######## mseq_burst_ctrl_flat ########
Fig. 1: mseq_burst_ctrl_flat, register map, names as in the netlist
Bar = 50 um. Other sequential cells in the stronger grey, the rest of the logic in the fainter grey.
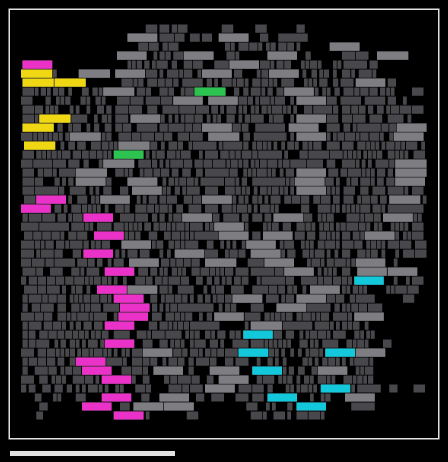
Fig. 2: mseq_burst_ctrl_flat, metal layers overlaid
Only two layers are drawn.
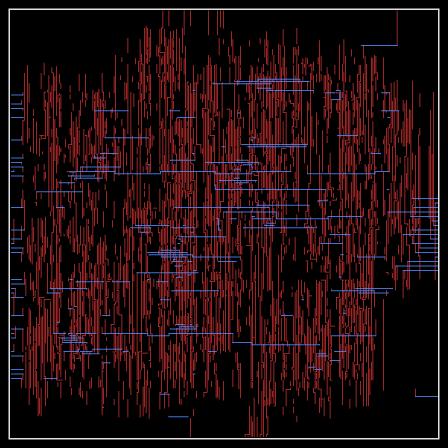
Fig. 3: mseq_burst_ctrl_flat, clock nets
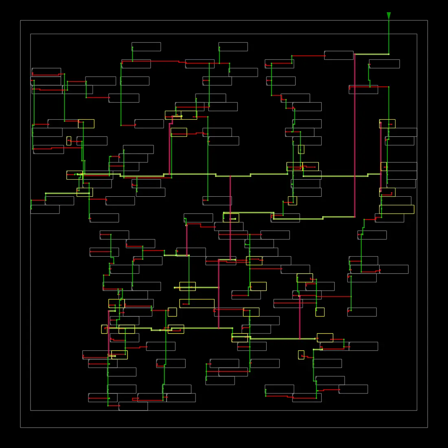
### config.mk
export PLATFORM = sky130hd
export DESIGN_NAME = mseq_burst_ctrl_flat
export DESIGN_NICKNAME = d
export VERILOG_FILES = /design/src/rtl/mseq_burst_ctrl_if.sv /design/src/rtl/mseq_burst_ctrl.sv /design/src/flat_wrapper.sv
export SDC_FILE = /design/constraint.sdc
export NUM_CORES = 1
export LEC_CHECK = 0
export ABC_AREA = 1
export ABC_CLOCK_PERIOD_IN_PS = 1850
export CORE_MARGIN = 3
export CORE_UTILIZATION = 50
export CTS_BUF_LIST = sky130_fd_sc_hd__clkbuf_8
export DETAILED_ROUTE_END_ITERATION = 8
export PLACE_DENSITY = 0.78
export SETUP_SLACK_MARGIN = 0.1
export SLEW_MARGIN = 15
export SYNTH_ARGS = -nofsm -noshare
export SYNTH_HDL_FRONTEND = slang
export SYNTH_SLANG_ARGS = --single-unit
### constraint.sdc
create_clock -name clk -period 1.85 [get_ports clk]
set_input_delay 0.2775 -clock clk [delete_from_list [all_inputs] [get_ports clk]]
set_output_delay 0.2775 -clock clk [all_outputs]
set_load 0.02 [all_outputs]
### src/rtl/mseq_burst_ctrl_if.sv
`default_nettype none
// ============================================================================
// Module      : mseq_burst_ctrl_if
// Description : Host-side control/status bundle for the m-sequence burst
//               sequencer. The master modport is the host (drives start,
//               abort, seed and run configuration). The slave modport is the
//               sequencer (drives the pulse output and status flags).
//               Optional macro: MSEQ_SYNC_EN adds the sync_out status bit.
// Signals     : start, abort, seed_ld, seed[LFSR_W], period[DIV_W],
//               reps[8], gap[DIV_W]                   host -> sequencer
//               out_imp, chip_idx[LFSR_W], busy, done sequencer -> host
//               sync_out (MSEQ_SYNC_EN only)          sequencer -> host
// Revision    : 1.0  initial release
// ============================================================================
interface mseq_burst_ctrl_if #(
    parameter int DIV_W  = 19,
    parameter int LFSR_W = 6
);
    logic              start;
    logic              abort;
    logic              seed_ld;
    logic [LFSR_W-1:0] seed;
    logic [DIV_W-1:0]  period;
    logic [7:0]        reps;
    logic [DIV_W-1:0]  gap;
    logic              out_imp;
    logic [LFSR_W-1:0] chip_idx;
    logic              busy;
    logic              done;
`ifdef MSEQ_SYNC_EN
    logic              sync_out;
`endif

    modport master (
        output start, abort, seed_ld, seed, period, reps, gap,
        input  out_imp, chip_idx, busy, done
`ifdef MSEQ_SYNC_EN
        , input sync_out
`endif
    );

    modport slave (
        input  start, abort, seed_ld, seed, period, reps, gap,
        output out_imp, chip_idx, busy, done
`ifdef MSEQ_SYNC_EN
        , output sync_out
`endif
    );
endinterface
`default_nettype wire

### src/rtl/mseq_burst_ctrl.sv
`default_nettype none
// ============================================================================
// Module      : mseq_burst_ctrl
// Description : Sequencer for the m-sequence pulse emitter path. Runs a
//               maximal-length LFSR (x^6+x^5+1, N = 63 chips) and emits a
//               one-clock pulse at the start of every '1' chip, one chip per
//               programmable period. A run is a programmable number of
//               identical repetitions separated by idle gaps.
//               Optional macro: MSEQ_SYNC_EN adds sync_out, a one-clock pulse
//               at chip 0 of every repetition, aligned with out_imp.
// Ports       : clk    - system clock
//               reset  - asynchronous reset, active-low
//               bus    - mseq_burst_ctrl_if.slave (start/abort/seed/config in,
//                        out_imp/chip_idx/busy/done[/sync_out] out)
// Revision    : 1.0  initial release
// ============================================================================
module mseq_burst_ctrl #(
    parameter int                DIV_W  = 19,
    parameter int                LFSR_W = 6,
    parameter logic [LFSR_W-1:0] SEED0  = 6'h3F
) (
    input wire logic          clk,
    input wire logic          reset,
    mseq_burst_ctrl_if.slave  bus
);

    typedef enum logic [1:0] {
        S_IDLE = 2'd0,
        S_RUN  = 2'd1,
        S_GAP  = 2'd2
    } state_t;

    // Index of the last chip, N-1 = 2^LFSR_W - 2
    localparam logic [LFSR_W-1:0] c_LAST_CHIP  = {{(LFSR_W-1){1'b1}}, 1'b0};
    localparam logic [DIV_W-1:0]  c_DIV_ONE    = {{(DIV_W-1){1'b0}}, 1'b1};
    localparam logic [DIV_W-1:0]  c_PERIOD_MIN = {{(DIV_W-2){1'b0}}, 2'b10};

    state_t            r_state,    w_state_nxt;
    logic [LFSR_W-1:0] r_lfsr,     w_lfsr_nxt;
    logic [LFSR_W-1:0] r_seed_reg, w_seed_reg_nxt;
    logic [DIV_W-1:0]  r_div_cnt,  w_div_cnt_nxt;
    logic [DIV_W-1:0]  r_div_last, w_div_last_nxt;
    logic [LFSR_W-1:0] r_chip_idx, w_chip_idx_nxt;
    logic [7:0]        r_rep_cnt,  w_rep_cnt_nxt;
    logic [7:0]        r_reps,     w_reps_nxt;
    logic [DIV_W-1:0]  r_gap,      w_gap_nxt;
    logic [DIV_W-1:0]  r_gap_cnt,  w_gap_cnt_nxt;
    logic              r_out_imp,  w_out_imp_nxt;
    logic              r_done,     w_done_nxt;

    logic [DIV_W-1:0]  w_period_eff;
    logic [LFSR_W-1:0] w_start_seed;
    logic [7:0]        w_rep_inc;
    logic              w_chip_end;
    logic              w_fb;

    // Period below 2 is clamped so that the pulse slot and the shift slot
    // never fall on the same clock.
    assign w_period_eff = (bus.period < c_PERIOD_MIN) ? c_PERIOD_MIN : bus.period;
    // A seed loaded in the same cycle as start is the one the run uses.
    assign w_start_seed = bus.seed_ld ? bus.seed : r_seed_reg;
    assign w_rep_inc    = r_rep_cnt + 8'd1;
    assign w_chip_end   = (r_div_cnt == r_div_last);
    // Fibonacci form shifting toward bit 0: new MSB = s[n] ^ s[n+5]
    assign w_fb         = r_lfsr[0] ^ r_lfsr[LFSR_W-1];

`ifdef MSEQ_SYNC_EN
    logic r_sync_out, w_sync_out_nxt;
`endif

    always_comb begin
        w_state_nxt    = r_state;
        w_lfsr_nxt     = r_lfsr;
        w_seed_reg_nxt = r_seed_reg;
        w_div_cnt_nxt  = r_div_cnt;
        w_div_last_nxt = r_div_last;
        w_chip_idx_nxt = r_chip_idx;
        w_rep_cnt_nxt  = r_rep_cnt;
        w_reps_nxt     = r_reps;
        w_gap_nxt      = r_gap;
        w_gap_cnt_nxt  = r_gap_cnt;
        w_out_imp_nxt  = 1'b0;
        w_done_nxt     = 1'b0;
`ifdef MSEQ_SYNC_EN
        w_sync_out_nxt = 1'b0;
`endif

        if ((r_state == S_IDLE) && bus.seed_ld) begin
            w_seed_reg_nxt = bus.seed;
        end

        if (bus.abort) begin
            w_state_nxt    = S_IDLE;
            w_div_cnt_nxt  = '0;
            w_chip_idx_nxt = '0;
            w_gap_cnt_nxt  = '0;
        end else begin
            case (r_state)
                S_IDLE: begin
                    if (bus.start) begin
                        w_state_nxt    = S_RUN;
                        // An all-zero LFSR would lock up; substitute all-ones.
                        w_lfsr_nxt     = (w_start_seed == '0) ? '1 : w_start_seed;
                        w_div_cnt_nxt  = '0;
                        w_chip_idx_nxt = '0;
                        w_rep_cnt_nxt  = '0;
                        w_gap_cnt_nxt  = '0;
                        w_div_last_nxt = w_period_eff - c_DIV_ONE;
                        w_reps_nxt     = bus.reps;
                        w_gap_nxt      = bus.gap;
                    end
                end

                S_RUN: begin
                    if (r_div_cnt == '0) begin
                        w_out_imp_nxt = r_lfsr[0];
`ifdef MSEQ_SYNC_EN
                        w_sync_out_nxt = (r_chip_idx == '0);
`endif
                    end
                    if (w_chip_end) begin
                        w_div_cnt_nxt = '0;
                        // After N shifts the LFSR is back at its seed, so the
                        // next repetition needs no reload.
                        w_lfsr_nxt    = {w_fb, r_lfsr[LFSR_W-1:1]};
                        if (r_chip_idx == c_LAST_CHIP) begin
                            w_chip_idx_nxt = '0;
                            w_rep_cnt_nxt  = w_rep_inc;
                            // reps==0 means endless; the wrapped compare must
                            // not terminate it.
                            if ((r_reps != '0) && (w_rep_inc == r_reps)) begin
                                w_state_nxt = S_IDLE;
                                w_done_nxt  = 1'b1;
                            end else if (r_gap != '0) begin
                                w_state_nxt   = S_GAP;
                                w_gap_cnt_nxt = '0;
                            end
                        end else begin
                            w_chip_idx_nxt = r_chip_idx + 1'b1;
                        end
                    end else begin
                        w_div_cnt_nxt = r_div_cnt + c_DIV_ONE;
                    end
                end

                S_GAP: begin
                    if (r_gap_cnt == (r_gap - c_DIV_ONE)) begin
                        w_state_nxt   = S_RUN;
                        w_div_cnt_nxt = '0;
                        w_gap_cnt_nxt = '0;
                    end else begin
                        w_gap_cnt_nxt = r_gap_cnt + c_DIV_ONE;
                    end
                end

                default: begin
                    w_state_nxt = S_IDLE;
                end
            endcase
        end
    end

    always_ff @(posedge clk or negedge reset) begin
        if (!reset) begin
            r_state    <= S_IDLE;
            r_lfsr     <= SEED0;
            r_seed_reg <= SEED0;
            r_div_cnt  <= '0;
            r_div_last <= '0;
            r_chip_idx <= '0;
            r_rep_cnt  <= '0;
            r_reps     <= '0;
            r_gap      <= '0;
            r_gap_cnt  <= '0;
            r_out_imp  <= 1'b0;
            r_done     <= 1'b0;
        end else begin
            r_state    <= w_state_nxt;
            r_lfsr     <= w_lfsr_nxt;
            r_seed_reg <= w_seed_reg_nxt;
            r_div_cnt  <= w_div_cnt_nxt;
            r_div_last <= w_div_last_nxt;
            r_chip_idx <= w_chip_idx_nxt;
            r_rep_cnt  <= w_rep_cnt_nxt;
            r_reps     <= w_reps_nxt;
            r_gap      <= w_gap_nxt;
            r_gap_cnt  <= w_gap_cnt_nxt;
            r_out_imp  <= w_out_imp_nxt;
            r_done     <= w_done_nxt;
        end
    end

`ifdef MSEQ_SYNC_EN
    always_ff @(posedge clk or negedge reset) begin
        if (!reset) begin
            r_sync_out <= 1'b0;
        end else begin
            r_sync_out <= w_sync_out_nxt;
        end
    end

    assign bus.sync_out = r_sync_out;
`endif

    assign bus.out_imp  = r_out_imp;
    assign bus.chip_idx = r_chip_idx;
    assign bus.busy     = (r_state != S_IDLE);
    assign bus.done     = r_done;

endmodule
`default_nettype wire
### src/flat_wrapper.sv
// flat-port wrapper written by rule: the top's interface ports become plain ports
module mseq_burst_ctrl_flat 
#(
    parameter int                DIV_W  = 19,
    parameter int                LFSR_W = 6,
    parameter logic [LFSR_W-1:0] SEED0  = 6'h3F
)
  (clk, reset, bus_start, bus_abort, bus_seed_ld, bus_seed, bus_period, bus_reps, bus_gap, bus_out_imp, bus_chip_idx, bus_busy, bus_done);
  mseq_burst_ctrl_if #(.DIV_W(DIV_W), .LFSR_W(LFSR_W)) bus_i ();
  input wire logic clk;
  input wire logic reset;
  input wire logic [$bits(bus_i.start)-1:0] bus_start;
  input wire logic [$bits(bus_i.abort)-1:0] bus_abort;
  input wire logic [$bits(bus_i.seed_ld)-1:0] bus_seed_ld;
  input wire logic [$bits(bus_i.seed)-1:0] bus_seed;
  input wire logic [$bits(bus_i.period)-1:0] bus_period;
  input wire logic [$bits(bus_i.reps)-1:0] bus_reps;
  input wire logic [$bits(bus_i.gap)-1:0] bus_gap;
  output wire logic [$bits(bus_i.out_imp)-1:0] bus_out_imp;
  output wire logic [$bits(bus_i.chip_idx)-1:0] bus_chip_idx;
  output wire logic [$bits(bus_i.busy)-1:0] bus_busy;
  output wire logic [$bits(bus_i.done)-1:0] bus_done;
  assign bus_i.start = bus_start;
  assign bus_i.abort = bus_abort;
  assign bus_i.seed_ld = bus_seed_ld;
  assign bus_i.seed = bus_seed;
  assign bus_i.period = bus_period;
  assign bus_i.reps = bus_reps;
  assign bus_i.gap = bus_gap;
  assign bus_out_imp = bus_i.out_imp;
  assign bus_chip_idx = bus_i.chip_idx;
  assign bus_busy = bus_i.busy;
  assign bus_done = bus_i.done;
  mseq_burst_ctrl #(.DIV_W(DIV_W), .LFSR_W(LFSR_W), .SEED0(SEED0)) u_core (.clk(clk), .reset(reset), .bus(bus_i));
endmodule
==> results.toml <==
# synthesis and place-and-route metrics
[die]
die_w_um = 129.4
dieHeight_um = 129.4
pin_count = 66
placeableCoreArea_um2 = 14700

[logic_synthesis]
synthXorXnorAreaFrac = 0.07130
yosysTopAreaCell = "dfrtp_1"
synth_cells = 1067
syn_area_per_cell_um2 = 7.138
ys.flops = 114
synth.cell_area_um2 = 7616

[timing]
setup_tns_ns = -9.612
tightest_slew_ns = 0.7996
finalSetupViolations = 54
fin_ws_ns = -0.2676
hold_viol = 0

[status]
status = "finished, violations left"
violations = "negative setup slack"

[job]
timing.max_cap.violations = 0

[clocking]
root_buffer = "clkbuf_8"
clkSlewWorstSetupHoldPaths_ns = 0.08
cts_sinks = 114
post_cts_resized = 158

[power_and_ir_drop]
clockPowerShare = 0.197
p_seq_frac = 0.316
p_seq_mw = 3.88
power_leader = "combinational cells"
p_total_mw = 12.29
irDropWorstVdd_mv = 0.7622

[final_layout]
clock_area_frac = 0.03710
final_util = 0.7503
nNonClkBuffers = 260

[setup_path]
start_kind = "flip-flop"
ff2ff_setup_slack_ns = -0.27
path_max_fanout = 9
cp-endpoint = "u_core.r_gap_cnt[7]$_DFFE_PN0P_"
cp-startpoint = "u_core.r_gap[4]$_DFFE_PN0P_"

[route]
antenna_left = 0

[grt]
grtUsageMet3 = 0.05070
grt_start_max_net_pins = 40

[worst_hold_path]
hold_path_class = "in2reg"
## Picture notes: Fig. 1
Key: u_core.r_reps = cyan [flops 8]; u_core.r_state = green [flops 2]; u_core.r_div_last = magenta [flops 19]; u_core.r_seed_reg = yellow [flops 6, where top left]
Another 79 sequential cells are not coloured.

## Picture notes: Fig. 2
Key: M3 = blue [wire length 1170 um]; M2 = red [wire length 11700 um]
WL/cell: 15.07 um
routed wire length: 22710 um

## Picture notes: Fig. 3
flop count: 114
skew final: 0.01513 ns
Clk Latency, worst-skew pair: 0.46 ns
clk pwr: 2.43 mW


######## ws2812_chain_tx ########
===== src/rtl/ws2812_pkg.sv =====
// ws2812_pkg: shared definitions for the WS2812 chain transmitter.
//   - state_t   : frame-level FSM states.
//   - *_27M     : default bit and latch timings, in clk cycles at 27 MHz.
//   - cnt_width : width of a cycle counter that must reach the longest of
//                 the latch gap and the two bit periods.
package ws2812_pkg;

  typedef enum logic [1:0] {
    IDLE  = 2'd0,
    FETCH = 2'd1,
    SEND  = 2'd2,
    LATCH = 2'd3
  } state_t;

  localparam int T0H_27M = 9;
  localparam int T0L_27M = 22;
  localparam int T1H_27M = 19;
  localparam int T1L_27M = 16;
  localparam int RES_27M = 1350;

  function automatic int cnt_width(input int res, input int t0, input int t1);
    int m;
    m = res;
    if (t0 > m) m = t0;
    if (t1 > m) m = t1;
    return $clog2(m + 1);
  endfunction

endpackage


===== src/rtl/ws2812_bit_tx.sv =====
// ws2812_bit_tx: serialises one BPP-bit word MSB first with WS2812 timing.
// Ports:
//   clk, rst_n : clock, synchronous active-low reset
//   load       : capture data into the shift register, restart at bit BPP-1
//   data       : word to send
//   run        : parent is in its sending state; counters advance
//   dout       : registered serial output (one cycle behind the counter)
//   word_last  : combinational, high on the last cycle of bit 0
module ws2812_bit_tx import ws2812_pkg::*; #(
  parameter int BPP = 24,
  parameter int T0H = T0H_27M,
  parameter int T0L = T0L_27M,
  parameter int T1H = T1H_27M,
  parameter int T1L = T1L_27M,
  parameter int CW  = 11
) (
  input  logic           clk,
  input  logic           rst_n,
  input  logic           load,
  input  logic [BPP-1:0] data,
  input  logic           run,
  output logic           dout,
  output logic           word_last
);

  localparam int BW = $clog2(BPP);
  localparam logic [CW-1:0] H0 = CW'(T0H);
  localparam logic [CW-1:0] H1 = CW'(T1H);
  localparam logic [CW-1:0] L0 = CW'(T0H + T0L - 1);
  localparam logic [CW-1:0] L1 = CW'(T1H + T1L - 1);
  localparam logic [BW-1:0] TOP_BIT = BW'(BPP - 1);

  logic [BPP-1:0] shreg;
  logic [CW-1:0]  cnt;
  logic [BW-1:0]  bit_idx;
  logic [CW-1:0]  high_len;
  logic [CW-1:0]  last_cnt;
  logic           bit_end;

  always_comb begin
    // NOTE: every always_comb output gets a default first so no path leaves it unassigned (no latch).
    high_len = H0;
    last_cnt = L0;
    if (shreg[BPP-1]) begin
      high_len = H1;
      last_cnt = L1;
    end
  end

  assign bit_end   = run && (cnt == last_cnt);
  assign word_last = bit_end && (bit_idx == '0);

  always_ff @(posedge clk) begin
    // NOTE: the shift register is a handful of flops, not a memory, so it is reset along with the counters.
    if (!rst_n) begin
      shreg   <= '0;
      cnt     <= '0;
      bit_idx <= '0;
      dout    <= 1'b0;
    end else begin
      // NOTE: sequential state uses <= so every flop samples pre-edge values.
      dout <= run && (cnt < high_len);
      if (load) begin
        shreg   <= data;
        cnt     <= '0;
        bit_idx <= TOP_BIT;
      end else if (bit_end) begin
        cnt     <= '0;
        shreg   <= {shreg[BPP-2:0], 1'b0};
        bit_idx <= (bit_idx == '0) ? TOP_BIT : bit_idx - BW'(1);
      end else if (run) begin
        cnt <= cnt + CW'(1);
      end
    end
  end

endmodule


===== src/rtl/ws2812_chain_tx.sv =====
// ws2812_chain_tx: drives a chain of NUM_LEDS WS2812 pixels from a
// valid/ready pixel stream, with a one-pixel shadow buffer so the wire
// timing never stalls between pixels. Each frame ends with a RES-cycle
// latch gap.
// Ports:
//   clk, rst_n  : clock, synchronous active-low reset
//   start       : frame request, sampled only in IDLE
//   pix_data    : pixel word, GRB[W], MSB first on the wire
//   pix_valid   : pix_data valid
//   pix_ready   : pixel accepted this cycle when pix_valid is also high
//   busy        : frame in progress, latch gap included
//   frame_done  : one-cycle pulse at the end of the latch gap
//   underrun    : one-cycle pulse when a pixel slot found the shadow empty
//   dout        : registered serial line to the first LED
module ws2812_chain_tx import ws2812_pkg::*; #(
  parameter int NUM_LEDS     = 8,
  parameter int BPP          = 24,
  parameter int T0H          = T0H_27M,
  parameter int T0L          = T0L_27M,
  parameter int T1H          = T1H_27M,
  parameter int T1L          = T1L_27M,
  parameter int RES          = RES_27M,
  parameter int AUTO_REFRESH = 0
) (
  input  logic           clk,
  input  logic           rst_n,
  input  logic           start,
  input  logic [BPP-1:0] pix_data,
  input  logic           pix_valid,
  output logic           pix_ready,
  output logic           busy,
  output logic           frame_done,
  output logic           underrun,
  output logic           dout
);

  localparam int CW = cnt_width(RES, T0H + T0L, T1H + T1L);
  localparam int FW = $clog2(NUM_LEDS + 1);
  localparam logic [FW-1:0] N_PIX    = FW'(NUM_LEDS);
  localparam logic [FW-1:0] N_LAST   = FW'(NUM_LEDS - 1);
  localparam logic [CW-1:0] RES_LAST = CW'(RES - 1);

  state_t         state, state_nxt;
  logic [CW-1:0]  lcnt;
  logic [BPP-1:0] shadow;
  logic           shadow_full;
  logic [FW-1:0]  fetched;
  logic [FW-1:0]  sent;
  logic [FW:0]    fetch_sum;
  logic [FW-1:0]  fetched_nxt;
  logic           word_last;
  logic           accept;
  logic           more;
  logic           load;
  logic           load_next;
  logic           underrun_now;
  logic           frame_end_now;
  logic [BPP-1:0] load_data;

  assign busy      = (state != IDLE);
  assign pix_ready = busy && !shadow_full && (fetched < N_PIX);
  assign accept    = pix_valid && pix_ready;
  assign more      = (sent < N_LAST);
  // An empty shadow at a pixel boundary sends a dark pixel in that slot.
  assign load_data = shadow_full ? shadow : '0;

  always_comb begin
    state_nxt     = state;
    load          = 1'b0;
    load_next     = 1'b0;
    underrun_now  = 1'b0;
    frame_end_now = 1'b0;
    case (state)
      IDLE:  if (start || (AUTO_REFRESH != 0)) state_nxt = FETCH;
      FETCH: if (shadow_full) begin
               load      = 1'b1;
               state_nxt = SEND;
             end
      SEND:  if (word_last) begin
               if (more) begin
                 load         = 1'b1;
                 load_next    = 1'b1;
                 underrun_now = !shadow_full;
               end else begin
                 state_nxt = LATCH;
               end
             end
      LATCH: if (lcnt == RES_LAST) begin
               frame_end_now = 1'b1;
               state_nxt     = IDLE;
             end
      default: state_nxt = IDLE;
    endcase
  end

  // A dark (underrun) slot counts as fetched, so a late pixel fills the next
  // slot and a frame never consumes more than NUM_LEDS pixels. Saturate in
  // case a handshake lands on the same cycle as the final underrun slot.
  always_comb begin
    fetch_sum   = {1'b0, fetched} + (FW+1)'(accept) + (FW+1)'(underrun_now);
    fetched_nxt = fetch_sum[FW-1:0];
    if (fetch_sum > {1'b0, N_PIX}) fetched_nxt = N_PIX;
  end

  always_ff @(posedge clk) begin
    if (!rst_n) begin
      state       <= IDLE;
      lcnt        <= '0;
      shadow      <= '0;
      shadow_full <= 1'b0;
      fetched     <= '0;
      sent        <= '0;
      frame_done  <= 1'b0;
      underrun    <= 1'b0;
    end else begin
      state      <= state_nxt;
      frame_done <= frame_end_now;
      underrun   <= underrun_now;
      lcnt       <= (state == LATCH && !frame_end_now) ? lcnt + CW'(1) : '0;
      if (state == IDLE) begin
        shadow_full <= 1'b0;
        fetched     <= '0;
        sent        <= '0;
      end else begin
        // accept needs an empty shadow, so it never collides with a real consume.
        if (accept) begin
          shadow      <= pix_data;
          shadow_full <= 1'b1;
        end else if (load) begin
          shadow_full <= 1'b0;
        end
        fetched <= fetched_nxt;
        if (load_next) sent <= sent + FW'(1);
      end
    end
  end

  ws2812_bit_tx #(
    .BPP (BPP),
    .T0H (T0H),
    .T0L (T0L),
    .T1H (T1H),
    .T1L (T1L),
    .CW  (CW)
  ) u_bit_tx (
    .clk       (clk),
    .rst_n     (rst_n),
    .load      (load),
    .data      (load_data),
    .run       (state == SEND),
    .dout      (dout),
    .word_last (word_last)
  );

endmodule


===== config.mk =====
export PLATFORM = sky130hd
export DESIGN_NAME = ws2812_chain_tx
export DESIGN_NICKNAME = d
export VERILOG_FILES = /design/src/rtl/ws2812_pkg.sv /design/src/rtl/ws2812_bit_tx.sv /design/src/rtl/ws2812_chain_tx.sv
export SDC_FILE = /design/constraint.sdc
export NUM_CORES = 1
export LEC_CHECK = 0
export ABC_AREA = 1
export CAP_MARGIN = 40
export CORE_ASPECT_RATIO = 1.1
export CORE_MARGIN = 3
export CORE_UTILIZATION = 60
export CTS_BUF_LIST = sky130_fd_sc_hd__clkbuf_16
export DETAILED_ROUTE_END_ITERATION = 7
export PLACE_DENSITY_LB_ADDON = 0.2
export SLEW_MARGIN = 20
export SYNTH_ARGS = -nofsm -noshare
export SYNTH_HDL_FRONTEND = slang
export SYNTH_SLANG_ARGS = --single-unit

===== constraint.sdc =====
create_clock -name clk -period 7.8 [get_ports clk]
set_clock_uncertainty 0.1 [all_clocks]
set_input_delay 1.17 -clock clk [delete_from_list [all_inputs] [get_ports clk]]
set_output_delay 1.17 -clock clk [all_outputs]
set_load 0.005 [all_outputs]

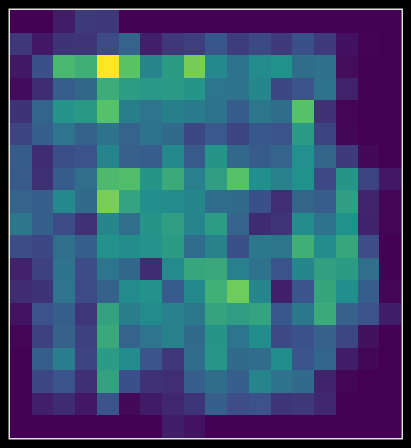
Fig. 4. Wiring heat map (ws2812_chain_tx).
18 x 19 tiles, from dark purple (low) to yellow (high), scaled to the fullest tile. Values are wire area over tile area, all layers added.
18% of the tiles are nearly empty. 16% of the tiles are over half the peak. The fullest tile reaches 0.60. The mean over all tiles is 0.17. The densest ninth of the die: middle.
via count: 4042
WL/cell: 12.10 um
routed wire length: 9219 um
all-layer global routing usage: 0.2184

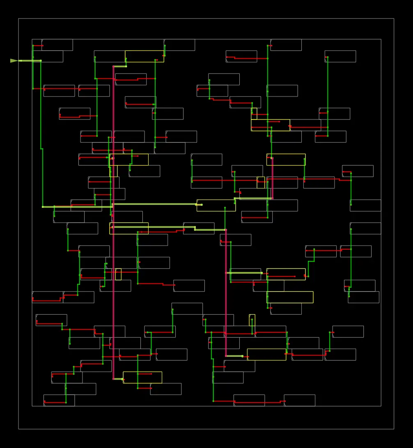
Fig. 5. Clock nets (ws2812_chain_tx).
Num CTS Buffers: 9
clk sinks: 89
flop count: 89

==> results.toml <==
# synthesis and place-and-route metrics
[power_and_ir_drop]
p_seq_uw = 515
irDropWorstVdd_mv = 0.1543
p_total_mw = 1.184
p_seq_frac = 0.435
comb_power_uw = 263
power_leader = "sequential cells"
power.density_nw_per_um2 = 229.8
intPower_uw = 830.4
power_switching_uw = 353.8

[die]
dieHeight_um = 97.39
die_w_um = 89.08

[timing]
final.min_clock_period_ns = 3.632
fin_ws_ns = 4.168
min_period_over_period = 0.4656
rsz0062_at_grt = "false"
slew_headroom = 0.4671
finalSetupViolations = 0
tightest_slew_ns = 0.7968

[clocking]
post-cts-setup-buffers = 0
clk_latency_ns = 0.34

[logic_synthesis]
edf_count = 0
synthXorXnorAreaFrac = 0.02307
synth.cell_area_um2 = 4556
top_cells_by_count = "nand2_1, dfxtp_1, inv_1"
synth.top_cell.area_share = 0.3911
synth_top_flop_cell = "dfxtp_1"
logic_family = "simple AND/OR/NAND/NOR gates"
synthAoiAreaFrac = 0.06976
synth_cells = 658

[placement]
dp_cells = 745

[route]
routedLengthMet1_um = 4424
dr.pass1.iters = 4
wl_met3_um = 447
wl_met2_um = 4212

[worst_hold_path]
hold_depth = 2
min_from = "shadow[16]$_SDFFE_PN0P_"
hold_path_class = "reg2reg"

[setup_path]
start_kind = "input pin"
critPathBufInv = 3
ff2ff_setup_slack_ns = 4.47
slowest_stage = "clkdlybuf4s50_1"
required_ns = 7.99
slowest_delay_ns = 0.99
end_kind = "flip-flop"

[status]
status = "complete, no violations"

[final_layout]
finalNonFillerCells = 762
num-clock-buffers = 9
final_util = 0.7149
register_area_um2 = 1782
largest_class = "multi-input combinational cells"
nNonClkBuffers = 39

[grt]
use_met2 = 0.3296

######## vga_pattern_sequencer_flat ########
## src/rtl/vga_pattern_sequencer_pkg.sv

```systemverilog
// Shared types and constants for the VGA pattern sequencer: pattern states,
// colour width and default active-area geometry.
package vga_pkg;

  localparam int COLOR_W      = 6;
  localparam int H_ACTIVE_DEF = 640;
  localparam int V_ACTIVE_DEF = 480;

  typedef enum logic [1:0] {
    BARS     = 2'd0,
    GRID     = 2'd1,
    GRADIENT = 2'd2,
    CHECKER  = 2'd3
  } pattern_e;

  function automatic pattern_e nextPattern(pattern_e p);
    case (p)
      BARS:     return GRID;
      GRID:     return GRADIENT;
      GRADIENT: return CHECKER;
      default:  return BARS;
    endcase
  endfunction

endpackage

```

## src/rtl/vga_pattern_sequencer_if.sv

```systemverilog
// Pixel-stream bundle between the sync generator, the pattern sequencer and
// the colour pins.
interface vga_pattern_sequencer_if;
  import vga_pkg::*;

  logic [9:0]         x_px;
  logic [9:0]         y_px;
  logic               activevideo;
  logic               hsync_in;
  logic               vsync_in;
  logic               hsync;
  logic               vsync;
  logic [COLOR_W-1:0] color;
  logic [1:0]         pattern;
  logic               led;

  modport master (
    output x_px, y_px, activevideo, hsync_in, vsync_in,
    input  hsync, vsync, color, pattern, led
  );

  modport slave (
    input  x_px, y_px, activevideo, hsync_in, vsync_in,
    output hsync, vsync, color, pattern, led
  );

endinterface

```

## src/rtl/vga_pattern_sequencer_sync_edge.sv

```systemverilog
// Two-flop synchroniser for an asynchronous level, followed by a one-cycle
// pulse on each synchronised rising edge.
module sync_edge (
  input  logic clk,
  input  logic reset_n,
  input  logic async_i,
  output logic rise_o
);

  logic meta_q;
  logic sync_q;
  logic last_q;

  always_ff @(posedge clk or negedge reset_n) begin
    if (!reset_n) begin
      meta_q <= 1'b0;
      sync_q <= 1'b0;
      last_q <= 1'b0;
    end else begin
      meta_q <= async_i;
      sync_q <= meta_q;
      last_q <= sync_q;
    end
  end

  assign rise_o = sync_q & ~last_q;

endmodule

```

## src/rtl/vga_pattern_sequencer.sv

```systemverilog
// Test-pattern colour datapath: two-stage pixel pipeline with delayed syncs and
// a frame-synchronous pattern sequencer driven by a timeout or a push-button.
module vga_pattern_sequencer
  import vga_pkg::*;
#(
  parameter int FRAMES_PER_PATTERN = 120,
  parameter int H_ACTIVE           = H_ACTIVE_DEF,
  parameter int V_ACTIVE           = V_ACTIVE_DEF,
  parameter bit VSYNC_ACTIVE_LOW   = 1'b1
) (
  input  logic                   clk,
  input  logic                   reset_n,
  input  logic                   next_btn,
  input  logic                   auto_en,
  vga_pattern_sequencer_if.slave vga
);

  localparam logic       SYNC_IDLE  = VSYNC_ACTIVE_LOW;
  localparam logic [7:0] LAST_FRAME = 8'(FRAMES_PER_PATTERN - 1);
  localparam logic [9:0] X_LAST     = 10'(H_ACTIVE - 1);
  localparam logic [9:0] Y_LAST     = 10'(V_ACTIVE - 1);

  logic [9:0]         x1_q;
  logic [9:0]         y1_q;
  logic               av1_q;
  logic               hs1_q;
  logic               vs1_q;
  logic               st1Valid_q;
  logic               vsPrevActive_q;
  logic [COLOR_W-1:0] color_q;
  logic [COLOR_W-1:0] color_d;
  logic               hs2_q;
  logic               vs2_q;
  pattern_e           pattern_q;
  pattern_e           pattern_d;
  logic [7:0]         frameCnt_q;
  logic [7:0]         frameCnt_d;
  logic               btnPending_q;
  logic               btnPending_d;
  logic               led_q;
  logic               led_d;
  logic               btnRise;
  logic               vs1Active;
  logic               boundary;
  logic               advance;

  sync_edge u_btn_sync (
    .clk     (clk),
    .reset_n (reset_n),
    .async_i (next_btn),
    .rise_o  (btnRise)
  );

  function automatic logic [COLOR_W-1:0] patternColor(
    pattern_e   p,
    logic [9:0] x,
    logic [9:0] y,
    logic [1:0] cntHi
  );
    logic [2:0] bar;
    bar = x[8:6];
    case (p)
      BARS:     return {bar[2], bar[2], bar[1], bar[1], bar[0], bar[0]};
      GRID:     return (x[4:0] == 5'd0 || y[4:0] == 5'd0 || x == X_LAST || y == Y_LAST)
                       ? {COLOR_W{1'b1}} : '0;
      GRADIENT: return {x[8:7], y[7:6], cntHi};
      default:  return (x[5] ^ y[5]) ? {COLOR_W{1'b1}} : '0;
    endcase
  endfunction

  // The previous-vsync flag resets to "active" so a vsync already asserted at
  // release must deassert and reassert before it counts as a frame boundary.
  always_ff @(posedge clk or negedge reset_n) begin
    if (!reset_n) begin
      x1_q           <= '0;
      y1_q           <= '0;
      av1_q          <= 1'b0;
      hs1_q          <= SYNC_IDLE;
      vs1_q          <= SYNC_IDLE;
      st1Valid_q     <= 1'b0;
      vsPrevActive_q <= 1'b1;
    end else begin
      x1_q           <= vga.x_px;
      y1_q           <= vga.y_px;
      av1_q          <= vga.activevideo;
      hs1_q          <= vga.hsync_in;
      vs1_q          <= vga.vsync_in;
      st1Valid_q     <= 1'b1;
      vsPrevActive_q <= st1Valid_q ? vs1Active : 1'b1;
    end
  end

  assign vs1Active = (vs1_q != SYNC_IDLE);
  assign boundary  = vs1Active && !vsPrevActive_q;
  assign advance   = (auto_en && frameCnt_q == LAST_FRAME) || btnPending_q;

  always_ff @(posedge clk or negedge reset_n) begin
    if (!reset_n) begin
      pattern_q    <= BARS;
      frameCnt_q   <= '0;
      btnPending_q <= 1'b0;
      led_q        <= 1'b0;
    end else begin
      pattern_q    <= pattern_d;
      frameCnt_q   <= frameCnt_d;
      btnPending_q <= btnPending_d;
      led_q        <= led_d;
    end
  end

  // A press arriving in the boundary cycle itself stays pending for the next frame.
  always_comb begin
    pattern_d    = pattern_q;
    frameCnt_d   = frameCnt_q;
    btnPending_d = btnPending_q || btnRise;
    led_d        = led_q;
    if (boundary) begin
      led_d        = ~led_q;
      btnPending_d = btnRise;
      if (advance) begin
        pattern_d  = nextPattern(pattern_q);
        frameCnt_d = '0;
      end else if (frameCnt_q != 8'hFF) begin
        frameCnt_d = frameCnt_q + 8'd1;
      end
    end
  end

  assign color_d = av1_q ? patternColor(pattern_q, x1_q, y1_q, frameCnt_q[5:4]) : '0;

  always_ff @(posedge clk or negedge reset_n) begin
    if (!reset_n) begin
      color_q <= '0;
      hs2_q   <= SYNC_IDLE;
      vs2_q   <= SYNC_IDLE;
    end else begin
      color_q <= color_d;
      hs2_q   <= hs1_q;
      vs2_q   <= vs1_q;
    end
  end

  assign vga.color   = color_q;
  assign vga.hsync   = hs2_q;
  assign vga.vsync   = vs2_q;
  assign vga.pattern = pattern_q;
  assign vga.led     = led_q;

endmodule

```

## src/flat_wrapper.sv

```systemverilog
// flat-port wrapper written by rule: the top's interface ports become plain ports
module vga_pattern_sequencer_flat import vga_pkg::*;
#(
  parameter int FRAMES_PER_PATTERN = 120,
  parameter int H_ACTIVE           = H_ACTIVE_DEF,
  parameter int V_ACTIVE           = V_ACTIVE_DEF,
  parameter bit VSYNC_ACTIVE_LOW   = 1'b1
)
  (clk, reset_n, next_btn, auto_en, vga_x_px, vga_y_px, vga_activevideo, vga_hsync_in, vga_vsync_in, vga_hsync, vga_vsync, vga_color, vga_pattern, vga_led);
  vga_pattern_sequencer_if vga_i ();
  input  logic clk;
  input  logic reset_n;
  input  logic next_btn;
  input  logic auto_en;
  input wire logic [$bits(vga_i.x_px)-1:0] vga_x_px;
  input wire logic [$bits(vga_i.y_px)-1:0] vga_y_px;
  input wire logic [$bits(vga_i.activevideo)-1:0] vga_activevideo;
  input wire logic [$bits(vga_i.hsync_in)-1:0] vga_hsync_in;
  input wire logic [$bits(vga_i.vsync_in)-1:0] vga_vsync_in;
  output wire logic [$bits(vga_i.hsync)-1:0] vga_hsync;
  output wire logic [$bits(vga_i.vsync)-1:0] vga_vsync;
  output wire logic [$bits(vga_i.color)-1:0] vga_color;
  output wire logic [$bits(vga_i.pattern)-1:0] vga_pattern;
  output wire logic [$bits(vga_i.led)-1:0] vga_led;
  assign vga_i.x_px = vga_x_px;
  assign vga_i.y_px = vga_y_px;
  assign vga_i.activevideo = vga_activevideo;
  assign vga_i.hsync_in = vga_hsync_in;
  assign vga_i.vsync_in = vga_vsync_in;
  assign vga_hsync = vga_i.hsync;
  assign vga_vsync = vga_i.vsync;
  assign vga_color = vga_i.color;
  assign vga_pattern = vga_i.pattern;
  assign vga_led = vga_i.led;
  vga_pattern_sequencer #(.FRAMES_PER_PATTERN(FRAMES_PER_PATTERN), .H_ACTIVE(H_ACTIVE), .V_ACTIVE(V_ACTIVE), .VSYNC_ACTIVE_LOW(VSYNC_ACTIVE_LOW)) u_core (.clk(clk), .reset_n(reset_n), .next_btn(next_btn), .auto_en(auto_en), .vga(vga_i));
endmodule
```

## config.mk

```make
export PLATFORM = sky130hd
export DESIGN_NAME = vga_pattern_sequencer_flat
export DESIGN_NICKNAME = d
export VERILOG_FILES = /design/src/rtl/vga_pattern_sequencer_pkg.sv /design/src/rtl/vga_pattern_sequencer_if.sv /design/src/rtl/vga_pattern_sequencer_sync_edge.sv /design/src/rtl/vga_pattern_sequencer.sv /design/src/flat_wrapper.sv
export SDC_FILE = /design/constraint.sdc
export NUM_CORES = 1
export LEC_CHECK = 0
export CAP_MARGIN = 20
export CORE_ASPECT_RATIO = 1.5
export CORE_MARGIN = 3
export CORE_UTILIZATION = 45
export CTS_CLUSTER_SIZE = 25
export DETAILED_ROUTE_END_ITERATION = 7
export PLACE_DENSITY = 0.75
export SKIP_CTS_REPAIR_TIMING = 1
export SYNTH_ARGS = -nofsm -noshare
export SYNTH_HDL_FRONTEND = slang
export SYNTH_SLANG_ARGS = --single-unit
```

## constraint.sdc

```tcl
create_clock -name clk -period 1.4 [get_ports clk]
set_input_delay 0.28 -clock clk [delete_from_list [all_inputs] [get_ports clk]]
set_output_delay 0.28 -clock clk [all_outputs]
set_load 0.02 [all_outputs]
```

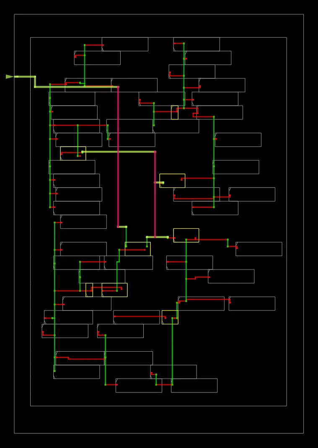
Fig. 6. Clock nets (vga_pattern_sequencer_flat).
clk pwr: 773 uW
clk sinks: 48
flop count: 48
Clk Latency, worst-skew pair: 0.29 ns

==> results.toml <==
# synthesis and place-and-route metrics
[setup_path]
r2r_end = "u_core.frameCnt_q[0]$_DFFE_PN0P_"
critPathBufInv = 1
end_kind = "flip-flop"
required_ns = 1.61
r2r_cells = 5
path_depth = 5
slowest_delay_ns = 0.42
crit_chain = "ha_4, buf_6, a41oi_4, or3b_1, o21ai_1"
start_kind = "flip-flop"

[placement]
portBuffers = 37
post-place-ws_ns = -0.3707
dp_cells = 228
dpl_cell_area_um2 = 2356
dp_hpwl_um = 2604

[timing]
whs_ns = 0.3636
rsz0062_at_grt = "true"
clock_skew_ns = 0.007057
finalSetupViolations = 11
fin_ws_ns = -0.1392

[worst_hold_path]
hold_path_class = "reg2reg"
min_to = "u_core.u_btn_sync.sync_q$_DFF_PN0_"

[grt]
grt_pass1_wl_um = 5934
use_met2 = 0.2747
grt_overflow = 0
grt_start_max_net_pins = 49
antenna_found_initial = 0

[final_layout]
fin_area_um2 = 2663
logic_area_um2 = 709.4
area_delta_synth_final_pct = 47.78
nNetsFinal = 232
seq_share = 0.4535
nNonClkBuffers = 61
nFillCells = 256
comb_area_frac = 0.2664
final_util = 0.7100
finalNonFillerCells = 244

[route]
wl_met2_um = 2198
wl_met3_um = 180

[logic_synthesis]
synth-async-reset-ratio = 1.000
synth_top_flop_cell = "dfrtp_1"
ys.flops = 48
synth_cells = 132
top_cells_by_count = "dfrtp_1, nand2_1, o21ai_0"
logic_family = "simple AND/OR/NAND/NOR gates"
mux_share = 0.01944

[power_and_ir_drop]
intPower_mw = 2.472
power_leader = "sequential cells"
p_total_mw = 3.560
irDropWorstVdd_mv = 0.9026

[status]
status = "finished, violations left"
violations = "negative setup slack"

[clocking]
root_buffer = "clkbuf_8"
numCtsBuffers = 5

[die]
nWellTaps = 43
die-area_um2 = 4815
placeableCoreArea_um2 = 3750

######## adc_sequencer ########
File: config.mk
export PLATFORM = sky130hd
export DESIGN_NAME = adc_sequencer
export DESIGN_NICKNAME = d
export VERILOG_FILES = /design/src/rtl/adc_sequencer.sv
export SDC_FILE = /design/constraint.sdc
export NUM_CORES = 1
export LEC_CHECK = 0
export CORE_ASPECT_RATIO = 1.5
export CORE_UTILIZATION = 48
export DETAILED_ROUTE_END_ITERATION = 16
export PLACE_DENSITY = 0.78
export SLEW_MARGIN = 5
export SYNTH_ARGS = -nofsm -noshare
export SYNTH_HDL_FRONTEND = slang
export SYNTH_SLANG_ARGS = --single-unit
export TNS_END_PERCENT = 5
File: constraint.sdc
create_clock -name clk -period 3.56 [get_ports clk]
set_input_delay 0.89 -clock clk [delete_from_list [all_inputs] [get_ports clk]]
set_output_delay 0.89 -clock clk [all_outputs]
set_load 0.1 [all_outputs]
File: src/rtl/adc_sequencer.sv
// Channel sequencer for the AD79X8 serial ADC interface: builds control words, checks returned addresses, keeps per-channel last values.
// Define ADC_SEQ_AVG_EN to average each channel over four checked samples before emitting.
module adc_sequencer #(
    parameter int NUM_CH = 8,
    parameter bit RANGE  = 1'b0,
    parameter bit CODING = 1'b1
) (
    input  logic              clk,
    input  logic              rst,
    input  logic              enable,
    input  logic [NUM_CH-1:0] ch_mask,
    output logic [15:0]       adc_word,
    output logic              adc_initiate,
    input  logic              adc_cs,
    input  logic [15:0]       adc_result,
    output logic              sample_valid,
    output logic [2:0]        sample_ch,
    output logic [11:0]       sample_data,
    output logic              addr_err,
    input  logic              clr_err,
    input  logic [2:0]        rd_ch,
    output logic [11:0]       rd_data,
    output logic              busy
);
    typedef enum logic [1:0] {IDLE, LOAD, WAIT, CAPTURE} state_t;

    state_t      state, state_nxt;
    logic [2:0]  cur_ch, exp_ch;
    logic        prime, cs_q;
    logic        take, res_ok, run_ok;
    logic        vld_p1;
    logic [2:0]  ch_p1;
    logic [11:0] data_p1;
    logic [11:0] store [NUM_CH];

    function automatic logic [15:0] ctrl_word(input logic [2:0] ch);
        return {1'b1, 1'b0, 1'b0, ch, 2'b11, 1'b0, 1'b0, RANGE, CODING, 4'b0000};
    endfunction

    function automatic logic [2:0] first_ch(input logic [NUM_CH-1:0] m);
        logic [NUM_CH-1:0] sh;
        logic [2:0]        r;
        r = '0;
        for (int i = NUM_CH - 1; i >= 0; i--) begin
            sh = m >> i;
            if (sh[0]) r = 3'(i);
        end
        return r;
    endfunction

    // Nearest enabled channel above cur, wrapping; falls back to cur itself.
    function automatic logic [2:0] next_ch(input logic [2:0] cur, input logic [NUM_CH-1:0] m);
        logic [NUM_CH-1:0] sh;
        logic [2:0]        r;
        int                idx;
        r = cur;
        for (int i = NUM_CH; i >= 1; i--) begin
            idx = (int'(cur) + i) % NUM_CH;
            sh  = m >> idx;
            if (sh[0]) r = 3'(idx);
        end
        return r;
    endfunction

    assign run_ok = enable && (ch_mask != '0);

    always_ff @(posedge clk) begin
        if (rst) state <= IDLE;
        else     state <= state_nxt;
    end

    always_comb begin
        state_nxt = state;
        case (state)
            IDLE:    if (run_ok) state_nxt = LOAD;
            LOAD:    if (!adc_cs) state_nxt = WAIT;
            WAIT:    if (!cs_q && adc_cs) state_nxt = CAPTURE;
            CAPTURE: state_nxt = run_ok ? LOAD : IDLE;
            default: state_nxt = IDLE;
        endcase
    end

    always_comb begin
        adc_initiate = 1'b0;
        adc_word     = '0;
        busy         = 1'b1;
        case (state)
            IDLE:    busy = 1'b0;
            LOAD: begin
                adc_initiate = 1'b1;
                adc_word     = ctrl_word(cur_ch);
            end
            default: ;
        endcase
    end

    always_ff @(posedge clk) begin
        if (rst) begin
            cur_ch <= '0;
            exp_ch <= '0;
            prime  <= 1'b1;
            cs_q   <= 1'b1;
        end else begin
            cs_q <= adc_cs;
            case (state)
                IDLE: if (run_ok) begin
                    prime  <= 1'b1;
                    cur_ch <= first_ch(ch_mask);
                end
                CAPTURE: begin
                    prime  <= 1'b0;
                    exp_ch <= cur_ch;
                    cur_ch <= next_ch(cur_ch, ch_mask);
                end
                default: ;
            endcase
        end
    end

    // Capture stage: the returned word belongs to the channel written one frame earlier
    assign take   = (state == CAPTURE) && !prime;
    assign res_ok = !adc_result[15] && (adc_result[14:12] == exp_ch);

`ifdef ADC_SEQ_AVG_EN
    logic [13:0] acc [NUM_CH];
    logic [1:0]  cnt [NUM_CH];

    function automatic logic [11:0] avg4(input logic [13:0] a, input logic [11:0] d);
        logic [13:0] s;
        s = a + {2'b00, d};
        return s[13:2];
    endfunction

    always_ff @(posedge clk) begin
        if (rst || (state == IDLE && run_ok)) begin
            for (int i = 0; i < NUM_CH; i++) begin
                acc[i] <= '0;
                cnt[i] <= '0;
            end
        end else if (take && res_ok) begin
            if (cnt[exp_ch] == 2'd3) begin
                acc[exp_ch] <= '0;
                cnt[exp_ch] <= '0;
            end else begin
                acc[exp_ch] <= acc[exp_ch] + {2'b00, adc_result[11:0]};
                cnt[exp_ch] <= cnt[exp_ch] + 2'd1;
            end
        end
    end
`endif

    always_ff @(posedge clk) begin
        if (rst) begin
            vld_p1   <= 1'b0;
            ch_p1    <= '0;
            data_p1  <= '0;
            addr_err <= 1'b0;
            rd_data  <= '0;
            for (int i = 0; i < NUM_CH; i++) store[i] <= '0;
        end else begin
            vld_p1 <= 1'b0;
            if (take && !res_ok) addr_err <= 1'b1;
            else if (clr_err)    addr_err <= 1'b0;
`ifdef ADC_SEQ_AVG_EN
            if (take && res_ok && (cnt[exp_ch] == 2'd3)) begin
                vld_p1        <= 1'b1;
                ch_p1         <= exp_ch;
                data_p1       <= avg4(acc[exp_ch], adc_result[11:0]);
                store[exp_ch] <= avg4(acc[exp_ch], adc_result[11:0]);
            end
`else
            if (take && res_ok) begin
                vld_p1        <= 1'b1;
                ch_p1         <= exp_ch;
                data_p1       <= adc_result[11:0];
                store[exp_ch] <= adc_result[11:0];
            end
`endif
            rd_data <= (int'(rd_ch) < NUM_CH) ? store[rd_ch] : '0;
        end
    end

    assign sample_valid = vld_p1;
    assign sample_ch    = ch_p1;
    assign sample_data  = data_p1;

endmodule

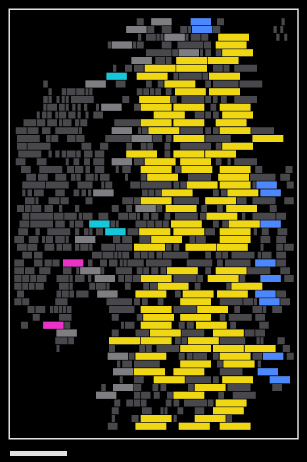
Fig. 7. Register map, names as in the netlist (adc_sequencer).
Bar = 20 um. Other sequential cells in the stronger grey, the rest of the logic in the fainter grey.
Key: rd_data = blue [flops 12]; state = magenta [flops 2]; sample_ch = cyan [flops 3]; store = yellow [flops 96]

==> results.toml <==
# synthesis and place-and-route metrics
[status]
status = "complete, no violations"

[logic_synthesis]
logic_family = "multiplexers"
synth-async-reset-ratio = 0
yosysCellCount = 545
top_cells_by_count = "and2_1, edfxtp_1, nor2_1"
ys.flops = 135
synth_top_flop_cell = "edfxtp_1"
synth.cell_area_um2 = 6972
ys_types = 57
simple_gate_share = 0.1709
synth_seq_share = 0.5255
ys_area_um2 = 6972
ys_sh_adder = 0.01256
top_cells_by_area = "edfxtp_1, dfxtp_1, mux4_2"

[final_layout]
finalNonFillerCells = 810
largest_class = "flip-flops and latches"
largest_reg_flops = 96
final_common_cell = "and2_1"
final_cell_mix = "and2_1, edfxtp_1, nor2_1"
nMultiInputCombCells = 356
nFillCells = 1131
nNonClkBuffers = 85
nNetsFinal = 644
final_util = 0.5828

[placement]
portBuffers = 69
dp_cells = 778
dp_hpwl_um = 11380

[grt]
grt_overflow = 0
grt_busiest_layer = "met2"
gr-usage-met1 = 0.2520
use_met2 = 0.4099
grt_start_max_net_pins = 42
antenna_found_initial = 0
grtUsageMet3 = 0.05091

[die]
placeableCoreArea_um2 = 14120
die-area_um2 = 15020
rows = 53
dieHeight_um = 149.6

[route]
dr.max_layer_used = "met4"
antenna_left = 0
wl_met3_um = 1027

[power_and_ir_drop]
comb_power_mw = 1.46
intPower_mw = 3.282
power_switching_mw = 1.666
comb_power_share = 0.294
p_total_mw = 4.949

[setup_path]
slowest_stage = "ha_1"
r2r-start = "cur_ch[1]$_SDFFE_PP0P_"
critical-path-top-delay-family = "adder cells"
r2r_end = "cur_ch[2]$_SDFFE_PP0P_"
critPathBufInv = 1
crit_type = "reg2reg"
end_kind = "flip-flop"
cp-startpoint = "cur_ch[1]$_SDFFE_PP0P_"
start_kind = "flip-flop"

[timing]
min_period_over_period = 0.8621
slew_headroom = 0.3557
max_freq_mhz = 325.8
rsz0062_at_grt = "false"
setup_tns_ns = 0
clock_skew_ns = 0.005795

[clocking]
post-cts-setup-buffers = 0
cts_sinks = 135
clk_latency_ns = 0.42
post_cts_resized = 0
numCtsBuffers = 17
clockBufferDepth = 2

######## game_ctrl_flat ########
### config.mk
export PLATFORM = sky130hd
export DESIGN_NAME = game_ctrl_flat
export DESIGN_NICKNAME = d
export VERILOG_FILES = /design/src/rtl/game_ctrl_if.sv /design/src/rtl/game_ctrl.sv /design/src/flat_wrapper.sv
export SDC_FILE = /design/constraint.sdc
export NUM_CORES = 1
export LEC_CHECK = 0
export ABC_AREA = 0
export CAP_MARGIN = 20
export CORE_AREA = 2 2 314 316
export DETAILED_ROUTE_END_ITERATION = 16
export DIE_AREA = 0 0 316 318
export GPL_TIMING_DRIVEN = 0
export PLACE_DENSITY_LB_ADDON = 0.08
export SYNTH_ARGS = -nofsm -noshare
export SYNTH_HDL_FRONTEND = slang
export SYNTH_SLANG_ARGS = --single-unit
### constraint.sdc
create_clock -name clk -period 3.5 [get_ports clk]
set_input_delay 0.7 -clock clk [delete_from_list [all_inputs] [get_ports clk]]
set_output_delay 0.7 -clock clk [all_outputs]
set_load 0.05 [all_outputs]
### src/rtl/game_ctrl_if.sv
// Button and render bus between the paint-board controller and its neighbours.
// The master side drives the debounced button levels and watches the game outputs.
// The slave side (the controller) owns the game outputs.
interface game_ctrl_if;
    logic         btn_up;
    logic         btn_down;
    logic         btn_left;
    logic         btn_right;
    logic         btn_sel;
    logic         btn_col;
    logic         btn_back;
    logic [1:0]   state;
    logic [3:0]   cursor_x;
    logic [3:0]   cursor_y;
    logic [767:0] board_data;
    logic [2:0]   pen_idx;
    logic [7:0]   paint_count;

    modport master (
        output btn_up, btn_down, btn_left, btn_right, btn_sel, btn_col, btn_back,
        input  state, cursor_x, cursor_y, board_data, pen_idx, paint_count
    );

    modport slave (
        input  btn_up, btn_down, btn_left, btn_right, btn_sel, btn_col, btn_back,
        output state, cursor_x, cursor_y, board_data, pen_idx, paint_count
    );
endinterface

### src/rtl/game_ctrl.sv
// Game-logic controller for the VGA paint board: MENU/PLAY/SETTLE state machine,
// wrap-around cursor over an 8x8 board and 12-bit RGB painting from a fixed palette.
// All outputs come straight from registers.
module game_ctrl #(
    parameter int MAX_PAINTS    = 64,
    parameter int SETTLE_CYCLES = 200_000_000
) (
    input  logic       clk,
    input  logic       rstn,
    game_ctrl_if.slave bus
);
    localparam int                CNT_W       = (SETTLE_CYCLES > 2) ? $clog2(SETTLE_CYCLES) : 1;
    localparam logic [CNT_W-1:0]  SETTLE_LOAD = CNT_W'(SETTLE_CYCLES - 1);
    localparam logic [7:0]        MAX_CNT     = 8'(MAX_PAINTS);

    typedef enum logic [1:0] {
        MENU   = 2'b00,
        PLAY   = 2'b01,
        SETTLE = 2'b10
    } state_t;

    state_t           state;
    logic [2:0]       cur_x;
    logic [2:0]       cur_y;
    logic [767:0]     board;
    logic [2:0]       pen;
    logic [7:0]       paint_count;
    logic [CNT_W-1:0] settle_cnt;

    // Button history; bit order {back, col, sel, right, left, down, up}
    logic [6:0] btn_now;
    logic [6:0] btn_q;
    logic [6:0] press;

    logic       up_p, down_p, left_p, right_p, sel_p, col_p, back_p;
    logic [2:0] next_x;
    logic [2:0] next_y;
    logic [9:0] cell_lsb;
    logic [7:0] count_inc;

    // Fixed 8-entry pen palette, {R,G,B} nibbles
    function automatic logic [11:0] palette(input logic [2:0] idx);
        case (idx)
            3'd0:    palette = 12'hF00;
            3'd1:    palette = 12'h0F0;
            3'd2:    palette = 12'h00F;
            3'd3:    palette = 12'hFF0;
            3'd4:    palette = 12'h0FF;
            3'd5:    palette = 12'hF0F;
            3'd6:    palette = 12'hFFF;
            default: palette = 12'h888;
        endcase
    endfunction

    assign btn_now = {bus.btn_back, bus.btn_col, bus.btn_sel, bus.btn_right,
                      bus.btn_left, bus.btn_down, bus.btn_up};
    assign press   = btn_now & ~btn_q;

    assign up_p    = press[0];
    assign down_p  = press[1];
    assign left_p  = press[2];
    assign right_p = press[3];
    assign sel_p   = press[4];
    assign col_p   = press[5];
    assign back_p  = press[6];

    // Paint target uses the cursor before any move in the same cycle
    assign cell_lsb  = 10'({cur_y, cur_x}) * 10'd12;
    assign count_inc = paint_count + 8'd1;

    // Next cursor position: each axis independent, opposite presses cancel, 3-bit wrap
    always_comb begin
        next_x = cur_x;
        next_y = cur_y;
        if (right_p && !left_p) begin
            next_x = cur_x + 3'd1;
        end else if (left_p && !right_p) begin
            next_x = cur_x - 3'd1;
        end
        if (down_p && !up_p) begin
            next_y = cur_y + 3'd1;
        end else if (up_p && !down_p) begin
            next_y = cur_y - 3'd1;
        end
    end

    // Game state machine with all registered outputs
    always_ff @(posedge clk) begin
        if (!rstn) begin
            state       <= MENU;
            cur_x       <= '0;
            cur_y       <= '0;
            board       <= '0;
            pen         <= '0;
            paint_count <= '0;
            settle_cnt  <= '0;
            // History starts high so a button held through reset gives no press
            btn_q       <= '1;
        end else begin
            btn_q <= btn_now;
            case (state)
                MENU: begin
                    if (sel_p) begin
                        state       <= PLAY;
                        board       <= '0;
                        cur_x       <= '0;
                        cur_y       <= '0;
                        paint_count <= '0;
                    end
                end
                PLAY: begin
                    cur_x <= next_x;
                    cur_y <= next_y;
                    if (col_p) begin
                        pen <= pen + 3'd1;
                    end
                    // back wins over sel and throws the paint away
                    if (back_p) begin
                        state      <= SETTLE;
                        settle_cnt <= SETTLE_LOAD;
                    end else if (sel_p) begin
                        board[cell_lsb +: 12] <= palette(pen);
                        paint_count           <= count_inc;
                        if (count_inc == MAX_CNT) begin
                            state      <= SETTLE;
                            settle_cnt <= SETTLE_LOAD;
                        end
                    end
                end
                SETTLE: begin
                    if (sel_p || settle_cnt == '0) begin
                        state <= MENU;
                    end else begin
                        settle_cnt <= settle_cnt - CNT_W'(1);
                    end
                end
                default: state <= MENU;
            endcase
        end
    end

    assign bus.state       = state;
    assign bus.cursor_x    = {1'b0, cur_x};
    assign bus.cursor_y    = {1'b0, cur_y};
    assign bus.board_data  = board;
    assign bus.pen_idx     = pen;
    assign bus.paint_count = paint_count;
endmodule

### src/flat_wrapper.sv
// flat-port wrapper written by rule: the top's interface ports become plain ports
module game_ctrl_flat 
#(
    parameter int MAX_PAINTS    = 64,
    parameter int SETTLE_CYCLES = 200_000_000
)
  (clk, rstn, bus_btn_up, bus_btn_down, bus_btn_left, bus_btn_right, bus_btn_sel, bus_btn_col, bus_btn_back, bus_state, bus_cursor_x, bus_cursor_y, bus_board_data, bus_pen_idx, bus_paint_count);
  game_ctrl_if bus_i ();
  input  logic clk;
  input  logic rstn;
  input wire logic [$bits(bus_i.btn_up)-1:0] bus_btn_up;
  input wire logic [$bits(bus_i.btn_down)-1:0] bus_btn_down;
  input wire logic [$bits(bus_i.btn_left)-1:0] bus_btn_left;
  input wire logic [$bits(bus_i.btn_right)-1:0] bus_btn_right;
  input wire logic [$bits(bus_i.btn_sel)-1:0] bus_btn_sel;
  input wire logic [$bits(bus_i.btn_col)-1:0] bus_btn_col;
  input wire logic [$bits(bus_i.btn_back)-1:0] bus_btn_back;
  output wire logic [$bits(bus_i.state)-1:0] bus_state;
  output wire logic [$bits(bus_i.cursor_x)-1:0] bus_cursor_x;
  output wire logic [$bits(bus_i.cursor_y)-1:0] bus_cursor_y;
  output wire logic [$bits(bus_i.board_data)-1:0] bus_board_data;
  output wire logic [$bits(bus_i.pen_idx)-1:0] bus_pen_idx;
  output wire logic [$bits(bus_i.paint_count)-1:0] bus_paint_count;
  assign bus_i.btn_up = bus_btn_up;
  assign bus_i.btn_down = bus_btn_down;
  assign bus_i.btn_left = bus_btn_left;
  assign bus_i.btn_right = bus_btn_right;
  assign bus_i.btn_sel = bus_btn_sel;
  assign bus_i.btn_col = bus_btn_col;
  assign bus_i.btn_back = bus_btn_back;
  assign bus_state = bus_i.state;
  assign bus_cursor_x = bus_i.cursor_x;
  assign bus_cursor_y = bus_i.cursor_y;
  assign bus_board_data = bus_i.board_data;
  assign bus_pen_idx = bus_i.pen_idx;
  assign bus_paint_count = bus_i.paint_count;
  game_ctrl #(.MAX_PAINTS(MAX_PAINTS), .SETTLE_CYCLES(SETTLE_CYCLES)) u_core (.clk(clk), .rstn(rstn), .bus(bus_i));
endmodule
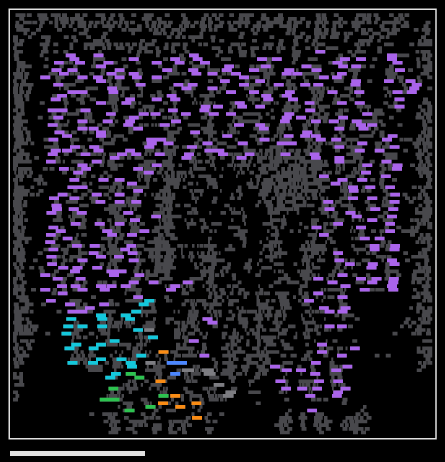
Fig. 8. Register map, names as in the netlist (game_ctrl_flat).
Bar = 100 um. Other sequential cells in the stronger grey, the rest of the logic in the fainter grey.
Key: u_core.settle_cnt = cyan [flops 28, where bottom left]; u_core.bus.board_data = purple [flops 384]; u_core.bus.pen_idx = blue [flops 3]; u_core.btn_q = orange [flops 7, where bottom middle]; u_core.bus.paint_count = green [flops 8, where bottom left]

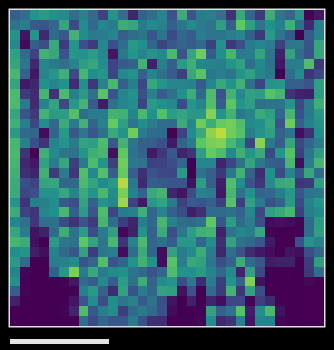
Fig. 9. Placement density heat map (game_ctrl_flat).
Bar = 100 um. 32 x 32 tiles, from dark purple (low) to yellow (high), 0 to 100% covered.
The emptiest ninth of the die: bottom right. 8.9% of the tiles are nearly empty. The fullest tile reaches 90%. 2.1% of the tiles are over 75% full.
Pre-Place Util: 0.2216
core area: 97410 um^2

==> results.toml <==
# synthesis and place-and-route metrics
[timing]
min_period_over_period = 1.017
whs_ns = 0.4559
rsz0062_at_grt = "true"
fin_ws_ns = -0.06035
finalSetupViolations = 37
hold_viol = 0
tightest_slew_ns = 1.167

[route]
post_drt_wl_per_cell_um = 30.51
dr.pass1.iters = 6
routedLengthMet1_um = 59810
wl_met2_um = 70440

[power_and_ir_drop]
power_leader = "the clock network"
intPower_mw = 9.065
power.density_nw_per_um2 = 335.7
p_clk_mw = 5.65
sw_frac_of_total = 0.2965

[final_layout]
largest_reg_flops = 384
buf_share = 0.3736
logic_area_um2 = 11830
nMultiInputCombCells = 1409
nNetsFinal = 3479
final_cell_mix = "clkdlybuf4s50_1, buf_4, dfxtp_1"
largest_class = "buffers"
nNonClkBuffers = 1534

[setup_path]
required_ns = 4.02
slowest_stage = "or4_4"
start_kind = "flip-flop"
cp-endpoint = "u_core.bus.board_data[667]$_SDFFE_PN0P_"
critPathBufInv = 2
r2r_cells = 12
crit_type = "reg2reg"
path_depth = 12
r2r-start = "u_core.cur_x[1]$_SDFFE_PN0P_"
ff2ff_setup_slack_ns = -0.06
path_max_fanout = 7

[logic_synthesis]
yosysWarnings = 0
mux_share = 0.002493
ys.flops = 438
logic_family = "AND-OR/OR-AND gates"
synth.top_cell.area_share = 0.4063
top_cell = "dfxtp_1"
ys_types = 85
yosysCellCount = 2392
synth-async-reset-ratio = 0
simple_gate_share = 0.1184
top_cells_by_area = "dfxtp_1, buf_4, a32o_1"
synth_cells = 2392

[worst_hold_path]
min_to = "u_core.bus.board_data[459]$_SDFFE_PN0P_"
hold_path_class = "reg2reg"
hold_depth = 2

[grt]
grt_overflow = 0
antenna_found_initial = 4
grt_start_max_net_pins = 15

[clocking]
clkSlewWorstSetupHoldPaths_ns = 0.06
clk_latency_ns = 0.61
cts_tree = "yes"
post_cts_resized = 505
cts_hold_buffers = 0
numCtsBuffers = 51

[placement]
dp_hpwl_um = 113200

[status]
violations = "negative setup slack"
status = "finished, violations left"

[job]
timing.max_cap.violations = 0

[die]
die_w_um = 316
rows = 115

######## demux_stream_1n ########
Fig. 10: demux_stream_1n, metal layers overlaid
Only two layers are drawn.
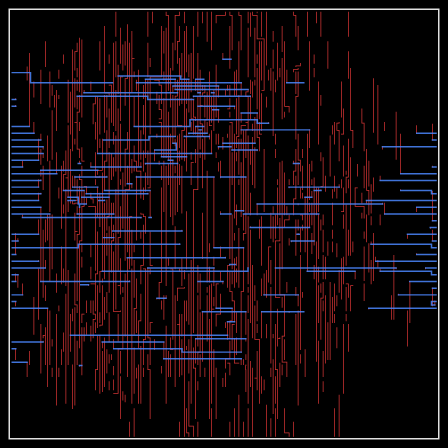
===== src/rtl/demux_stream_pkg.sv =====
`default_nettype none
// ============================================================================
// Module   : demux_stream_pkg
// Brief    : Shared defaults and helper functions for the 1:N stream demux.
// Revision : 1.0 - initial release
// ============================================================================
package demux_stream_pkg;

    localparam int c_def_sel_w  = 3;
    localparam int c_def_data_w = 8;
    localparam int c_def_cnt_w  = 16;

    function automatic int num_ch(input int sel_w);
        return 1 << sel_w;
    endfunction

    // Saturating increment for counters up to 31 bits wide.
    function automatic logic [31:0] sat_inc(input logic [31:0] v, input int w);
        logic [31:0] v_max;
        v_max = (32'd1 << w) - 32'd1;
        return (v == v_max) ? v : v + 32'd1;
    endfunction

endpackage
`default_nettype wire


===== src/rtl/demux_stream_slot.sv =====
`default_nettype none
// ============================================================================
// Module   : demux_stream_slot
// Brief    : One-entry output buffer for a single demux channel; optional
//            drain counter when DEMUX_STREAM_CNT_EN is defined.
// Revision : 1.0 - initial release
// ============================================================================
module demux_stream_slot
    import demux_stream_pkg::*;
#(
    parameter int DATA_W = c_def_data_w
`ifdef DEMUX_STREAM_CNT_EN
   ,parameter int CNT_W  = c_def_cnt_w
`endif
) (
    input  logic              clk,
    input  logic              rst,
    input  logic              i_load,
    input  logic [DATA_W-1:0] i_data,
    input  logic              i_ready,
    output logic              o_valid,
    output logic [DATA_W-1:0] o_data
`ifdef DEMUX_STREAM_CNT_EN
   ,output logic [CNT_W-1:0]  o_cnt
`endif
);

    logic              r_valid;
    logic [DATA_W-1:0] r_data;
    logic              w_drain;

    assign w_drain = r_valid & i_ready;
    assign o_valid = r_valid;
    assign o_data  = r_data;

    // A load wins over a drain so a same-cycle drain+reload keeps valid high.
    always_ff @(posedge clk or posedge rst) begin
        if (rst) begin
            r_valid <= 1'b0;
            r_data  <= '0;
        end else if (i_load) begin
            r_valid <= 1'b1;
            r_data  <= i_data;
        end else if (w_drain) begin
            r_valid <= 1'b0;
        end
    end

`ifdef DEMUX_STREAM_CNT_EN
    logic [CNT_W-1:0] r_cnt;

    always_ff @(posedge clk or posedge rst) begin
        if (rst) begin
            r_cnt <= '0;
        end else if (w_drain) begin
            r_cnt <= CNT_W'(sat_inc(32'(r_cnt), CNT_W));
        end
    end

    assign o_cnt = r_cnt;
`endif

endmodule
`default_nettype wire


===== src/rtl/demux_stream_1n.sv =====
`default_nettype none
// ============================================================================
// Module   : demux_stream_1n
// Brief    : 1:2^SEL_W streaming demux with per-channel one-entry buffers and
//            round-robin auto-select. DEMUX_STREAM_CNT_EN adds drain counters.
// Revision : 1.0 - initial release
// ============================================================================
module demux_stream_1n
    import demux_stream_pkg::*;
#(
    parameter int SEL_W  = c_def_sel_w,
    parameter int DATA_W = c_def_data_w
`ifdef DEMUX_STREAM_CNT_EN
   ,parameter int CNT_W  = c_def_cnt_w
`endif
) (
    input  logic                             clk,
    input  logic                             rst,
    input  logic                             in_valid,
    output logic                             in_ready,
    input  logic [DATA_W-1:0]                in_data,
    input  logic [SEL_W-1:0]                 in_sel,
    input  logic                             auto_mode,
    output logic [SEL_W-1:0]                 cur_sel,
    output logic [num_ch(SEL_W)-1:0]         out_valid,
    input  logic [num_ch(SEL_W)-1:0]         out_ready,
    output logic [num_ch(SEL_W)*DATA_W-1:0]  out_data
`ifdef DEMUX_STREAM_CNT_EN
   ,output logic [num_ch(SEL_W)*CNT_W-1:0]   out_cnt
`endif
);

    localparam int c_n = num_ch(SEL_W);

    logic [SEL_W-1:0] r_ptr;
    logic [SEL_W-1:0] w_tgt;
    logic             w_accept;

    assign w_tgt    = auto_mode ? r_ptr : in_sel;
    // Combinational ready from the target consumer keeps full throughput.
    assign in_ready = !out_valid[w_tgt] || out_ready[w_tgt];
    assign w_accept = in_valid && in_ready;
    assign cur_sel  = r_ptr;

    // Natural SEL_W-bit wrap gives modulo-N advance.
    always_ff @(posedge clk or posedge rst) begin
        if (rst) begin
            r_ptr <= '0;
        end else if (w_accept && auto_mode) begin
            r_ptr <= r_ptr + SEL_W'(1);
        end
    end

    for (genvar k = 0; k < c_n; k++) begin : g_slot
        logic w_load;

        assign w_load = w_accept && (w_tgt == SEL_W'(k));

        demux_stream_slot #(
            .DATA_W (DATA_W)
`ifdef DEMUX_STREAM_CNT_EN
           ,.CNT_W  (CNT_W)
`endif
        ) u_slot (
            .clk     (clk),
            .rst     (rst),
            .i_load  (w_load),
            .i_data  (in_data),
            .i_ready (out_ready[k]),
            .o_valid (out_valid[k]),
            .o_data  (out_data[k*DATA_W +: DATA_W])
`ifdef DEMUX_STREAM_CNT_EN
           ,.o_cnt   (out_cnt[k*CNT_W +: CNT_W])
`endif
        );
    end

endmodule
`default_nettype wire


===== config.mk =====
export PLATFORM = sky130hd
export DESIGN_NAME = demux_stream_1n
export DESIGN_NICKNAME = d
export VERILOG_FILES = /design/src/rtl/demux_stream_pkg.sv /design/src/rtl/demux_stream_slot.sv /design/src/rtl/demux_stream_1n.sv
export SDC_FILE = /design/constraint.sdc
export NUM_CORES = 1
export LEC_CHECK = 0
export ABC_AREA = 1
export CORE_MARGIN = 2
export CORE_UTILIZATION = 50
export CTS_BUF_LIST = sky130_fd_sc_hd__clkbuf_16
export CTS_CLUSTER_SIZE = 16
export DETAILED_ROUTE_END_ITERATION = 12
export PLACE_DENSITY = 0.88
export SYNTH_ARGS = -nofsm -noshare
export SYNTH_HDL_FRONTEND = slang
export SYNTH_SLANG_ARGS = --single-unit

===== constraint.sdc =====
create_clock -name clk -period 3.7 [get_ports clk]
set_input_delay 0.74 -clock clk [delete_from_list [all_inputs] [get_ports clk]]
set_output_delay 0.74 -clock clk [all_outputs]
set_load 0.005 [all_outputs]

==> results.toml <==
# synthesis and place-and-route metrics
[logic_synthesis]
synth_top_flop_cell = "dfrtp_1"
simple_gate_share = 0.3565
top_cells_by_area = "dfrtp_1, nand2_1, nand3_1"
synth_seq_share = 0.5525
ys_area_um2 = 3397
yosysCellCount = 407
ys_sh_adder = 0.003683
logic_family = "simple AND/OR/NAND/NOR gates"
mux_share = 0

[route]
routedLengthMet1_um = 3950
avgViaCountPerCell = 5.666
wl_met3_um = 1066

[power_and_ir_drop]
clockPowerShare = 0.241
power_leader = "sequential cells"
power.density_nw_per_um2 = 806.2
leakagePower_nw = 2.377
p_seq_mw = 1.44
intPower_mw = 2.598
comb_power_share = 0.379
p_total_mw = 3.785
p_clk_uw = 912

[timing]
rsz0062_at_grt = "false"
clock_skew_ns = 0.006045
fin_ws_ns = 0.4261
final.min_clock_period_ns = 3.274
setup_tns_ns = 0
max_freq_mhz = 305.4

[die]
dieHeight_um = 86.43
placeableCoreArea_um2 = 6681
nWellTaps = 80
die_w_um = 86.43

[setup_path]
critPathBufInv = 3
path_max_fanout = 8
slowest_delay_ns = 0.53
critical-path-top-delay-family = "buffers and inverters"
cp-endpoint = "in_ready"
crit_chain = "clkdlybuf4s50_1, nand2_4, nand2_4, nand2_1, nor2_1, nor2_1, nand3_1, nand2_2, inv_1, clkdlybuf4s50_1"
r2r_end = "g_slot[1].u_slot.o_data[4]$_DFFE_PP0P_"
path_depth = 10
slowest_stage = "clkdlybuf4s50_1"

[clocking]
clkSlewWorstSetupHoldPaths_ns = 0.06
cts_hold_buffers = 0
cts_tree = "yes"

[final_layout]
nMultiInputCombCells = 285
num_antenna_cells = 0
nNonClkBuffers = 108
nNetsFinal = 523

[worst_hold_path]
min_to = "g_slot[4].u_slot.o_data[5]$_DFFE_PP0P_"

[status]
status = "complete, no violations"

[grt]
grt_pass1_vias = 3265
grt_busiest_layer = "met2"
grt_pass1_wl_um = 16010
grt_overflow = 0
grtUsageMet3 = 0.07810

[placement]
dp_hpwl_um = 6466
gp_routability_congestion = 0.9934

[job]
timing.max_cap.violations = 0
About Fig. 10:
Key: M3 = blue [wire length 1070 um]; M2 = red [wire length 4780 um]
WL/cell: 17.23 um
all-layer global routing usage: 0.2788
via count: 3303
routed wire length: 10050 um


######## deserializer_buf ########
Fig. 11: deserializer_buf, register map, names as in the netlist
Bar = 20 um. Other sequential cells in the stronger grey, the rest of the logic in the fainter grey.
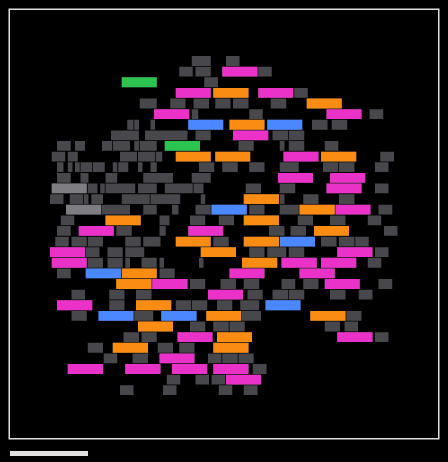
Fig. 12: deserializer_buf, wiring heat map
22 x 22 tiles, from dark purple (low) to yellow (high), scaled to the fullest tile. Values are wire area over tile area, all layers added.
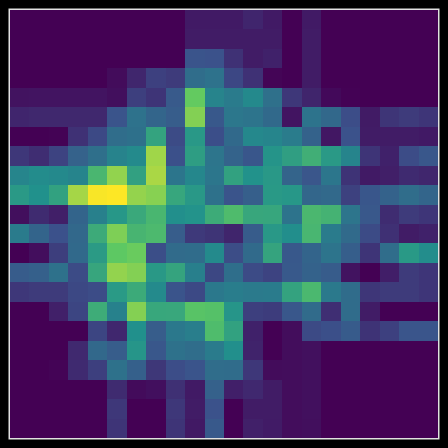
==> src/rtl/deserializer_buf.sv <==
// deserializer_buf
//   Collects N_SAMPLES words of BIT_WIDTH bits from a valid/ready input stream
//   and presents them as one packed batch on a valid/ready output. Word k of a
//   batch (k = 0 first received) sits at send_msg[k*BIT_WIDTH +: BIT_WIDTH].
//   The block is double-buffered: a fill buffer collects the next batch while
//   the output register holds the current one.
//
// Ports
//   clk      : clock, rising edge
//   reset    : asynchronous, active-high reset
//   recv_msg : incoming word
//   recv_val : recv_msg valid
//   recv_rdy : block accepts a word this cycle
//   send_msg : assembled batch
//   send_val : send_msg valid
//   send_rdy : consumer accepts send_msg
//
// state | meaning
// ------+---------------------------------------------------------------
// FILL  | accepting words into the fill buffer
// HOLD  | fill buffer complete, output register still occupied
module deserializer_buf #(
  parameter int BIT_WIDTH = 8,
  parameter int N_SAMPLES = 4
) (
  input  logic                           clk,
  input  logic                           reset,
  input  logic [BIT_WIDTH-1:0]           recv_msg,
  input  logic                           recv_val,
  output logic                           recv_rdy,
  output logic [N_SAMPLES*BIT_WIDTH-1:0] send_msg,
  output logic                           send_val,
  input  logic                           send_rdy
);

  localparam int CW = ($clog2(N_SAMPLES) > 1) ? $clog2(N_SAMPLES) : 1;
  localparam logic [CW-1:0] CNT_LAST = CW'(N_SAMPLES - 1);

  localparam logic [0:0] FILL = 1'b0;
  localparam logic [0:0] HOLD = 1'b1;

  logic [0:0]                     state;
  logic [CW-1:0]                  cnt;
  logic [BIT_WIDTH-1:0]           fill_mem [N_SAMPLES];
  logic [N_SAMPLES*BIT_WIDTH-1:0] fill_flat;
  logic [N_SAMPLES*BIT_WIDTH-1:0] batch_done;
  logic                           recv_hs;
  logic                           send_hs;

  always_comb begin
    fill_flat = '0;
    for (int k = 0; k < N_SAMPLES; k++) begin
      fill_flat[k*BIT_WIDTH +: BIT_WIDTH] = fill_mem[k];
    end
  end

  // The final word bypasses the fill buffer so the batch can move straight
  // to the output register in the same cycle it completes.
  assign batch_done = {recv_msg, fill_flat[(N_SAMPLES-1)*BIT_WIDTH-1:0]};

  assign recv_rdy = (state == FILL) && !reset;
  assign recv_hs  = recv_val && recv_rdy;
  assign send_hs  = send_val && send_rdy;

  always_ff @(posedge clk or posedge reset) begin
    if (reset) begin
      state    <= FILL;
      cnt      <= '0;
      send_msg <= '0;
      send_val <= 1'b0;
      for (int k = 0; k < N_SAMPLES; k++) begin
        fill_mem[k] <= '0;
      end
    end else begin
      case (state)
        FILL: begin
          // Output drained with nothing new behind it; overridden below
          // when a batch completes in the same cycle.
          if (send_hs) begin
            send_val <= 1'b0;
          end
          if (recv_hs) begin
            if (cnt != CNT_LAST) begin
              fill_mem[cnt] <= recv_msg;
              cnt           <= cnt + CW'(1);
            end else begin
              cnt <= '0;
              if (!send_val || send_rdy) begin
                send_msg <= batch_done;
                send_val <= 1'b1;
              end else begin
                fill_mem[cnt] <= recv_msg;
                state         <= HOLD;
              end
            end
          end
        end
        HOLD: begin
          if (send_rdy) begin
            send_msg <= fill_flat;
            send_val <= 1'b1;
            state    <= FILL;
          end
        end
        default: state <= FILL;
      endcase
    end
  end

endmodule

==> config.mk <==
export PLATFORM = sky130hd
export DESIGN_NAME = deserializer_buf
export DESIGN_NICKNAME = d
export VERILOG_FILES = /design/src/rtl/deserializer_buf.sv
export SDC_FILE = /design/constraint.sdc
export NUM_CORES = 1
export LEC_CHECK = 0
export CAP_MARGIN = 10
export CORE_MARGIN = 10
export CORE_UTILIZATION = 35
export DETAILED_ROUTE_END_ITERATION = 8
export PLACE_DENSITY = 0.64
export RECOVER_POWER = 100
export REMOVE_ABC_BUFFERS = 1
export SLEW_MARGIN = 20
export SYNTH_ARGS = -nofsm -noshare
export SYNTH_HDL_FRONTEND = slang
export SYNTH_SLANG_ARGS = --single-unit
==> constraint.sdc <==
create_clock -name clk -period 2.3 [get_ports clk]
set_clock_uncertainty 0.2 [all_clocks]
set_input_delay 0.46 -clock clk [delete_from_list [all_inputs] [get_ports clk]]
set_output_delay 0.46 -clock clk [all_outputs]
set_load 0.03 [all_outputs]
==> results.toml <==
# synthesis and place-and-route metrics
[power_and_ir_drop]
power_switching_mw = 1.665

[final_layout]
nNetsFinal = 255
final_common_cell = "mux2_2"
flops = 68
drive_gt1_frac = 0.4091

[route]
wl_met3_um = 424
drt_iter0_markers = 21
dr.pass1.iters = 3
wl_met2_um = 2556

[worst_hold_path]
min_from = "send_msg[29]$_DFFE_PP0P_"
hold_depth = 1

[clocking]
numCtsBuffers = 9
htree_levels = 3

[logic_synthesis]
yosysWarnings = 0
yosysTopAreaCell = "dfrtp_1"
synth_top_flop_cell = "dfrtp_1"
synth_seq_share = 0.6053
ys.flops = 68

[grt]
antenna_found_initial = 0
grt_usage = 0.1011
gr-usage-met1 = 0.1203
grt_start_max_net_pins = 51

[setup_path]
path_depth = 6
required_ns = 2.32
slowest_delay_ns = 0.58
end_kind = "flip-flop"
arrival_ns = 2.20

[status]
status = "complete, no violations"

[placement]
dp_cells = 329

[timing]
hold_viol = 0
finalSetupViolations = 0
## Picture notes: Fig. 11
Key: cnt = green [flops 2]; fill_flat = blue [flops 8]; send_msg = magenta [flops 32]; batch_done = orange [flops 24]
Another 2 sequential cells are not coloured.
Flop+latch power: 2.02 mW
Storage cell area: 1702 um^2
fraction of area in registers: 0.4659
post-layout util: 0.4702

## Picture notes: Fig. 12
The fullest tile reaches 0.34. 29% of the tiles are nearly empty. 14% of the tiles are over half the peak. The densest ninth of the die: left middle.


######## wait_qualifier ########
Fig. 13: wait_qualifier, placement density heat map
Bar = 10 um. 10 x 10 tiles, from dark purple (low) to yellow (high), 0 to 100% covered.
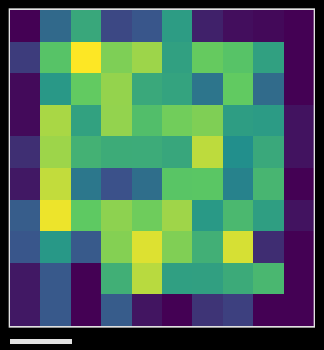
File: config.mk
export PLATFORM = sky130hd
export DESIGN_NAME = wait_qualifier
export DESIGN_NICKNAME = d
export VERILOG_FILES = /design/src/rtl/wait_qualifier.sv
export SDC_FILE = /design/constraint.sdc
export NUM_CORES = 1
export LEC_CHECK = 0
export CAP_MARGIN = 20
export CORE_AREA = 2 2 47 49
export CTS_BUF_LIST = sky130_fd_sc_hd__clkbuf_4
export DETAILED_ROUTE_END_ITERATION = 10
export DIE_AREA = 0 0 49 51
export PLACE_DENSITY_LB_ADDON = 0.12
export SYNTH_ARGS = -nofsm -noshare
export SYNTH_HDL_FRONTEND = slang
export SYNTH_SLANG_ARGS = --single-unit
File: constraint.sdc
create_clock -name clock -period 3.3 [get_ports clock]
set_clock_uncertainty 0.2 [all_clocks]
set_input_delay 0.495 -clock clock [delete_from_list [all_inputs] [get_ports clock]]
set_output_delay 0.495 -clock clock [all_outputs]
set_load 0.05 [all_outputs]
File: src/rtl/wait_qualifier.sv
// Input-qualification timer: flags `in` once it has been sampled high for k_wait consecutive edges.
// Build option WAIT_PULSE_EN turns `waited` into a single pulse per high run instead of a level.
module wait_qualifier #(
  parameter int unsigned CNT_W = 8
) (
  input  logic             clock,
  input  logic             reset,
  input  logic             in,
  input  logic [CNT_W-1:0] k_wait,
  output logic             waited,
  output logic [CNT_W-1:0] count
);

  logic [CNT_W-1:0] k_eff;
  logic [CNT_W:0]   next_sum;
  logic             reach;
  logic             below;

  // Threshold compare on a widened sum so k_wait at full scale cannot overflow.
  always_comb begin
    k_eff    = (k_wait == '0) ? CNT_W'(1) : k_wait;
    next_sum = {1'b0, count} + (CNT_W + 1)'(1);
    reach    = (next_sum >= {1'b0, k_eff});
    below    = (count < k_eff);
  end

  // Saturating run counter; any low sample restarts it.
  always_ff @(posedge clock or posedge reset) begin
    if (reset) begin
      count <= '0;
    end else if (!in) begin
      count <= '0;
    end else if (below) begin
      count <= count + CNT_W'(1);
    end
  end

`ifdef WAIT_PULSE_EN
  logic fired;

  // Pulse once per high run; fired blocks re-pulsing until in drops.
  always_ff @(posedge clock or posedge reset) begin
    if (reset) begin
      waited <= 1'b0;
      fired  <= 1'b0;
    end else if (!in) begin
      waited <= 1'b0;
      fired  <= 1'b0;
    end else begin
      waited <= reach & ~fired;
      fired  <= fired | reach;
    end
  end
`else
  // Level flag: once qualified it holds until in drops, whatever k_wait does.
  always_ff @(posedge clock or posedge reset) begin
    if (reset) begin
      waited <= 1'b0;
    end else if (!in) begin
      waited <= 1'b0;
    end else begin
      waited <= waited | reach;
    end
  end
`endif

endmodule

==> results.toml <==
# synthesis and place-and-route metrics
[route]
drt_wl_total_um = 2031
dr.pass1.iters = 3

[power_and_ir_drop]
comb_power_uw = 77.3
comb_power_share = 0.269

[clocking]
cts_sinks = 9
clockBufferDepth = 2
clkSlewWorstSetupHoldPaths_ns = 0.06
post_cts_resized = 0

[final_layout]
drive_gt1_frac = 0.06107
num_antenna_cells = 0
largest-register = "count"
register_area_um2 = 225.2
nMultiInputCombCells = 84
finalNonFillerCells = 159
clock_area_frac = 0.02540

[setup_path]
critical-path-top-delay-family = "simple AND/OR/NAND/NOR gates"
critPathBufInv = 2
crit_top_cell = "a21oi_1"
start_kind = "input pin"

[die]
dieHeight_um = 51
placeableCoreArea_um2 = 2063

[timing]
final.min_clock_period_ns = 2.762
hold_viol = 0

[logic_synthesis]
ys_types = 31
synth.top_cell.area_share = 0.2419
syn_area_per_cell_um2 = 8.540

[status]
status = "complete, no violations"

[grt]
grt_start_max_net_pins = 12

[placement]
post-place-ws_ns = 0.3267
## Picture notes: Fig. 13
24% of the tiles are over 75% full. The densest ninth of the die: middle. The mean over all tiles is 46%. 12% of the tiles are nearly empty. The fullest tile reaches 100%.


######## serial_add_seq ########
--- src/rtl/serial_add_seq.sv ---
// serial_add_seq: bit-serial adder sequencer.
// Streams two WIDTH-bit operands LSB-first through an external 1-bit full
// adder, one bit per clock, and assembles sum, unsigned carry-out and signed
// overflow. States: IDLE -> RUN (WIDTH cycles) -> DONE (one cycle).
module serial_add_seq #(
    parameter int WIDTH = 8
) (
    input  logic             clk,
    input  logic             rst,
    input  logic             start,
    input  logic [WIDTH-1:0] a,
    input  logic [WIDTH-1:0] b,
    input  logic             cin,
    output logic             fa_a,
    output logic             fa_b,
    output logic             fa_ci,
    input  logic             fa_s,
    input  logic             fa_co,
    output logic             fa_en,
    output logic             busy,
    output logic             done,
    output logic [WIDTH-1:0] sum,
    output logic             cout,
    output logic             ovf
);

    localparam int CW = $clog2(WIDTH);

    localparam logic [1:0] S_IDLE = 2'd0;
    localparam logic [1:0] S_RUN  = 2'd1;
    localparam logic [1:0] S_DONE = 2'd2;

    localparam logic [CW-1:0] LAST_BIT = CW'(WIDTH - 1);

    logic [1:0]       r_state;
    logic [1:0]       w_state_nxt;
    logic [WIDTH-1:0] r_a_sh;
    logic [WIDTH-1:0] r_b_sh;
    logic [WIDTH-1:0] r_sum_sh;
    logic             r_carry;
    logic [CW-1:0]    r_cnt;
    logic [WIDTH-1:0] r_sum;
    logic             r_cout;
    logic             r_ovf;

    logic             w_accept;
    logic             w_run;
    logic             w_last;

    assign w_run    = (r_state == S_RUN);
    // Start is only honoured when no operation is in flight.
    assign w_accept = start && ((r_state == S_IDLE) || (r_state == S_DONE));
    assign w_last   = (r_cnt == LAST_BIT);

    // Next-state selection for the IDLE/RUN/DONE sequencer.
    always_comb begin
        w_state_nxt = S_IDLE;
        case (r_state)
            S_IDLE: begin
                if (w_accept) begin
                    w_state_nxt = S_RUN;
                end else begin
                    w_state_nxt = S_IDLE;
                end
            end
            S_RUN: begin
                if (w_last) begin
                    w_state_nxt = S_DONE;
                end else begin
                    w_state_nxt = S_RUN;
                end
            end
            S_DONE: begin
                if (w_accept) begin
                    w_state_nxt = S_RUN;
                end else begin
                    w_state_nxt = S_IDLE;
                end
            end
            default: begin
                w_state_nxt = S_IDLE;
            end
        endcase
    end

    // Full-adder operand drive: current LSBs and carry in RUN, quiet otherwise.
    always_comb begin
        fa_a  = 1'b0;
        fa_b  = 1'b0;
        fa_ci = 1'b0;
        if (w_run) begin
            fa_a  = r_a_sh[0];
            fa_b  = r_b_sh[0];
            fa_ci = r_carry;
        end else begin
            fa_a  = 1'b0;
            fa_b  = 1'b0;
            fa_ci = 1'b0;
        end
    end

    assign busy  = w_run;
    assign fa_en = w_run;
    assign done  = (r_state == S_DONE);
    assign sum   = r_sum;
    assign cout  = r_cout;
    assign ovf   = r_ovf;

    // State register.
    always_ff @(posedge clk or posedge rst) begin
        if (rst) begin
            r_state <= S_IDLE;
        end else begin
            r_state <= w_state_nxt;
        end
    end

    // Operand shift registers, running carry, partial sum and bit counter.
    always_ff @(posedge clk or posedge rst) begin
        if (rst) begin
            r_a_sh   <= '0;
            r_b_sh   <= '0;
            r_sum_sh <= '0;
            r_carry  <= 1'b0;
            r_cnt    <= '0;
        end else if (w_accept) begin
            r_a_sh   <= a;
            r_b_sh   <= b;
            r_sum_sh <= '0;
            r_carry  <= cin;
            r_cnt    <= '0;
        end else if (w_run) begin
            r_a_sh   <= {1'b0, r_a_sh[WIDTH-1:1]};
            r_b_sh   <= {1'b0, r_b_sh[WIDTH-1:1]};
            r_sum_sh <= {fa_s, r_sum_sh[WIDTH-1:1]};
            r_carry  <= fa_co;
            r_cnt    <= r_cnt + CW'(1);
        end else begin
            r_a_sh   <= r_a_sh;
            r_b_sh   <= r_b_sh;
            r_sum_sh <= r_sum_sh;
            r_carry  <= r_carry;
            r_cnt    <= r_cnt;
        end
    end

    // Result registers: loaded only on the edge that processes the MSB.
    // At that edge r_carry still holds the carry into the MSB, so overflow
    // is that carry XOR the carry out of the MSB.
    always_ff @(posedge clk or posedge rst) begin
        if (rst) begin
            r_sum  <= '0;
            r_cout <= 1'b0;
            r_ovf  <= 1'b0;
        end else if (w_run && w_last) begin
            r_sum  <= {fa_s, r_sum_sh[WIDTH-1:1]};
            r_cout <= fa_co;
            r_ovf  <= r_carry ^ fa_co;
        end else begin
            r_sum  <= r_sum;
            r_cout <= r_cout;
            r_ovf  <= r_ovf;
        end
    end

endmodule

--- config.mk ---
export PLATFORM = sky130hd
export DESIGN_NAME = serial_add_seq
export DESIGN_NICKNAME = d
export VERILOG_FILES = /design/src/rtl/serial_add_seq.sv
export SDC_FILE = /design/constraint.sdc
export NUM_CORES = 1
export LEC_CHECK = 0
export ABC_AREA = 1
export CORE_MARGIN = 1.5
export CORE_UTILIZATION = 49
export DETAILED_ROUTE_END_ITERATION = 10
export PLACE_DENSITY_LB_ADDON = 0.08
export SLEW_MARGIN = 15
export SYNTH_ARGS = -nofsm -noshare
export SYNTH_HDL_FRONTEND = slang
export SYNTH_SLANG_ARGS = --single-unit
--- constraint.sdc ---
create_clock -name clk -period 1.5 [get_ports clk]
set_input_delay 0.225 -clock clk [delete_from_list [all_inputs] [get_ports clk]]
set_output_delay 0.225 -clock clk [all_outputs]
set_load 0.03 [all_outputs]
==> results.toml <==
# synthesis and place-and-route metrics
[status]
status = "complete, no violations"

[clocking]
post_cts_resized = 20
htree_levels = 2

[setup_path]
ff2ff_setup_slack_ns = 0.16
end_kind = "output port"
slowest_delay_ns = 0.42
r2r_end = "cout$_DFFE_PP0P_"

[placement]
dp_hpwl_um = 2408
dpl_cell_area_um2 = 2126

[route]
drt_iter0_markers = 68
wl_met2_um = 1792
antenna_left = 0
via_count = 1462
drt_wl_total_um = 3746
routedLengthMet1_um = 1625
dr.max_layer_used = "met4"

[logic_synthesis]
synth_top_flop_cell = "dfrtp_1"
top_cells_by_count = "nand2_1, dfrtp_1, nand3_1"
synth_seq_share = 0.5774
mux_share = 0
logic_family = "simple AND/OR/NAND/NOR gates"
synth.cell_area_um2 = 1690
top_cell = "nand2_1"
ys_types = 14
synth_cells = 200

[power_and_ir_drop]
comb_power_mw = 2.47
sw_frac_of_total = 0.4338
p_seq_frac = 0.378
clockPowerShare = 0.108
intPower_mw = 2.720
p_total_mw = 4.803
p_seq_mw = 1.82

[final_layout]
final_cell_mix = "nand2_1, nand3_1, dfrtp_1"
largest_class = "flip-flops and latches"
num-clock-buffers = 5
nMultiInputCombCells = 138
fin_area_um2 = 2273
register_area_um2 = 977.2
nNonClkInverters = 13
final_util = 0.6867

[timing]
final.min_clock_period_ns = 1.447
whs_ns = 0.2252
clock_skew_ns = 0.003938

[die]
dieHeight_um = 61.74
pin_count = 38
nWellTaps = 46

[grt]
grt_usage = 0.2162
grt_start_max_net_pins = 40
grt_pass1_wl_um = 5906
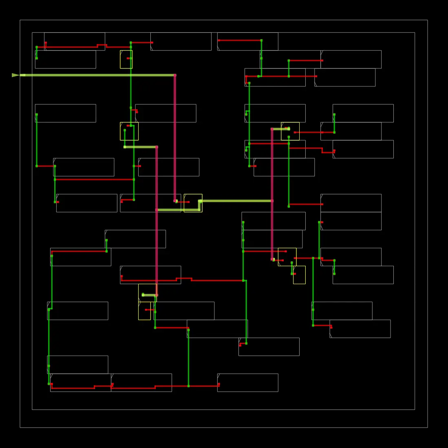
Fig. 14. Clock nets (serial_add_seq).
Num CTS Buffers: 5
flop count: 39

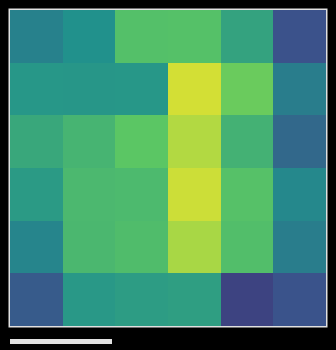
Fig. 15. Placement density heat map (serial_add_seq).
Bar = 20 um. 6 x 6 tiles, from dark purple (low) to yellow (high), 0 to 100% covered.
14% of the tiles are over 75% full. The fullest tile reaches 93%. The densest ninth of the die: middle. The emptiest ninth of the die: bottom right. The mean over all tiles is 58%.
Pre-Place Util: 0.5106
core area: 3311 um^2


######## sd_sector_arbiter ########
Fig. 16: sd_sector_arbiter, metal layers overlaid
Only two layers are drawn.
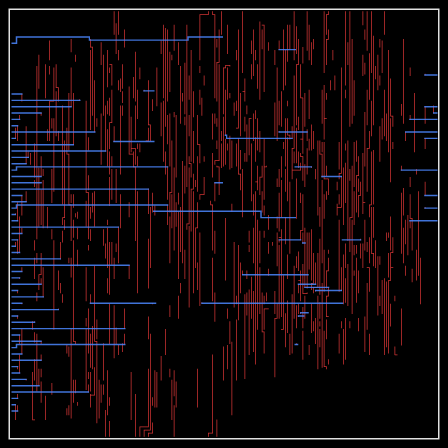
Fig. 17: sd_sector_arbiter, placement density heat map
Bar = 20 um. 9 x 9 tiles, from dark purple (low) to yellow (high), 0 to 100% covered.
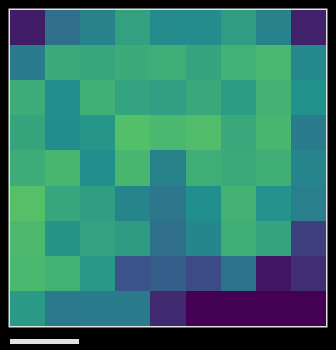
**config.mk**
```make
export PLATFORM = sky130hd
export DESIGN_NAME = sd_sector_arbiter
export DESIGN_NICKNAME = d
export VERILOG_FILES = /design/src/rtl/sd_sector_arbiter.sv
export SDC_FILE = /design/constraint.sdc
export NUM_CORES = 1
export LEC_CHECK = 0
export CAP_MARGIN = 25
export CELL_PAD_IN_SITES_DETAIL_PLACEMENT = 1
export CELL_PAD_IN_SITES_GLOBAL_PLACEMENT = 1
export CORE_MARGIN = 1
export CORE_UTILIZATION = 38
export DETAILED_ROUTE_END_ITERATION = 10
export PLACE_DENSITY = 0.91
export SLEW_MARGIN = 20
export SYNTH_ARGS = -nofsm -noshare
export SYNTH_HDL_FRONTEND = slang
export SYNTH_SLANG_ARGS = --single-unit
```
**constraint.sdc**
```tcl
create_clock -name DataClock -period 4.1 [get_ports DataClock]
set_input_delay 0.41 -clock DataClock [delete_from_list [all_inputs] [get_ports DataClock]]
set_output_delay 0.41 -clock DataClock [all_outputs]
set_load 0.02 [all_outputs]
```
**src/rtl/sd_sector_arbiter.sv**
```systemverilog
// Arbitrates the single SD-over-SPI sector-read engine between video and audio fetch.
// Define AUDIO_PRIORITY_EN for strict audio priority; the default build is round-robin.
module sd_sector_arbiter #(
    parameter int unsigned SECTOR_BYTES   = 512,
    parameter int unsigned ADDR_W         = 16,
    parameter int unsigned TIMEOUT_CYCLES = 4096
) (
    input  logic              DataClock,
    input  logic              Reset,
    input  logic              VidReq,
    input  logic [ADDR_W-1:0] VidAddr,
    output logic              VidGrant,
    output logic              VidByteValid,
    output logic              VidDone,
    input  logic              AudReq,
    input  logic [ADDR_W-1:0] AudAddr,
    output logic              AudGrant,
    output logic              AudByteValid,
    output logic              AudDone,
    input  logic              CoreReady,
    output logic              CoreStart,
    output logic [ADDR_W-1:0] CoreAddr,
    input  logic              CoreDataValid,
    input  logic [7:0]        CoreData,
    output logic [7:0]        ByteOut,
    output logic [8:0]        ByteIndex,
    output logic              Timeout
);
    localparam int unsigned      TMO_W     = $clog2(TIMEOUT_CYCLES + 1);
    localparam logic [TMO_W-1:0] TMO_LAST  = TMO_W'(TIMEOUT_CYCLES - 1);
    localparam logic [9:0]       BYTE_LAST = 10'(SECTOR_BYTES - 1);

    typedef enum logic [2:0] {IDLE, ISSUE, WAIT_DATA, XFER, DONE} state_t;

    state_t            state_q, state_d;
    logic [ADDR_W-1:0] core_addr_q, core_addr_d;
    logic              core_start_q, core_start_d;
    logic              vid_grant_q, vid_grant_d;
    logic              aud_grant_q, aud_grant_d;
    logic              vid_bv_q, vid_bv_d;
    logic              aud_bv_q, aud_bv_d;
    logic              vid_done_q, vid_done_d;
    logic              aud_done_q, aud_done_d;
    logic [7:0]        byte_out_q, byte_out_d;
    logic [8:0]        byte_index_q, byte_index_d;
    logic              timeout_q, timeout_d;
    logic [9:0]        byte_cnt_q, byte_cnt_d;
    logic [TMO_W-1:0]  tmo_cnt_q, tmo_cnt_d;
    logic              last_aud_q, last_aud_d;
    logic              pick_aud;
    logic              fwd;

    always_comb begin
        state_d      = state_q;
        core_addr_d  = core_addr_q;
        core_start_d = 1'b0;
        vid_grant_d  = vid_grant_q;
        aud_grant_d  = aud_grant_q;
        vid_bv_d     = 1'b0;
        aud_bv_d     = 1'b0;
        vid_done_d   = 1'b0;
        aud_done_d   = 1'b0;
        byte_out_d   = byte_out_q;
        byte_index_d = byte_index_q;
        timeout_d    = timeout_q;
        byte_cnt_d   = byte_cnt_q;
        tmo_cnt_d    = tmo_cnt_q;
        last_aud_d   = last_aud_q;
        fwd          = 1'b0;
`ifdef AUDIO_PRIORITY_EN
        pick_aud = AudReq;
`else
        // On a tie the requester not served last wins.
        pick_aud = AudReq && (!VidReq || !last_aud_q);
`endif

        case (state_q)
            IDLE: begin
                if (VidReq || AudReq) begin
                    aud_grant_d = pick_aud;
                    vid_grant_d = !pick_aud;
                    core_addr_d = pick_aud ? AudAddr : VidAddr;
                    state_d     = ISSUE;
                end
            end
            ISSUE: begin
                if (CoreReady) begin
                    core_start_d = 1'b1;
                    state_d      = WAIT_DATA;
                end
            end
            WAIT_DATA: begin
                if (CoreDataValid) begin
                    fwd = 1'b1;
                end else if (tmo_cnt_q == TMO_LAST) begin
                    timeout_d  = 1'b1;
                    vid_done_d = vid_grant_q;
                    aud_done_d = aud_grant_q;
                    state_d    = DONE;
                end else begin
                    tmo_cnt_d = tmo_cnt_q + 1'b1;
                end
            end
            XFER: fwd = CoreDataValid;
            DONE: begin
                vid_grant_d = 1'b0;
                aud_grant_d = 1'b0;
                last_aud_d  = aud_grant_q;
                byte_cnt_d  = '0;
                tmo_cnt_d   = '0;
                state_d     = IDLE;
            end
            default: state_d = IDLE;
        endcase

        // Done is raised on entry to DONE so it coincides with the last byte.
        if (fwd) begin
            byte_out_d   = CoreData;
            byte_index_d = byte_cnt_q[8:0];
            vid_bv_d     = vid_grant_q;
            aud_bv_d     = aud_grant_q;
            byte_cnt_d   = byte_cnt_q + 1'b1;
            if (byte_cnt_q == BYTE_LAST) begin
                vid_done_d = vid_grant_q;
                aud_done_d = aud_grant_q;
                state_d    = DONE;
            end else begin
                state_d = XFER;
            end
        end
    end

    always_ff @(posedge DataClock) begin
        if (Reset) begin
            state_q      <= IDLE;
            core_addr_q  <= '0;
            core_start_q <= 1'b0;
            vid_grant_q  <= 1'b0;
            aud_grant_q  <= 1'b0;
            vid_bv_q     <= 1'b0;
            aud_bv_q     <= 1'b0;
            vid_done_q   <= 1'b0;
            aud_done_q   <= 1'b0;
            byte_out_q   <= '0;
            byte_index_q <= '0;
            timeout_q    <= 1'b0;
            byte_cnt_q   <= '0;
            tmo_cnt_q    <= '0;
            last_aud_q   <= 1'b1;
        end else begin
            state_q      <= state_d;
            core_addr_q  <= core_addr_d;
            core_start_q <= core_start_d;
            vid_grant_q  <= vid_grant_d;
            aud_grant_q  <= aud_grant_d;
            vid_bv_q     <= vid_bv_d;
            aud_bv_q     <= aud_bv_d;
            vid_done_q   <= vid_done_d;
            aud_done_q   <= aud_done_d;
            byte_out_q   <= byte_out_d;
            byte_index_q <= byte_index_d;
            timeout_q    <= timeout_d;
            byte_cnt_q   <= byte_cnt_d;
            tmo_cnt_q    <= tmo_cnt_d;
            last_aud_q   <= last_aud_d;
        end
    end

    assign VidGrant     = vid_grant_q;
    assign AudGrant     = aud_grant_q;
    assign VidByteValid = vid_bv_q;
    assign AudByteValid = aud_bv_q;
    assign VidDone      = vid_done_q;
    assign AudDone      = aud_done_q;
    assign CoreStart    = core_start_q;
    assign CoreAddr     = core_addr_q;
    assign ByteOut      = byte_out_q;
    assign ByteIndex    = byte_index_q;
    assign Timeout      = timeout_q;
endmodule
```
==> results.toml <==
# synthesis and place-and-route metrics
[status]
status = "complete, no violations"

[placement]
portBuffers = 86

[timing]
maxSlewViolCount = 0
whs_ns = 0.4590
slew_headroom = 0.3296

[logic_synthesis]
ys_types = 50
simple_gate_share = 0.2421
ys_area_um2 = 3064

[die]
nWellTaps = 102
pin_count = 87
dieHeight_um = 91.80

[setup_path]
slowest_delay_ns = 0.68
crit_chain = "nand3b_1, buf_4, nor3_1, a22oi_1, nor3b_1"

[grt]
grt_pass1_vias = 3135
grt_busiest_layer = "met2"

[clocking]
post-cts-setup-buffers = 0

[power_and_ir_drop]
irDropWorstVdd_mv = 0.2266

[final_layout]
logic_area_um2 = 1597

[route]
avgViaCountPerCell = 5.509
## Picture notes: Fig. 16
Key: M3 = blue [wire length 655 um]; M2 = red [wire length 4320 um]

## Picture notes: Fig. 17
4.9% of the tiles are nearly empty. The emptiest ninth of the die: bottom right. The fullest tile reaches 71%. The mean over all tiles is 48%.
core area: 7767 um^2
Pre-Place Util: 0.3945
post-layout util: 0.5377


######## md_pad_poller_flat ########
Fig. 18: md_pad_poller_flat, placement density heat map
Bar = 20 um. 12 x 6 tiles, from dark purple (low) to yellow (high), 0 to 100% covered.
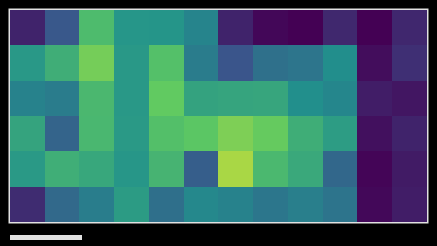
Fig. 19: md_pad_poller_flat, clock nets
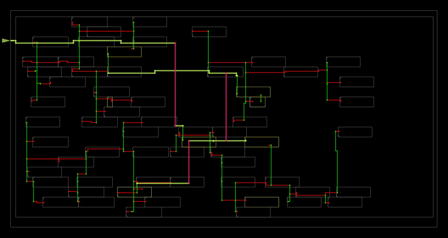
Fig. 20: md_pad_poller_flat, register map, names as in the netlist
Bar = 20 um. Other sequential cells in the stronger grey, the rest of the logic in the fainter grey.
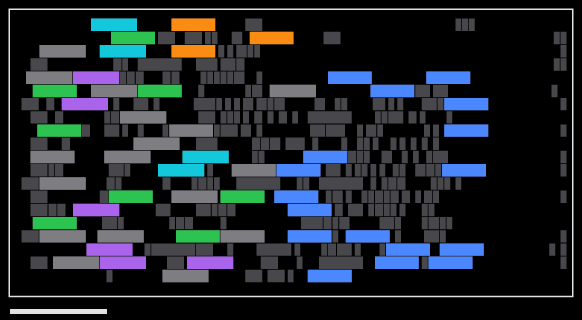
===== config.mk =====
export PLATFORM = sky130hd
export DESIGN_NAME = md_pad_poller_flat
export DESIGN_NICKNAME = d
export VERILOG_FILES = /design/src/rtl/md_pad_poller_if.sv /design/src/rtl/md_pad_poller.sv /design/src/flat_wrapper.sv
export SDC_FILE = /design/constraint.sdc
export NUM_CORES = 1
export LEC_CHECK = 0
export ABC_AREA = 1
export ABC_CLOCK_PERIOD_IN_PS = 2000
export CORE_ASPECT_RATIO = 0.5
export CORE_UTILIZATION = 40
export DETAILED_ROUTE_END_ITERATION = 12
export SLEW_MARGIN = 10
export SYNTH_ARGS = -nofsm -noshare
export SYNTH_HDL_FRONTEND = slang
export SYNTH_SLANG_ARGS = --single-unit

===== constraint.sdc =====
create_clock -name clk -period 2 [get_ports clk]
set_input_delay 0.3 -clock clk [delete_from_list [all_inputs] [get_ports clk]]
set_output_delay 0.3 -clock clk [all_outputs]
set_load 0.01 [all_outputs]

===== src/rtl/md_pad_poller_if.sv =====
// Pin and result bundle between the Mega Drive pad poller and the rest of the console.
// master = poller side, slave = pad port / consumer side.
interface md_pad_poller_if;
  logic        enable;
  logic [6:0]  port_in;
  logic [6:0]  port_out;
  logic [6:0]  port_oe;
  logic [11:0] buttons;
  logic        present;
  logic        six_btn;
  logic        valid;

  modport master (
    input  enable, port_in,
    output port_out, port_oe, buttons, present, six_btn, valid
  );

  modport slave (
    output enable, port_in,
    input  port_out, port_oe, buttons, present, six_btn, valid
  );
endinterface


===== src/rtl/md_pad_poller.sv =====
// Polls a real Mega Drive pad through the TH handshake and decodes an active-high button word.
// Define MD_PAD_POLL_SIX_EN for the full 8-phase six-button sequence; otherwise only PH0/PH1 run.
module md_pad_poller #(
  parameter int SETTLE = 100,
  parameter int IDLE   = 106000
) (
  input  logic            clk,
  input  logic            reset,
  md_pad_poller_if.master pad
);

  localparam int CMAX = (IDLE > SETTLE) ? IDLE : SETTLE;
  localparam int CW   = $clog2(CMAX + 1);
  localparam logic [CW-1:0] IDLE_LAST   = CW'(IDLE - 1);
  localparam logic [CW-1:0] SETTLE_LAST = CW'(SETTLE - 1);

  localparam logic [1:0] ST_IDLE  = 2'd0;
  localparam logic [1:0] ST_PHASE = 2'd1;
  localparam logic [1:0] ST_DONE  = 2'd2;

`ifdef MD_PAD_POLL_SIX_EN
  localparam logic [2:0] LAST_PH = 3'd7;
`else
  localparam logic [2:0] LAST_PH = 3'd1;
`endif

  logic [5:0]    sync1_q, sync1_d;
  logic [5:0]    s_q, s_d;
  logic [1:0]    state_q, state_d;
  logic [2:0]    phase_q, phase_d;
  logic [CW-1:0] cnt_q, cnt_d;
  logic          th_q, th_d;
  logic [5:0]    cap0_q, cap0_d;
  logic [5:2]    cap1_q, cap1_d;
`ifdef MD_PAD_POLL_SIX_EN
  logic [3:0]    cap5_q, cap5_d;
  logic [3:0]    cap6_q, cap6_d;
`endif
  logic [11:0]   buttons_q, buttons_d;
  logic          present_q, present_d;
  logic          six_q, six_d;
  logic          valid_q, valid_d;

  logic          pres_w;
  logic          six_w;
  logic [3:0]    ext_w;
  logic [7:0]    base_w;
  logic [11:0]   btn_w;

  // Decode from the captured pin slots, pins are active-low.
  always_comb begin
    pres_w = (cap1_q[3:2] == 2'b00);
    base_w = {~cap1_q[5], ~cap0_q[5], ~cap0_q[4], ~cap1_q[4], ~cap0_q[3:0]};
`ifdef MD_PAD_POLL_SIX_EN
    six_w  = pres_w && (cap5_q == 4'b0000);
    ext_w  = six_w ? {~cap6_q[0], ~cap6_q[1], ~cap6_q[2], ~cap6_q[3]} : 4'b0000;
`else
    six_w  = 1'b0;
    ext_w  = 4'b0000;
`endif
    btn_w  = pres_w ? {ext_w, base_w} : 12'h000;
  end

  always_comb begin
    sync1_d   = pad.port_in[5:0];
    s_d       = sync1_q;
    state_d   = state_q;
    phase_d   = phase_q;
    cnt_d     = cnt_q;
    th_d      = th_q;
    cap0_d    = cap0_q;
    cap1_d    = cap1_q;
`ifdef MD_PAD_POLL_SIX_EN
    cap5_d    = cap5_q;
    cap6_d    = cap6_q;
`endif
    buttons_d = buttons_q;
    present_d = present_q;
    six_d     = six_q;
    valid_d   = 1'b0;

    case (state_q)
      ST_IDLE: begin
        th_d = 1'b1;
        if (cnt_q == IDLE_LAST) begin
          cnt_d = '0;
          if (pad.enable) begin
            state_d = ST_PHASE;
            phase_d = 3'd0;
          end
        end else begin
          cnt_d = cnt_q + CW'(1);
        end
      end

      ST_PHASE: begin
        if (!pad.enable) begin
          state_d = ST_IDLE;
          cnt_d   = '0;
          th_d    = 1'b1;
        end else if (cnt_q == SETTLE_LAST) begin
          cnt_d = '0;
          case (phase_q)
            3'd0: cap0_d = s_q;
            3'd1: cap1_d = s_q[5:2];
`ifdef MD_PAD_POLL_SIX_EN
            3'd5: cap5_d = s_q[3:0];
            3'd6: cap6_d = s_q[3:0];
`endif
            default: ;
          endcase
          if (phase_q == LAST_PH) begin
            state_d = ST_DONE;
            th_d    = 1'b1;
          end else begin
            phase_d = phase_q + 3'd1;
            // next phase is odd (TH low) exactly when the current one is even
            th_d    = phase_q[0];
          end
        end else begin
          cnt_d = cnt_q + CW'(1);
        end
      end

      ST_DONE: begin
        state_d   = ST_IDLE;
        cnt_d     = '0;
        th_d      = 1'b1;
        valid_d   = 1'b1;
        buttons_d = btn_w;
        present_d = pres_w;
        six_d     = six_w;
      end

      default: begin
        state_d = ST_IDLE;
        cnt_d   = '0;
        th_d    = 1'b1;
      end
    endcase
  end

  always_ff @(posedge clk or posedge reset) begin
    if (reset) begin
      sync1_q   <= 6'h3F;
      s_q       <= 6'h3F;
      state_q   <= ST_IDLE;
      phase_q   <= 3'd0;
      cnt_q     <= '0;
      th_q      <= 1'b1;
      cap0_q    <= 6'h3F;
      cap1_q    <= 4'hF;
`ifdef MD_PAD_POLL_SIX_EN
      cap5_q    <= 4'hF;
      cap6_q    <= 4'hF;
`endif
      buttons_q <= 12'h000;
      present_q <= 1'b0;
      six_q     <= 1'b0;
      valid_q   <= 1'b0;
    end else begin
      sync1_q   <= sync1_d;
      s_q       <= s_d;
      state_q   <= state_d;
      phase_q   <= phase_d;
      cnt_q     <= cnt_d;
      th_q      <= th_d;
      cap0_q    <= cap0_d;
      cap1_q    <= cap1_d;
`ifdef MD_PAD_POLL_SIX_EN
      cap5_q    <= cap5_d;
      cap6_q    <= cap6_d;
`endif
      buttons_q <= buttons_d;
      present_q <= present_d;
      six_q     <= six_d;
      valid_q   <= valid_d;
    end
  end

  assign pad.port_out = {th_q, 6'h3F};
  assign pad.port_oe  = 7'b1000000;
  assign pad.buttons  = buttons_q;
  assign pad.present  = present_q;
  assign pad.six_btn  = six_q;
  assign pad.valid    = valid_q;

endmodule


===== src/flat_wrapper.sv =====
// flat-port wrapper written by rule: the top's interface ports become plain ports
module md_pad_poller_flat 
#(
  parameter int SETTLE = 100,
  parameter int IDLE   = 106000
)
  (clk, reset, pad_enable, pad_port_in, pad_port_out, pad_port_oe, pad_buttons, pad_present, pad_six_btn, pad_valid);
  md_pad_poller_if pad_i ();
  input  logic clk;
  input  logic reset;
  input wire logic [$bits(pad_i.enable)-1:0] pad_enable;
  input wire logic [$bits(pad_i.port_in)-1:0] pad_port_in;
  output wire logic [$bits(pad_i.port_out)-1:0] pad_port_out;
  output wire logic [$bits(pad_i.port_oe)-1:0] pad_port_oe;
  output wire logic [$bits(pad_i.buttons)-1:0] pad_buttons;
  output wire logic [$bits(pad_i.present)-1:0] pad_present;
  output wire logic [$bits(pad_i.six_btn)-1:0] pad_six_btn;
  output wire logic [$bits(pad_i.valid)-1:0] pad_valid;
  assign pad_i.enable = pad_enable;
  assign pad_i.port_in = pad_port_in;
  assign pad_port_out = pad_i.port_out;
  assign pad_port_oe = pad_i.port_oe;
  assign pad_buttons = pad_i.buttons;
  assign pad_present = pad_i.present;
  assign pad_six_btn = pad_i.six_btn;
  assign pad_valid = pad_i.valid;
  md_pad_poller #(.SETTLE(SETTLE), .IDLE(IDLE)) u_core (.clk(clk), .reset(reset), .pad(pad_i));
endmodule

==> results.toml <==
# synthesis and place-and-route metrics
[logic_synthesis]
synth_seq_share = 0.5444
synth_top_flop_cell = "dfrtp_1"
synth.top_cell.area_share = 0.3102

[job]
warnings = 29
timing.max_cap.violations = 0

[final_layout]
nNetsFinal = 316
fin_area_um2 = 2954
final_common_cell = "nand2_1"
logic_area_um2 = 939.7
comb_area_frac = 0.3181

[setup_path]
critPathBufInv = 0
crit_chain = "ha_1, nand3_1, nor2_1, nand4_1, nand3b_1, nand2_1, nor2_1"
r2r_end = "u_core.cnt_q[16]$_DFF_PP0_"
ff2ff_setup_slack_ns = 0.35
start_kind = "flip-flop"

[grt]
grtUsageMet3 = 0.04943
grt_overflow = 0
grt_usage = 0.1540
grt_pass1_vias = 1685
gr-usage-met1 = 0.1974

[route]
antenna_left = 0
dr.max_layer_used = "met4"
post_drt_wl_per_cell_um = 11.15
drt_iter0_markers = 131
wl_met2_um = 2031
wl_met3_um = 230

[power_and_ir_drop]
clockPowerShare = 0.440
leakagePower_nw = 1.333

[timing]
setup_tns_ns = 0
rsz0062_at_grt = "false"
fin_ws_ns = 0.3452

[clocking]
clockBufferDepth = 2
cts_hold_buffers = 0
root_buffer = "clkbuf_16"

[placement]
dp_cells = 383
post-place-ws_ns = 0.1421

[die]
nWellTaps = 88

[status]
status = "complete, no violations"
About Fig. 18:
The mean over all tiles is 42%. The densest ninth of the die: middle. The emptiest ninth of the die: top right. The fullest tile reaches 87%. 5.6% of the tiles are nearly empty.
post-layout util: 0.4799
Pre-Place Util: 0.4193
core area: 6156 um^2

About Fig. 19:
flop count: 55
clk pwr: 943 uW
clk sinks: 55
Num CTS Buffers: 5

About Fig. 20:
Key: u_core.phase_q = orange [flops 3]; u_core.s_q = purple [flops 6]; u_core.cnt_q = blue [flops 17]; u_core.pad.buttons = green [flops 8]; u_core.cap1_q = cyan [flops 4]


######## divider_8_seq ########
$ cat src/rtl/divider_8_seq.sv
// rtl/divider_8_seq.sv - sequential unsigned restoring divider, one quotient bit per clock (optional DIV_DBZ_EN divide-by-zero shortcut)
module divider_8_seq #(
    parameter int N = 8,
    parameter int M = 8
) (
    input  logic         clk,
    input  logic         rst,
    input  logic [N-1:0] A,
    input  logic [M-1:0] B,
    input  logic         in_valid,
    output logic         in_ready,
    output logic [N-1:0] q,
    output logic [M-1:0] r,
    output logic         out_valid,
`ifdef DIV_DBZ_EN
    output logic         dbz,
`endif
    input  logic         out_ready
);

    localparam int CW = (N > 1) ? $clog2(N) : 1;

    typedef enum logic [1:0] {
        S_IDLE,
        S_CALC,
        S_DONE
    } state_t;

    state_t        state_q, state_d;
    logic [CW-1:0] cnt_q, cnt_d;
    logic [N-1:0]  quo_q, quo_d;
    // The partial remainder settled after each iteration always fits in M
    // bits; the extra sign bit only exists in the combinational trial below.
    logic [M-1:0]  rem_q, rem_d;
    logic [M-1:0]  div_q, div_d;
`ifdef DIV_DBZ_EN
    logic          dbz_q, dbz_d;
`endif

    logic [M:0]    shifted;
    logic [M:0]    trial;

    // Next-state, datapath iteration and handshake decode.
    always_comb begin
        state_d = state_q;
        cnt_d   = cnt_q;
        quo_d   = quo_q;
        rem_d   = rem_q;
        div_d   = div_q;
`ifdef DIV_DBZ_EN
        dbz_d   = dbz_q;
`endif
        // Shift {rem,quo} left by one and try subtracting the divisor.
        shifted = {rem_q, quo_q[N-1]};
        trial   = shifted - {1'b0, div_q};

        case (state_q)
            S_IDLE: begin
                if (in_valid) begin
                    div_d   = B;
                    quo_d   = A;
                    rem_d   = '0;
                    cnt_d   = CW'(N - 1);
                    state_d = S_CALC;
`ifdef DIV_DBZ_EN
                    // Zero divisor skips the iterations and reports directly.
                    if (B == '0) begin
                        quo_d   = '1;
                        rem_d   = M'(A);
                        cnt_d   = '0;
                        dbz_d   = 1'b1;
                        state_d = S_DONE;
                    end
`endif
                end
            end
            S_CALC: begin
                // A clear sign bit means the subtraction fits: keep it and
                // record a 1; otherwise restore the shifted remainder.
                if (!trial[M]) begin
                    rem_d = trial[M-1:0];
                end else begin
                    rem_d = shifted[M-1:0];
                end
                quo_d = {quo_q[N-2:0], ~trial[M]};
                if (cnt_q == '0) begin
                    state_d = S_DONE;
                end else begin
                    cnt_d = cnt_q - CW'(1);
                end
            end
            S_DONE: begin
                if (out_ready) begin
                    state_d = S_IDLE;
`ifdef DIV_DBZ_EN
                    dbz_d   = 1'b0;
`endif
                end
            end
            default: begin
                state_d = S_IDLE;
            end
        endcase
    end

    // State and datapath registers with synchronous reset.
    always_ff @(posedge clk) begin
        if (rst) begin
            state_q <= S_IDLE;
            cnt_q   <= '0;
            quo_q   <= '0;
            rem_q   <= '0;
            div_q   <= '0;
`ifdef DIV_DBZ_EN
            dbz_q   <= 1'b0;
`endif
        end else begin
            state_q <= state_d;
            cnt_q   <= cnt_d;
            quo_q   <= quo_d;
            rem_q   <= rem_d;
            div_q   <= div_d;
`ifdef DIV_DBZ_EN
            dbz_q   <= dbz_d;
`endif
        end
    end

    assign in_ready  = (state_q == S_IDLE);
    assign out_valid = (state_q == S_DONE);
    assign q         = quo_q;
    assign r         = rem_q;
`ifdef DIV_DBZ_EN
    assign dbz       = dbz_q;
`endif

endmodule

$ cat config.mk
export PLATFORM = sky130hd
export DESIGN_NAME = divider_8_seq
export DESIGN_NICKNAME = d
export VERILOG_FILES = /design/src/rtl/divider_8_seq.sv
export SDC_FILE = /design/constraint.sdc
export NUM_CORES = 1
export LEC_CHECK = 0
export CAP_MARGIN = 40
export CELL_PAD_IN_SITES_DETAIL_PLACEMENT = 0
export CELL_PAD_IN_SITES_GLOBAL_PLACEMENT = 1
export CORE_MARGIN = 5
export CORE_UTILIZATION = 32
export DETAILED_ROUTE_END_ITERATION = 10
export MAX_ROUTING_LAYER = met4
export PLACE_DENSITY = 0.77
export RECOVER_POWER = 50
export SLEW_MARGIN = 10
export SYNTH_ARGS = -nofsm -noshare
export SYNTH_HDL_FRONTEND = slang
export SYNTH_SLANG_ARGS = --single-unit
$ cat constraint.sdc
create_clock -name clk -period 3 [get_ports clk]
set_clock_uncertainty 0.2 [all_clocks]
set_input_delay 0.3 -clock clk [delete_from_list [all_inputs] [get_ports clk]]
set_output_delay 0.3 -clock clk [all_outputs]
set_load 0.03 [all_outputs]
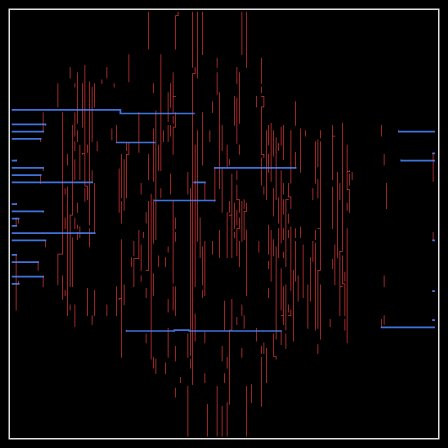
Fig. 21. Metal layers overlaid (divider_8_seq).
Only two layers are drawn.
Key: M3 = blue [wire length 210 um]; M2 = red [wire length 1740 um]

==> results.toml <==
# synthesis and place-and-route metrics
[logic_synthesis]
top_cell = "nand2_1"
logic_family = "AND-OR/OR-AND gates"
synthXorXnorAreaFrac = 0.02771
top_cells_by_area = "dfxtp_1, nand2_1, ha_1"
ys_types = 33
top_cells_by_count = "nand2_1, dfxtp_1, nor2_1"
ys_area_um2 = 1580
synth.top_cell.area_share = 0.3674
syn_nets = 227
synthAoiAreaFrac = 0.2090
yosysTopAreaCell = "dfxtp_1"
synth_top_flop_cell = "dfxtp_1"
ys.flops = 29

[job]
timing.max_cap.violations = 0

[final_layout]
final_common_cell = "nand2_1"
fin_area_um2 = 2122
seq_share = 0.2736
buf_share = 0.1887
nNonClkInverters = 16
final_cell_mix = "nand2_1, clkdlybuf4s50_1, dfxtp_1"
flops = 29
logic_area_um2 = 917.1
nMultiInputCombCells = 145
num-clock-buffers = 8
area_delta_synth_final_pct = 34.28

[clocking]
clockBufferDepth = 2
root_buffer = "clkbuf_8"
htree_levels = 2
post_cts_resized = 0
clk_latency_ns = 0.28
cts_sinks = 29
cts_tree = "yes"
numCtsBuffers = 5

[setup_path]
slowest_stage = "fa_1"
cp-endpoint = "r[0]$_SDFFE_PP0P_"
critical-path-top-delay-family = "AND-OR/OR-AND gates"
ff2ff_setup_slack_ns = 0.23
required_ns = 3.02
crit_top_cell = "inv_1"
slowest_delay_ns = 0.43
crit_type = "reg2reg"

[worst_hold_path]
hold_path_class = "reg2reg"
min_from = "div_q[4]$_SDFFE_PP0P_"
min_to = "div_q[4]$_SDFFE_PP0P_"

[grt]
grt_overflow = 0
grtUsageMet3 = 0.05830
grt_start_max_net_pins = 19
antenna_found_initial = 0

[route]
antenna_left = 0
wl_met3_um = 209
via_count = 1431

[die]
placeableCoreArea_um2 = 4755
pin_count = 38
nWellTaps = 67

[timing]
max_freq_mhz = 361.2
whs_ns = 0.2539
min_period_over_period = 0.9228
slew_headroom = 0.5751
maxSlewViolCount = 0
final.min_clock_period_ns = 2.768
hold_viol = 0

[status]
status = "complete, no violations"

[placement]
dpl_cell_area_um2 = 2042
post-place-ws_ns = 0.1994

[power_and_ir_drop]
leakagePower_nw = 0.8450
comb_power_uw = 543

######## logic_unit_pipe ########
**config.mk**
```make
export PLATFORM = sky130hd
export DESIGN_NAME = logic_unit_pipe
export DESIGN_NICKNAME = d
export VERILOG_FILES = /design/src/rtl/logic_unit_pkg.sv /design/src/rtl/lu_skid_buf.sv /design/src/rtl/logic_unit_pipe.sv
export SDC_FILE = /design/constraint.sdc
export NUM_CORES = 1
export LEC_CHECK = 0
export ABC_AREA = 0
export CAP_MARGIN = 20
export CORE_UTILIZATION = 50
export DETAILED_ROUTE_END_ITERATION = 12
export PLACE_DENSITY = 0.78
export RECOVER_POWER = 50
export SYNTH_ARGS = -nofsm -noshare
export SYNTH_HDL_FRONTEND = slang
export SYNTH_SLANG_ARGS = --single-unit
```
**constraint.sdc**
```tcl
create_clock -name clk -period 3.43 [get_ports clk]
set_input_delay 1.029 -clock clk [delete_from_list [all_inputs] [get_ports clk]]
set_output_delay 1.029 -clock clk [all_outputs]
set_load 0.01 [all_outputs]
```
**src/rtl/logic_unit_pkg.sv**
```systemverilog
// Shared types and the combinational evaluation function for the logic unit.
package logic_unit_pkg;

    // Widest operand the evaluation function handles; the top zero-extends and truncates.
    localparam int LU_MAX_W = 64;

    typedef enum logic [2:0] {
        OP_AND  = 3'd0,
        OP_OR   = 3'd1,
        OP_NAND = 3'd2,
        OP_NOR  = 3'd3,
        OP_NOTA = 3'd4,
        OP_NOTB = 3'd5,
        OP_XOR  = 3'd6,
        OP_XNOR = 3'd7
    } op_e;

    typedef struct packed {
        logic zero;
        logic ones;
        logic par;
    } lu_flags_t;

    // Pure bitwise evaluation; the caller keeps only its low WIDTH bits.
    function automatic logic [LU_MAX_W-1:0] lu_eval(input op_e op,
                                                    input logic [LU_MAX_W-1:0] a,
                                                    input logic [LU_MAX_W-1:0] b);
        logic [LU_MAX_W-1:0] r;
        case (op)
            OP_AND:  r = a & b;
            OP_OR:   r = a | b;
            OP_NAND: r = ~(a & b);
            OP_NOR:  r = ~(a | b);
            OP_NOTA: r = ~a;
            OP_NOTB: r = ~b;
            OP_XOR:  r = a ^ b;
            OP_XNOR: r = ~(a ^ b);
            default: r = '0;
        endcase
        return r;
    endfunction

endpackage

```
**src/rtl/lu_skid_buf.sv**
```systemverilog
// Two-entry valid/ready stage: a main output register backed by one skid register.
// Handshake: a word moves on any edge where valid and ready are both high; the
// sender holds data while valid is high and ready low. in_ready is a register
// equal to "skid empty", so it never depends combinationally on out_ready.
module lu_skid_buf #(
    parameter int DW = 11
) (
    input  logic          clk,
    input  logic          rst_n,
    input  logic          in_valid,
    output logic          in_ready,
    input  logic [DW-1:0] in_data,
    output logic          out_valid,
    input  logic          out_ready,
    output logic [DW-1:0] out_data
);

    logic          r_main_valid;
    logic [DW-1:0] r_main_data;
    logic          r_skid_valid;
    logic [DW-1:0] r_skid_data;
    logic          r_in_ready;

    logic w_accept;
    logic w_xfer;
    logic w_skid_full_next;

    assign w_accept = in_valid && r_in_ready;
    assign w_xfer   = r_main_valid && out_ready;

    // Skid holds a word after this edge only if main stays occupied and something lands in skid.
    assign w_skid_full_next = r_main_valid && !w_xfer && (r_skid_valid || w_accept);

    // Main/skid occupancy and data; skid always drains into main first to keep order.
    always_ff @(posedge clk or negedge rst_n) begin
        if (!rst_n) begin
            r_main_valid <= 1'b0;
            r_main_data  <= '0;
            r_skid_valid <= 1'b0;
            r_skid_data  <= '0;
            r_in_ready   <= 1'b1;
        end else begin
            if (!r_main_valid || w_xfer) begin
                if (r_skid_valid) begin
                    r_main_data  <= r_skid_data;
                    r_main_valid <= 1'b1;
                    r_skid_valid <= 1'b0;
                end else if (w_accept) begin
                    r_main_data  <= in_data;
                    r_main_valid <= 1'b1;
                end else begin
                    r_main_valid <= 1'b0;
                end
            end else if (w_accept) begin
                r_skid_data  <= in_data;
                r_skid_valid <= 1'b1;
            end
            r_in_ready <= !w_skid_full_next;
        end
    end

    assign in_ready  = r_in_ready;
    assign out_valid = r_main_valid;
    assign out_data  = r_main_data;

endmodule

```
**src/rtl/logic_unit_pipe.sv**
```systemverilog
// Pipelined bitwise logic unit: op decode, chain feedback, result flags and an
// accept counter in front of a two-entry output skid stage. WIDTH must not exceed LU_MAX_W.
module logic_unit_pipe
    import logic_unit_pkg::*;
#(
    parameter int WIDTH = 8,
    parameter int CNT_W = 16
) (
    input  logic             clk,
    input  logic             rst_n,
    input  logic             in_valid,
    output logic             in_ready,
    input  op_e              in_op,
    input  logic             in_chain,
    input  logic [WIDTH-1:0] in_a,
    input  logic [WIDTH-1:0] in_b,
    output logic             out_valid,
    input  logic             out_ready,
    output logic [WIDTH-1:0] out_res,
    output logic             out_zero,
    output logic             out_ones,
    output logic             out_par,
    output logic [CNT_W-1:0] tx_count
);

    localparam int DW = WIDTH + 3;

    logic [WIDTH-1:0]    r_prev;
    logic [CNT_W-1:0]    r_tx_count;

    logic                w_in_ready;
    logic                w_accept;
    logic [WIDTH-1:0]    w_b;
    logic [LU_MAX_W-1:0] w_eval;
    logic [WIDTH-1:0]    w_res;
    lu_flags_t           w_flags;
    logic [DW-1:0]       w_buf_in;
    logic [DW-1:0]       w_buf_out;

    assign w_accept = in_valid && w_in_ready;

    // Chain mode replaces operand B with the previous accepted result.
    assign w_b    = in_chain ? r_prev : in_b;
    assign w_eval = lu_eval(in_op, LU_MAX_W'(in_a), LU_MAX_W'(w_b));
    assign w_res  = w_eval[WIDTH-1:0];

    if (WIDTH < LU_MAX_W) begin : g_hi
        logic w_unused_hi;
        assign w_unused_hi = ^w_eval[LU_MAX_W-1:WIDTH];
    end

    // Flags are computed alongside the result so they travel with it through the buffer.
    assign w_flags.zero = ~|w_res;
    assign w_flags.ones = &w_res;
    assign w_flags.par  = ^w_res;
    assign w_buf_in     = {w_res, w_flags};

    // Previous-result register loads at accept time, regardless of output draining.
    always_ff @(posedge clk or negedge rst_n) begin
        if (!rst_n) begin
            r_prev <= '0;
        end else if (w_accept) begin
            r_prev <= w_res;
        end
    end

    // Accepted-transaction counter, wraps silently.
    always_ff @(posedge clk or negedge rst_n) begin
        if (!rst_n) begin
            r_tx_count <= '0;
        end else if (w_accept) begin
            r_tx_count <= r_tx_count + CNT_W'(1);
        end
    end

    lu_skid_buf #(
        .DW(DW)
    ) u_skid (
        .clk       (clk),
        .rst_n     (rst_n),
        .in_valid  (in_valid),
        .in_ready  (w_in_ready),
        .in_data   (w_buf_in),
        .out_valid (out_valid),
        .out_ready (out_ready),
        .out_data  (w_buf_out)
    );

    assign in_ready = w_in_ready;
    assign out_res  = w_buf_out[DW-1:3];
    assign out_zero = w_buf_out[2];
    assign out_ones = w_buf_out[1];
    assign out_par  = w_buf_out[0];
    assign tx_count = r_tx_count;

endmodule

```
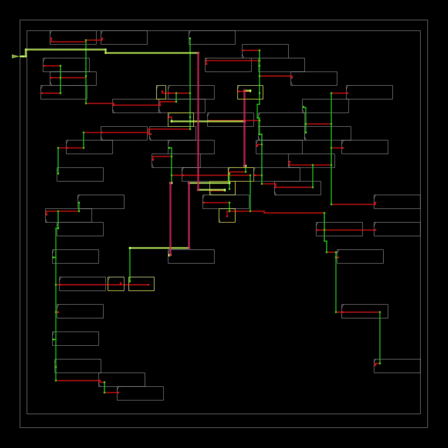
Fig. 22. Clock nets (logic_unit_pipe).
Clk Latency, worst-skew pair: 0.31 ns
clk sinks: 49
CLK BUF: 5
clk pwr: 353 uW
skew final: 0.01605 ns

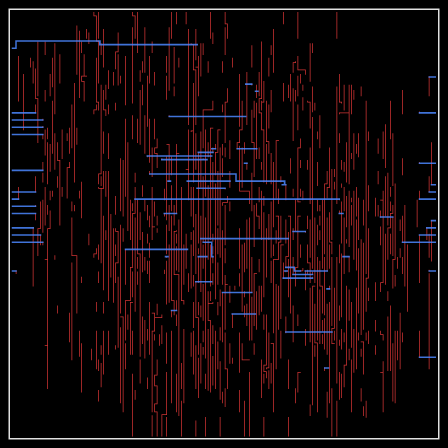
Fig. 23. Metal layers overlaid (logic_unit_pipe).
Only two layers are drawn.
Key: M3 = blue [wire length 330 um]; M2 = red [wire length 4010 um]

==> results.toml <==
# synthesis and place-and-route metrics
[status]
status = "complete, no violations"

[logic_synthesis]
top_cell = "nand2_1"
synthAoiAreaFrac = 0.1399
synthXorXnorAreaFrac = 0.05050
synth_seq_share = 0.3932
synth_cells = 359
syn_nets = 408
synth.top_cell.area_share = 0.3848
mux_share = 0.05010
simple_gate_share = 0.1936
yosysCellCount = 359
yosysTopAreaCell = "dfrtp_1"
ys_types = 42
edf_count = 0
logic_family = "simple AND/OR/NAND/NOR gates"

[setup_path]
crit_type = "in2reg"
critPathBufInv = 2
r2r_end = "u_skid.out_data[0]$_DFFE_PN0P_"
arrival_ns = 3.57
path_max_fanout = 2
end_kind = "flip-flop"
slowest_stage = "clkdlybuf4s50_1"

[route]
avgViaCountPerCell = 5.496
drt_wl_total_um = 8154
wl_met2_um = 4007
via_count = 2902
dr.pass1.iters = 4

[power_and_ir_drop]
comb_power_uw = 817
comb_power_share = 0.410
leakagePower_nw = 2.062
power_switching_uw = 707.0
power.density_nw_per_um2 = 469.5
p_total_mw = 1.990
power_leader = "sequential cells"

[grt]
use_met2 = 0.4454
grt_overflow = 0
grt_pass1_wl_um = 13410
grt_busiest_layer = "met2"
gr-usage-met1 = 0.3621

[job]
timing.max_cap.violations = 0

[clocking]
clkSlewWorstSetupHoldPaths_ns = 0.10
root_buffer = "clkbuf_8"
post_cts_resized = 15
cts_hold_buffers = 0

[final_layout]
finalNonFillerCells = 528
fin_area_um2 = 4238
seq_share = 0.2896
buf_share = 0.2111
area_delta_synth_final_pct = 35.75
register_area_um2 = 1227
logic_area_um2 = 1807
nMultiInputCombCells = 258
drive_gt1_frac = 0.1943

[timing]
hold_viol = 0
whs_ns = 0.4819
rsz0062_at_grt = "true"
maxSlewViolCount = 0
slew_headroom = 0.06350
fin_ws_ns = 0.05845

[die]
fp_util = 0.5242
placeableCoreArea_um2 = 5956
nWellTaps = 75
rows = 28

[placement]
dp_hpwl_um = 6020
gp_routability_congestion = 0.8443
portBuffers = 52

[worst_hold_path]
hold_path_class = "reg2reg"
min_from = "tx_count[15]$_DFFE_PN0P_"

######## bitbang_tx ########
Fig. 24: bitbang_tx, placement density heat map
Bar = 20 um. 8 x 8 tiles, from dark purple (low) to yellow (high), 0 to 100% covered.
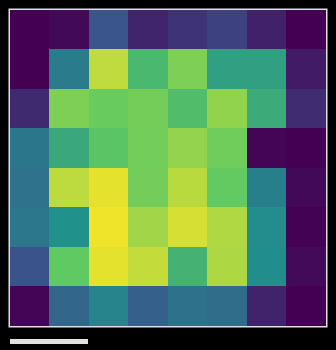
Fig. 25: bitbang_tx, metal layers overlaid
Only two layers are drawn.
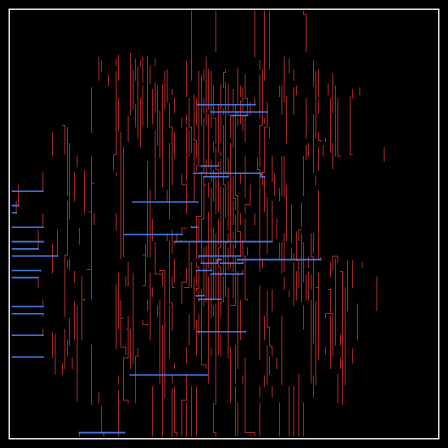
## src/rtl/bitbang_pkg.sv

```systemverilog
// Shared definitions for the bitbang configuration transmitter: trailer
// patterns, command encoding and the FSM/phase enumerations.
package bitbang_pkg;

    localparam logic [15:0] ON_PATTERN  = 16'hFAB1;
    localparam logic [15:0] OFF_PATTERN = 16'hFAB0;

    localparam logic CMD_DATA = 1'b0;
    localparam logic CMD_STOP = 1'b1;

    typedef enum logic [1:0] {ST_IDLE, ST_SHIFT, ST_GAP} state_t;
    typedef enum logic [1:0] {PH_D, PH_R, PH_C, PH_F} phase_t;

    // Control bits 31..16 are always zero; the trailer occupies bits 15..0.
    function automatic logic ctrl_bit(input logic [15:0] trailer, input logic [4:0] idx);
        return idx[4] ? 1'b0 : trailer[idx[3:0]];
    endfunction

endpackage

```

## src/rtl/bitbang_tx_phase_gen.sv

```systemverilog
// Phase timer for bitbang_tx: PHASE_CYCLES clocks per phase, four phases
// (D, R, C, F) per bit, with a bit_done pulse on the last cycle of F.
module bitbang_tx_phase_gen
    import bitbang_pkg::*;
#(
    parameter int PHASE_CYCLES = 4
) (
    input  logic   clk,
    input  logic   reset,
    input  logic   start,
    input  logic   run,
    output phase_t phase,
    output logic   phase_last,
    output logic   bit_done
);

    localparam int CNT_W = $clog2(PHASE_CYCLES);

    logic [CNT_W-1:0] cnt;

    assign phase_last = (cnt == CNT_W'(PHASE_CYCLES - 1));
    assign bit_done   = run && phase_last && (phase == PH_F);

    always_ff @(posedge clk) begin
        if (reset || start) begin
            cnt   <= '0;
            phase <= PH_D;
        end else if (run) begin
            if (phase_last) begin
                cnt   <= '0;
                phase <= phase_t'(phase + 2'd1);
            end else begin
                cnt <= cnt + 1'b1;
            end
        end
    end

endmodule

```

## src/rtl/bitbang_tx.sv

```systemverilog
// Bitbang configuration transmitter: one 32-bit data/control frame per word.
// Optional one-entry holding register enabled by BITBANG_TX_SKID_EN.
module bitbang_tx
    import bitbang_pkg::*;
#(
    parameter int PHASE_CYCLES = 4,
    parameter int GAP_CYCLES   = 16
) (
    input  logic        clk,
    input  logic        reset,
    input  logic [31:0] tx_data,
    input  logic        tx_cmd,
    input  logic        tx_valid,
    output logic        tx_ready,
    output logic        s_clk,
    output logic        s_data,
    output logic        busy
);

    localparam int GAP_W = $clog2(GAP_CYCLES + 1);

    state_t           state;
    logic [31:0]      data_q;
    logic [15:0]      trailer_q;
    logic [4:0]       bit_idx;
    logic [4:0]       bit_idx_dec;
    logic [GAP_W-1:0] gap_cnt;

    phase_t      phase;
    logic        phase_last;
    logic        bit_done;
    logic        accept;
    logic        gap_end;
    logic        launch;
    logic        launch_cmd;
    logic        ready_next;
    logic [31:0] launch_data;
    logic [31:0] launch_word;

    assign accept      = tx_valid && tx_ready;
    assign gap_end     = (state == ST_GAP) && (gap_cnt == '0);
    assign bit_idx_dec = bit_idx - 5'd1;

`ifdef BITBANG_TX_SKID_EN
    logic        hold_valid;
    logic [31:0] hold_data;
    logic        hold_cmd;
    logic        launch_hold;
    logic        launch_tx;
    logic        fill_hold;

    // A word arriving on the last GAP cycle with the holder empty bypasses it.
    assign launch_hold = gap_end && hold_valid;
    assign launch_tx   = accept && ((state == ST_IDLE) || (gap_end && !hold_valid));
    assign fill_hold   = accept && !launch_tx;
    assign launch      = launch_hold || launch_tx;
    assign launch_data = launch_hold ? hold_data : tx_data;
    assign launch_cmd  = launch_hold ? hold_cmd  : tx_cmd;
    assign ready_next  = !(fill_hold || (hold_valid && !launch_hold));

    always_ff @(posedge clk) begin
        if (reset) begin
            hold_valid <= 1'b0;
        end else if (fill_hold) begin
            hold_valid <= 1'b1;
            hold_data  <= tx_data;
            hold_cmd   <= tx_cmd;
        end else if (launch_hold) begin
            hold_valid <= 1'b0;
        end
    end
`else
    assign launch      = accept;
    assign launch_data = tx_data;
    assign launch_cmd  = tx_cmd;
    assign ready_next  = ((state == ST_IDLE) && !accept) || gap_end;
`endif

    assign launch_word = (launch_cmd == CMD_STOP) ? 32'd0 : launch_data;

    bitbang_tx_phase_gen #(
        .PHASE_CYCLES(PHASE_CYCLES)
    ) u_phase_gen (
        .clk       (clk),
        .reset     (reset),
        .start     (launch),
        .run       (state == ST_SHIFT),
        .phase     (phase),
        .phase_last(phase_last),
        .bit_done  (bit_done)
    );

    // NOTE: data_q, trailer_q, bit_idx and gap_cnt are left out of reset on
    // purpose; they are always loaded before being used.
    always_ff @(posedge clk) begin
        if (reset) begin
            state    <= ST_IDLE;
            s_clk    <= 1'b0;
            s_data   <= 1'b0;
            busy     <= 1'b0;
            tx_ready <= 1'b0;
        end else begin
            tx_ready <= ready_next;
            if (launch) begin
                state     <= ST_SHIFT;
                busy      <= 1'b1;
                s_clk     <= 1'b0;
                s_data    <= launch_word[31];
                data_q    <= launch_word;
                trailer_q <= (launch_cmd == CMD_STOP) ? OFF_PATTERN : ON_PATTERN;
                bit_idx   <= 5'd31;
            end else begin
                case (state)
                    ST_IDLE: begin
                        s_clk  <= 1'b0;
                        s_data <= 1'b0;
                        busy   <= 1'b0;
                    end
                    ST_SHIFT: begin
                        if (bit_done) begin
                            if (bit_idx == 5'd0) begin
                                state   <= ST_GAP;
                                s_data  <= 1'b0;
                                gap_cnt <= GAP_W'(GAP_CYCLES - 1);
                            end else begin
                                bit_idx <= bit_idx_dec;
                                s_data  <= data_q[bit_idx_dec];
                            end
                        end else if (phase_last) begin
                            // Outputs are registered, so each case sets up the next phase.
                            case (phase)
                                PH_D:    s_clk  <= 1'b1;
                                PH_R:    s_data <= ctrl_bit(trailer_q, bit_idx);
                                PH_C:    s_clk  <= 1'b0;
                                default: ;
                            endcase
                        end
                    end
                    ST_GAP: begin
                        if (gap_cnt == '0) begin
                            state <= ST_IDLE;
                            busy  <= 1'b0;
                        end else begin
                            gap_cnt <= gap_cnt - 1'b1;
                        end
                    end
                    default: state <= ST_IDLE;
                endcase
            end
        end
    end

endmodule

```

## config.mk

```make
export PLATFORM = sky130hd
export DESIGN_NAME = bitbang_tx
export DESIGN_NICKNAME = d
export VERILOG_FILES = /design/src/rtl/bitbang_pkg.sv /design/src/rtl/bitbang_tx_phase_gen.sv /design/src/rtl/bitbang_tx.sv
export SDC_FILE = /design/constraint.sdc
export NUM_CORES = 1
export LEC_CHECK = 0
export CAP_MARGIN = 20
export CORE_MARGIN = 5
export CORE_UTILIZATION = 54
export DETAILED_ROUTE_END_ITERATION = 7
export PLACE_DENSITY = 0.84
export SLEW_MARGIN = 5
export SYNTH_ARGS = -nofsm -noshare
export SYNTH_HDL_FRONTEND = slang
export SYNTH_SLANG_ARGS = --single-unit
```

## constraint.sdc

```tcl
create_clock -name clk -period 3.17 [get_ports clk]
set_clock_uncertainty 0.05 [all_clocks]
set_input_delay 0.317 -clock clk [delete_from_list [all_inputs] [get_ports clk]]
set_output_delay 0.317 -clock clk [all_outputs]
set_load 0.01 [all_outputs]
```

==> results.toml <==
# synthesis and place-and-route metrics
[grt]
gr-usage-met1 = 0.1858
grt_pass1_vias = 1686
grt_busiest_layer = "met2"
grt_pass1_wl_um = 7783
grt_usage = 0.1618

[worst_hold_path]
hold_depth = 2

[final_layout]
nNonClkBuffers = 42
logic_area_um2 = 1105
seq_share = 0.4635
flops = 53
drive_gt1_frac = 0.06154
num-clock-buffers = 7
clock_area_frac = 0.02488
largest-register = "data_q"

[timing]
hold_viol = 0
tightest_slew_ns = 0.5181
rsz0062_at_grt = "false"
min_period_over_period = 0.7256
setup_tns_ns = 0
fin_ws_ns = 0.8700

[clocking]
post-cts-setup-buffers = 0
cts_tree = "yes"

[logic_synthesis]
mux_share = 0.07447
top_cells_by_count = "edfxtp_1, nor2b_1, nand2_1"
yosysTopAreaCell = "edfxtp_1"
ys_sh_adder = 0.06013

[power_and_ir_drop]
power_leader = "sequential cells"
comb_power_share = 0.174
p_total_mw = 1.429
irDropWorstVdd_mv = 0.2802

[route]
dr.pass1.iters = 4
dr.max_layer_used = "met4"
drt_iter0_markers = 110

[placement]
dp_cells = 319
post-place-ws_ns = 0.8573

[setup_path]
start_kind = "flip-flop"
arrival_ns = 2.45

[status]
status = "complete, no violations"

[die]
die-area_um2 = 6525
## Picture notes: Fig. 24
The fullest tile reaches 98%. 13% of the tiles are nearly empty. The mean over all tiles is 48%.

## Picture notes: Fig. 25
Key: M2 = red [wire length 2600 um]; M3 = blue [wire length 233 um]
WL/cell: 14.60 um
via count: 1743


######## map_tile_store ########
Fig. 26: map_tile_store, metal layers overlaid
Only two layers are drawn.
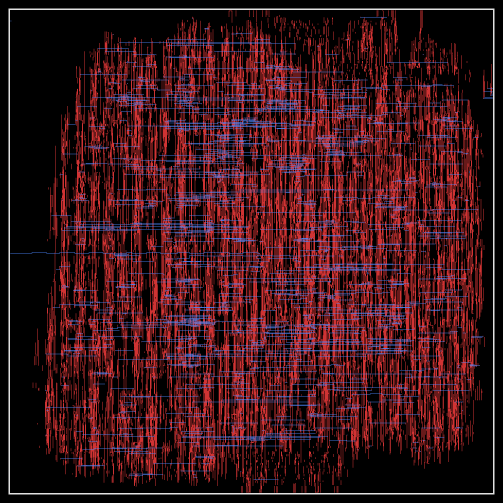
Fig. 27: map_tile_store, register map, names as in the netlist
Bar = 100 um. Other sequential cells in the stronger grey, the rest of the logic in the fainter grey.
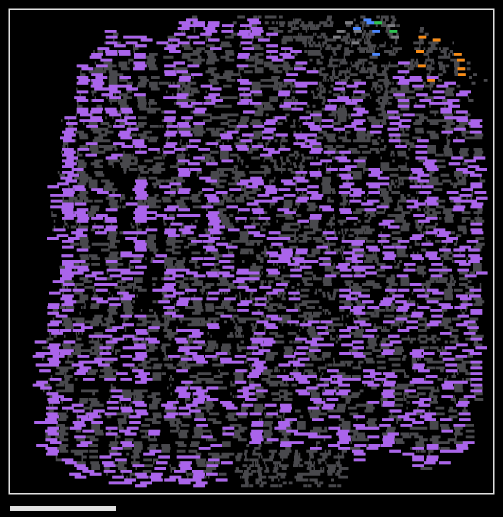
--- config.mk ---
export PLATFORM = sky130hd
export DESIGN_NAME = map_tile_store
export DESIGN_NICKNAME = d
export VERILOG_FILES = /design/src/rtl/map_tile_store.sv
export SDC_FILE = /design/constraint.sdc
export NUM_CORES = 2
export LEC_CHECK = 0
export CAP_MARGIN = 30
export CORE_MARGIN = 5
export CORE_UTILIZATION = 39
export CTS_BUF_LIST = sky130_fd_sc_hd__clkbuf_8
export CTS_CLUSTER_SIZE = 40
export DETAILED_ROUTE_END_ITERATION = 8
export PLACE_DENSITY_LB_ADDON = 0.08
export SLEW_MARGIN = 10
export SYNTH_ARGS = -nofsm -noshare
export SYNTH_HDL_FRONTEND = slang
export SYNTH_SLANG_ARGS = --single-unit
--- constraint.sdc ---
create_clock -name clock_50 -period 28.6 [get_ports clock_50]
set_clock_uncertainty 0.1 [all_clocks]
set_input_delay 5.72 -clock clock_50 [delete_from_list [all_inputs] [get_ports clock_50]]
set_output_delay 5.72 -clock clock_50 [all_outputs]
set_load 0.01 [all_outputs]
--- src/rtl/map_tile_store.sv ---
// map_tile_store: tile-map storage with two async read ports, a req/ack write port,
// self-initialisation to the default maze, and an orb counter.
module map_tile_store #(
    parameter int MAP_W   = 21,
    parameter int MAP_H   = 21,
    parameter int START_X = 10,
    parameter int START_Y = 9
) (
    input  logic       clock_50,
    input  logic       reset,
    input  logic [4:0] map_x,
    input  logic [4:0] map_y,
    output logic [2:0] sprite_type,
    input  logic [4:0] q_x,
    input  logic [4:0] q_y,
    output logic [2:0] q_type,
    input  logic       wr_req,
    input  logic [4:0] wr_x,
    input  logic [4:0] wr_y,
    input  logic [2:0] wr_type,
    output logic       wr_ack,
    output logic       wr_err,
    output logic       ready,
    output logic [8:0] orb_count,
    output logic       big_orb_eaten
);
    localparam int N = MAP_W * MAP_H;
    localparam int AW = $clog2(N);
    localparam logic [4:0] XMAX = 5'(MAP_W - 1);
    localparam logic [4:0] YMAX = 5'(MAP_H - 1);
    localparam logic [4:0] X1 = 5'(MAP_W - 2);
    localparam logic [4:0] Y1 = 5'(MAP_H - 2);
    localparam logic [4:0] SX = 5'(START_X);
    localparam logic [4:0] SY = 5'(START_Y);

    typedef enum logic [1:0] {INIT, IDLE, ACK} state_t;

    state_t state_q, state_d;
    logic [4:0] ix_q, ix_d, iy_q, iy_d;
    logic [8:0] orb_q, orb_d;
    logic wr_err_q, wr_err_d, boe_q, boe_d;
    logic [2:0] mem_q [N];
    logic wr_go, wr_ok, inc, dec, mem_we;
    logic [2:0] old_t, init_t, mem_wd;
    logic [AW-1:0] mem_a;

    function automatic logic in_map(input logic [4:0] x, input logic [4:0] y);
        return x <= XMAX && y <= YMAX;
    endfunction

    function automatic logic [AW-1:0] addr(input logic [4:0] x, input logic [4:0] y);
        return AW'(y) * AW'(MAP_W) + AW'(x);
    endfunction

    function automatic logic is_orb(input logic [2:0] c);
        return c == 3'b001 || c == 3'b010;
    endfunction

    function automatic logic [2:0] layout(input logic [4:0] x, input logic [4:0] y);
        logic border, pillar, corner;
        border = x == 5'd0 || x == XMAX || y == 5'd0 || y == YMAX;
        pillar = !x[0] && !y[0];
        corner = (x == 5'd1 || x == X1) && (y == 5'd1 || y == Y1);
        return (border || pillar) ? 3'b011 : corner ? 3'b001 : (x == SX && y == SY) ? 3'b100 : 3'b010;
    endfunction

    assign sprite_type = in_map(map_x, map_y) ? mem_q[addr(map_x, map_y)] : 3'b000;
    assign q_type      = in_map(q_x, q_y) ? mem_q[addr(q_x, q_y)] : 3'b000;

    assign wr_go  = state_q == IDLE && wr_req;
    assign wr_ok  = wr_go && in_map(wr_x, wr_y);
    assign old_t  = in_map(wr_x, wr_y) ? mem_q[addr(wr_x, wr_y)] : 3'b000;
    assign init_t = layout(ix_q, iy_q);

    always_ff @(posedge clock_50) begin
        if (reset) begin
            state_q  <= INIT;
            ix_q     <= '0;
            iy_q     <= '0;
            orb_q    <= '0;
            wr_err_q <= 1'b0;
            boe_q    <= 1'b0;
        end else begin
            state_q  <= state_d;
            ix_q     <= ix_d;
            iy_q     <= iy_d;
            orb_q    <= orb_d;
            wr_err_q <= wr_err_d;
            boe_q    <= boe_d;
        end
    end

    always_ff @(posedge clock_50) begin
        if (mem_we) mem_q[mem_a] <= mem_wd;
    end

    always_comb begin
        state_d = state_q == INIT ? ((ix_q == XMAX && iy_q == YMAX) ? IDLE : INIT)
                : state_q == IDLE ? (wr_req ? ACK : IDLE) : IDLE;
        ix_d = state_q == INIT ? (ix_q == XMAX ? 5'd0 : ix_q + 5'd1) : ix_q;
        iy_d = (state_q == INIT && ix_q == XMAX) ? iy_q + 5'd1 : iy_q;
    end

    // An orb->orb rewrite (e.g. big to small) leaves the count alone.
    always_comb begin
        inc      = state_q == INIT ? is_orb(init_t) : wr_ok && !is_orb(old_t) && is_orb(wr_type);
        dec      = wr_ok && is_orb(old_t) && !is_orb(wr_type);
        orb_d    = (inc && orb_q != 9'h1ff) ? orb_q + 9'd1 : (dec && orb_q != 9'd0) ? orb_q - 9'd1 : orb_q;
        wr_err_d = wr_go && !wr_ok;
        boe_d    = wr_ok && old_t == 3'b001 && wr_type != 3'b001;
        mem_we   = !reset && (state_q == INIT || wr_ok);
        mem_a    = state_q == INIT ? addr(ix_q, iy_q) : addr(wr_x, wr_y);
        mem_wd   = state_q == INIT ? init_t : wr_type;
    end

    assign wr_ack        = state_q == ACK;
    assign ready         = state_q != INIT;
    assign wr_err        = wr_err_q;
    assign big_orb_eaten = boe_q;
    assign orb_count     = orb_q;
endmodule

==> results.toml <==
# synthesis and place-and-route metrics
[logic_synthesis]
synth-async-reset-ratio = 0
edf_count = 1323
yosysCellCount = 4410
synth_top_flop_cell = "edfxtp_1"
mux_share = 0.3590
ys_types = 77
syn_nets = 4574
top_cell = "edfxtp_1"
synth_seq_share = 0.5161
yosysTopAreaCell = "edfxtp_1"
ys.flops = 1346
ys_sh_adder = 0.02221
ys_area_um2 = 77860

[final_layout]
largest_reg_flops = 1323
clock_area_frac = 0.05309
final_common_cell = "edfxtp_1"
drive_gt1_frac = 0.3702
fin_area_um2 = 86300
nNonClkBuffers = 196
finalNonFillerCells = 7314
largest-register = "mem_q"
num-clock-buffers = 234

[placement]
dpl_cell_area_um2 = 81550
portBuffers = 54
gp_routability_congestion = 0.8247
dp_hpwl_um = 182900

[worst_hold_path]
hold_path_class = "reg2reg"
min_to = "state_q[1]$_SDFF_PP0_"

[grt]
use_met2 = 0.4288
grt_pass1_wl_um = 398900
grt_start_max_net_pins = 218
grt_overflow = 0
grt_pass1_vias = 48330

[setup_path]
r2r_cells = 21
crit_chain = "clkdlybuf4s50_1, ha_1, ha_1, ha_1, ha_4, inv_1, fa_4, buf_4, buf_4, mux4_2, mux4_2, mux2i_1, o21ai_0, a21oi_1, nor2_1, clkdlybuf4s50_1"
required_ns = 22.78
path_max_fanout = 33
slowest_delay_ns = 1.18
crit_top_cell = "ha_1"
start_kind = "input pin"
ff2ff_setup_slack_ns = 22.56
cp-startpoint = "map_y[2]"
path_depth = 16

[die]
die_w_um = 456.8
placeableCoreArea_um2 = 199200
pin_count = 55
die-area_um2 = 208700

[power_and_ir_drop]
p_clk_mw = 1.78
irDropWorstVdd_mv = 0.05517
p_total_mw = 6.050
comb_power_share = 0.352
comb_power_mw = 2.13
power_leader = "sequential cells"
leakagePower_nw = 26.04
power.density_nw_per_um2 = 70.10

[clocking]
numCtsBuffers = 234
clkSlewWorstSetupHoldPaths_ns = 0.06
root_buffer = "clkbuf_8"
cts_sinks = 1346
post-cts-setup-buffers = 0
clockBufferDepth = 3

[timing]
final.min_clock_period_ns = 18.68
hold_viol = 0
finalSetupViolations = 0
slew_headroom = 0.2699
fin_ws_ns = 9.922

[route]
drt_wl_total_um = 284600
post_drt_wl_per_cell_um = 38.91
drc = 0

[status]
status = "complete, no violations"
About Fig. 26:
Key: M3 = blue [wire length 22.9 mm]; M2 = red [wire length 135 mm]

About Fig. 27:
Key: state_q = green [flops 2]; ix_q = blue [flops 5, where top right]; mem_q = purple [flops 1323, where widely spread]; orb_count = orange [flops 9, where top right]
Another 7 sequential cells are not coloured.
post-layout util: 0.4331
Flop+latch power: 2.13 mW
Storage cell area: 40190 um^2
fraction of area in registers: 0.4657


######## serial_subtractor ########
--- config.mk ---
export PLATFORM = sky130hd
export DESIGN_NAME = serial_subtractor
export DESIGN_NICKNAME = d
export VERILOG_FILES = /design/src/rtl/arith_pkg.sv /design/src/rtl/full_subtractor.sv /design/src/rtl/serial_subtractor.sv
export SDC_FILE = /design/constraint.sdc
export NUM_CORES = 1
export LEC_CHECK = 0
export CAP_MARGIN = 20
export CORE_UTILIZATION = 53
export DETAILED_ROUTE_END_ITERATION = 16
export PLACE_DENSITY = 0.82
export RECOVER_POWER = 25
export SYNTH_ARGS = -nofsm -noshare
export SYNTH_HDL_FRONTEND = slang
export SYNTH_HIERARCHICAL = 1
export SYNTH_SLANG_ARGS = --single-unit
--- constraint.sdc ---
create_clock -name clk -period 3.1 [get_ports clk]
set_input_delay 0.465 -clock clk [delete_from_list [all_inputs] [get_ports clk]]
set_output_delay 0.465 -clock clk [all_outputs]
set_load 0.02 [all_outputs]
--- src/rtl/arith_pkg.sv ---
// Shared definitions for the serial arithmetic cells.
// Contents:
//   DEFAULT_WIDTH - default operand width for the serial cells
//   subState_e    - IDLE / RUN / DONE control states of a serial cell
//   borrowOut()   - borrow-out of a one-bit full subtractor stage
package arith_pkg;

  localparam int DEFAULT_WIDTH = 8;

  typedef enum logic [1:0] {
    IDLE = 2'd0,
    RUN  = 2'd1,
    DONE = 2'd2
  } subState_e;

  // A borrow is produced when the subtrahend bit exceeds the minuend bit, or
  // when the two bits are equal and a borrow is already pending from below.
  function automatic logic borrowOut(input logic x, input logic y, input logic bin);
    return (~x & y) | (~(x ^ y) & bin);
  endfunction

endpackage

--- src/rtl/full_subtractor.sv ---
// One-bit full subtractor; purely combinational.
// Ports:
//   a    - minuend bit
//   b    - subtrahend bit
//   bin  - borrow-in from the less significant stage
//   diff - difference bit, a ^ b ^ bin
//   bout - borrow-out toward the more significant stage
module full_subtractor
  import arith_pkg::*;
(
  input  logic a,
  input  logic b,
  input  logic bin,
  output logic diff,
  output logic bout
);

  // The difference bit is the parity of the three inputs; the borrow uses the
  // package helper so every serial cell agrees on the same borrow equation.
  assign diff = a ^ b ^ bin;
  assign bout = borrowOut(a, b, bin);

endmodule

--- src/rtl/serial_subtractor.sv ---
// Bit-serial unsigned subtractor: diff = (a - b) mod 2^WIDTH, LSB first,
// one bit per clock, using a single full subtractor stage and a borrow
// flip-flop that carries the borrow between cycles.
// Ports:
//   clk       - rising-edge clock
//   rst_n     - asynchronous active-low reset
//   in_valid  - operands a/b valid
//   in_ready  - block can accept operands (IDLE only)
//   a, b      - minuend / subtrahend, unsigned, WIDTH bits
//   out_valid - diff/borrow valid (DONE only)
//   out_ready - consumer takes the result
//   diff      - (a - b) mod 2^WIDTH
//   borrow    - 1 iff a < b unsigned
//   busy      - high in RUN or DONE
module serial_subtractor
  import arith_pkg::*;
#(
  parameter int WIDTH = DEFAULT_WIDTH
) (
  input  logic             clk,
  input  logic             rst_n,
  input  logic             in_valid,
  output logic             in_ready,
  input  logic [WIDTH-1:0] a,
  input  logic [WIDTH-1:0] b,
  output logic             out_valid,
  input  logic             out_ready,
  output logic [WIDTH-1:0] diff,
  output logic             borrow,
  output logic             busy
);

  localparam int CNT_W = $clog2(WIDTH);
  localparam logic [CNT_W-1:0] LAST_CNT = CNT_W'(WIDTH - 1);

  subState_e        state_q;
  logic [WIDTH-1:0] aSh_q;
  logic [WIDTH-1:0] bSh_q;
  logic [WIDTH-1:0] res_q;
  logic             bff_q;
  logic [CNT_W-1:0] cnt_q;
  logic             borrow_q;
  logic             inReady_q;
  logic             outValid_q;
  logic             busy_q;

  logic             stageDiff;
  logic             stageBout;
  logic [WIDTH-1:0] aSh_d;
  logic [WIDTH-1:0] bSh_d;
  logic [WIDTH-1:0] res_d;

  // The single per-bit stage always looks at the current LSBs of the operand
  // shift registers and the borrow carried over from the previous cycle.
  full_subtractor u_stage (
    .a    (aSh_q[0]),
    .b    (bSh_q[0]),
    .bin  (bff_q),
    .diff (stageDiff),
    .bout (stageBout)
  );

  // Operands drain out of the bottom; each new difference bit enters the
  // result at the top, so after WIDTH shifts the first bit sits at the LSB.
  assign aSh_d = {1'b0, aSh_q[WIDTH-1:1]};
  assign bSh_d = {1'b0, bSh_q[WIDTH-1:1]};
  assign res_d = {stageDiff, res_q[WIDTH-1:1]};

  // Control FSM and datapath registers. Handshake outputs are registered and
  // updated together with the state so they always match it exactly. The
  // counter holds at its last value on the final bit instead of wrapping.
  always_ff @(posedge clk or negedge rst_n) begin
    if (!rst_n) begin
      state_q    <= IDLE;
      aSh_q      <= '0;
      bSh_q      <= '0;
      res_q      <= '0;
      bff_q      <= 1'b0;
      cnt_q      <= '0;
      borrow_q   <= 1'b0;
      inReady_q  <= 1'b1;
      outValid_q <= 1'b0;
      busy_q     <= 1'b0;
    end else begin
      case (state_q)
        IDLE: begin
          if (in_valid) begin
            aSh_q     <= a;
            bSh_q     <= b;
            bff_q     <= 1'b0;
            cnt_q     <= '0;
            state_q   <= RUN;
            inReady_q <= 1'b0;
            busy_q    <= 1'b1;
          end
        end
        RUN: begin
          aSh_q <= aSh_d;
          bSh_q <= bSh_d;
          res_q <= res_d;
          bff_q <= stageBout;
          if (cnt_q == LAST_CNT) begin
            borrow_q   <= stageBout;
            state_q    <= DONE;
            outValid_q <= 1'b1;
          end else begin
            cnt_q <= cnt_q + CNT_W'(1);
          end
        end
        DONE: begin
          if (out_ready) begin
            state_q    <= IDLE;
            outValid_q <= 1'b0;
            inReady_q  <= 1'b1;
            busy_q     <= 1'b0;
          end
        end
        default: begin
          state_q    <= IDLE;
          outValid_q <= 1'b0;
          inReady_q  <= 1'b1;
          busy_q     <= 1'b0;
        end
      endcase
    end
  end

  assign in_ready  = inReady_q;
  assign out_valid = outValid_q;
  assign busy      = busy_q;
  assign diff      = res_q;
  assign borrow    = borrow_q;

endmodule

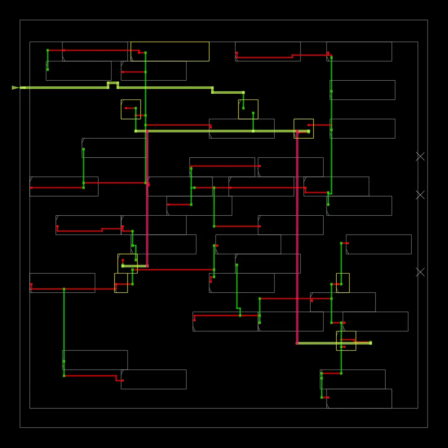
Fig. 28. Clock nets (serial_subtractor).
flop count: 34
clk pwr: 326 uW
CLK BUF: 5
skew final: 0.008994 ns
Clk Latency, worst-skew pair: 0.35 ns

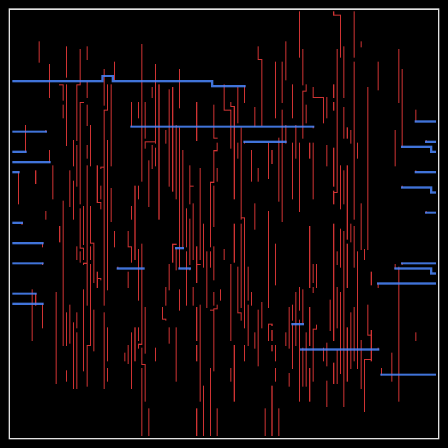
Fig. 29. Metal layers overlaid (serial_subtractor).
Only two layers are drawn.
Key: M3 = blue [wire length 151 um]; M2 = red [wire length 1510 um]

==> results.toml <==
# synthesis and place-and-route metrics
[final_layout]
area_delta_synth_final_pct = 20.78
nNonClkBuffers = 32

[status]
violations = "design-rule violations, max-capacitance violations, max-slew violations"
status = "finished, violations left"

[die]
dieHeight_um = 57.49

[route]
antenna_left = 0
dr.pass1.iters = 10
drc = 3

[timing]
final.min_clock_period_ns = 2.154
maxSlewViolCount = 35
max_freq_mhz = 464.2

[logic_synthesis]
mux_share = 0.01610
synth-async-reset-ratio = 1.000
top_cells_by_count = "dfrtp_1, nand2_1, nor2_1"
logic_family = "simple AND/OR/NAND/NOR gates"

[job]
timing.max_cap.violations = 1

[setup_path]
cp-endpoint = "state_q[1]$_DFFE_PN0P_"

[power_and_ir_drop]
comb_power_uw = 829
power_switching_uw = 745.1
leakagePower_nw = 0.8660

[clocking]
post-cts-setup-buffers = 0

######## pipeif_fetchq_flat ########
Fig. 30: pipeif_fetchq_flat, clock nets
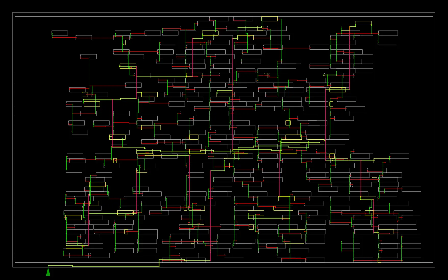
Fig. 31: pipeif_fetchq_flat, placement density heat map
Bar = 50 um. 24 x 15 tiles, from dark purple (low) to yellow (high), 0 to 100% covered.
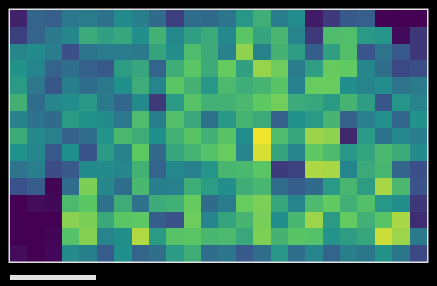
Fig. 32: pipeif_fetchq_flat, metal layers overlaid
Only two layers are drawn.
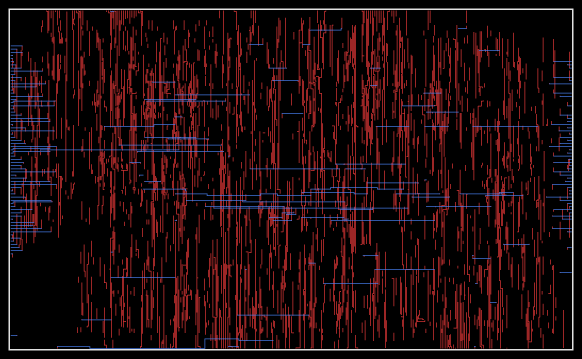
### config.mk
export PLATFORM = sky130hd
export DESIGN_NAME = pipeif_fetchq_flat
export DESIGN_NICKNAME = d
export VERILOG_FILES = /design/src/rtl/pipeif_pkg.sv /design/src/rtl/pipeif_fetchq_if.sv /design/src/rtl/pipeif_fifo.sv /design/src/rtl/pipeif_fetchq.sv /design/src/flat_wrapper.sv
export SDC_FILE = /design/constraint.sdc
export NUM_CORES = 1
export LEC_CHECK = 0
export CAP_MARGIN = 20
export CELL_PAD_IN_SITES_DETAIL_PLACEMENT = 1
export CELL_PAD_IN_SITES_GLOBAL_PLACEMENT = 2
export CORE_ASPECT_RATIO = 0.6
export CORE_UTILIZATION = 41
export DETAILED_ROUTE_END_ITERATION = 8
export PLACE_DENSITY = 0.83
export RECOVER_POWER = 25
export SLEW_MARGIN = 20
export SYNTH_ARGS = -nofsm -noshare
export SYNTH_HDL_FRONTEND = slang
export SYNTH_SLANG_ARGS = --single-unit
### constraint.sdc
create_clock -name clock -period 4.4 [get_ports clock]
set_clock_uncertainty 0.05 [all_clocks]
set_input_delay 0.66 -clock clock [delete_from_list [all_inputs] [get_ports clock]]
set_output_delay 0.66 -clock clock [all_outputs]
set_load 0.01 [all_outputs]
### src/rtl/pipeif_pkg.sv
// Shared definitions for the instruction-fetch stage: redirect encodings,
// the default queue-entry layout and a pointer-width helper.
package pipeif_pkg;

   typedef enum logic [1:0] {
      PCS_SEQ = 2'b00,
      PCS_BR  = 2'b01,
      PCS_JR  = 2'b10,
      PCS_J   = 2'b11
   } pcs_e;

   localparam int FQ_XLEN = 32;

   typedef struct packed {
      logic [FQ_XLEN-1:0] pc;
      logic [FQ_XLEN-1:0] ins;
   } fq_entry_t;

   function automatic int clog2(input int v);
      int r;
      r = 0;
      for (int i = 0; i < 31; i++) begin
         if ((32'd1 << i) < v) r = i + 1;
      end
      return r;
   endfunction

endpackage

### src/rtl/pipeif_fetchq_if.sv
// Fetch-stage bus: instruction ROM port plus the valid/ready handshake to ID.
// master = fetch stage, slave = ROM/ID side.
interface pipeif_fetchq_if #(
   parameter int XLEN    = 32,
   parameter int IMEM_AW = 6
);
   logic               imem_rd;
   logic [IMEM_AW-1:0] imem_addr;
   logic [XLEN-1:0]    imem_rdata;
   logic               if_valid;
   logic [XLEN-1:0]    if_ins;
   logic [XLEN-1:0]    if_pc;
   logic [XLEN-1:0]    if_pc4;
   logic               id_ready;

   modport master (
      output imem_rd, imem_addr, if_valid, if_ins, if_pc, if_pc4,
      input  imem_rdata, id_ready
   );

   modport slave (
      input  imem_rd, imem_addr, if_valid, if_ins, if_pc, if_pc4,
      output imem_rdata, id_ready
   );
endinterface

### src/rtl/pipeif_fifo.sv
// QDEPTH-entry synchronous queue of fetched {pc, ins} entries with flush.
// Pointers wrap naturally because QDEPTH is a power of two.
module pipeif_fifo
   import pipeif_pkg::*;
#(
   parameter int  QDEPTH  = 4,
   parameter type entry_t = fq_entry_t,
   localparam int PW      = clog2(QDEPTH)
) (
   input  logic    clock,
   input  logic    resetn,
   input  logic    push,
   input  logic    pop,
   input  logic    flush,
   input  entry_t  din,
   output entry_t  head,
   output logic [PW:0] count
);

   entry_t        mem_r [QDEPTH];
   logic [PW-1:0] wr_ptr_r;
   logic [PW-1:0] rd_ptr_r;
   logic [PW:0]   count_r;

   always_ff @(posedge clock or negedge resetn) begin
      if (!resetn) begin
         wr_ptr_r <= '0;
         rd_ptr_r <= '0;
         count_r  <= '0;
      end else if (flush) begin
         wr_ptr_r <= '0;
         rd_ptr_r <= '0;
         count_r  <= '0;
      end else begin
         if (push) wr_ptr_r <= wr_ptr_r + {{(PW-1){1'b0}}, 1'b1};
         if (pop)  rd_ptr_r <= rd_ptr_r + {{(PW-1){1'b0}}, 1'b1};
         count_r <= count_r + {{PW{1'b0}}, push} - {{PW{1'b0}}, pop};
      end
   end

   // Storage needs no reset: head is only observed while count is nonzero.
   always_ff @(posedge clock) begin
      if (push && !flush) mem_r[wr_ptr_r] <= din;
   end

   assign head  = mem_r[rd_ptr_r];
   assign count = count_r;

endmodule

### src/rtl/pipeif_fetchq.sv
// Instruction-fetch stage: PC, one-cycle ROM reads, fetch queue and redirect.
// Optional IF_PERF_EN adds perf_fetch/perf_flush event counters.
module pipeif_fetchq
   import pipeif_pkg::*;
#(
   parameter int              XLEN     = 32,
   parameter int              IMEM_AW  = 6,
   parameter int              QDEPTH   = 4,
   parameter logic [XLEN-1:0] RESET_PC = '0
) (
   input  logic             clock,
   input  logic             resetn,
   input  logic [1:0]       pcsource,
   input  logic [XLEN-1:0]  bpc,
   input  logic [XLEN-1:0]  rpc,
   input  logic [XLEN-1:0]  jpc,
   pipeif_fetchq_if.master  bus,
   output logic             misalign_err
`ifdef IF_PERF_EN
   ,
   output logic [31:0]      perf_fetch,
   output logic [31:0]      perf_flush
`endif
);

   localparam int PW = clog2(QDEPTH);
   localparam int CW = PW + 1;
   localparam int SW = CW + 1;
   localparam logic [XLEN-1:0] PC_STEP = {{(XLEN-3){1'b0}}, 3'd4};

   typedef struct packed {
      logic [XLEN-1:0] pc;
      logic [XLEN-1:0] ins;
   } entry_t;

   logic [XLEN-1:0] pc_r, tag_r, target_s;
   logic            inflight_r, kill_r, misalign_r;
   logic            redirect_s, pop_s, push_s, issue_s, valid_s;
   logic [CW-1:0]   count_s;
   entry_t          head_s, din_s;

   always_comb begin
      target_s = pc_r;
      case (pcsource)
         PCS_BR:  target_s = bpc;
         PCS_JR:  target_s = rpc;
         PCS_J:   target_s = jpc;
         default: target_s = pc_r;
      endcase
   end

   // Redirect beats everything; issue is held off during reset so the ROM sees no strobe.
   always_comb begin
      redirect_s = (pcsource != PCS_SEQ);
      valid_s    = (count_s != '0);
      pop_s      = valid_s && bus.id_ready && !redirect_s;
      push_s     = inflight_r && !kill_r && !redirect_s;
      issue_s    = resetn && !redirect_s &&
                   (((SW'(count_s) + SW'(inflight_r)) < SW'(QDEPTH)) || pop_s);
      din_s      = '{pc: tag_r, ins: bus.imem_rdata};
   end

   always_ff @(posedge clock or negedge resetn) begin
      if (!resetn) begin
         pc_r       <= RESET_PC;
         tag_r      <= '0;
         inflight_r <= 1'b0;
         kill_r     <= 1'b0;
         misalign_r <= 1'b0;
      end else begin
         inflight_r <= issue_s;
         kill_r     <= redirect_s;
         if (redirect_s) begin
            pc_r <= {target_s[XLEN-1:2], 2'b00};
            if (target_s[1:0] != 2'b00) misalign_r <= 1'b1;
         end else if (issue_s) begin
            pc_r  <= pc_r + PC_STEP;
            tag_r <= pc_r;
         end
      end
   end

   pipeif_fifo #(
      .QDEPTH  (QDEPTH),
      .entry_t (entry_t)
   ) u_fifo (
      .clock  (clock),
      .resetn (resetn),
      .push   (push_s),
      .pop    (pop_s),
      .flush  (redirect_s),
      .din    (din_s),
      .head   (head_s),
      .count  (count_s)
   );

   // Head fields read as zero while the queue is empty.
   always_comb begin
      bus.imem_rd   = issue_s;
      bus.imem_addr = pc_r[IMEM_AW+1:2];
      bus.if_valid  = valid_s;
      if (valid_s) begin
         bus.if_ins = head_s.ins;
         bus.if_pc  = head_s.pc;
         bus.if_pc4 = head_s.pc + PC_STEP;
      end else begin
         bus.if_ins = '0;
         bus.if_pc  = '0;
         bus.if_pc4 = '0;
      end
   end

   assign misalign_err = misalign_r;

`ifdef IF_PERF_EN
   logic [31:0] perf_fetch_r, perf_flush_r;

   always_ff @(posedge clock or negedge resetn) begin
      if (!resetn) begin
         perf_fetch_r <= 32'd0;
         perf_flush_r <= 32'd0;
      end else begin
         if (push_s)     perf_fetch_r <= perf_fetch_r + 32'd1;
         if (redirect_s) perf_flush_r <= perf_flush_r + 32'd1;
      end
   end

   assign perf_fetch = perf_fetch_r;
   assign perf_flush = perf_flush_r;
`endif

endmodule
### src/flat_wrapper.sv
// flat-port wrapper written by rule: the top's interface ports become plain ports
module pipeif_fetchq_flat import pipeif_pkg::*;
#(
   parameter int              XLEN     = 32,
   parameter int              IMEM_AW  = 6,
   parameter int              QDEPTH   = 4,
   parameter logic [XLEN-1:0] RESET_PC = '0
)
  (clock, resetn, pcsource, bpc, rpc, jpc, misalign_err, bus_imem_rd, bus_imem_addr, bus_if_valid, bus_if_ins, bus_if_pc, bus_if_pc4, bus_imem_rdata, bus_id_ready);
  pipeif_fetchq_if #(.XLEN(XLEN), .IMEM_AW(IMEM_AW)) bus_i ();
  input  logic clock;
  input  logic resetn;
  input  logic [1:0] pcsource;
  input  logic [XLEN-1:0] bpc;
  input  logic [XLEN-1:0] rpc;
  input  logic [XLEN-1:0] jpc;
  output logic misalign_err;
  output wire logic [$bits(bus_i.imem_rd)-1:0] bus_imem_rd;
  output wire logic [$bits(bus_i.imem_addr)-1:0] bus_imem_addr;
  output wire logic [$bits(bus_i.if_valid)-1:0] bus_if_valid;
  output wire logic [$bits(bus_i.if_ins)-1:0] bus_if_ins;
  output wire logic [$bits(bus_i.if_pc)-1:0] bus_if_pc;
  output wire logic [$bits(bus_i.if_pc4)-1:0] bus_if_pc4;
  input wire logic [$bits(bus_i.imem_rdata)-1:0] bus_imem_rdata;
  input wire logic [$bits(bus_i.id_ready)-1:0] bus_id_ready;
  assign bus_imem_rd = bus_i.imem_rd;
  assign bus_imem_addr = bus_i.imem_addr;
  assign bus_if_valid = bus_i.if_valid;
  assign bus_if_ins = bus_i.if_ins;
  assign bus_if_pc = bus_i.if_pc;
  assign bus_if_pc4 = bus_i.if_pc4;
  assign bus_i.imem_rdata = bus_imem_rdata;
  assign bus_i.id_ready = bus_id_ready;
  pipeif_fetchq #(.XLEN(XLEN), .IMEM_AW(IMEM_AW), .QDEPTH(QDEPTH), .RESET_PC(RESET_PC)) u_core (.clock(clock), .resetn(resetn), .pcsource(pcsource), .bpc(bpc), .rpc(rpc), .jpc(jpc), .bus(bus_i), .misalign_err(misalign_err));
endmodule
==> results.toml <==
# synthesis and place-and-route metrics
[final_layout]
nNonClkInverters = 15
nMultiInputCombCells = 495
finalNonFillerCells = 1596
register_area_um2 = 9204
buf_share = 0.1403

[clocking]
cts_hold_buffers = 1
clockBufferDepth = 3
cts_sinks = 318
post-cts-setup-buffers = 0

[setup_path]
crit_chain = "buf_16, mux4_2, ha_1, inv_1, nor3_2, nand4_1, xor2_1, nor2_1, clkdlybuf4s50_1"
critical-path-top-delay-family = "buffers and inverters"
ff2ff_setup_slack_ns = 0.87

[route]
routedLengthMet1_um = 17140
drt_iter0_markers = 515
dr.max_layer_used = "met4"

[timing]
hold_viol = 0
max_freq_mhz = 237.1
final.min_clock_period_ns = 4.218
slew_headroom = 0.4095

[logic_synthesis]
synthAoiAreaFrac = 0.03195
yosysWarnings = 0
top_cells_by_count = "edfxtp_1, dfrtp_1, and2_1"

[power_and_ir_drop]
comb_power_uw = 422
p_seq_mw = 3.61
intPower_mw = 5.279
p_total_mw = 6.776

[worst_hold_path]
min_to = "u_core.misalign_err$_DFFE_PN0P_"

[grt]
grt_pass1_wl_um = 54050

[die]
die_w_um = 242.7

[placement]
dp_cells = 1538

[status]
status = "complete, no violations"
Notes on Fig. 30 above:
Num CTS Buffers: 30
CLK BUF: 36
Clk Latency, worst-skew pair: 0.57 ns
clk pwr: 2.74 mW

Notes on Fig. 31 above:
9.4% of the tiles are over 75% full. 3.3% of the tiles are nearly empty. The fullest tile reaches 98%. The mean over all tiles is 49%.
post-layout util: 0.5340
Pre-Place Util: 0.4197
core area: 33960 um^2

Notes on Fig. 32 above:
Key: M2 = red [wire length 15400 um]; M3 = blue [wire length 2050 um]


######## median_line_buffer ########
Fig. 33: median_line_buffer, clock nets
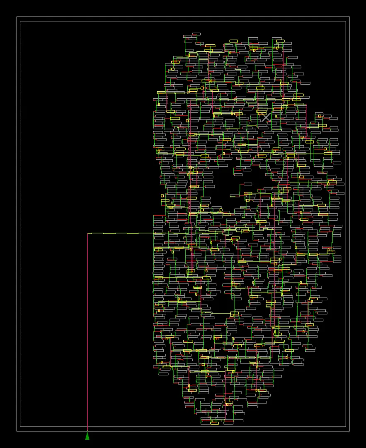
Fig. 34: median_line_buffer, register map, names as in the netlist
Bar = 100 um. Other sequential cells in the stronger grey, the rest of the logic in the fainter grey.
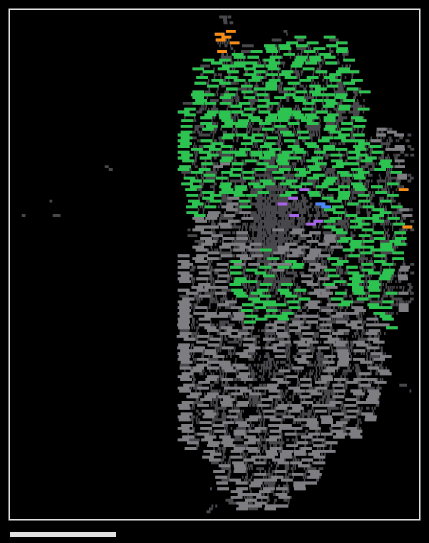
**config.mk**
```make
export PLATFORM = sky130hd
export DESIGN_NAME = median_line_buffer
export DESIGN_NICKNAME = d
export VERILOG_FILES = /design/src/rtl/median_line_buffer.sv
export SDC_FILE = /design/constraint.sdc
export NUM_CORES = 1
export LEC_CHECK = 0
export ABC_AREA = 1
export CORE_ASPECT_RATIO = 1.25
export CORE_MARGIN = 4
export CORE_UTILIZATION = 25
export DETAILED_ROUTE_END_ITERATION = 6
export GPL_TIMING_DRIVEN = 0
export SYNTH_ARGS = -nofsm -noshare
export SYNTH_HDL_FRONTEND = slang
export SYNTH_SLANG_ARGS = --single-unit
export TNS_END_PERCENT = 1
```
**constraint.sdc**
```tcl
create_clock -name clk1_i -period 5.8 [get_ports clk1_i]
set_input_delay 1.74 -clock clk1_i [delete_from_list [all_inputs] [get_ports clk1_i]]
set_output_delay 1.74 -clock clk1_i [all_outputs]
set_load 0.1 [all_outputs]
```
**src/rtl/median_line_buffer.sv**
```systemverilog
// ---------------------------------------------------------------------------
// median_line_buffer
//
// Upstream feeder for the median filter pipeline. Takes a raster pixel
// stream (one pixel per accepted beat) and emits, one cycle later, the
// vertical 3-pixel column for the same column index:
//   a_o = row n-2, b_o = row n-1, c_o = row n (current pixel).
// Two line memories hold the previous two rows. They are not reset; a
// row-fill state machine masks their stale contents until both hold data
// from the current frame.
//
// Optional build macro: BORDER_REPLICATE_EN
//   undefined : rows 0 and 1 produce no output (top border cropped).
//   defined   : rows 0 and 1 produce output with the missing rows
//               replicated from the oldest available row.
//
// Ports
//   clk1_i        clock, all state on rising edge
//   rst_i         asynchronous, active-high reset
//   pix_in_i      incoming pixel, bit 0 = MSB
//   pix_valid_i   pix_in_i accepted this cycle (no backpressure)
//   sof_i         start of frame, qualified by pix_valid_i
//   a_o/b_o/c_o   column output rows n-2 / n-1 / n
//   out_valid_o   single-cycle pulse, a_o/b_o/c_o hold a valid column
//   out_col_o     column index of the emitted column
//   out_last_o    emitted column is the last of its line
// ---------------------------------------------------------------------------
module median_line_buffer #(
    parameter int PIX_W  = 8,
    parameter int IMG_W  = 64,
    parameter int ADDR_W = 6
) (
    input  logic              clk1_i,
    input  logic              rst_i,
    input  logic [0:PIX_W-1]  pix_in_i,
    input  logic              pix_valid_i,
    input  logic              sof_i,
    output logic [0:PIX_W-1]  a_o,
    output logic [0:PIX_W-1]  b_o,
    output logic [0:PIX_W-1]  c_o,
    output logic              out_valid_o,
    output logic [ADDR_W-1:0] out_col_o,
    output logic              out_last_o
);

    typedef enum logic [1:0] {
        FILL0  = 2'd0,
        FILL1  = 2'd1,
        STREAM = 2'd2
    } state_e;

    localparam logic [ADDR_W-1:0] LAST_COL = ADDR_W'(IMG_W - 1);

    state_e            state_q, state_d;
    logic [ADDR_W-1:0] col_q, col_d;
    logic [0:PIX_W-1]  a_q, a_d, b_q, b_d, c_q, c_d;
    logic              valid_q, valid_d;
    logic [ADDR_W-1:0] ocol_q, ocol_d;
    logic              last_q, last_d;

    logic [0:PIX_W-1]  l1_mem [IMG_W];
    logic [0:PIX_W-1]  l2_mem [IMG_W];

    // Effective column/state for this beat: sof re-anchors to (row 0, col 0)
    // before the beat is processed, overriding any wrap in the same cycle.
    logic              sof_beat;
    logic [ADDR_W-1:0] col_x;
    state_e            state_x;
    logic              wrap;
    logic [0:PIX_W-1]  l1_rd, l2_rd;

    assign sof_beat = pix_valid_i & sof_i;
    assign col_x    = sof_beat ? '0 : col_q;
    assign state_x  = sof_beat ? FILL0 : state_q;
    assign wrap     = (col_x == LAST_COL);
    assign l1_rd    = l1_mem[col_x];
    assign l2_rd    = l2_mem[col_x];

    always_comb begin
        state_d = state_q;
        col_d   = col_q;
        a_d     = a_q;
        b_d     = b_q;
        c_d     = c_q;
        valid_d = 1'b0;
        ocol_d  = ocol_q;
        last_d  = last_q;
        if (pix_valid_i) begin
            col_d = wrap ? '0 : col_x + ADDR_W'(1);
            if (wrap) begin
                case (state_x)
                    FILL0:   state_d = FILL1;
                    FILL1:   state_d = STREAM;
                    default: state_d = STREAM;
                endcase
            end else begin
                state_d = state_x;
            end

            case (state_x)
                STREAM: begin
                    valid_d = 1'b1;
                    a_d     = l2_rd;
                    b_d     = l1_rd;
                    c_d     = pix_in_i;
                end
`ifdef BORDER_REPLICATE_EN
                FILL0: begin
                    valid_d = 1'b1;
                    a_d     = pix_in_i;
                    b_d     = pix_in_i;
                    c_d     = pix_in_i;
                end
                FILL1: begin
                    valid_d = 1'b1;
                    a_d     = l1_rd;
                    b_d     = l1_rd;
                    c_d     = pix_in_i;
                end
`endif
                default: ;
            endcase

            // Column tag only tracks emitted columns so it holds alongside A/B/C.
            if (valid_d) begin
                ocol_d = col_x;
                last_d = wrap;
            end
        end
    end

    always_ff @(posedge clk1_i or posedge rst_i) begin
        if (rst_i) begin
            state_q <= FILL0;
            col_q   <= '0;
            a_q     <= '0;
            b_q     <= '0;
            c_q     <= '0;
            valid_q <= 1'b0;
            ocol_q  <= '0;
            last_q  <= 1'b0;
        end else begin
            state_q <= state_d;
            col_q   <= col_d;
            a_q     <= a_d;
            b_q     <= b_d;
            c_q     <= c_d;
            valid_q <= valid_d;
            ocol_q  <= ocol_d;
            last_q  <= last_d;
        end
    end

    // Line memories: read-before-write, shifting the column down one row.
    always_ff @(posedge clk1_i) begin
        if (pix_valid_i) begin
            l2_mem[col_x] <= l1_rd;
            l1_mem[col_x] <= pix_in_i;
        end
    end

    assign a_o         = a_q;
    assign b_o         = b_q;
    assign c_o         = c_q;
    assign out_valid_o = valid_q;
    assign out_col_o   = ocol_q;
    assign out_last_o  = last_q;

endmodule

```
==> results.toml <==
# synthesis and place-and-route metrics
[status]
status = "finished, violations left"
violations = "design-rule violations"

[power_and_ir_drop]
p_total_mw = 19.12
leakagePower_nw = 20.64
comb_power_share = 0.189
power.density_nw_per_um2 = 361.7

[final_layout]
buf_share = 0.05261

[worst_hold_path]
min_to = "c_o[1]$_DFFE_PP0P_"
min_from = "c_o[1]$_DFFE_PP0P_"

[route]
wl_met2_um = 73660
drc = 2
routedLengthMet1_um = 56010

[clocking]
post_cts_resized = 0

[timing]
hold_viol = 0

[setup_path]
path_depth = 9

[job]
warnings = 27
About Fig. 33:
Num CTS Buffers: 93
clk pwr: 6.43 mW

About Fig. 34:
Key: col_q = purple [flops 6]; l2_mem = green [flops 512]; state_q = blue [flops 2]; b_o = orange [flops 8]
Another 536 sequential cells are not coloured.


######## m10k_column_reader_flat ########
Fig. 35: m10k_column_reader_flat, placement density heat map
Bar = 20 um. 9 x 9 tiles, from dark purple (low) to yellow (high), 0 to 100% covered.
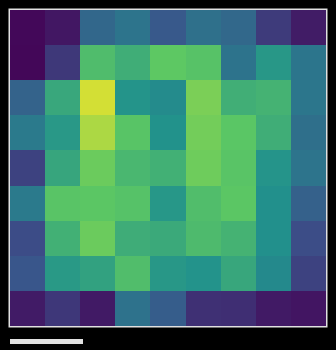
Fig. 36: m10k_column_reader_flat, register map, names as in the netlist
Bar = 20 um. Other sequential cells in the stronger grey, the rest of the logic in the fainter grey.
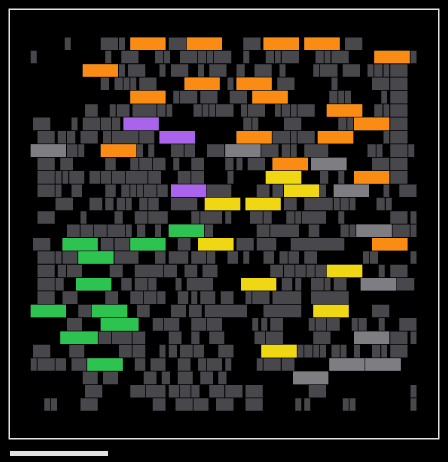
Fig. 37: m10k_column_reader_flat, metal layers overlaid
Only two layers are drawn.
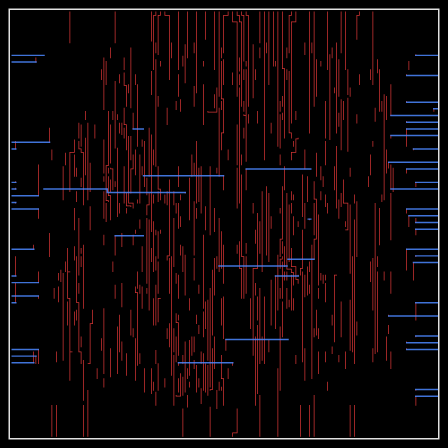
==> src/rtl/m10k_column_reader_if.sv <==
// PIO readback handshake plus the shared M10K read port, as seen by the column reader.
// master = reader side, slave = HPS/memory side.
interface m10k_column_reader_if #(
    parameter int ADDR_W = 9,
    parameter int DATA_W = 18
);
    logic              pio_valid;
    logic [DATA_W-1:0] pio_q;
    logic [ADDR_W-1:0] pio_idx;
    logic              pio_ack;
    logic [ADDR_W-1:0] mem_rd_addr;
    logic              mem_rd_sel;
    logic [DATA_W-1:0] mem_q;

    modport master (
        output pio_valid, pio_q, pio_idx, mem_rd_addr, mem_rd_sel,
        input  pio_ack, mem_q
    );

    modport slave (
        input  pio_valid, pio_q, pio_idx, mem_rd_addr, mem_rd_sel,
        output pio_ack, mem_q
    );
endinterface

==> src/rtl/m10k_column_reader.sv <==
// Drains one M10K column to the HPS, one word per four-phase req/ack; first word valid 4 cycles after start edge.
// Stalls in PRESENT/RELEASE for the HPS; optional running checksum under READBACK_CHECKSUM_EN.
module m10k_column_reader #(
    parameter int ADDR_W = 9,
    parameter int DATA_W = 18
) (
    input  logic                 clk,
    input  logic                 reset,
    input  logic                 start,
    input  logic [ADDR_W:0]      pio_height,
    m10k_column_reader_if.master bus,
    output logic                 busy,
    output logic                 done,
    output logic [DATA_W-1:0]    checksum
);
    typedef enum logic [2:0] {
        S_IDLE, S_ISSUE, S_WAIT, S_CAPTURE, S_PRESENT, S_RELEASE, S_DONE
    } state_t;

    localparam logic [ADDR_W:0] MAX_LEN = {1'b1, {ADDR_W{1'b0}}};
    localparam logic [ADDR_W:0] ONE     = {{ADDR_W{1'b0}}, 1'b1};

    state_t            state, next_state;
    logic              start_d;
    logic [ADDR_W-1:0] addr;
    logic [ADDR_W:0]   len;
    logic [DATA_W-1:0] pio_q_r;
    logic [ADDR_W-1:0] pio_idx_r;
    logic              accept;
    logic              advance;

    logic              start_rise;
    logic [ADDR_W:0]   height_clamped;
    logic              last_word;

    assign start_rise     = start & ~start_d;
    assign height_clamped = (pio_height > MAX_LEN) ? MAX_LEN : pio_height;
    // len is one bit wider than addr so a full column compares without wrap
    assign last_word      = ({1'b0, addr} == (len - ONE));

    always_ff @(posedge clk) begin
        if (reset) begin
            state <= S_IDLE;
        end else begin
            state <= next_state;
        end
    end

    always_comb begin
        next_state    = state;
        accept        = 1'b0;
        advance       = 1'b0;
        busy          = 1'b0;
        done          = 1'b0;
        bus.pio_valid = 1'b0;
        bus.mem_rd_sel = 1'b0;
        case (state)
            S_IDLE, S_DONE: begin
                done = (state == S_DONE);
                if (start_rise) begin
                    accept     = 1'b1;
                    next_state = (height_clamped == '0) ? S_DONE : S_ISSUE;
                end
            end
            S_ISSUE: begin
                busy           = 1'b1;
                bus.mem_rd_sel = 1'b1;
                next_state     = S_WAIT;
            end
            S_WAIT: begin
                busy           = 1'b1;
                bus.mem_rd_sel = 1'b1;
                next_state     = S_CAPTURE;
            end
            S_CAPTURE: begin
                busy           = 1'b1;
                bus.mem_rd_sel = 1'b1;
                next_state     = S_PRESENT;
            end
            S_PRESENT: begin
                busy          = 1'b1;
                bus.pio_valid = 1'b1;
                if (bus.pio_ack) next_state = S_RELEASE;
            end
            S_RELEASE: begin
                busy = 1'b1;
                if (!bus.pio_ack) begin
                    if (last_word) begin
                        next_state = S_DONE;
                    end else begin
                        advance    = 1'b1;
                        next_state = S_ISSUE;
                    end
                end
            end
            default: next_state = S_IDLE;
        endcase
    end

    // start_d reloads from start during reset so a held-high start cannot retrigger
    always_ff @(posedge clk) begin
        if (reset) begin
            start_d   <= start;
            addr      <= '0;
            len       <= '0;
            pio_q_r   <= '0;
            pio_idx_r <= '0;
        end else begin
            start_d <= start;
            if (accept) begin
                len  <= height_clamped;
                addr <= '0;
            end else if (advance) begin
                addr <= addr + 1'b1;
            end
            if (state == S_CAPTURE) begin
                pio_q_r   <= bus.mem_q;
                pio_idx_r <= addr;
            end
        end
    end

    assign bus.mem_rd_addr = addr;
    assign bus.pio_q       = pio_q_r;
    assign bus.pio_idx     = pio_idx_r;

`ifdef READBACK_CHECKSUM_EN
    logic [DATA_W-1:0] checksum_r;

    always_ff @(posedge clk) begin
        if (reset) begin
            checksum_r <= '0;
        end else if (accept) begin
            checksum_r <= '0;
        end else if (state == S_CAPTURE) begin
            checksum_r <= checksum_r + bus.mem_q;
        end
    end

    assign checksum = checksum_r;
`else
    assign checksum = '0;
`endif
endmodule

==> src/flat_wrapper.sv <==
// flat-port wrapper written by rule: the top's interface ports become plain ports
module m10k_column_reader_flat 
#(
    parameter int ADDR_W = 9,
    parameter int DATA_W = 18
)
  (clk, reset, start, pio_height, busy, done, checksum, bus_pio_valid, bus_pio_q, bus_pio_idx, bus_mem_rd_addr, bus_mem_rd_sel, bus_pio_ack, bus_mem_q);
  m10k_column_reader_if #(.ADDR_W(ADDR_W), .DATA_W(DATA_W)) bus_i ();
  input  logic clk;
  input  logic reset;
  input  logic start;
  input  logic [ADDR_W:0] pio_height;
  output logic busy;
  output logic done;
  output logic [DATA_W-1:0] checksum;
  output wire logic [$bits(bus_i.pio_valid)-1:0] bus_pio_valid;
  output wire logic [$bits(bus_i.pio_q)-1:0] bus_pio_q;
  output wire logic [$bits(bus_i.pio_idx)-1:0] bus_pio_idx;
  output wire logic [$bits(bus_i.mem_rd_addr)-1:0] bus_mem_rd_addr;
  output wire logic [$bits(bus_i.mem_rd_sel)-1:0] bus_mem_rd_sel;
  input wire logic [$bits(bus_i.pio_ack)-1:0] bus_pio_ack;
  input wire logic [$bits(bus_i.mem_q)-1:0] bus_mem_q;
  assign bus_pio_valid = bus_i.pio_valid;
  assign bus_pio_q = bus_i.pio_q;
  assign bus_pio_idx = bus_i.pio_idx;
  assign bus_mem_rd_addr = bus_i.mem_rd_addr;
  assign bus_mem_rd_sel = bus_i.mem_rd_sel;
  assign bus_i.pio_ack = bus_pio_ack;
  assign bus_i.mem_q = bus_mem_q;
  m10k_column_reader #(.ADDR_W(ADDR_W), .DATA_W(DATA_W)) u_core (.clk(clk), .reset(reset), .start(start), .pio_height(pio_height), .bus(bus_i), .busy(busy), .done(done), .checksum(checksum));
endmodule
==> config.mk <==
export PLATFORM = sky130hd
export DESIGN_NAME = m10k_column_reader_flat
export DESIGN_NICKNAME = d
export VERILOG_FILES = /design/src/rtl/m10k_column_reader_if.sv /design/src/rtl/m10k_column_reader.sv /design/src/flat_wrapper.sv
export SDC_FILE = /design/constraint.sdc
export NUM_CORES = 1
export LEC_CHECK = 0
export CORE_MARGIN = 4
export CORE_UTILIZATION = 41
export DETAILED_ROUTE_END_ITERATION = 6
export HOLD_SLACK_MARGIN = 0.03
export PLACE_DENSITY_LB_ADDON = 0.1
export SETUP_SLACK_MARGIN = 0.05
export SYNTH_ARGS = -nofsm -noshare
export SYNTH_HDL_FRONTEND = slang
export SYNTH_SLANG_ARGS = --single-unit
export TNS_END_PERCENT = 5
==> constraint.sdc <==
create_clock -name clk -period 2.28 [get_ports clk]
set_input_delay 0.342 -clock clk [delete_from_list [all_inputs] [get_ports clk]]
set_output_delay 0.342 -clock clk [all_outputs]
set_load 0.02 [all_outputs]
==> results.toml <==
# synthesis and place-and-route metrics
[logic_synthesis]
synth_seq_share = 0.3902
synth_top_flop_cell = "dfxtp_1"
top_cells_by_count = "nand2_1, dfxtp_1, a21oi_1"
ys.flops = 50
yosysTopAreaCell = "dfxtp_1"
synthXorXnorAreaFrac = 0.04634
top_cells_by_area = "dfxtp_1, nand2_1, a21oi_1"
edf_count = 0
yosysCellCount = 321
logic_family = "simple AND/OR/NAND/NOR gates"
top_cell = "nand2_1"
yosysWarnings = 0
syn_area_per_cell_um2 = 7.991

[placement]
gp_routability_congestion = 0.8460
dp_cells = 482
dp_hpwl_um = 4806
dpl_cell_area_um2 = 3503

[final_layout]
largest_reg_flops = 18
seq_share = 0.2711
largest_class = "multi-input combinational cells"
final_util = 0.6178
final_common_cell = "clkdlybuf4s50_1"
num-clock-buffers = 5
register_area_um2 = 1003
buf_share = 0.2671
final_cell_mix = "clkdlybuf4s50_1, nand2_1, dfxtp_1"
nNonClkInverters = 6

[die]
placeableCoreArea_um2 = 5991
dieHeight_um = 87.10
die-area_um2 = 7586
fp_util = 0.4282

[clocking]
numCtsBuffers = 5
post_cts_resized = 13
cts_tree = "yes"
clk_latency_ns = 0.31
root_buffer = "clkbuf_8"

[route]
dr.max_layer_used = "met4"
wl_met2_um = 3109
routedLengthMet1_um = 3097
wl_met3_um = 336
drt_iter0_markers = 59
dr.pass1.iters = 4

[worst_hold_path]
min_from = "u_core.bus.pio_q[3]$_SDFFE_PP0P_"
hold_depth = 2
min_to = "u_core.bus.pio_q[3]$_SDFFE_PP0P_"

[job]
warnings = 29

[power_and_ir_drop]
leakagePower_nw = 1.339
irDropWorstVdd_mv = 0.3473
p_seq_frac = 0.471
p_seq_uw = 908

[status]
status = "finished, violations left"
violations = "negative setup slack"

[timing]
clock_skew_ns = 0.01345
finalSetupViolations = 10
setup_tns_ns = -0.7835
whs_ns = 0.4581
fin_ws_ns = -0.1579
hold_viol = 0

[setup_path]
r2r_cells = 7
r2r-start = "u_core.len[6]$_SDFFE_PP0P_"
r2r_end = "u_core.bus.mem_rd_addr[7]$_SDFFE_PP0P_"
slowest_stage = "or4_4"
path_depth = 7
start_kind = "flip-flop"

[grt]
grt_usage = 0.1742
grt_start_max_net_pins = 28
grt_pass1_vias = 2206
Notes on Fig. 35 above:
The fullest tile reaches 93%. 8.6% of the tiles are over 75% full. The densest ninth of the die: middle. 1.2% of the tiles are nearly empty. The mean over all tiles is 48%.

Notes on Fig. 36 above:
Key: u_core.bus.mem_rd_addr = yellow [flops 9]; u_core.len = green [flops 10]; u_core.bus.pio_q = orange [flops 18]; u_core.state = purple [flops 3]
Another 10 sequential cells are not coloured.

Notes on Fig. 37 above:
Key: M2 = red [wire length 3110 um]; M3 = blue [wire length 337 um]


######## leon_inst_feeder ########
`config.mk`:
```
export PLATFORM = sky130hd
export DESIGN_NAME = leon_inst_feeder
export DESIGN_NICKNAME = d
export VERILOG_FILES = /design/src/rtl/leon_inst_feeder.sv
export SDC_FILE = /design/constraint.sdc
export NUM_CORES = 1
export LEC_CHECK = 0
export CAP_MARGIN = 20
export CORE_ASPECT_RATIO = 0.7
export CORE_MARGIN = 4
export CORE_UTILIZATION = 54
export CTS_BUF_LIST = sky130_fd_sc_hd__clkbuf_4 sky130_fd_sc_hd__clkbuf_8
export CTS_CLUSTER_SIZE = 24
export DETAILED_ROUTE_END_ITERATION = 10
export PLACE_DENSITY_LB_ADDON = 0.1
export RECOVER_POWER = 25
export SETUP_SLACK_MARGIN = 0.15
export SLEW_MARGIN = 20
export SYNTH_ARGS = -nofsm -noshare
export SYNTH_HDL_FRONTEND = slang
export SYNTH_SLANG_ARGS = --single-unit
```
`constraint.sdc`:
```
create_clock -name clk -period 4.17 [get_ports clk]
set_clock_uncertainty 0.15 [all_clocks]
set_input_delay 0.834 -clock clk [delete_from_list [all_inputs] [get_ports clk]]
set_output_delay 0.834 -clock clk [all_outputs]
set_load 0.02 [all_outputs]
```
`src/rtl/leon_inst_feeder.sv`:
```
// leon_inst_feeder: FIFO-backed instruction supply for the LEON icache data word and hold handshake.
// Optional macro LEON_FEEDER_NOP_FILL_EN: an empty fetch returns NOP_WORD instead of stalling the core.
module leon_inst_feeder #(
  parameter int          DEPTH    = 8,
  parameter logic [31:0] NOP_WORD = 32'h01000000,
  parameter int          CNT_W    = 16
) (
  input  logic                   clk,
  input  logic                   rst,
  input  logic                   push_valid,
  input  logic [31:0]            push_inst,
  output logic                   push_ready,
  input  logic                   flush,
  input  logic                   fetch_en,
  output logic [31:0]            inst_out,
  output logic                   inst_valid,
  output logic                   ico_hold,
  output logic [$clog2(DEPTH):0] level,
  output logic [CNT_W-1:0]       issued_count
);

  localparam int PTR_W = $clog2(DEPTH);
  localparam int LVL_W = PTR_W + 1;
  localparam logic [LVL_W-1:0] FULL_LVL = LVL_W'(DEPTH);

  logic [31:0]      mem_r [DEPTH];
  logic [PTR_W-1:0] wr_ptr_r;
  logic [PTR_W-1:0] rd_ptr_r;
  logic [LVL_W-1:0] level_r;
  logic             push_ready_r;
  logic [31:0]      inst_out_r;
  logic             inst_valid_r;
  logic             ico_hold_r;
  logic [CNT_W-1:0] cnt_r;

  logic             push_s;
  logic             pop_s;
  logic             nop_fill_s;
  logic             hold_nxt_s;
  logic             empty_s;
  logic [LVL_W-1:0] level_nxt_s;

  assign empty_s = (level_r == LVL_W'(0));
  // push_ready already excludes the full case, so a push never overruns a pop
  assign push_s  = push_valid && push_ready_r && !flush;

`ifdef LEON_FEEDER_NOP_FILL_EN

  // Fetch decode: empty fetches are answered with a NOP and never stall
  always_comb begin
    pop_s      = 1'b0;
    nop_fill_s = 1'b0;
    hold_nxt_s = 1'b1;
    if (fetch_en && !flush) begin
      if (empty_s) begin
        nop_fill_s = 1'b1;
      end else begin
        pop_s = 1'b1;
      end
    end else begin
      pop_s = 1'b0;
    end
  end

`else

  typedef enum logic [0:0] {
    ST_IDLE  = 1'b0,
    ST_STALL = 1'b1
  } state_t;

  state_t state_r;
  state_t state_nxt_s;

  // FSM state register
  always_ff @(posedge clk) begin
    if (rst) begin
      state_r <= ST_IDLE;
    end else begin
      state_r <= state_nxt_s;
    end
  end

  // FSM next state: a stalled fetch waits for the first available word, ignoring new strobes
  always_comb begin
    state_nxt_s = state_r;
    pop_s       = 1'b0;
    nop_fill_s  = 1'b0;
    if (flush) begin
      state_nxt_s = ST_IDLE;
    end else begin
      case (state_r)
        ST_IDLE: begin
          if (fetch_en && empty_s) begin
            state_nxt_s = ST_STALL;
          end else if (fetch_en) begin
            pop_s = 1'b1;
          end else begin
            state_nxt_s = ST_IDLE;
          end
        end
        ST_STALL: begin
          if (!empty_s) begin
            pop_s       = 1'b1;
            state_nxt_s = ST_IDLE;
          end else begin
            state_nxt_s = ST_STALL;
          end
        end
        default: begin
          state_nxt_s = ST_IDLE;
        end
      endcase
    end
    hold_nxt_s = (state_nxt_s == ST_IDLE);
  end

`endif

  // Occupancy next state
  always_comb begin
    level_nxt_s = level_r;
    case ({push_s, pop_s})
      2'b10:   level_nxt_s = level_r + LVL_W'(1);
      2'b01:   level_nxt_s = level_r - LVL_W'(1);
      default: level_nxt_s = level_r;
    endcase
  end

  // FIFO storage write port
  always_ff @(posedge clk) begin
    if (push_s) begin
      mem_r[wr_ptr_r] <= push_inst;
    end
  end

  // Pointers, occupancy and registered outputs; flush keeps the issued count
  always_ff @(posedge clk) begin
    if (rst) begin
      wr_ptr_r     <= '0;
      rd_ptr_r     <= '0;
      level_r      <= '0;
      push_ready_r <= 1'b1;
      inst_out_r   <= NOP_WORD;
      inst_valid_r <= 1'b0;
      ico_hold_r   <= 1'b1;
      cnt_r        <= '0;
    end else if (flush) begin
      wr_ptr_r     <= '0;
      rd_ptr_r     <= '0;
      level_r      <= '0;
      push_ready_r <= 1'b1;
      inst_out_r   <= NOP_WORD;
      inst_valid_r <= 1'b0;
      ico_hold_r   <= 1'b1;
    end else begin
      if (push_s) begin
        wr_ptr_r <= wr_ptr_r + PTR_W'(1);
      end
      if (pop_s) begin
        rd_ptr_r   <= rd_ptr_r + PTR_W'(1);
        inst_out_r <= mem_r[rd_ptr_r];
        cnt_r      <= cnt_r + CNT_W'(1);
      end else if (nop_fill_s) begin
        inst_out_r <= NOP_WORD;
      end
      level_r      <= level_nxt_s;
      push_ready_r <= (level_nxt_s < FULL_LVL);
      inst_valid_r <= pop_s;
      ico_hold_r   <= hold_nxt_s;
    end
  end

  assign push_ready   = push_ready_r;
  assign inst_out     = inst_out_r;
  assign inst_valid   = inst_valid_r;
  assign ico_hold     = ico_hold_r;
  assign level        = level_r;
  assign issued_count = cnt_r;

endmodule

```
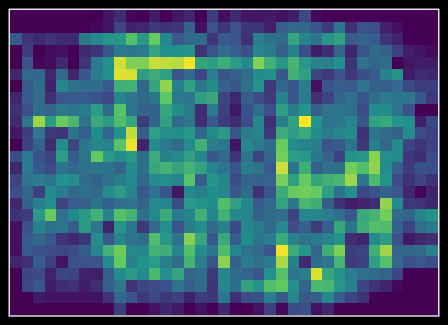
Fig. 38. Wiring heat map (leon_inst_feeder).
37 x 26 tiles, from dark purple (low) to yellow (high), scaled to the fullest tile. Values are wire area over tile area, all layers added.
8.9% of the tiles are nearly empty. The mean over all tiles is 0.16. The fullest tile reaches 0.47.
routed wire length: 24340 um
WL/cell: 22.41 um
all-layer global routing usage: 0.2027

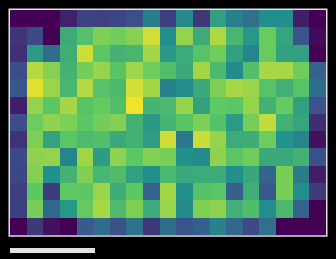
Fig. 39. Placement density heat map (leon_inst_feeder).
Bar = 50 um. 19 x 13 tiles, from dark purple (low) to yellow (high), 0 to 100% covered.
29% of the tiles are over 75% full. The mean over all tiles is 56%. The emptiest ninth of the die: bottom right. 4.9% of the tiles are nearly empty.
Pre-Place Util: 0.5496
post-layout util: 0.6533
core area: 21680 um^2

==> results.toml <==
# synthesis and place-and-route metrics
[clocking]
clk_latency_ns = 0.54
post-cts-setup-buffers = 0
cts_hold_buffers = 0
htree_levels = 2
root_buffer = "clkbuf_8"

[power_and_ir_drop]
comb_power_uw = 170
irDropWorstVdd_mv = 0.2364
sw_frac_of_total = 0.1986
p_seq_frac = 0.567
comb_power_share = 0.028

[route]
drc = 0
dr.max_layer_used = "met4"
drt_iter0_markers = 507

[setup_path]
slowest_delay_ns = 0.47
critPathBufInv = 2
cp-startpoint = "flush"
r2r_cells = 8
path_max_fanout = 5
required_ns = 4.45
critical-path-top-delay-family = "simple AND/OR/NAND/NOR gates"
r2r-start = "level[0]$_SDFFE_PP0N_"

[logic_synthesis]
synth.top_cell.area_share = 0.6453
yosysTopAreaCell = "edfxtp_1"
top_cells_by_area = "edfxtp_1, mux4_2, dfxtp_1"
edf_count = 256
synth_top_flop_cell = "edfxtp_1"
synth_cells = 643
ys_sh_adder = 0.007982
ys.flops = 318
syn_area_per_cell_um2 = 18.53
top_cells_by_count = "edfxtp_1, mux4_2, dfxtp_1"

[timing]
hold_viol = 0
max_freq_mhz = 339.2
fin_ws_ns = 1.222
final.min_clock_period_ns = 2.948
min_period_over_period = 0.7070
rsz0062_at_grt = "false"
finalSetupViolations = 0

[worst_hold_path]
min_from = "issued_count[15]$_SDFFE_PP0P_"
hold_depth = 2

[die]
die_w_um = 185.5
dieHeight_um = 132.3
die-area_um2 = 24540
rows = 45

[grt]
grt_busiest_layer = "met2"
gr-usage-met1 = 0.2994

[final_layout]
nMultiInputCombCells = 288
largest-register = "mem_r"
nNonClkBuffers = 109
largest_reg_flops = 256
clock_area_frac = 0.06635
register_area_um2 = 8934
drive_gt1_frac = 0.2338
final_common_cell = "edfxtp_1"
nNetsFinal = 812
final_cell_mix = "edfxtp_1, clkdlybuf4s50_1, mux4_2"
largest_class = "flip-flops and latches"

[placement]
dp_hpwl_um = 13950

[job]
warnings = 26

[status]
status = "complete, no violations"
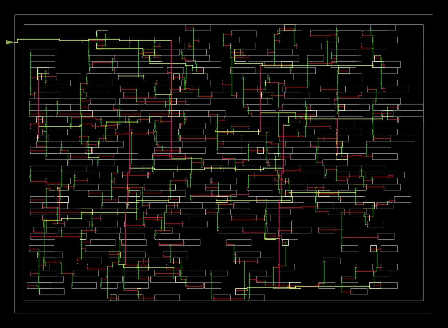
Fig. 40. Clock nets (leon_inst_feeder).
flop count: 318
clk sinks: 318
CLK BUF: 79
clk pwr: 2.47 mW


######## piso_bit_serializer ########
===== config.mk =====
export PLATFORM = sky130hd
export DESIGN_NAME = piso_bit_serializer
export DESIGN_NICKNAME = d
export VERILOG_FILES = /design/src/rtl/piso_bit_serializer.sv
export SDC_FILE = /design/constraint.sdc
export NUM_CORES = 1
export LEC_CHECK = 0
export ABC_AREA = 0
export CORE_AREA = 2 2 39 41
export CTS_BUF_LIST = sky130_fd_sc_hd__clkbuf_8
export DETAILED_ROUTE_END_ITERATION = 6
export DIE_AREA = 0 0 41 43
export GPL_TIMING_DRIVEN = 1
export HOLD_SLACK_MARGIN = 0.1
export PLACE_DENSITY_LB_ADDON = 0.25
export SYNTH_ARGS = -nofsm -noshare
export SYNTH_HDL_FRONTEND = slang
export SYNTH_SLANG_ARGS = --single-unit

===== constraint.sdc =====
create_clock -name clk -period 1.5 [get_ports clk]
set_clock_uncertainty 0.15 [all_clocks]
set_input_delay 0.375 -clock clk [delete_from_list [all_inputs] [get_ports clk]]
set_output_delay 0.375 -clock clk [all_outputs]
set_load 0.005 [all_outputs]

===== src/rtl/piso_bit_serializer.sv =====
// piso_bit_serializer: parallel-in/serial-out stage feeding serial sequence
// detectors. Accepts a WIDTH-bit word over valid/ready and emits it one bit
// per enabled clock, with back-to-back reload on the last enabled bit so the
// downstream detector sees a gapless bit stream.
//
// Ports:
//   clk        - clock, rising edge
//   rst        - asynchronous active-low reset (0 = in reset)
//   din        - parallel word to serialize
//   din_valid  - din offered this cycle
//   din_ready  - word accepted at this edge if din_valid=1 (combinational)
//   shift_en   - advance one bit this cycle; 0 holds the current bit
//   sout       - current serial bit
//   sout_valid - sout carries a word bit
//   sout_last  - sout is the final bit of the current word
module piso_bit_serializer #(
  parameter int unsigned WIDTH     = 4,
  parameter bit          MSB_FIRST = 1'b0
) (
  input  logic             clk,
  input  logic             rst,
  input  logic [WIDTH-1:0] din,
  input  logic             din_valid,
  output logic             din_ready,
  input  logic             shift_en,
  output logic             sout,
  output logic             sout_valid,
  output logic             sout_last
);

  localparam int unsigned CNT_W = $clog2(WIDTH);

  typedef enum logic {
    IDLE  = 1'b0,
    SHIFT = 1'b1
  } state_t;

  state_t           r_state;
  state_t           w_state_nxt;
  logic [WIDTH-1:0] r_shreg;
  logic [WIDTH-1:0] w_shreg_nxt;
  logic [WIDTH-1:0] w_shreg_shifted;
  logic [CNT_W-1:0] r_cnt;
  logic [CNT_W-1:0] w_cnt_nxt;
  logic             w_last;
  logic             w_accept;

  // State, shift register and bit counter
  always_ff @(posedge clk or negedge rst) begin
    if (!rst) begin
      r_state <= IDLE;
      r_shreg <= '0;
      r_cnt   <= '0;
    end else begin
      r_state <= w_state_nxt;
      r_shreg <= w_shreg_nxt;
      r_cnt   <= w_cnt_nxt;
    end
  end

  // Shift toward the output end, zero-filling the vacated bit
  assign w_shreg_shifted = MSB_FIRST ? {r_shreg[WIDTH-2:0], 1'b0}
                                     : {1'b0, r_shreg[WIDTH-1:1]};

  assign w_last    = (r_state == SHIFT) && (r_cnt == CNT_W'(WIDTH - 1));
  // Ready on the last enabled bit too, which gives the gapless reload
  assign din_ready = rst && ((r_state == IDLE) || (w_last && shift_en));
  assign w_accept  = din_valid && din_ready;

  // Next-state logic
  always_comb begin
    w_state_nxt = r_state;
    w_shreg_nxt = r_shreg;
    w_cnt_nxt   = r_cnt;
    unique case (r_state)
      IDLE: begin
        if (w_accept) begin
          w_state_nxt = SHIFT;
          w_shreg_nxt = din;
          w_cnt_nxt   = '0;
        end
      end
      SHIFT: begin
        if (shift_en) begin
          if (!w_last) begin
            w_shreg_nxt = w_shreg_shifted;
            w_cnt_nxt   = r_cnt + CNT_W'(1);
          end else if (w_accept) begin
            w_shreg_nxt = din;
            w_cnt_nxt   = '0;
          end else begin
            w_state_nxt = IDLE;
            w_shreg_nxt = '0;
            w_cnt_nxt   = '0;
          end
        end
      end
      default: begin
        w_state_nxt = IDLE;
        w_shreg_nxt = '0;
        w_cnt_nxt   = '0;
      end
    endcase
  end

  // Outputs decoded from registered state
  assign sout_valid = (r_state == SHIFT);
  assign sout_last  = w_last;
  assign sout       = (r_state == SHIFT) &&
                      (MSB_FIRST ? r_shreg[WIDTH-1] : r_shreg[0]);

endmodule


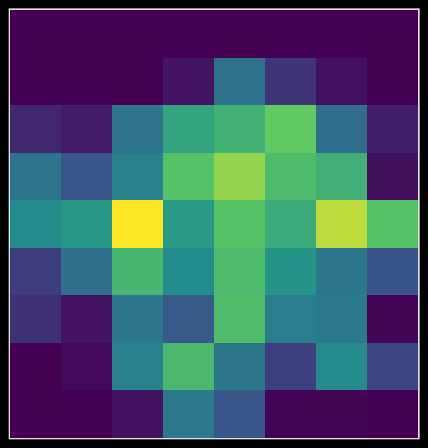
Fig. 41. Wiring heat map (piso_bit_serializer).
8 x 9 tiles, from dark purple (low) to yellow (high), scaled to the fullest tile. Values are wire area over tile area, all layers added.
26% of the tiles are over half the peak. The fullest tile reaches 0.31. The mean over all tiles is 0.094.
WL/cell: 12.19 um
via count: 404
routed wire length: 1024 um
all-layer global routing usage: 0.1483

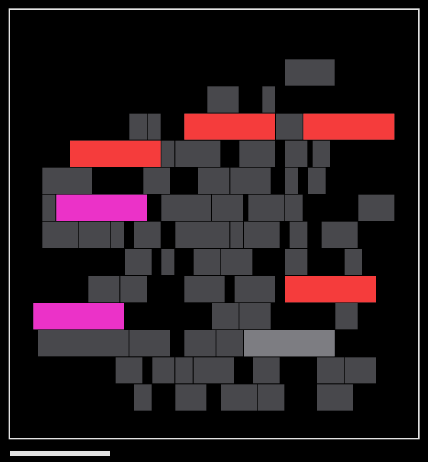
Fig. 42. Register map, names as in the netlist (piso_bit_serializer).
Bar = 10 um. Other sequential cells in the stronger grey, the rest of the logic in the fainter grey.
Key: r_shreg = red [flops 4]; r_cnt = magenta [flops 2]
Another 1 sequential cells are not coloured.

==> results.toml <==
# synthesis and place-and-route metrics
[die]
rows = 14
die-area_um2 = 1763
die_w_um = 41

[job]
timing.max_cap.violations = 0

[setup_path]
r2r_end = "sout_valid$_DFF_PN0_"
ff2ff_setup_slack_ns = 0
path_max_fanout = 3
critical-path-top-delay-family = "flip-flops"
cp-endpoint = "sout_last"

[worst_hold_path]
min_from = "r_shreg[3]$_DFFE_PN0P_"

[timing]
finalSetupViolations = 2
min_period_over_period = 1.067
fin_ws_ns = -0.1001

[final_layout]
register_area_um2 = 175.2
finalNonFillerCells = 84
nFillCells = 133
nNonClkBuffers = 26
nNetsFinal = 78
num-clock-buffers = 3

[status]
violations = "negative setup slack"
status = "finished, violations left"

[logic_synthesis]
synthAoiAreaFrac = 0.2295
synth-async-reset-ratio = 1.000
simple_gate_share = 0.2328

[clocking]
post_cts_resized = 27
clk_latency_ns = 0.23
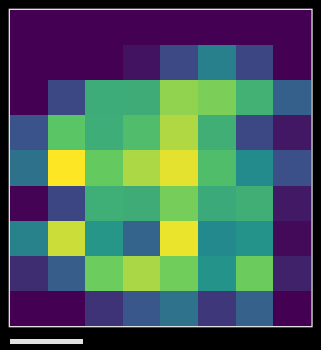
Fig. 43. Placement density heat map (piso_bit_serializer).
Bar = 10 um. 8 x 9 tiles, from dark purple (low) to yellow (high), 0 to 100% covered.
The emptiest ninth of the die: top left. The mean over all tiles is 39%. The fullest tile reaches 100%. 19% of the tiles are over 75% full.


######## eb_gray_pointer ########
--- src/rtl/eb_gray_pointer.sv ---
// Gray-coded pointer unit for one side of the PCS RX elastic buffer.
// Registered binary/Gray pointer pair with step/hold/jump control, remote pointer decode and fill-level flags.
module eb_gray_pointer #(
    parameter int ADDR_WIDTH = 4,
    parameter int MODE       = 0,
    parameter int HI_THRESH  = 12,
    parameter int LO_THRESH  = 4
) (
    input  logic                  clk,
    input  logic                  rst,
    input  logic                  clr,
    input  logic                  inc,
    input  logic                  hold,
    input  logic                  jump,
    input  logic [ADDR_WIDTH:0]   remote_gray,
    output logic [ADDR_WIDTH:0]   bin_ptr,
    output logic [ADDR_WIDTH:0]   gray_ptr,
    output logic [ADDR_WIDTH-1:0] addr,
    output logic [ADDR_WIDTH:0]   remote_bin,
    output logic [ADDR_WIDTH:0]   level,
    output logic                  busy,
    output logic                  full,
    output logic                  empty,
    output logic                  level_hi,
    output logic                  level_lo,
    output logic                  err
);

    localparam int PTR_W = ADDR_WIDTH + 1;
    localparam int DEPTH = 2 ** ADDR_WIDTH;
    localparam logic [PTR_W-1:0] DEPTH_V = PTR_W'(DEPTH);
    localparam logic [PTR_W-1:0] HI_V    = PTR_W'(HI_THRESH);
    localparam logic [PTR_W-1:0] LO_V    = PTR_W'(LO_THRESH);

    // ST_JUMP means the second step of an accepted jump is owed this cycle.
    typedef enum logic {ST_IDLE = 1'b0, ST_JUMP = 1'b1} state_t;

    state_t           state_q;
    state_t           state_d;
    logic [PTR_W-1:0] bin_q;
    logic [PTR_W-1:0] bin_d;
    logic [PTR_W-1:0] gray_q;
    logic [PTR_W-1:0] remote_bin_q;
    logic [PTR_W-1:0] level_q;
    logic [PTR_W-1:0] level_d;
    logic             err_q;
    logic             adv;

    function automatic logic [PTR_W-1:0] to_gray(input logic [PTR_W-1:0] b);
        return b ^ (b >> 1);
    endfunction

    function automatic logic [PTR_W-1:0] to_bin(input logic [PTR_W-1:0] g);
        logic [PTR_W-1:0] b;
        b = '0;
        b[PTR_W-1] = g[PTR_W-1];
        for (int i = PTR_W - 2; i >= 0; i--) begin
            b[i] = b[i+1] ^ g[i];
        end
        return b;
    endfunction

    always_ff @(posedge clk) begin
        if (rst) begin
            state_q <= ST_IDLE;
        end else begin
            state_q <= state_d;
        end
    end

    always_comb begin
        state_d = state_q;
        if (clr) begin
            state_d = ST_IDLE;
        end else begin
            case (state_q)
                ST_JUMP: state_d = ST_IDLE;
                default: if (inc && jump && !hold) state_d = ST_JUMP;
            endcase
        end
    end

    // A pending jump step wins over hold/inc; clr discards everything.
    always_comb begin
        adv = 1'b0;
        if (state_q == ST_JUMP) begin
            adv = 1'b1;
        end else if (!hold && inc) begin
            adv = 1'b1;
        end
        bin_d = clr ? '0 : bin_q + PTR_W'(adv);
    end

    always_comb begin
        if (MODE == 0) begin
            level_d = bin_q - remote_bin_q;
        end else begin
            level_d = remote_bin_q - bin_q;
        end
    end

    // Gray is taken from the next binary value so it never lags bin_ptr.
    always_ff @(posedge clk) begin
        if (rst) begin
            bin_q        <= '0;
            gray_q       <= '0;
            remote_bin_q <= '0;
            level_q      <= '0;
            err_q        <= 1'b0;
        end else begin
            bin_q        <= bin_d;
            gray_q       <= to_gray(bin_d);
            remote_bin_q <= to_bin(remote_gray);
            level_q      <= level_d;
            err_q        <= clr ? 1'b0 : (err_q | (level_d > DEPTH_V));
        end
    end

    always_comb begin
        busy       = (state_q == ST_JUMP);
        bin_ptr    = bin_q;
        gray_ptr   = gray_q;
        addr       = bin_q[ADDR_WIDTH-1:0];
        remote_bin = remote_bin_q;
        level      = level_q;
        err        = err_q;
        full       = (level_q == DEPTH_V);
        empty      = (level_q == '0);
        level_hi   = (level_q >= HI_V);
        level_lo   = (level_q <= LO_V);
    end

endmodule

--- config.mk ---
export PLATFORM = sky130hd
export DESIGN_NAME = eb_gray_pointer
export DESIGN_NICKNAME = d
export VERILOG_FILES = /design/src/rtl/eb_gray_pointer.sv
export SDC_FILE = /design/constraint.sdc
export NUM_CORES = 1
export LEC_CHECK = 0
export ABC_AREA = 0
export CORE_ASPECT_RATIO = 0.75
export CORE_UTILIZATION = 41
export DETAILED_ROUTE_END_ITERATION = 7
export PLACE_DENSITY = 0.78
export SLEW_MARGIN = 25
export SYNTH_ARGS = -nofsm -noshare
export SYNTH_HDL_FRONTEND = slang
export SYNTH_SLANG_ARGS = --single-unit
--- constraint.sdc ---
create_clock -name clk -period 1.8 [get_ports clk]
set_input_delay 0.27 -clock clk [delete_from_list [all_inputs] [get_ports clk]]
set_output_delay 0.27 -clock clk [all_outputs]
set_load 0.02 [all_outputs]
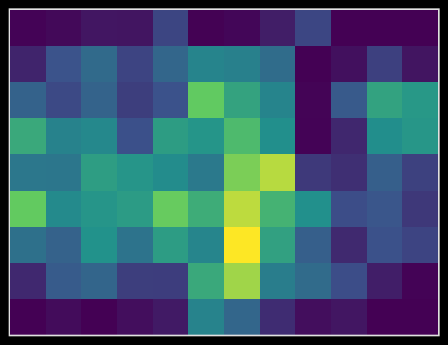
Fig. 44. Wiring heat map (eb_gray_pointer).
12 x 9 tiles, from dark purple (low) to yellow (high), scaled to the fullest tile. Values are wire area over tile area, all layers added.
The mean over all tiles is 0.13. The densest ninth of the die: middle. The fullest tile reaches 0.40. 13% of the tiles are nearly empty.

==> results.toml <==
# synthesis and place-and-route metrics
[setup_path]
r2r_cells = 8
path_depth = 1
crit_chain = "clkdlybuf4s50_1"
path_max_fanout = 6
slowest_stage = "clkdlybuf4s50_1"
crit_type = "reg2out"

[timing]
clock_skew_ns = 0.004343
maxSlewViolCount = 0
final.min_clock_period_ns = 1.736

[grt]
grtUsageMet3 = 0.07018
grt_start_max_net_pins = 15

[route]
routedLengthMet1_um = 864
post_drt_wl_per_cell_um = 11.58
wl_met3_um = 148

[logic_synthesis]
synth.top_cell.area_share = 0.4341
top_cells_by_count = "dfxtp_1, nor2_1, inv_1"

[final_layout]
flops = 21
nMultiInputCombCells = 67
comb_area_frac = 0.3436
final_cell_mix = "clkdlybuf4s50_1, dfxtp_1, nor2_1"
num_antenna_cells = 0
area_delta_synth_final_pct = 47.42
final_common_cell = "clkdlybuf4s50_1"

[clocking]
clockBufferDepth = 2
cts_hold_buffers = 0

[power_and_ir_drop]
leakagePower_nw = 0.5984
sw_frac_of_total = 0.3073
p_total_mw = 1.096

[placement]
dp_cells = 171
gp_routability_congestion = 0.7872

[worst_hold_path]
min_to = "busy$_SDFF_PP0_"

[die]
rows = 14

[status]
status = "complete, no violations"
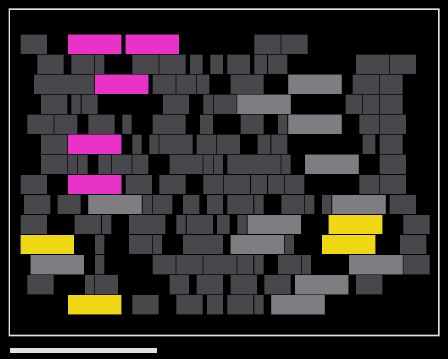
Fig. 45. Register map, names as in the netlist (eb_gray_pointer).
Bar = 20 um. Other sequential cells in the stronger grey, the rest of the logic in the fainter grey.
Key: remote_bin = magenta [flops 5]; gray_ptr = yellow [flops 4]
Storage cell area: 420.4 um^2
post-layout util: 0.6736
fraction of area in registers: 0.2945
Flop+latch power: 531 uW


######## alu_sequencer_flat ########
Fig. 46: alu_sequencer_flat, register map, names as in the netlist
Bar = 20 um. Other sequential cells in the stronger grey, the rest of the logic in the fainter grey.
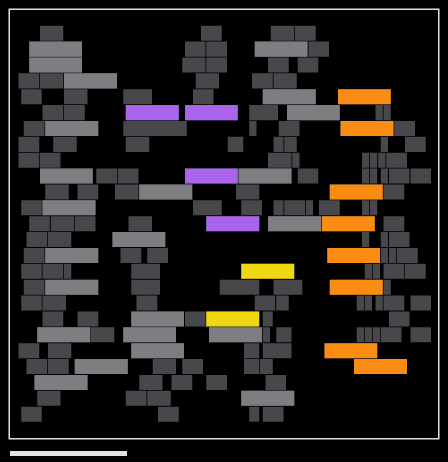
`src/rtl/alu_sequencer_if.sv`:
```
// Request/response and alu-side signal bundle for alu_sequencer.
// master = sequencer, slave = CPU control plus the alu instance.
interface alu_sequencer_if #(
   parameter int unsigned DATA_W = 8,
   parameter int unsigned OP_W   = 4
);
   logic              req_valid;
   logic              req_ready;
   logic [OP_W-1:0]   req_op;
   logic [DATA_W-1:0] req_a;
   logic [DATA_W-1:0] req_b;

   logic [OP_W-1:0]   alu_op;
   logic [DATA_W-1:0] operand_a;
   logic [DATA_W-1:0] operand_b;
   logic [DATA_W-1:0] alu_result;
   logic              zero_flag;
   logic              carry_flag;
   logic              overflow_flag;

   logic              rsp_valid;
   logic              rsp_ready;
   logic [DATA_W-1:0] rsp_result;
   logic              rsp_wb_en;
   logic              rsp_err;

   logic              status_z;
   logic              status_c;
   logic              status_v;

   modport master (
      input  req_valid, req_op, req_a, req_b,
      input  alu_result, zero_flag, carry_flag, overflow_flag,
      input  rsp_ready,
      output req_ready,
      output alu_op, operand_a, operand_b,
      output rsp_valid, rsp_result, rsp_wb_en, rsp_err,
      output status_z, status_c, status_v
   );

   modport slave (
      output req_valid, req_op, req_a, req_b,
      output alu_result, zero_flag, carry_flag, overflow_flag,
      output rsp_ready,
      input  req_ready,
      input  alu_op, operand_a, operand_b,
      input  rsp_valid, rsp_result, rsp_wb_en, rsp_err,
      input  status_z, status_c, status_v
   );
endinterface

```
`src/rtl/alu_sequencer.sv`:
```
// Drives the combinational alu with registered operands, captures result/flags, returns a response.
// Optional SHIFT_MULTI_EN: SHL/SHR iterate req_b[2:0] times by feeding alu_result back.
module alu_sequencer #(
   parameter int unsigned DATA_W = 8,
   parameter int unsigned OP_W   = 4
) (
   input  logic              clk,
   input  logic              rst,
   alu_sequencer_if.master   bus
);

   localparam logic [OP_W-1:0] OP_SHL = OP_W'(6);
   localparam logic [OP_W-1:0] OP_SHR = OP_W'(7);
   localparam logic [OP_W-1:0] OP_CMP = OP_W'(8);

   typedef enum logic [1:0] {
      S_IDLE = 2'd0,
      S_EXEC = 2'd1,
      S_RESP = 2'd2
   } state_e;

   state_e            state_q;
   logic              req_ready_q;
   logic [OP_W-1:0]   alu_op_q;
   logic [DATA_W-1:0] operand_a_q;
   logic [DATA_W-1:0] operand_b_q;
   logic              rsp_valid_q;
   logic [DATA_W-1:0] rsp_result_q;
   logic              rsp_wb_en_q;
   logic              rsp_err_q;
   logic              status_z_q;
   logic              status_c_q;
   logic              status_v_q;

`ifdef SHIFT_MULTI_EN
   logic [2:0] shift_cnt_q;
   logic [2:0] shift_cnt_d;
   logic       req_is_shift;

   // Non-shift ops and shifts both leave EXEC when the counter reaches 1.
   always_comb begin
      req_is_shift = (bus.req_op == OP_SHL) || (bus.req_op == OP_SHR);
      shift_cnt_d  = req_is_shift ? bus.req_b[2:0] : 3'd1;
   end
`endif

   always_ff @(posedge clk or posedge rst) begin
      if (rst) begin
         state_q      <= S_IDLE;
         req_ready_q  <= 1'b0;
         alu_op_q     <= '0;
         operand_a_q  <= '0;
         operand_b_q  <= '0;
         rsp_valid_q  <= 1'b0;
         rsp_result_q <= '0;
         rsp_wb_en_q  <= 1'b0;
         rsp_err_q    <= 1'b0;
         status_z_q   <= 1'b0;
         status_c_q   <= 1'b0;
         status_v_q   <= 1'b0;
`ifdef SHIFT_MULTI_EN
         shift_cnt_q  <= 3'd0;
`endif
      end else begin
         unique case (state_q)
            S_IDLE: begin
               // req_ready comes up on the first edge after reset release
               if (!req_ready_q) begin
                  req_ready_q <= 1'b1;
               end else if (bus.req_valid) begin
                  req_ready_q <= 1'b0;
                  alu_op_q    <= bus.req_op;
                  operand_a_q <= bus.req_a;
                  operand_b_q <= bus.req_b;
`ifdef SHIFT_MULTI_EN
                  shift_cnt_q <= shift_cnt_d;
                  if (req_is_shift && (shift_cnt_d == 3'd0)) begin
                     // zero-count shift bypasses the alu entirely
                     rsp_valid_q  <= 1'b1;
                     rsp_result_q <= bus.req_a;
                     rsp_wb_en_q  <= 1'b1;
                     rsp_err_q    <= 1'b0;
                     status_z_q   <= (bus.req_a == '0);
                     status_c_q   <= 1'b0;
                     status_v_q   <= 1'b0;
                     state_q      <= S_RESP;
                  end else begin
                     state_q <= S_EXEC;
                  end
`else
                  state_q <= S_EXEC;
`endif
               end
            end

            S_EXEC: begin
`ifdef SHIFT_MULTI_EN
               if (shift_cnt_q > 3'd1) begin
                  operand_a_q <= bus.alu_result;
                  shift_cnt_q <= shift_cnt_q - 3'd1;
               end else
`endif
               begin
                  rsp_valid_q  <= 1'b1;
                  rsp_result_q <= bus.alu_result;
                  state_q      <= S_RESP;
                  if (alu_op_q <= OP_CMP) begin
                     rsp_err_q   <= 1'b0;
                     rsp_wb_en_q <= (alu_op_q != OP_CMP);
                     status_z_q  <= bus.zero_flag;
                     status_c_q  <= bus.carry_flag;
                     status_v_q  <= bus.overflow_flag;
                  end else begin
                     // illegal opcode: report, never write back, keep status
                     rsp_err_q   <= 1'b1;
                     rsp_wb_en_q <= 1'b0;
                  end
               end
            end

            S_RESP: begin
               if (bus.rsp_ready) begin
                  rsp_valid_q <= 1'b0;
                  req_ready_q <= 1'b1;
                  state_q     <= S_IDLE;
               end
            end

            default: begin
               state_q     <= S_IDLE;
               rsp_valid_q <= 1'b0;
               req_ready_q <= 1'b0;
            end
         endcase
      end
   end

   assign bus.req_ready  = req_ready_q;
   assign bus.alu_op     = alu_op_q;
   assign bus.operand_a  = operand_a_q;
   assign bus.operand_b  = operand_b_q;
   assign bus.rsp_valid  = rsp_valid_q;
   assign bus.rsp_result = rsp_result_q;
   assign bus.rsp_wb_en  = rsp_wb_en_q;
   assign bus.rsp_err    = rsp_err_q;
   assign bus.status_z   = status_z_q;
   assign bus.status_c   = status_c_q;
   assign bus.status_v   = status_v_q;

endmodule
```
`src/flat_wrapper.sv`:
```
// flat-port wrapper written by rule: the top's interface ports become plain ports
module alu_sequencer_flat 
#(
   parameter int unsigned DATA_W = 8,
   parameter int unsigned OP_W   = 4
)
  (clk, rst, bus_req_valid, bus_req_op, bus_req_a, bus_req_b, bus_alu_result, bus_zero_flag, bus_carry_flag, bus_overflow_flag, bus_rsp_ready, bus_req_ready, bus_alu_op, bus_operand_a, bus_operand_b, bus_rsp_valid, bus_rsp_result, bus_rsp_wb_en, bus_rsp_err, bus_status_z, bus_status_c, bus_status_v);
  alu_sequencer_if #(.DATA_W(DATA_W), .OP_W(OP_W)) bus_i ();
  input  logic clk;
  input  logic rst;
  input wire logic [$bits(bus_i.req_valid)-1:0] bus_req_valid;
  input wire logic [$bits(bus_i.req_op)-1:0] bus_req_op;
  input wire logic [$bits(bus_i.req_a)-1:0] bus_req_a;
  input wire logic [$bits(bus_i.req_b)-1:0] bus_req_b;
  input wire logic [$bits(bus_i.alu_result)-1:0] bus_alu_result;
  input wire logic [$bits(bus_i.zero_flag)-1:0] bus_zero_flag;
  input wire logic [$bits(bus_i.carry_flag)-1:0] bus_carry_flag;
  input wire logic [$bits(bus_i.overflow_flag)-1:0] bus_overflow_flag;
  input wire logic [$bits(bus_i.rsp_ready)-1:0] bus_rsp_ready;
  output wire logic [$bits(bus_i.req_ready)-1:0] bus_req_ready;
  output wire logic [$bits(bus_i.alu_op)-1:0] bus_alu_op;
  output wire logic [$bits(bus_i.operand_a)-1:0] bus_operand_a;
  output wire logic [$bits(bus_i.operand_b)-1:0] bus_operand_b;
  output wire logic [$bits(bus_i.rsp_valid)-1:0] bus_rsp_valid;
  output wire logic [$bits(bus_i.rsp_result)-1:0] bus_rsp_result;
  output wire logic [$bits(bus_i.rsp_wb_en)-1:0] bus_rsp_wb_en;
  output wire logic [$bits(bus_i.rsp_err)-1:0] bus_rsp_err;
  output wire logic [$bits(bus_i.status_z)-1:0] bus_status_z;
  output wire logic [$bits(bus_i.status_c)-1:0] bus_status_c;
  output wire logic [$bits(bus_i.status_v)-1:0] bus_status_v;
  assign bus_i.req_valid = bus_req_valid;
  assign bus_i.req_op = bus_req_op;
  assign bus_i.req_a = bus_req_a;
  assign bus_i.req_b = bus_req_b;
  assign bus_i.alu_result = bus_alu_result;
  assign bus_i.zero_flag = bus_zero_flag;
  assign bus_i.carry_flag = bus_carry_flag;
  assign bus_i.overflow_flag = bus_overflow_flag;
  assign bus_i.rsp_ready = bus_rsp_ready;
  assign bus_req_ready = bus_i.req_ready;
  assign bus_alu_op = bus_i.alu_op;
  assign bus_operand_a = bus_i.operand_a;
  assign bus_operand_b = bus_i.operand_b;
  assign bus_rsp_valid = bus_i.rsp_valid;
  assign bus_rsp_result = bus_i.rsp_result;
  assign bus_rsp_wb_en = bus_i.rsp_wb_en;
  assign bus_rsp_err = bus_i.rsp_err;
  assign bus_status_z = bus_i.status_z;
  assign bus_status_c = bus_i.status_c;
  assign bus_status_v = bus_i.status_v;
  alu_sequencer #(.DATA_W(DATA_W), .OP_W(OP_W)) u_core (.clk(clk), .rst(rst), .bus(bus_i));
endmodule
```
`config.mk`:
```
export PLATFORM = sky130hd
export DESIGN_NAME = alu_sequencer_flat
export DESIGN_NICKNAME = d
export VERILOG_FILES = /design/src/rtl/alu_sequencer_if.sv /design/src/rtl/alu_sequencer.sv /design/src/flat_wrapper.sv
export SDC_FILE = /design/constraint.sdc
export NUM_CORES = 1
export LEC_CHECK = 0
export CORE_UTILIZATION = 28
export CTS_CLUSTER_SIZE = 30
export DETAILED_ROUTE_END_ITERATION = 8
export GPL_TIMING_DRIVEN = 0
export REMOVE_ABC_BUFFERS = 1
export SYNTH_ARGS = -nofsm -noshare
export SYNTH_HDL_FRONTEND = slang
export SYNTH_SLANG_ARGS = --single-unit
export TNS_END_PERCENT = 1
```
`constraint.sdc`:
```
create_clock -name clk -period 2.2 [get_ports clk]
set_input_delay 0.44 -clock clk [delete_from_list [all_inputs] [get_ports clk]]
set_output_delay 0.44 -clock clk [all_outputs]
set_load 0.01 [all_outputs]
```
==> results.toml <==
# synthesis and place-and-route metrics
[final_layout]
nNetsFinal = 212
num-clock-buffers = 7
num_antenna_cells = 0
buf_share = 0.3026
comb_area_frac = 0.2023

[status]
status = "complete, no violations"

[setup_path]
critPathBufInv = 1
ff2ff_setup_slack_ns = 0.20
critical-path-top-delay-family = "simple AND/OR/NAND/NOR gates"
cp-endpoint = "u_core.bus.alu_op[2]$_DFFE_PP0P_"
crit_chain = "clkdlybuf4s50_1, nor3b_4, mux2_2"

[clocking]
numCtsBuffers = 5

[route]
avgViaCountPerCell = 4.269
drt_iter0_markers = 25

[logic_synthesis]
mux_share = 0.1817
synthXorXnorAreaFrac = 0

[timing]
hold_viol = 0
rsz0062_at_grt = "false"
tightest_slew_ns = 1.044
finalSetupViolations = 0

[grt]
grt_start_max_net_pins = 38

[power_and_ir_drop]
power.density_nw_per_um2 = 1452
About Fig. 46:
Key: u_core.bus.rsp_result = orange [flops 8]; u_core.state_q = yellow [flops 2]; u_core.bus.alu_op = purple [flops 4]
Storage cell area: 925.9 um^2
fraction of area in registers: 0.4057
post-layout util: 0.4738
Flop+latch power: 1.23 mW


######## dmem_lsu ########
Fig. 47: dmem_lsu, placement density heat map
Bar = 20 um. 12 x 16 tiles, from dark purple (low) to yellow (high), 0 to 100% covered.
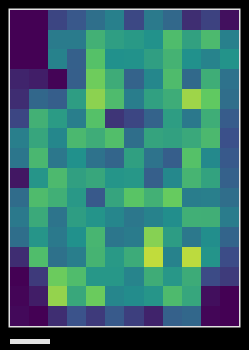
===== config.mk =====
export PLATFORM = sky130hd
export DESIGN_NAME = dmem_lsu
export DESIGN_NICKNAME = d
export VERILOG_FILES = /design/src/rtl/dmem_lsu.sv
export SDC_FILE = /design/constraint.sdc
export NUM_CORES = 1
export LEC_CHECK = 0
export CAP_MARGIN = 5
export CORE_ASPECT_RATIO = 1.4
export CORE_MARGIN = 3
export CORE_UTILIZATION = 35
export DETAILED_ROUTE_END_ITERATION = 16
export PLACE_DENSITY_LB_ADDON = 0.1
export SYNTH_ARGS = -nofsm -noshare
export SYNTH_HDL_FRONTEND = slang
export SYNTH_SLANG_ARGS = --single-unit

===== constraint.sdc =====
create_clock -name clk -period 8 [get_ports clk]
set_input_delay 1.6 -clock clk [delete_from_list [all_inputs] [get_ports clk]]
set_output_delay 1.6 -clock clk [all_outputs]
set_load 0.005 [all_outputs]

===== src/rtl/dmem_lsu.sv =====
// -----------------------------------------------------------------------------
// dmem_lsu - load/store unit for the single-cycle RISC-V datapath.
//
// Drives every access to a word-addressed data memory that has a combinational
// read port and a write port committing on the rising clock edge. One load or
// store is accepted per handshake. Loads return sign/zero-extended data, byte
// and halfword stores are done as read-modify-write, and misaligned or
// out-of-range requests are answered with resp_err without touching memory.
//
// Ports
//   clk         in   clock, all state updates on the rising edge
//   rst_n       in   asynchronous active-low reset
//   req_valid   in   request present
//   req_ready   out  high only in IDLE
//   req_we      in   1 = store, 0 = load
//   req_addr    in   byte address [DATA_W]
//   req_wdata   in   store data (low byte/half used for SB/SH) [DATA_W]
//   req_funct3  in   RISC-V width code
//   resp_valid  out  one-cycle completion pulse
//   resp_rdata  out  extended load data, 0 for stores and errors [DATA_W]
//   resp_err    out  request rejected (valid with resp_valid)
//   mem_we      out  memory write enable
//   mem_addr    out  word index (byte address >> 2) [DATA_W]
//   mem_wdata   out  word to write [DATA_W]
//   mem_rdata   in   combinational read data for mem_addr [DATA_W]
// -----------------------------------------------------------------------------
module dmem_lsu #(
    parameter int DATA_W    = 32,
    parameter int MEM_WORDS = 32
) (
    input  logic              clk,
    input  logic              rst_n,
    input  logic              req_valid,
    output logic              req_ready,
    input  logic              req_we,
    input  logic [DATA_W-1:0] req_addr,
    input  logic [DATA_W-1:0] req_wdata,
    input  logic [2:0]        req_funct3,
    output logic              resp_valid,
    output logic [DATA_W-1:0] resp_rdata,
    output logic              resp_err,
    output logic              mem_we,
    output logic [DATA_W-1:0] mem_addr,
    output logic [DATA_W-1:0] mem_wdata,
    input  logic [DATA_W-1:0] mem_rdata
);

    typedef enum logic [2:0] {
        IDLE  = 3'd0,
        LOAD  = 3'd1,
        MERGE = 3'd2,
        WRITE = 3'd3,
        RESP  = 3'd4
    } state_t;

    localparam logic [2:0] F3_B  = 3'b000;
    localparam logic [2:0] F3_H  = 3'b001;
    localparam logic [2:0] F3_W  = 3'b010;
    localparam logic [2:0] F3_BU = 3'b100;
    localparam logic [2:0] F3_HU = 3'b101;

    state_t            state;
    logic [DATA_W-1:0] addr_q;
    logic [2:0]        funct3_q;
    logic [DATA_W-1:0] wbuf_q;
    logic              resp_err_q;
    logic [DATA_W-1:0] resp_rdata_q;

    // -------------------------------------------------------------------------
    // Request legality: direction-specific funct3, natural alignment and the
    // word index falling inside the memory.
    // -------------------------------------------------------------------------
    function automatic logic req_illegal(input logic              we,
                                         input logic [DATA_W-1:0] addr,
                                         input logic [2:0]        f3);
        logic bad_f3;
        logic misaligned;
        logic out_of_range;
        if (we)
            bad_f3 = !(f3 inside {F3_B, F3_H, F3_W});
        else
            bad_f3 = !(f3 inside {F3_B, F3_H, F3_W, F3_BU, F3_HU});
        // f3[1:0] encodes the access size for both signed and unsigned forms
        case (f3[1:0])
            2'b01:   misaligned = addr[0];
            2'b10:   misaligned = (addr[1:0] != 2'b00);
            default: misaligned = 1'b0;
        endcase
        out_of_range = ({2'b00, addr[DATA_W-1:2]} >= DATA_W'(MEM_WORDS));
        return bad_f3 | misaligned | out_of_range;
    endfunction

    // -------------------------------------------------------------------------
    // Load lane selection and extension. Byte k lives at bits 8k+7:8k.
    // -------------------------------------------------------------------------
    function automatic logic [DATA_W-1:0] load_extract(input logic [DATA_W-1:0] word,
                                                       input logic [1:0]        lane,
                                                       input logic [2:0]        f3);
        logic signed [7:0]  byte_s;
        logic signed [15:0] half_s;
        logic [DATA_W-1:0]  res;
        byte_s = word[{lane, 3'b000} +: 8];
        half_s = word[{lane[1], 4'b0000} +: 16];
        case (f3)
            F3_B:    res = {{(DATA_W-8){byte_s[7]}}, byte_s};
            F3_BU:   res = {{(DATA_W-8){1'b0}}, byte_s};
            F3_H:    res = {{(DATA_W-16){half_s[15]}}, half_s};
            F3_HU:   res = {{(DATA_W-16){1'b0}}, half_s};
            default: res = word;
        endcase
        return res;
    endfunction

    // -------------------------------------------------------------------------
    // Store merge: overwrite only the addressed byte/half of the current word.
    // -------------------------------------------------------------------------
    function automatic logic [DATA_W-1:0] store_merge(input logic [DATA_W-1:0] word,
                                                      input logic [1:0]        lane,
                                                      input logic [2:0]        f3,
                                                      input logic [DATA_W-1:0] wdata);
        logic [DATA_W-1:0] res;
        res = word;
        case (f3)
            F3_B:    res[{lane, 3'b000} +: 8]     = wdata[7:0];
            F3_H:    res[{lane[1], 4'b0000} +: 16] = wdata[15:0];
            default: res = wdata;
        endcase
        return res;
    endfunction

    // -------------------------------------------------------------------------
    // Control FSM and registered response. req_* is consumed only in IDLE.
    // -------------------------------------------------------------------------
    always_ff @(posedge clk or negedge rst_n) begin
        if (!rst_n) begin
            state        <= IDLE;
            resp_err_q   <= 1'b0;
            resp_rdata_q <= '0;
        end else begin
            case (state)
                IDLE: begin
                    if (req_valid) begin
                        if (req_illegal(req_we, req_addr, req_funct3)) begin
                            resp_err_q   <= 1'b1;
                            resp_rdata_q <= '0;
                            state        <= RESP;
                        end else if (!req_we) begin
                            state <= LOAD;
                        end else if (req_funct3 == F3_W) begin
                            state <= WRITE;
                        end else begin
                            state <= MERGE;
                        end
                    end
                end
                LOAD: begin
                    resp_err_q   <= 1'b0;
                    resp_rdata_q <= load_extract(mem_rdata, addr_q[1:0], funct3_q);
                    state        <= RESP;
                end
                MERGE: begin
                    state <= WRITE;
                end
                WRITE: begin
                    resp_err_q   <= 1'b0;
                    resp_rdata_q <= '0;
                    state        <= RESP;
                end
                RESP: begin
                    state <= IDLE;
                end
                default: begin
                    state <= IDLE;
                end
            endcase
        end
    end

    // -------------------------------------------------------------------------
    // Request latch and write buffer (data only, never reset). SW carries the
    // store word straight through; SB/SH overwrite it with the merged word.
    // -------------------------------------------------------------------------
    always_ff @(posedge clk) begin
        if (state == IDLE && req_valid) begin
            addr_q   <= req_addr;
            funct3_q <= req_funct3;
            wbuf_q   <= req_wdata;
        end else if (state == MERGE) begin
            wbuf_q <= store_merge(mem_rdata, addr_q[1:0], funct3_q, wbuf_q);
        end
    end

    // Memory strobes are decoded from state so reset drops them at once.
    always_comb begin
        req_ready  = (state == IDLE);
        resp_valid = (state == RESP);
        mem_we     = (state == WRITE);
        mem_wdata  = (state == WRITE) ? wbuf_q : '0;
        mem_addr   = (state == LOAD || state == MERGE || state == WRITE)
                   ? {2'b00, addr_q[DATA_W-1:2]} : '0;
    end

    assign resp_err   = resp_err_q;
    assign resp_rdata = resp_rdata_q;

endmodule


==> results.toml <==
# synthesis and place-and-route metrics
[final_layout]
fin_area_um2 = 8287
final_common_cell = "clkdlybuf4s50_1"
nMultiInputCombCells = 378
flops = 103
nNetsFinal = 853
comb_area_frac = 0.3115
finalNonFillerCells = 946
largest_class = "flip-flops and latches"

[route]
dr.max_layer_used = "met4"
via_count = 5160
drc = 0
antenna_left = 0

[die]
dieHeight_um = 159.4
nWellTaps = 199

[logic_synthesis]
synth_cells = 565
yosysTopAreaCell = "edfxtp_1"
logic_family = "AND-OR/OR-AND gates"
simple_gate_share = 0.1834
ys.flops = 103

[timing]
hold_viol = 0
finalSetupViolations = 0

[clocking]
clockBufferDepth = 2
clkSlewWorstSetupHoldPaths_ns = 0.07
root_buffer = "clkbuf_16"

[status]
status = "complete, no violations"

[power_and_ir_drop]
leakagePower_nw = 3.001
power.density_nw_per_um2 = 153.5

[setup_path]
start_kind = "flip-flop"

[placement]
dpl_cell_area_um2 = 7959
Notes on Fig. 47 above:
5.7% of the tiles are over 75% full. 6.8% of the tiles are nearly empty. The fullest tile reaches 91%. The emptiest ninth of the die: top left. The mean over all tiles is 44%.
post-layout util: 0.5081
core area: 16310 um^2
Pre-Place Util: 0.3606


######## memory_port_bridge ########
File: src/rtl/memory_port_bridge_pkg.sv
// Shared encodings and helpers for the CPU-to-memory-port bridge.
package memory_port_bridge_pkg;

  // Access size encodings carried on cpu_size.
  localparam logic [1:0] SIZE_BYTE = 2'b00;
  localparam logic [1:0] SIZE_HALF = 2'b01;
  localparam logic [1:0] SIZE_WORD = 2'b10;
  localparam logic [1:0] SIZE_INV  = 2'b11;

  // Bridge FSM states; the encoding is visible on the state_dbg port.
  typedef enum logic [1:0] {
    ST_IDLE   = 2'd0,
    ST_ACCESS = 2'd1,
    ST_WAIT   = 2'd2
  } state_t;

  // True when the request can never reach memory: bad alignment or bad size.
  function automatic logic is_misaligned(input logic [1:0] size, input logic [1:0] off);
    logic bad;
    bad = 1'b0;
    case (size)
      SIZE_BYTE: bad = 1'b0;
      SIZE_HALF: bad = off[0];
      SIZE_WORD: bad = (off != 2'b00);
      default:   bad = 1'b1;
    endcase
    return bad;
  endfunction

  // Byte write-enables for an aligned store.
  function automatic logic [3:0] byte_enables(input logic [1:0] size, input logic [1:0] off);
    logic [3:0] be;
    be = 4'b0000;
    case (size)
      SIZE_BYTE: be = 4'b0001 << off;
      SIZE_HALF: be = 4'b0011 << {off[1], 1'b0};
      SIZE_WORD: be = 4'b1111;
      default:   be = 4'b0000;
    endcase
    return be;
  endfunction

  // Right-justified store data replicated across every lane it could land in,
  // so the write-enables alone pick the destination bytes.
  function automatic logic [31:0] store_data(input logic [1:0] size, input logic [31:0] wdata);
    logic [31:0] d;
    d = 32'h0;
    case (size)
      SIZE_BYTE: d = {4{wdata[7:0]}};
      SIZE_HALF: d = {2{wdata[15:0]}};
      SIZE_WORD: d = wdata;
      default:   d = 32'h0;
    endcase
    return d;
  endfunction

endpackage

File: src/rtl/memory_port_bridge_load_align.sv
// Combinational load alignment: picks the addressed lane out of the memory
// word and sign- or zero-extends it to 32 bits.
module memory_port_bridge_load_align
  import memory_port_bridge_pkg::*;
(
  input  logic [31:0] word_in,
  input  logic [1:0]  off,
  input  logic [1:0]  size,
  input  logic        sign,
  output logic [31:0] data_out
);

  logic [7:0]  byte_lane;
  logic [15:0] half_lane;

  // Lane selection from the latched byte offset.
  always_comb begin
    byte_lane = word_in[7:0];
    case (off)
      2'd0:    byte_lane = word_in[7:0];
      2'd1:    byte_lane = word_in[15:8];
      2'd2:    byte_lane = word_in[23:16];
      default: byte_lane = word_in[31:24];
    endcase
    half_lane = off[1] ? word_in[31:16] : word_in[15:0];
  end

  // Extension by size and signedness; an invalid size never reaches here but yields 0.
  always_comb begin
    data_out = 32'h0;
    case (size)
      SIZE_BYTE: data_out = {{24{sign & byte_lane[7]}}, byte_lane};
      SIZE_HALF: data_out = {{16{sign & half_lane[15]}}, half_lane};
      SIZE_WORD: data_out = word_in;
      default:   data_out = 32'h0;
    endcase
  end

endmodule

File: src/rtl/memory_port_bridge.sv
// Bridge from a byte-addressed CPU load/store interface to a single word-wide
// memory port. Handshake: the CPU holds cpu_req (and its fields) high until it
// sees the one-cycle cpu_done pulse; the bridge strobes mem_enable for exactly
// one cycle and treats mem_ready as meaningful only while it is waiting.
module memory_port_bridge
  import memory_port_bridge_pkg::*;
#(
  parameter int addr_size      = 8,
  parameter int timeout_cycles = 15
) (
  input  logic                 clk,
  input  logic                 rst,
  input  logic                 cpu_req,
  input  logic                 cpu_we,
  input  logic [1:0]           cpu_size,
  input  logic                 cpu_sign,
  input  logic [31:0]          cpu_addr,
  input  logic [31:0]          cpu_wdata,
  output logic [31:0]          cpu_rdata,
  output logic                 cpu_done,
  output logic                 cpu_stall,
  output logic                 cpu_err_align,
  output logic                 cpu_err_timeout,
  output logic [addr_size-1:0] mem_addr,
  output logic [31:0]          mem_din,
  output logic [3:0]           mem_wr,
  output logic                 mem_enable,
  input  logic [31:0]          mem_dout,
  input  logic                 mem_ready,
  output logic [1:0]           state_dbg
);

  localparam logic [7:0] TIMEOUT = 8'(timeout_cycles);

  state_t      state_q, state_d;
  logic        accept, align_err, wait_ok, wait_timeout;
  logic        we_q, sign_q;
  logic [1:0]  size_q, off_q;
  logic [7:0]  count_q, count_inc;
  logic [31:0] load_data;

  // Address bits above the memory window alias onto it.
  logic unused_addr_bits;
  assign unused_addr_bits = ^cpu_addr[31:addr_size+2];

  assign cpu_stall = cpu_req & ~cpu_done;
  assign state_dbg = state_q;
  assign count_inc = count_q + 8'd1;

  memory_port_bridge_load_align u_load_align (
    .word_in  (mem_dout),
    .off      (off_q),
    .size     (size_q),
    .sign     (sign_q),
    .data_out (load_data)
  );

  // FSM state register.
  always_ff @(posedge clk) begin
    if (rst) state_q <= ST_IDLE;
    else     state_q <= state_d;
  end

  // Next-state logic and the one-cycle memory strobe.
  always_comb begin
    state_d      = state_q;
    mem_enable   = 1'b0;
    accept       = 1'b0;
    align_err    = 1'b0;
    wait_ok      = 1'b0;
    wait_timeout = 1'b0;
    case (state_q)
      ST_IDLE: begin
        // cpu_done still high means the CPU has not yet dropped the old request.
        if (cpu_req && !cpu_done) begin
          accept = 1'b1;
          if (is_misaligned(cpu_size, cpu_addr[1:0])) align_err = 1'b1;
          else                                         state_d   = ST_ACCESS;
        end
      end
      ST_ACCESS: begin
        mem_enable = 1'b1;
        state_d    = ST_WAIT;
      end
      ST_WAIT: begin
        if (mem_ready) begin
          wait_ok = 1'b1;
          state_d = ST_IDLE;
        end else if (count_inc == TIMEOUT) begin
          wait_timeout = 1'b1;
          state_d      = ST_IDLE;
        end
      end
      default: state_d = ST_IDLE;
    endcase
  end

  // Request latch, memory-side registers, timeout counter and CPU completion.
  always_ff @(posedge clk) begin
    if (rst) begin
      we_q            <= 1'b0;
      sign_q          <= 1'b0;
      size_q          <= SIZE_BYTE;
      off_q           <= 2'b00;
      count_q         <= 8'd0;
      mem_addr        <= '0;
      mem_din         <= 32'h0;
      mem_wr          <= 4'b0000;
      cpu_rdata       <= 32'h0;
      cpu_done        <= 1'b0;
      cpu_err_align   <= 1'b0;
      cpu_err_timeout <= 1'b0;
    end else begin
      cpu_done        <= 1'b0;
      cpu_err_align   <= 1'b0;
      cpu_err_timeout <= 1'b0;

      if (accept) begin
        we_q   <= cpu_we;
        sign_q <= cpu_sign;
        size_q <= cpu_size;
        off_q  <= cpu_addr[1:0];
        if (align_err) begin
          cpu_done      <= 1'b1;
          cpu_err_align <= 1'b1;
          cpu_rdata     <= 32'h0;
        end else begin
          mem_addr <= cpu_addr[addr_size+1:2];
          mem_wr   <= cpu_we ? byte_enables(cpu_size, cpu_addr[1:0]) : 4'b0000;
          mem_din  <= store_data(cpu_size, cpu_wdata);
        end
      end

      // Write-enables are only meaningful alongside the strobe.
      if (state_q == ST_ACCESS) begin
        count_q <= 8'd0;
        mem_wr  <= 4'b0000;
      end

      if (wait_ok) begin
        cpu_done  <= 1'b1;
        cpu_rdata <= we_q ? 32'h0 : load_data;
      end else if (wait_timeout) begin
        cpu_done        <= 1'b1;
        cpu_err_timeout <= 1'b1;
        cpu_rdata       <= 32'h0;
      end else if (state_q == ST_WAIT) begin
        count_q <= count_inc;
      end
    end
  end

endmodule

File: config.mk
export PLATFORM = sky130hd
export DESIGN_NAME = memory_port_bridge
export DESIGN_NICKNAME = d
export VERILOG_FILES = /design/src/rtl/memory_port_bridge_pkg.sv /design/src/rtl/memory_port_bridge_load_align.sv /design/src/rtl/memory_port_bridge.sv
export SDC_FILE = /design/constraint.sdc
export NUM_CORES = 1
export LEC_CHECK = 0
export CORE_MARGIN = 4
export CORE_UTILIZATION = 46
export DETAILED_ROUTE_END_ITERATION = 10
export GPL_TIMING_DRIVEN = 0
export PLACE_DENSITY_LB_ADDON = 0.2
export SLEW_MARGIN = 0
export SYNTH_ARGS = -nofsm -noshare
export SYNTH_HDL_FRONTEND = slang
export SYNTH_SLANG_ARGS = --single-unit
File: constraint.sdc
create_clock -name clk -period 2.3 [get_ports clk]
set_input_delay 0.69 -clock clk [delete_from_list [all_inputs] [get_ports clk]]
set_output_delay 0.69 -clock clk [all_outputs]
set_load 0.05 [all_outputs]
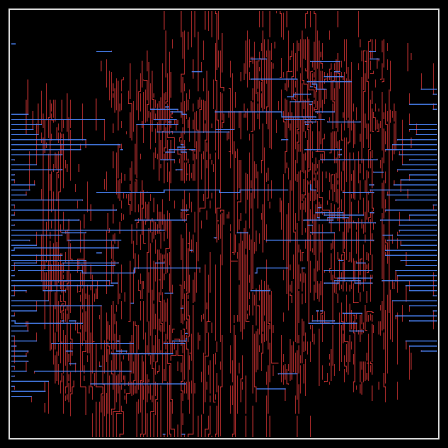
Fig. 48. Metal layers overlaid (memory_port_bridge).
Only two layers are drawn.
Key: M2 = red [wire length 8550 um]; M3 = blue [wire length 1710 um]

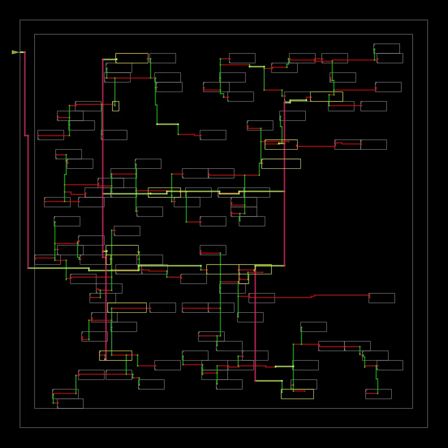
Fig. 49. Clock nets (memory_port_bridge).
Clk Latency, worst-skew pair: 0.35 ns
Num CTS Buffers: 9
clk sinks: 95
flop count: 95
CLK BUF: 10

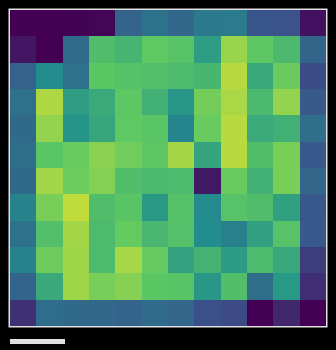
Fig. 50. Placement density heat map (memory_port_bridge).
Bar = 20 um. 12 x 12 tiles, from dark purple (low) to yellow (high), 0 to 100% covered.
4.9% of the tiles are nearly empty. 22% of the tiles are over 75% full. The fullest tile reaches 90%.
Pre-Place Util: 0.4681
core area: 11370 um^2

==> results.toml <==
# synthesis and place-and-route metrics
[clocking]
post_cts_resized = 33
cts_tree = "yes"
root_buffer = "clkbuf_16"
clockBufferDepth = 2

[timing]
maxSlewViolCount = 0
max_freq_mhz = 443.4
clock_skew_ns = 0.006764
setup_tns_ns = 0
min_period_over_period = 0.9805

[setup_path]
end_kind = "output port"
r2r-start = "count_q[0]$_SDFF_PP0_"
cp-endpoint = "cpu_stall"
r2r_end = "cpu_rdata[20]$_SDFFE_PP0P_"
cp-startpoint = "cpu_req"
critPathBufInv = 2
slowest_stage = "clkdlybuf4s50_1"
critical-path-top-delay-family = "buffers and inverters"
slowest_delay_ns = 0.48
crit_type = "in2out"

[grt]
grt_pass1_vias = 5741
grtUsageMet3 = 0.07311
grt_pass1_wl_um = 29180
antenna_found_initial = 0
grt_overflow = 0
gr-usage-met1 = 0.3369
use_met2 = 0.4552

[route]
antenna_left = 0
drc = 0
drt_wl_total_um = 18460
via_count = 5815

[worst_hold_path]
min_to = "mem_addr[3]$_SDFFE_PP0P_"
hold_depth = 2

[final_layout]
clock_area_frac = 0.04006
largestRegisters = "cpu_rdata: 32 flops, mem_din: 32 flops"
nNonClkInverters = 3
drive_gt1_frac = 0.1126
final_cell_mix = "clkdlybuf4s50_1, dfxtp_1, nand2_1"
fin_area_um2 = 7527
nMultiInputCombCells = 469
nNonClkBuffers = 227
finalNonFillerCells = 951
comb_area_frac = 0.4234

[placement]
gp_routability_congestion = 0.9723
dp_hpwl_um = 13710
dpl_cell_area_um2 = 7118

[logic_synthesis]
ys_sh_adder = 0.004701
edf_count = 0
yosysTopAreaCell = "dfxtp_1"
simple_gate_share = 0.2953
yosysWarnings = 0
synthXorXnorAreaFrac = 0.004937
syn_nets = 735
synth_top_flop_cell = "dfxtp_1"
yosysCellCount = 629
synth_seq_share = 0.3573
synth-async-reset-ratio = 0

[power_and_ir_drop]
intPower_mw = 3.062
sw_frac_of_total = 0.3031
comb_power_mw = 1.06
leakagePower_nw = 2.706
clockPowerShare = 0.359

[status]
status = "complete, no violations"

[job]
warnings = 51
timing.max_cap.violations = 0

[die]
pin_count = 187
nWellTaps = 143
die-area_um2 = 13360

######## grn_node_multi ########
### src/rtl/grn_node_multi.sv
// rtl/grn_node_multi.sv - multi-channel boolean GRN node with per-channel step divider
// Optional stability counter enabled by defining GRN_STABLE_CNT_EN.
module grn_node_multi #(
    parameter int N_CH   = 2,
    parameter int N_IN   = 2,
    parameter int DIV_W  = 4,
    parameter int STAB_W = 8
) (
    input  logic                    clk,
    input  logic                    rst,
    input  logic                    reset_nos,
    input  logic                    init_state,
    input  logic [N_CH-1:0]         start,
    input  logic [N_CH*DIV_W-1:0]   div_cfg,
    input  logic                    mode,
    input  logic [N_IN-1:0]         neg_mask,
    input  logic [N_CH*N_IN-1:0]    reg_in,
    output logic [N_CH-1:0]         s,
    output logic [N_CH-1:0]         updated,
    output logic [N_CH-1:0]         changed,
    output logic [N_CH-1:0]         stable
);

    logic [N_CH-1:0]  r_s;
    logic [N_CH-1:0]  r_updated;
    logic [N_CH-1:0]  r_changed;
    logic [DIV_W-1:0] r_cnt [N_CH];

    logic [N_CH-1:0]  w_f;
    logic [N_CH-1:0]  w_eval;
    logic [N_CH-1:0]  w_diff;

    // A channel evaluates only when its divider has run down to zero.
    always_comb begin
        w_f    = '0;
        w_eval = '0;
        w_diff = '0;
        for (int c = 0; c < N_CH; c++) begin
            w_f[c]    = mode ? (&(reg_in[c*N_IN +: N_IN] ^ neg_mask))
                             : (|(reg_in[c*N_IN +: N_IN] ^ neg_mask));
            w_eval[c] = start[c] && (r_cnt[c] == '0);
            w_diff[c] = w_f[c] != r_s[c];
        end
    end

    always_ff @(posedge clk) begin
        if (rst) begin
            r_s       <= '0;
            r_updated <= '0;
            r_changed <= '0;
            for (int c = 0; c < N_CH; c++) begin
                r_cnt[c] <= '0;
            end
        end else if (reset_nos) begin
            r_s       <= {N_CH{init_state}};
            r_updated <= '0;
            r_changed <= '0;
            for (int c = 0; c < N_CH; c++) begin
                r_cnt[c] <= '0;
            end
        end else begin
            for (int c = 0; c < N_CH; c++) begin
                r_updated[c] <= w_eval[c];
                r_changed[c] <= w_eval[c] && w_diff[c];
                if (w_eval[c]) begin
                    r_s[c]   <= w_f[c];
                    r_cnt[c] <= div_cfg[c*DIV_W +: DIV_W];
                end else if (start[c]) begin
                    r_cnt[c] <= r_cnt[c] - DIV_W'(1);
                end
            end
        end
    end

    assign s       = r_s;
    assign updated = r_updated;
    assign changed = r_changed;

`ifdef GRN_STABLE_CNT_EN
    localparam logic [STAB_W-1:0] STAB_MAX = {STAB_W{1'b1}};

    logic [STAB_W-1:0] r_stab [N_CH];

    // Counts consecutive evaluations that left the state unchanged, saturating.
    always_ff @(posedge clk) begin
        if (rst || reset_nos) begin
            for (int c = 0; c < N_CH; c++) begin
                r_stab[c] <= '0;
            end
        end else begin
            for (int c = 0; c < N_CH; c++) begin
                if (w_eval[c]) begin
                    if (w_diff[c]) begin
                        r_stab[c] <= '0;
                    end else if (r_stab[c] != STAB_MAX) begin
                        r_stab[c] <= r_stab[c] + STAB_W'(1);
                    end
                end
            end
        end
    end

    always_comb begin
        stable = '0;
        for (int c = 0; c < N_CH; c++) begin
            stable[c] = (r_stab[c] == STAB_MAX);
        end
    end
`else
    localparam logic [STAB_W-1:0] STAB_ZERO = '0;

    assign stable = {N_CH{&STAB_ZERO}};
`endif

endmodule

### config.mk
export PLATFORM = sky130hd
export DESIGN_NAME = grn_node_multi
export DESIGN_NICKNAME = d
export VERILOG_FILES = /design/src/rtl/grn_node_multi.sv
export SDC_FILE = /design/constraint.sdc
export NUM_CORES = 1
export LEC_CHECK = 0
export ABC_AREA = 1
export CORE_MARGIN = 2
export CORE_UTILIZATION = 41
export DETAILED_ROUTE_END_ITERATION = 6
export PLACE_DENSITY = 0.84
export SYNTH_ARGS = -nofsm -noshare
export SYNTH_HDL_FRONTEND = slang
export SYNTH_SLANG_ARGS = --single-unit
### constraint.sdc
create_clock -name clk -period 1.4 [get_ports clk]
set_input_delay 0.35 -clock clk [delete_from_list [all_inputs] [get_ports clk]]
set_output_delay 0.35 -clock clk [all_outputs]
set_load 0.01 [all_outputs]
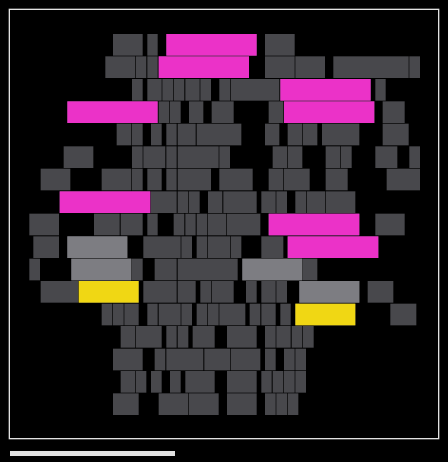
Fig. 51. Register map, names as in the netlist (grn_node_multi).
Bar = 20 um. Other sequential cells in the stronger grey, the rest of the logic in the fainter grey.
Key: r_cnt = magenta [flops 8]; changed = yellow [flops 2]
Another 4 sequential cells are not coloured.

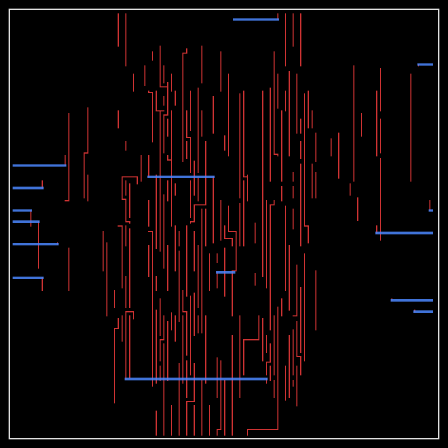
Fig. 52. Metal layers overlaid (grn_node_multi).
Only two layers are drawn.
Key: M2 = red [wire length 1060 um]; M3 = blue [wire length 71.1 um]

==> results.toml <==
# synthesis and place-and-route metrics
[placement]
dpl_cell_area_um2 = 1251

[logic_synthesis]
syn_area_per_cell_um2 = 7.497
ys_types = 26
synth_seq_share = 0.3845
ys_area_um2 = 937.1
yosysCellCount = 125
ys_sh_adder = 0.04005

[timing]
setup_tns_ns = 0
min_period_over_period = 0.9582
maxSlewViolCount = 0

[setup_path]
critPathBufInv = 1
slowest_delay_ns = 0.42
critical-path-top-delay-family = "flip-flops"
arrival_ns = 1.38
crit_type = "reg2reg"
path_depth = 7
crit_chain = "inv_2, ha_4, nand2_4, o21ai_4, a21oi_2, nand2_1, nand2_1"
crit_top_cell = "nand2_1"

[power_and_ir_drop]
comb_power_uw = 351
p_seq_uw = 500
irDropWorstVdd_mv = 0.5650
sw_frac_of_total = 0.2943
power.density_nw_per_um2 = 837.3

[grt]
grt_pass1_wl_um = 3229
antenna_found_initial = 0
grt_start_max_net_pins = 9

[final_layout]
logic_area_um2 = 516.7
flops = 14
final_common_cell = "nand2_1"
nMultiInputCombCells = 86
largest_class = "multi-input combinational cells"
largest_reg_flops = 8
nFillCells = 182
nNonClkBuffers = 34
num-clock-buffers = 4

[die]
nWellTaps = 28
fp_util = 0.4278

[worst_hold_path]
hold_depth = 2

[clocking]
root_buffer = "clkbuf_4"
clkSlewWorstSetupHoldPaths_ns = 0.08
clk_latency_ns = 0.27
clockBufferDepth = 2

[route]
antenna_left = 0

[status]
status = "complete, no violations"


==> layout pictures side by side <==
Register map, names as in the netlist.
Plate I
Bar = 20 um. Other sequential cells in the stronger grey, the rest of the logic in the fainter grey.
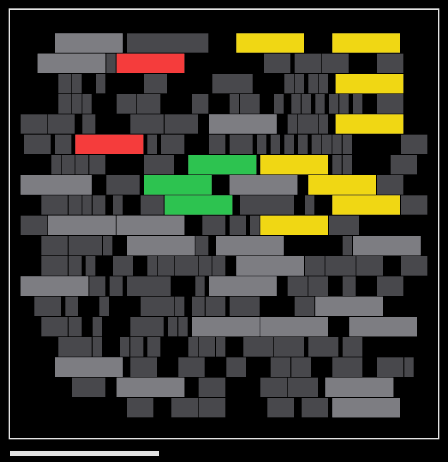
Plate II
Bar = 20 um. Other sequential cells in the stronger grey, the rest of the logic in the fainter grey.
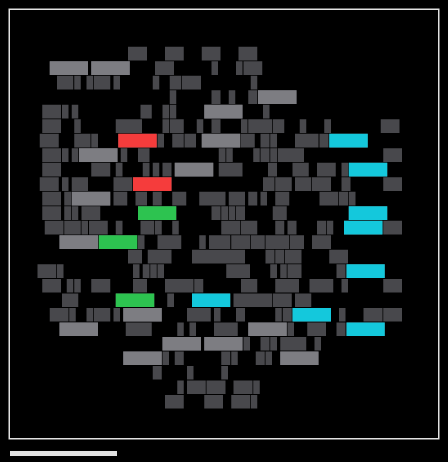
Plate III
Bar = 20 um. Other sequential cells in the stronger grey, the rest of the logic in the fainter grey.
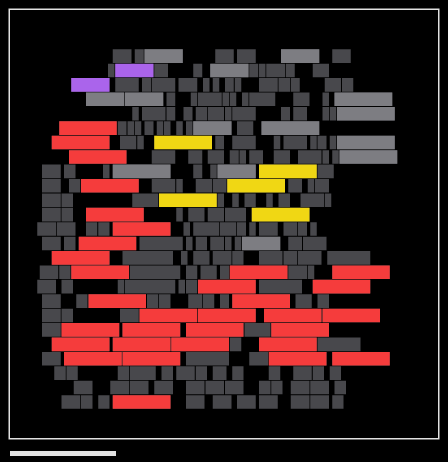
Plate IV
Bar = 20 um. Other sequential cells in the stronger grey, the rest of the logic in the fainter grey.
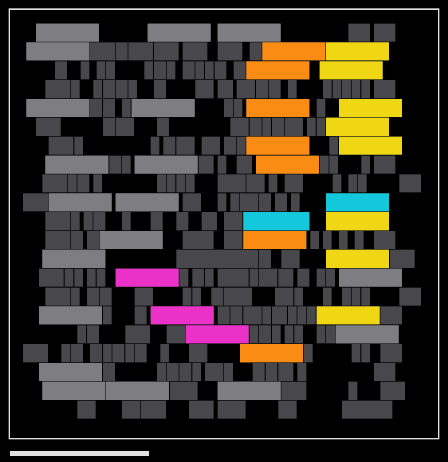
Plate V
Bar = 50 um. Other sequential cells in the stronger grey, the rest of the logic in the fainter grey.
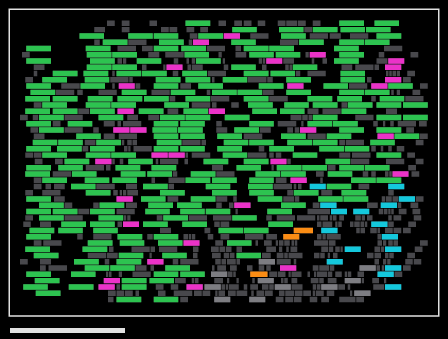
Plate VI
Bar = 20 um. Other sequential cells in the stronger grey, the rest of the logic in the fainter grey.
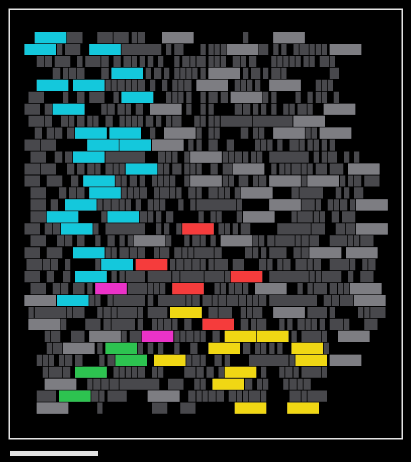
ws2812_chain_tx is Plate VI.
divider_8_seq is Plate II.
bitbang_tx is Plate III.
serial_add_seq is Plate IV.
serial_subtractor is Plate I.
leon_inst_feeder is Plate V.
The one with the most sequential cells is Plate V.
The one with the smallest die is Plate I.

Key to Plate II:
Key: cnt_q = green [flops 3]; state_q = red [flops 2]; r = cyan [flops 8]
Another 16 sequential cells are not coloured.


==> screenshots <==
Placement density heat map.
image #1
Bar = 50 um. 13 x 13 tiles, from dark purple (low) to yellow (high), 0 to 100% covered.
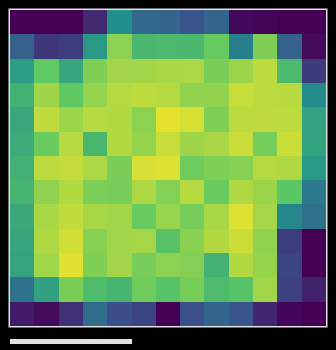
image #2
Bar = 100 um. 23 x 23 tiles, from dark purple (low) to yellow (high), 0 to 100% covered.
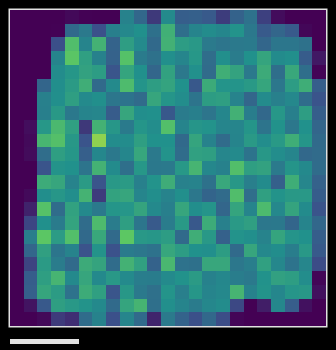
image #3
Bar = 20 um. 12 x 9 tiles, from dark purple (low) to yellow (high), 0 to 100% covered.
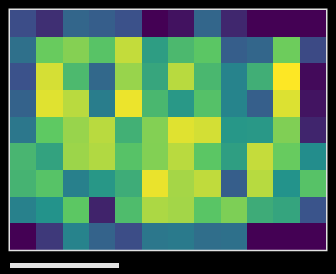
image #4
Bar = 20 um. 7 x 7 tiles, from dark purple (low) to yellow (high), 0 to 100% covered.
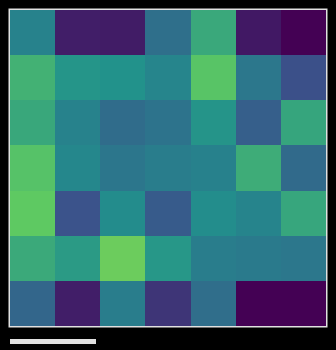
image #5
Bar = 20 um. 9 x 10 tiles, from dark purple (low) to yellow (high), 0 to 100% covered.
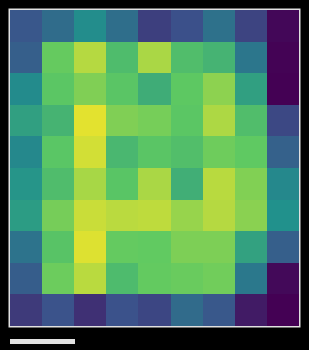
image #6
Bar = 20 um. 11 x 11 tiles, from dark purple (low) to yellow (high), 0 to 100% covered.
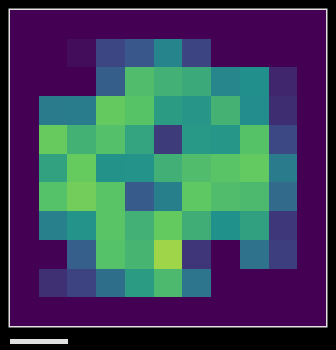
For ws2812_chain_tx, see image #5.
For deserializer_buf, see image #6.
For alu_sequencer_flat, see image #4.
For mseq_burst_ctrl_flat, see image #1.
For map_tile_store, see image #2.
For eb_gray_pointer, see image #3.
Of these, smallest die: image #3
Of these, largest die: image #2

Power figures rest on the tool's default switching activity, not on a simulated workload.
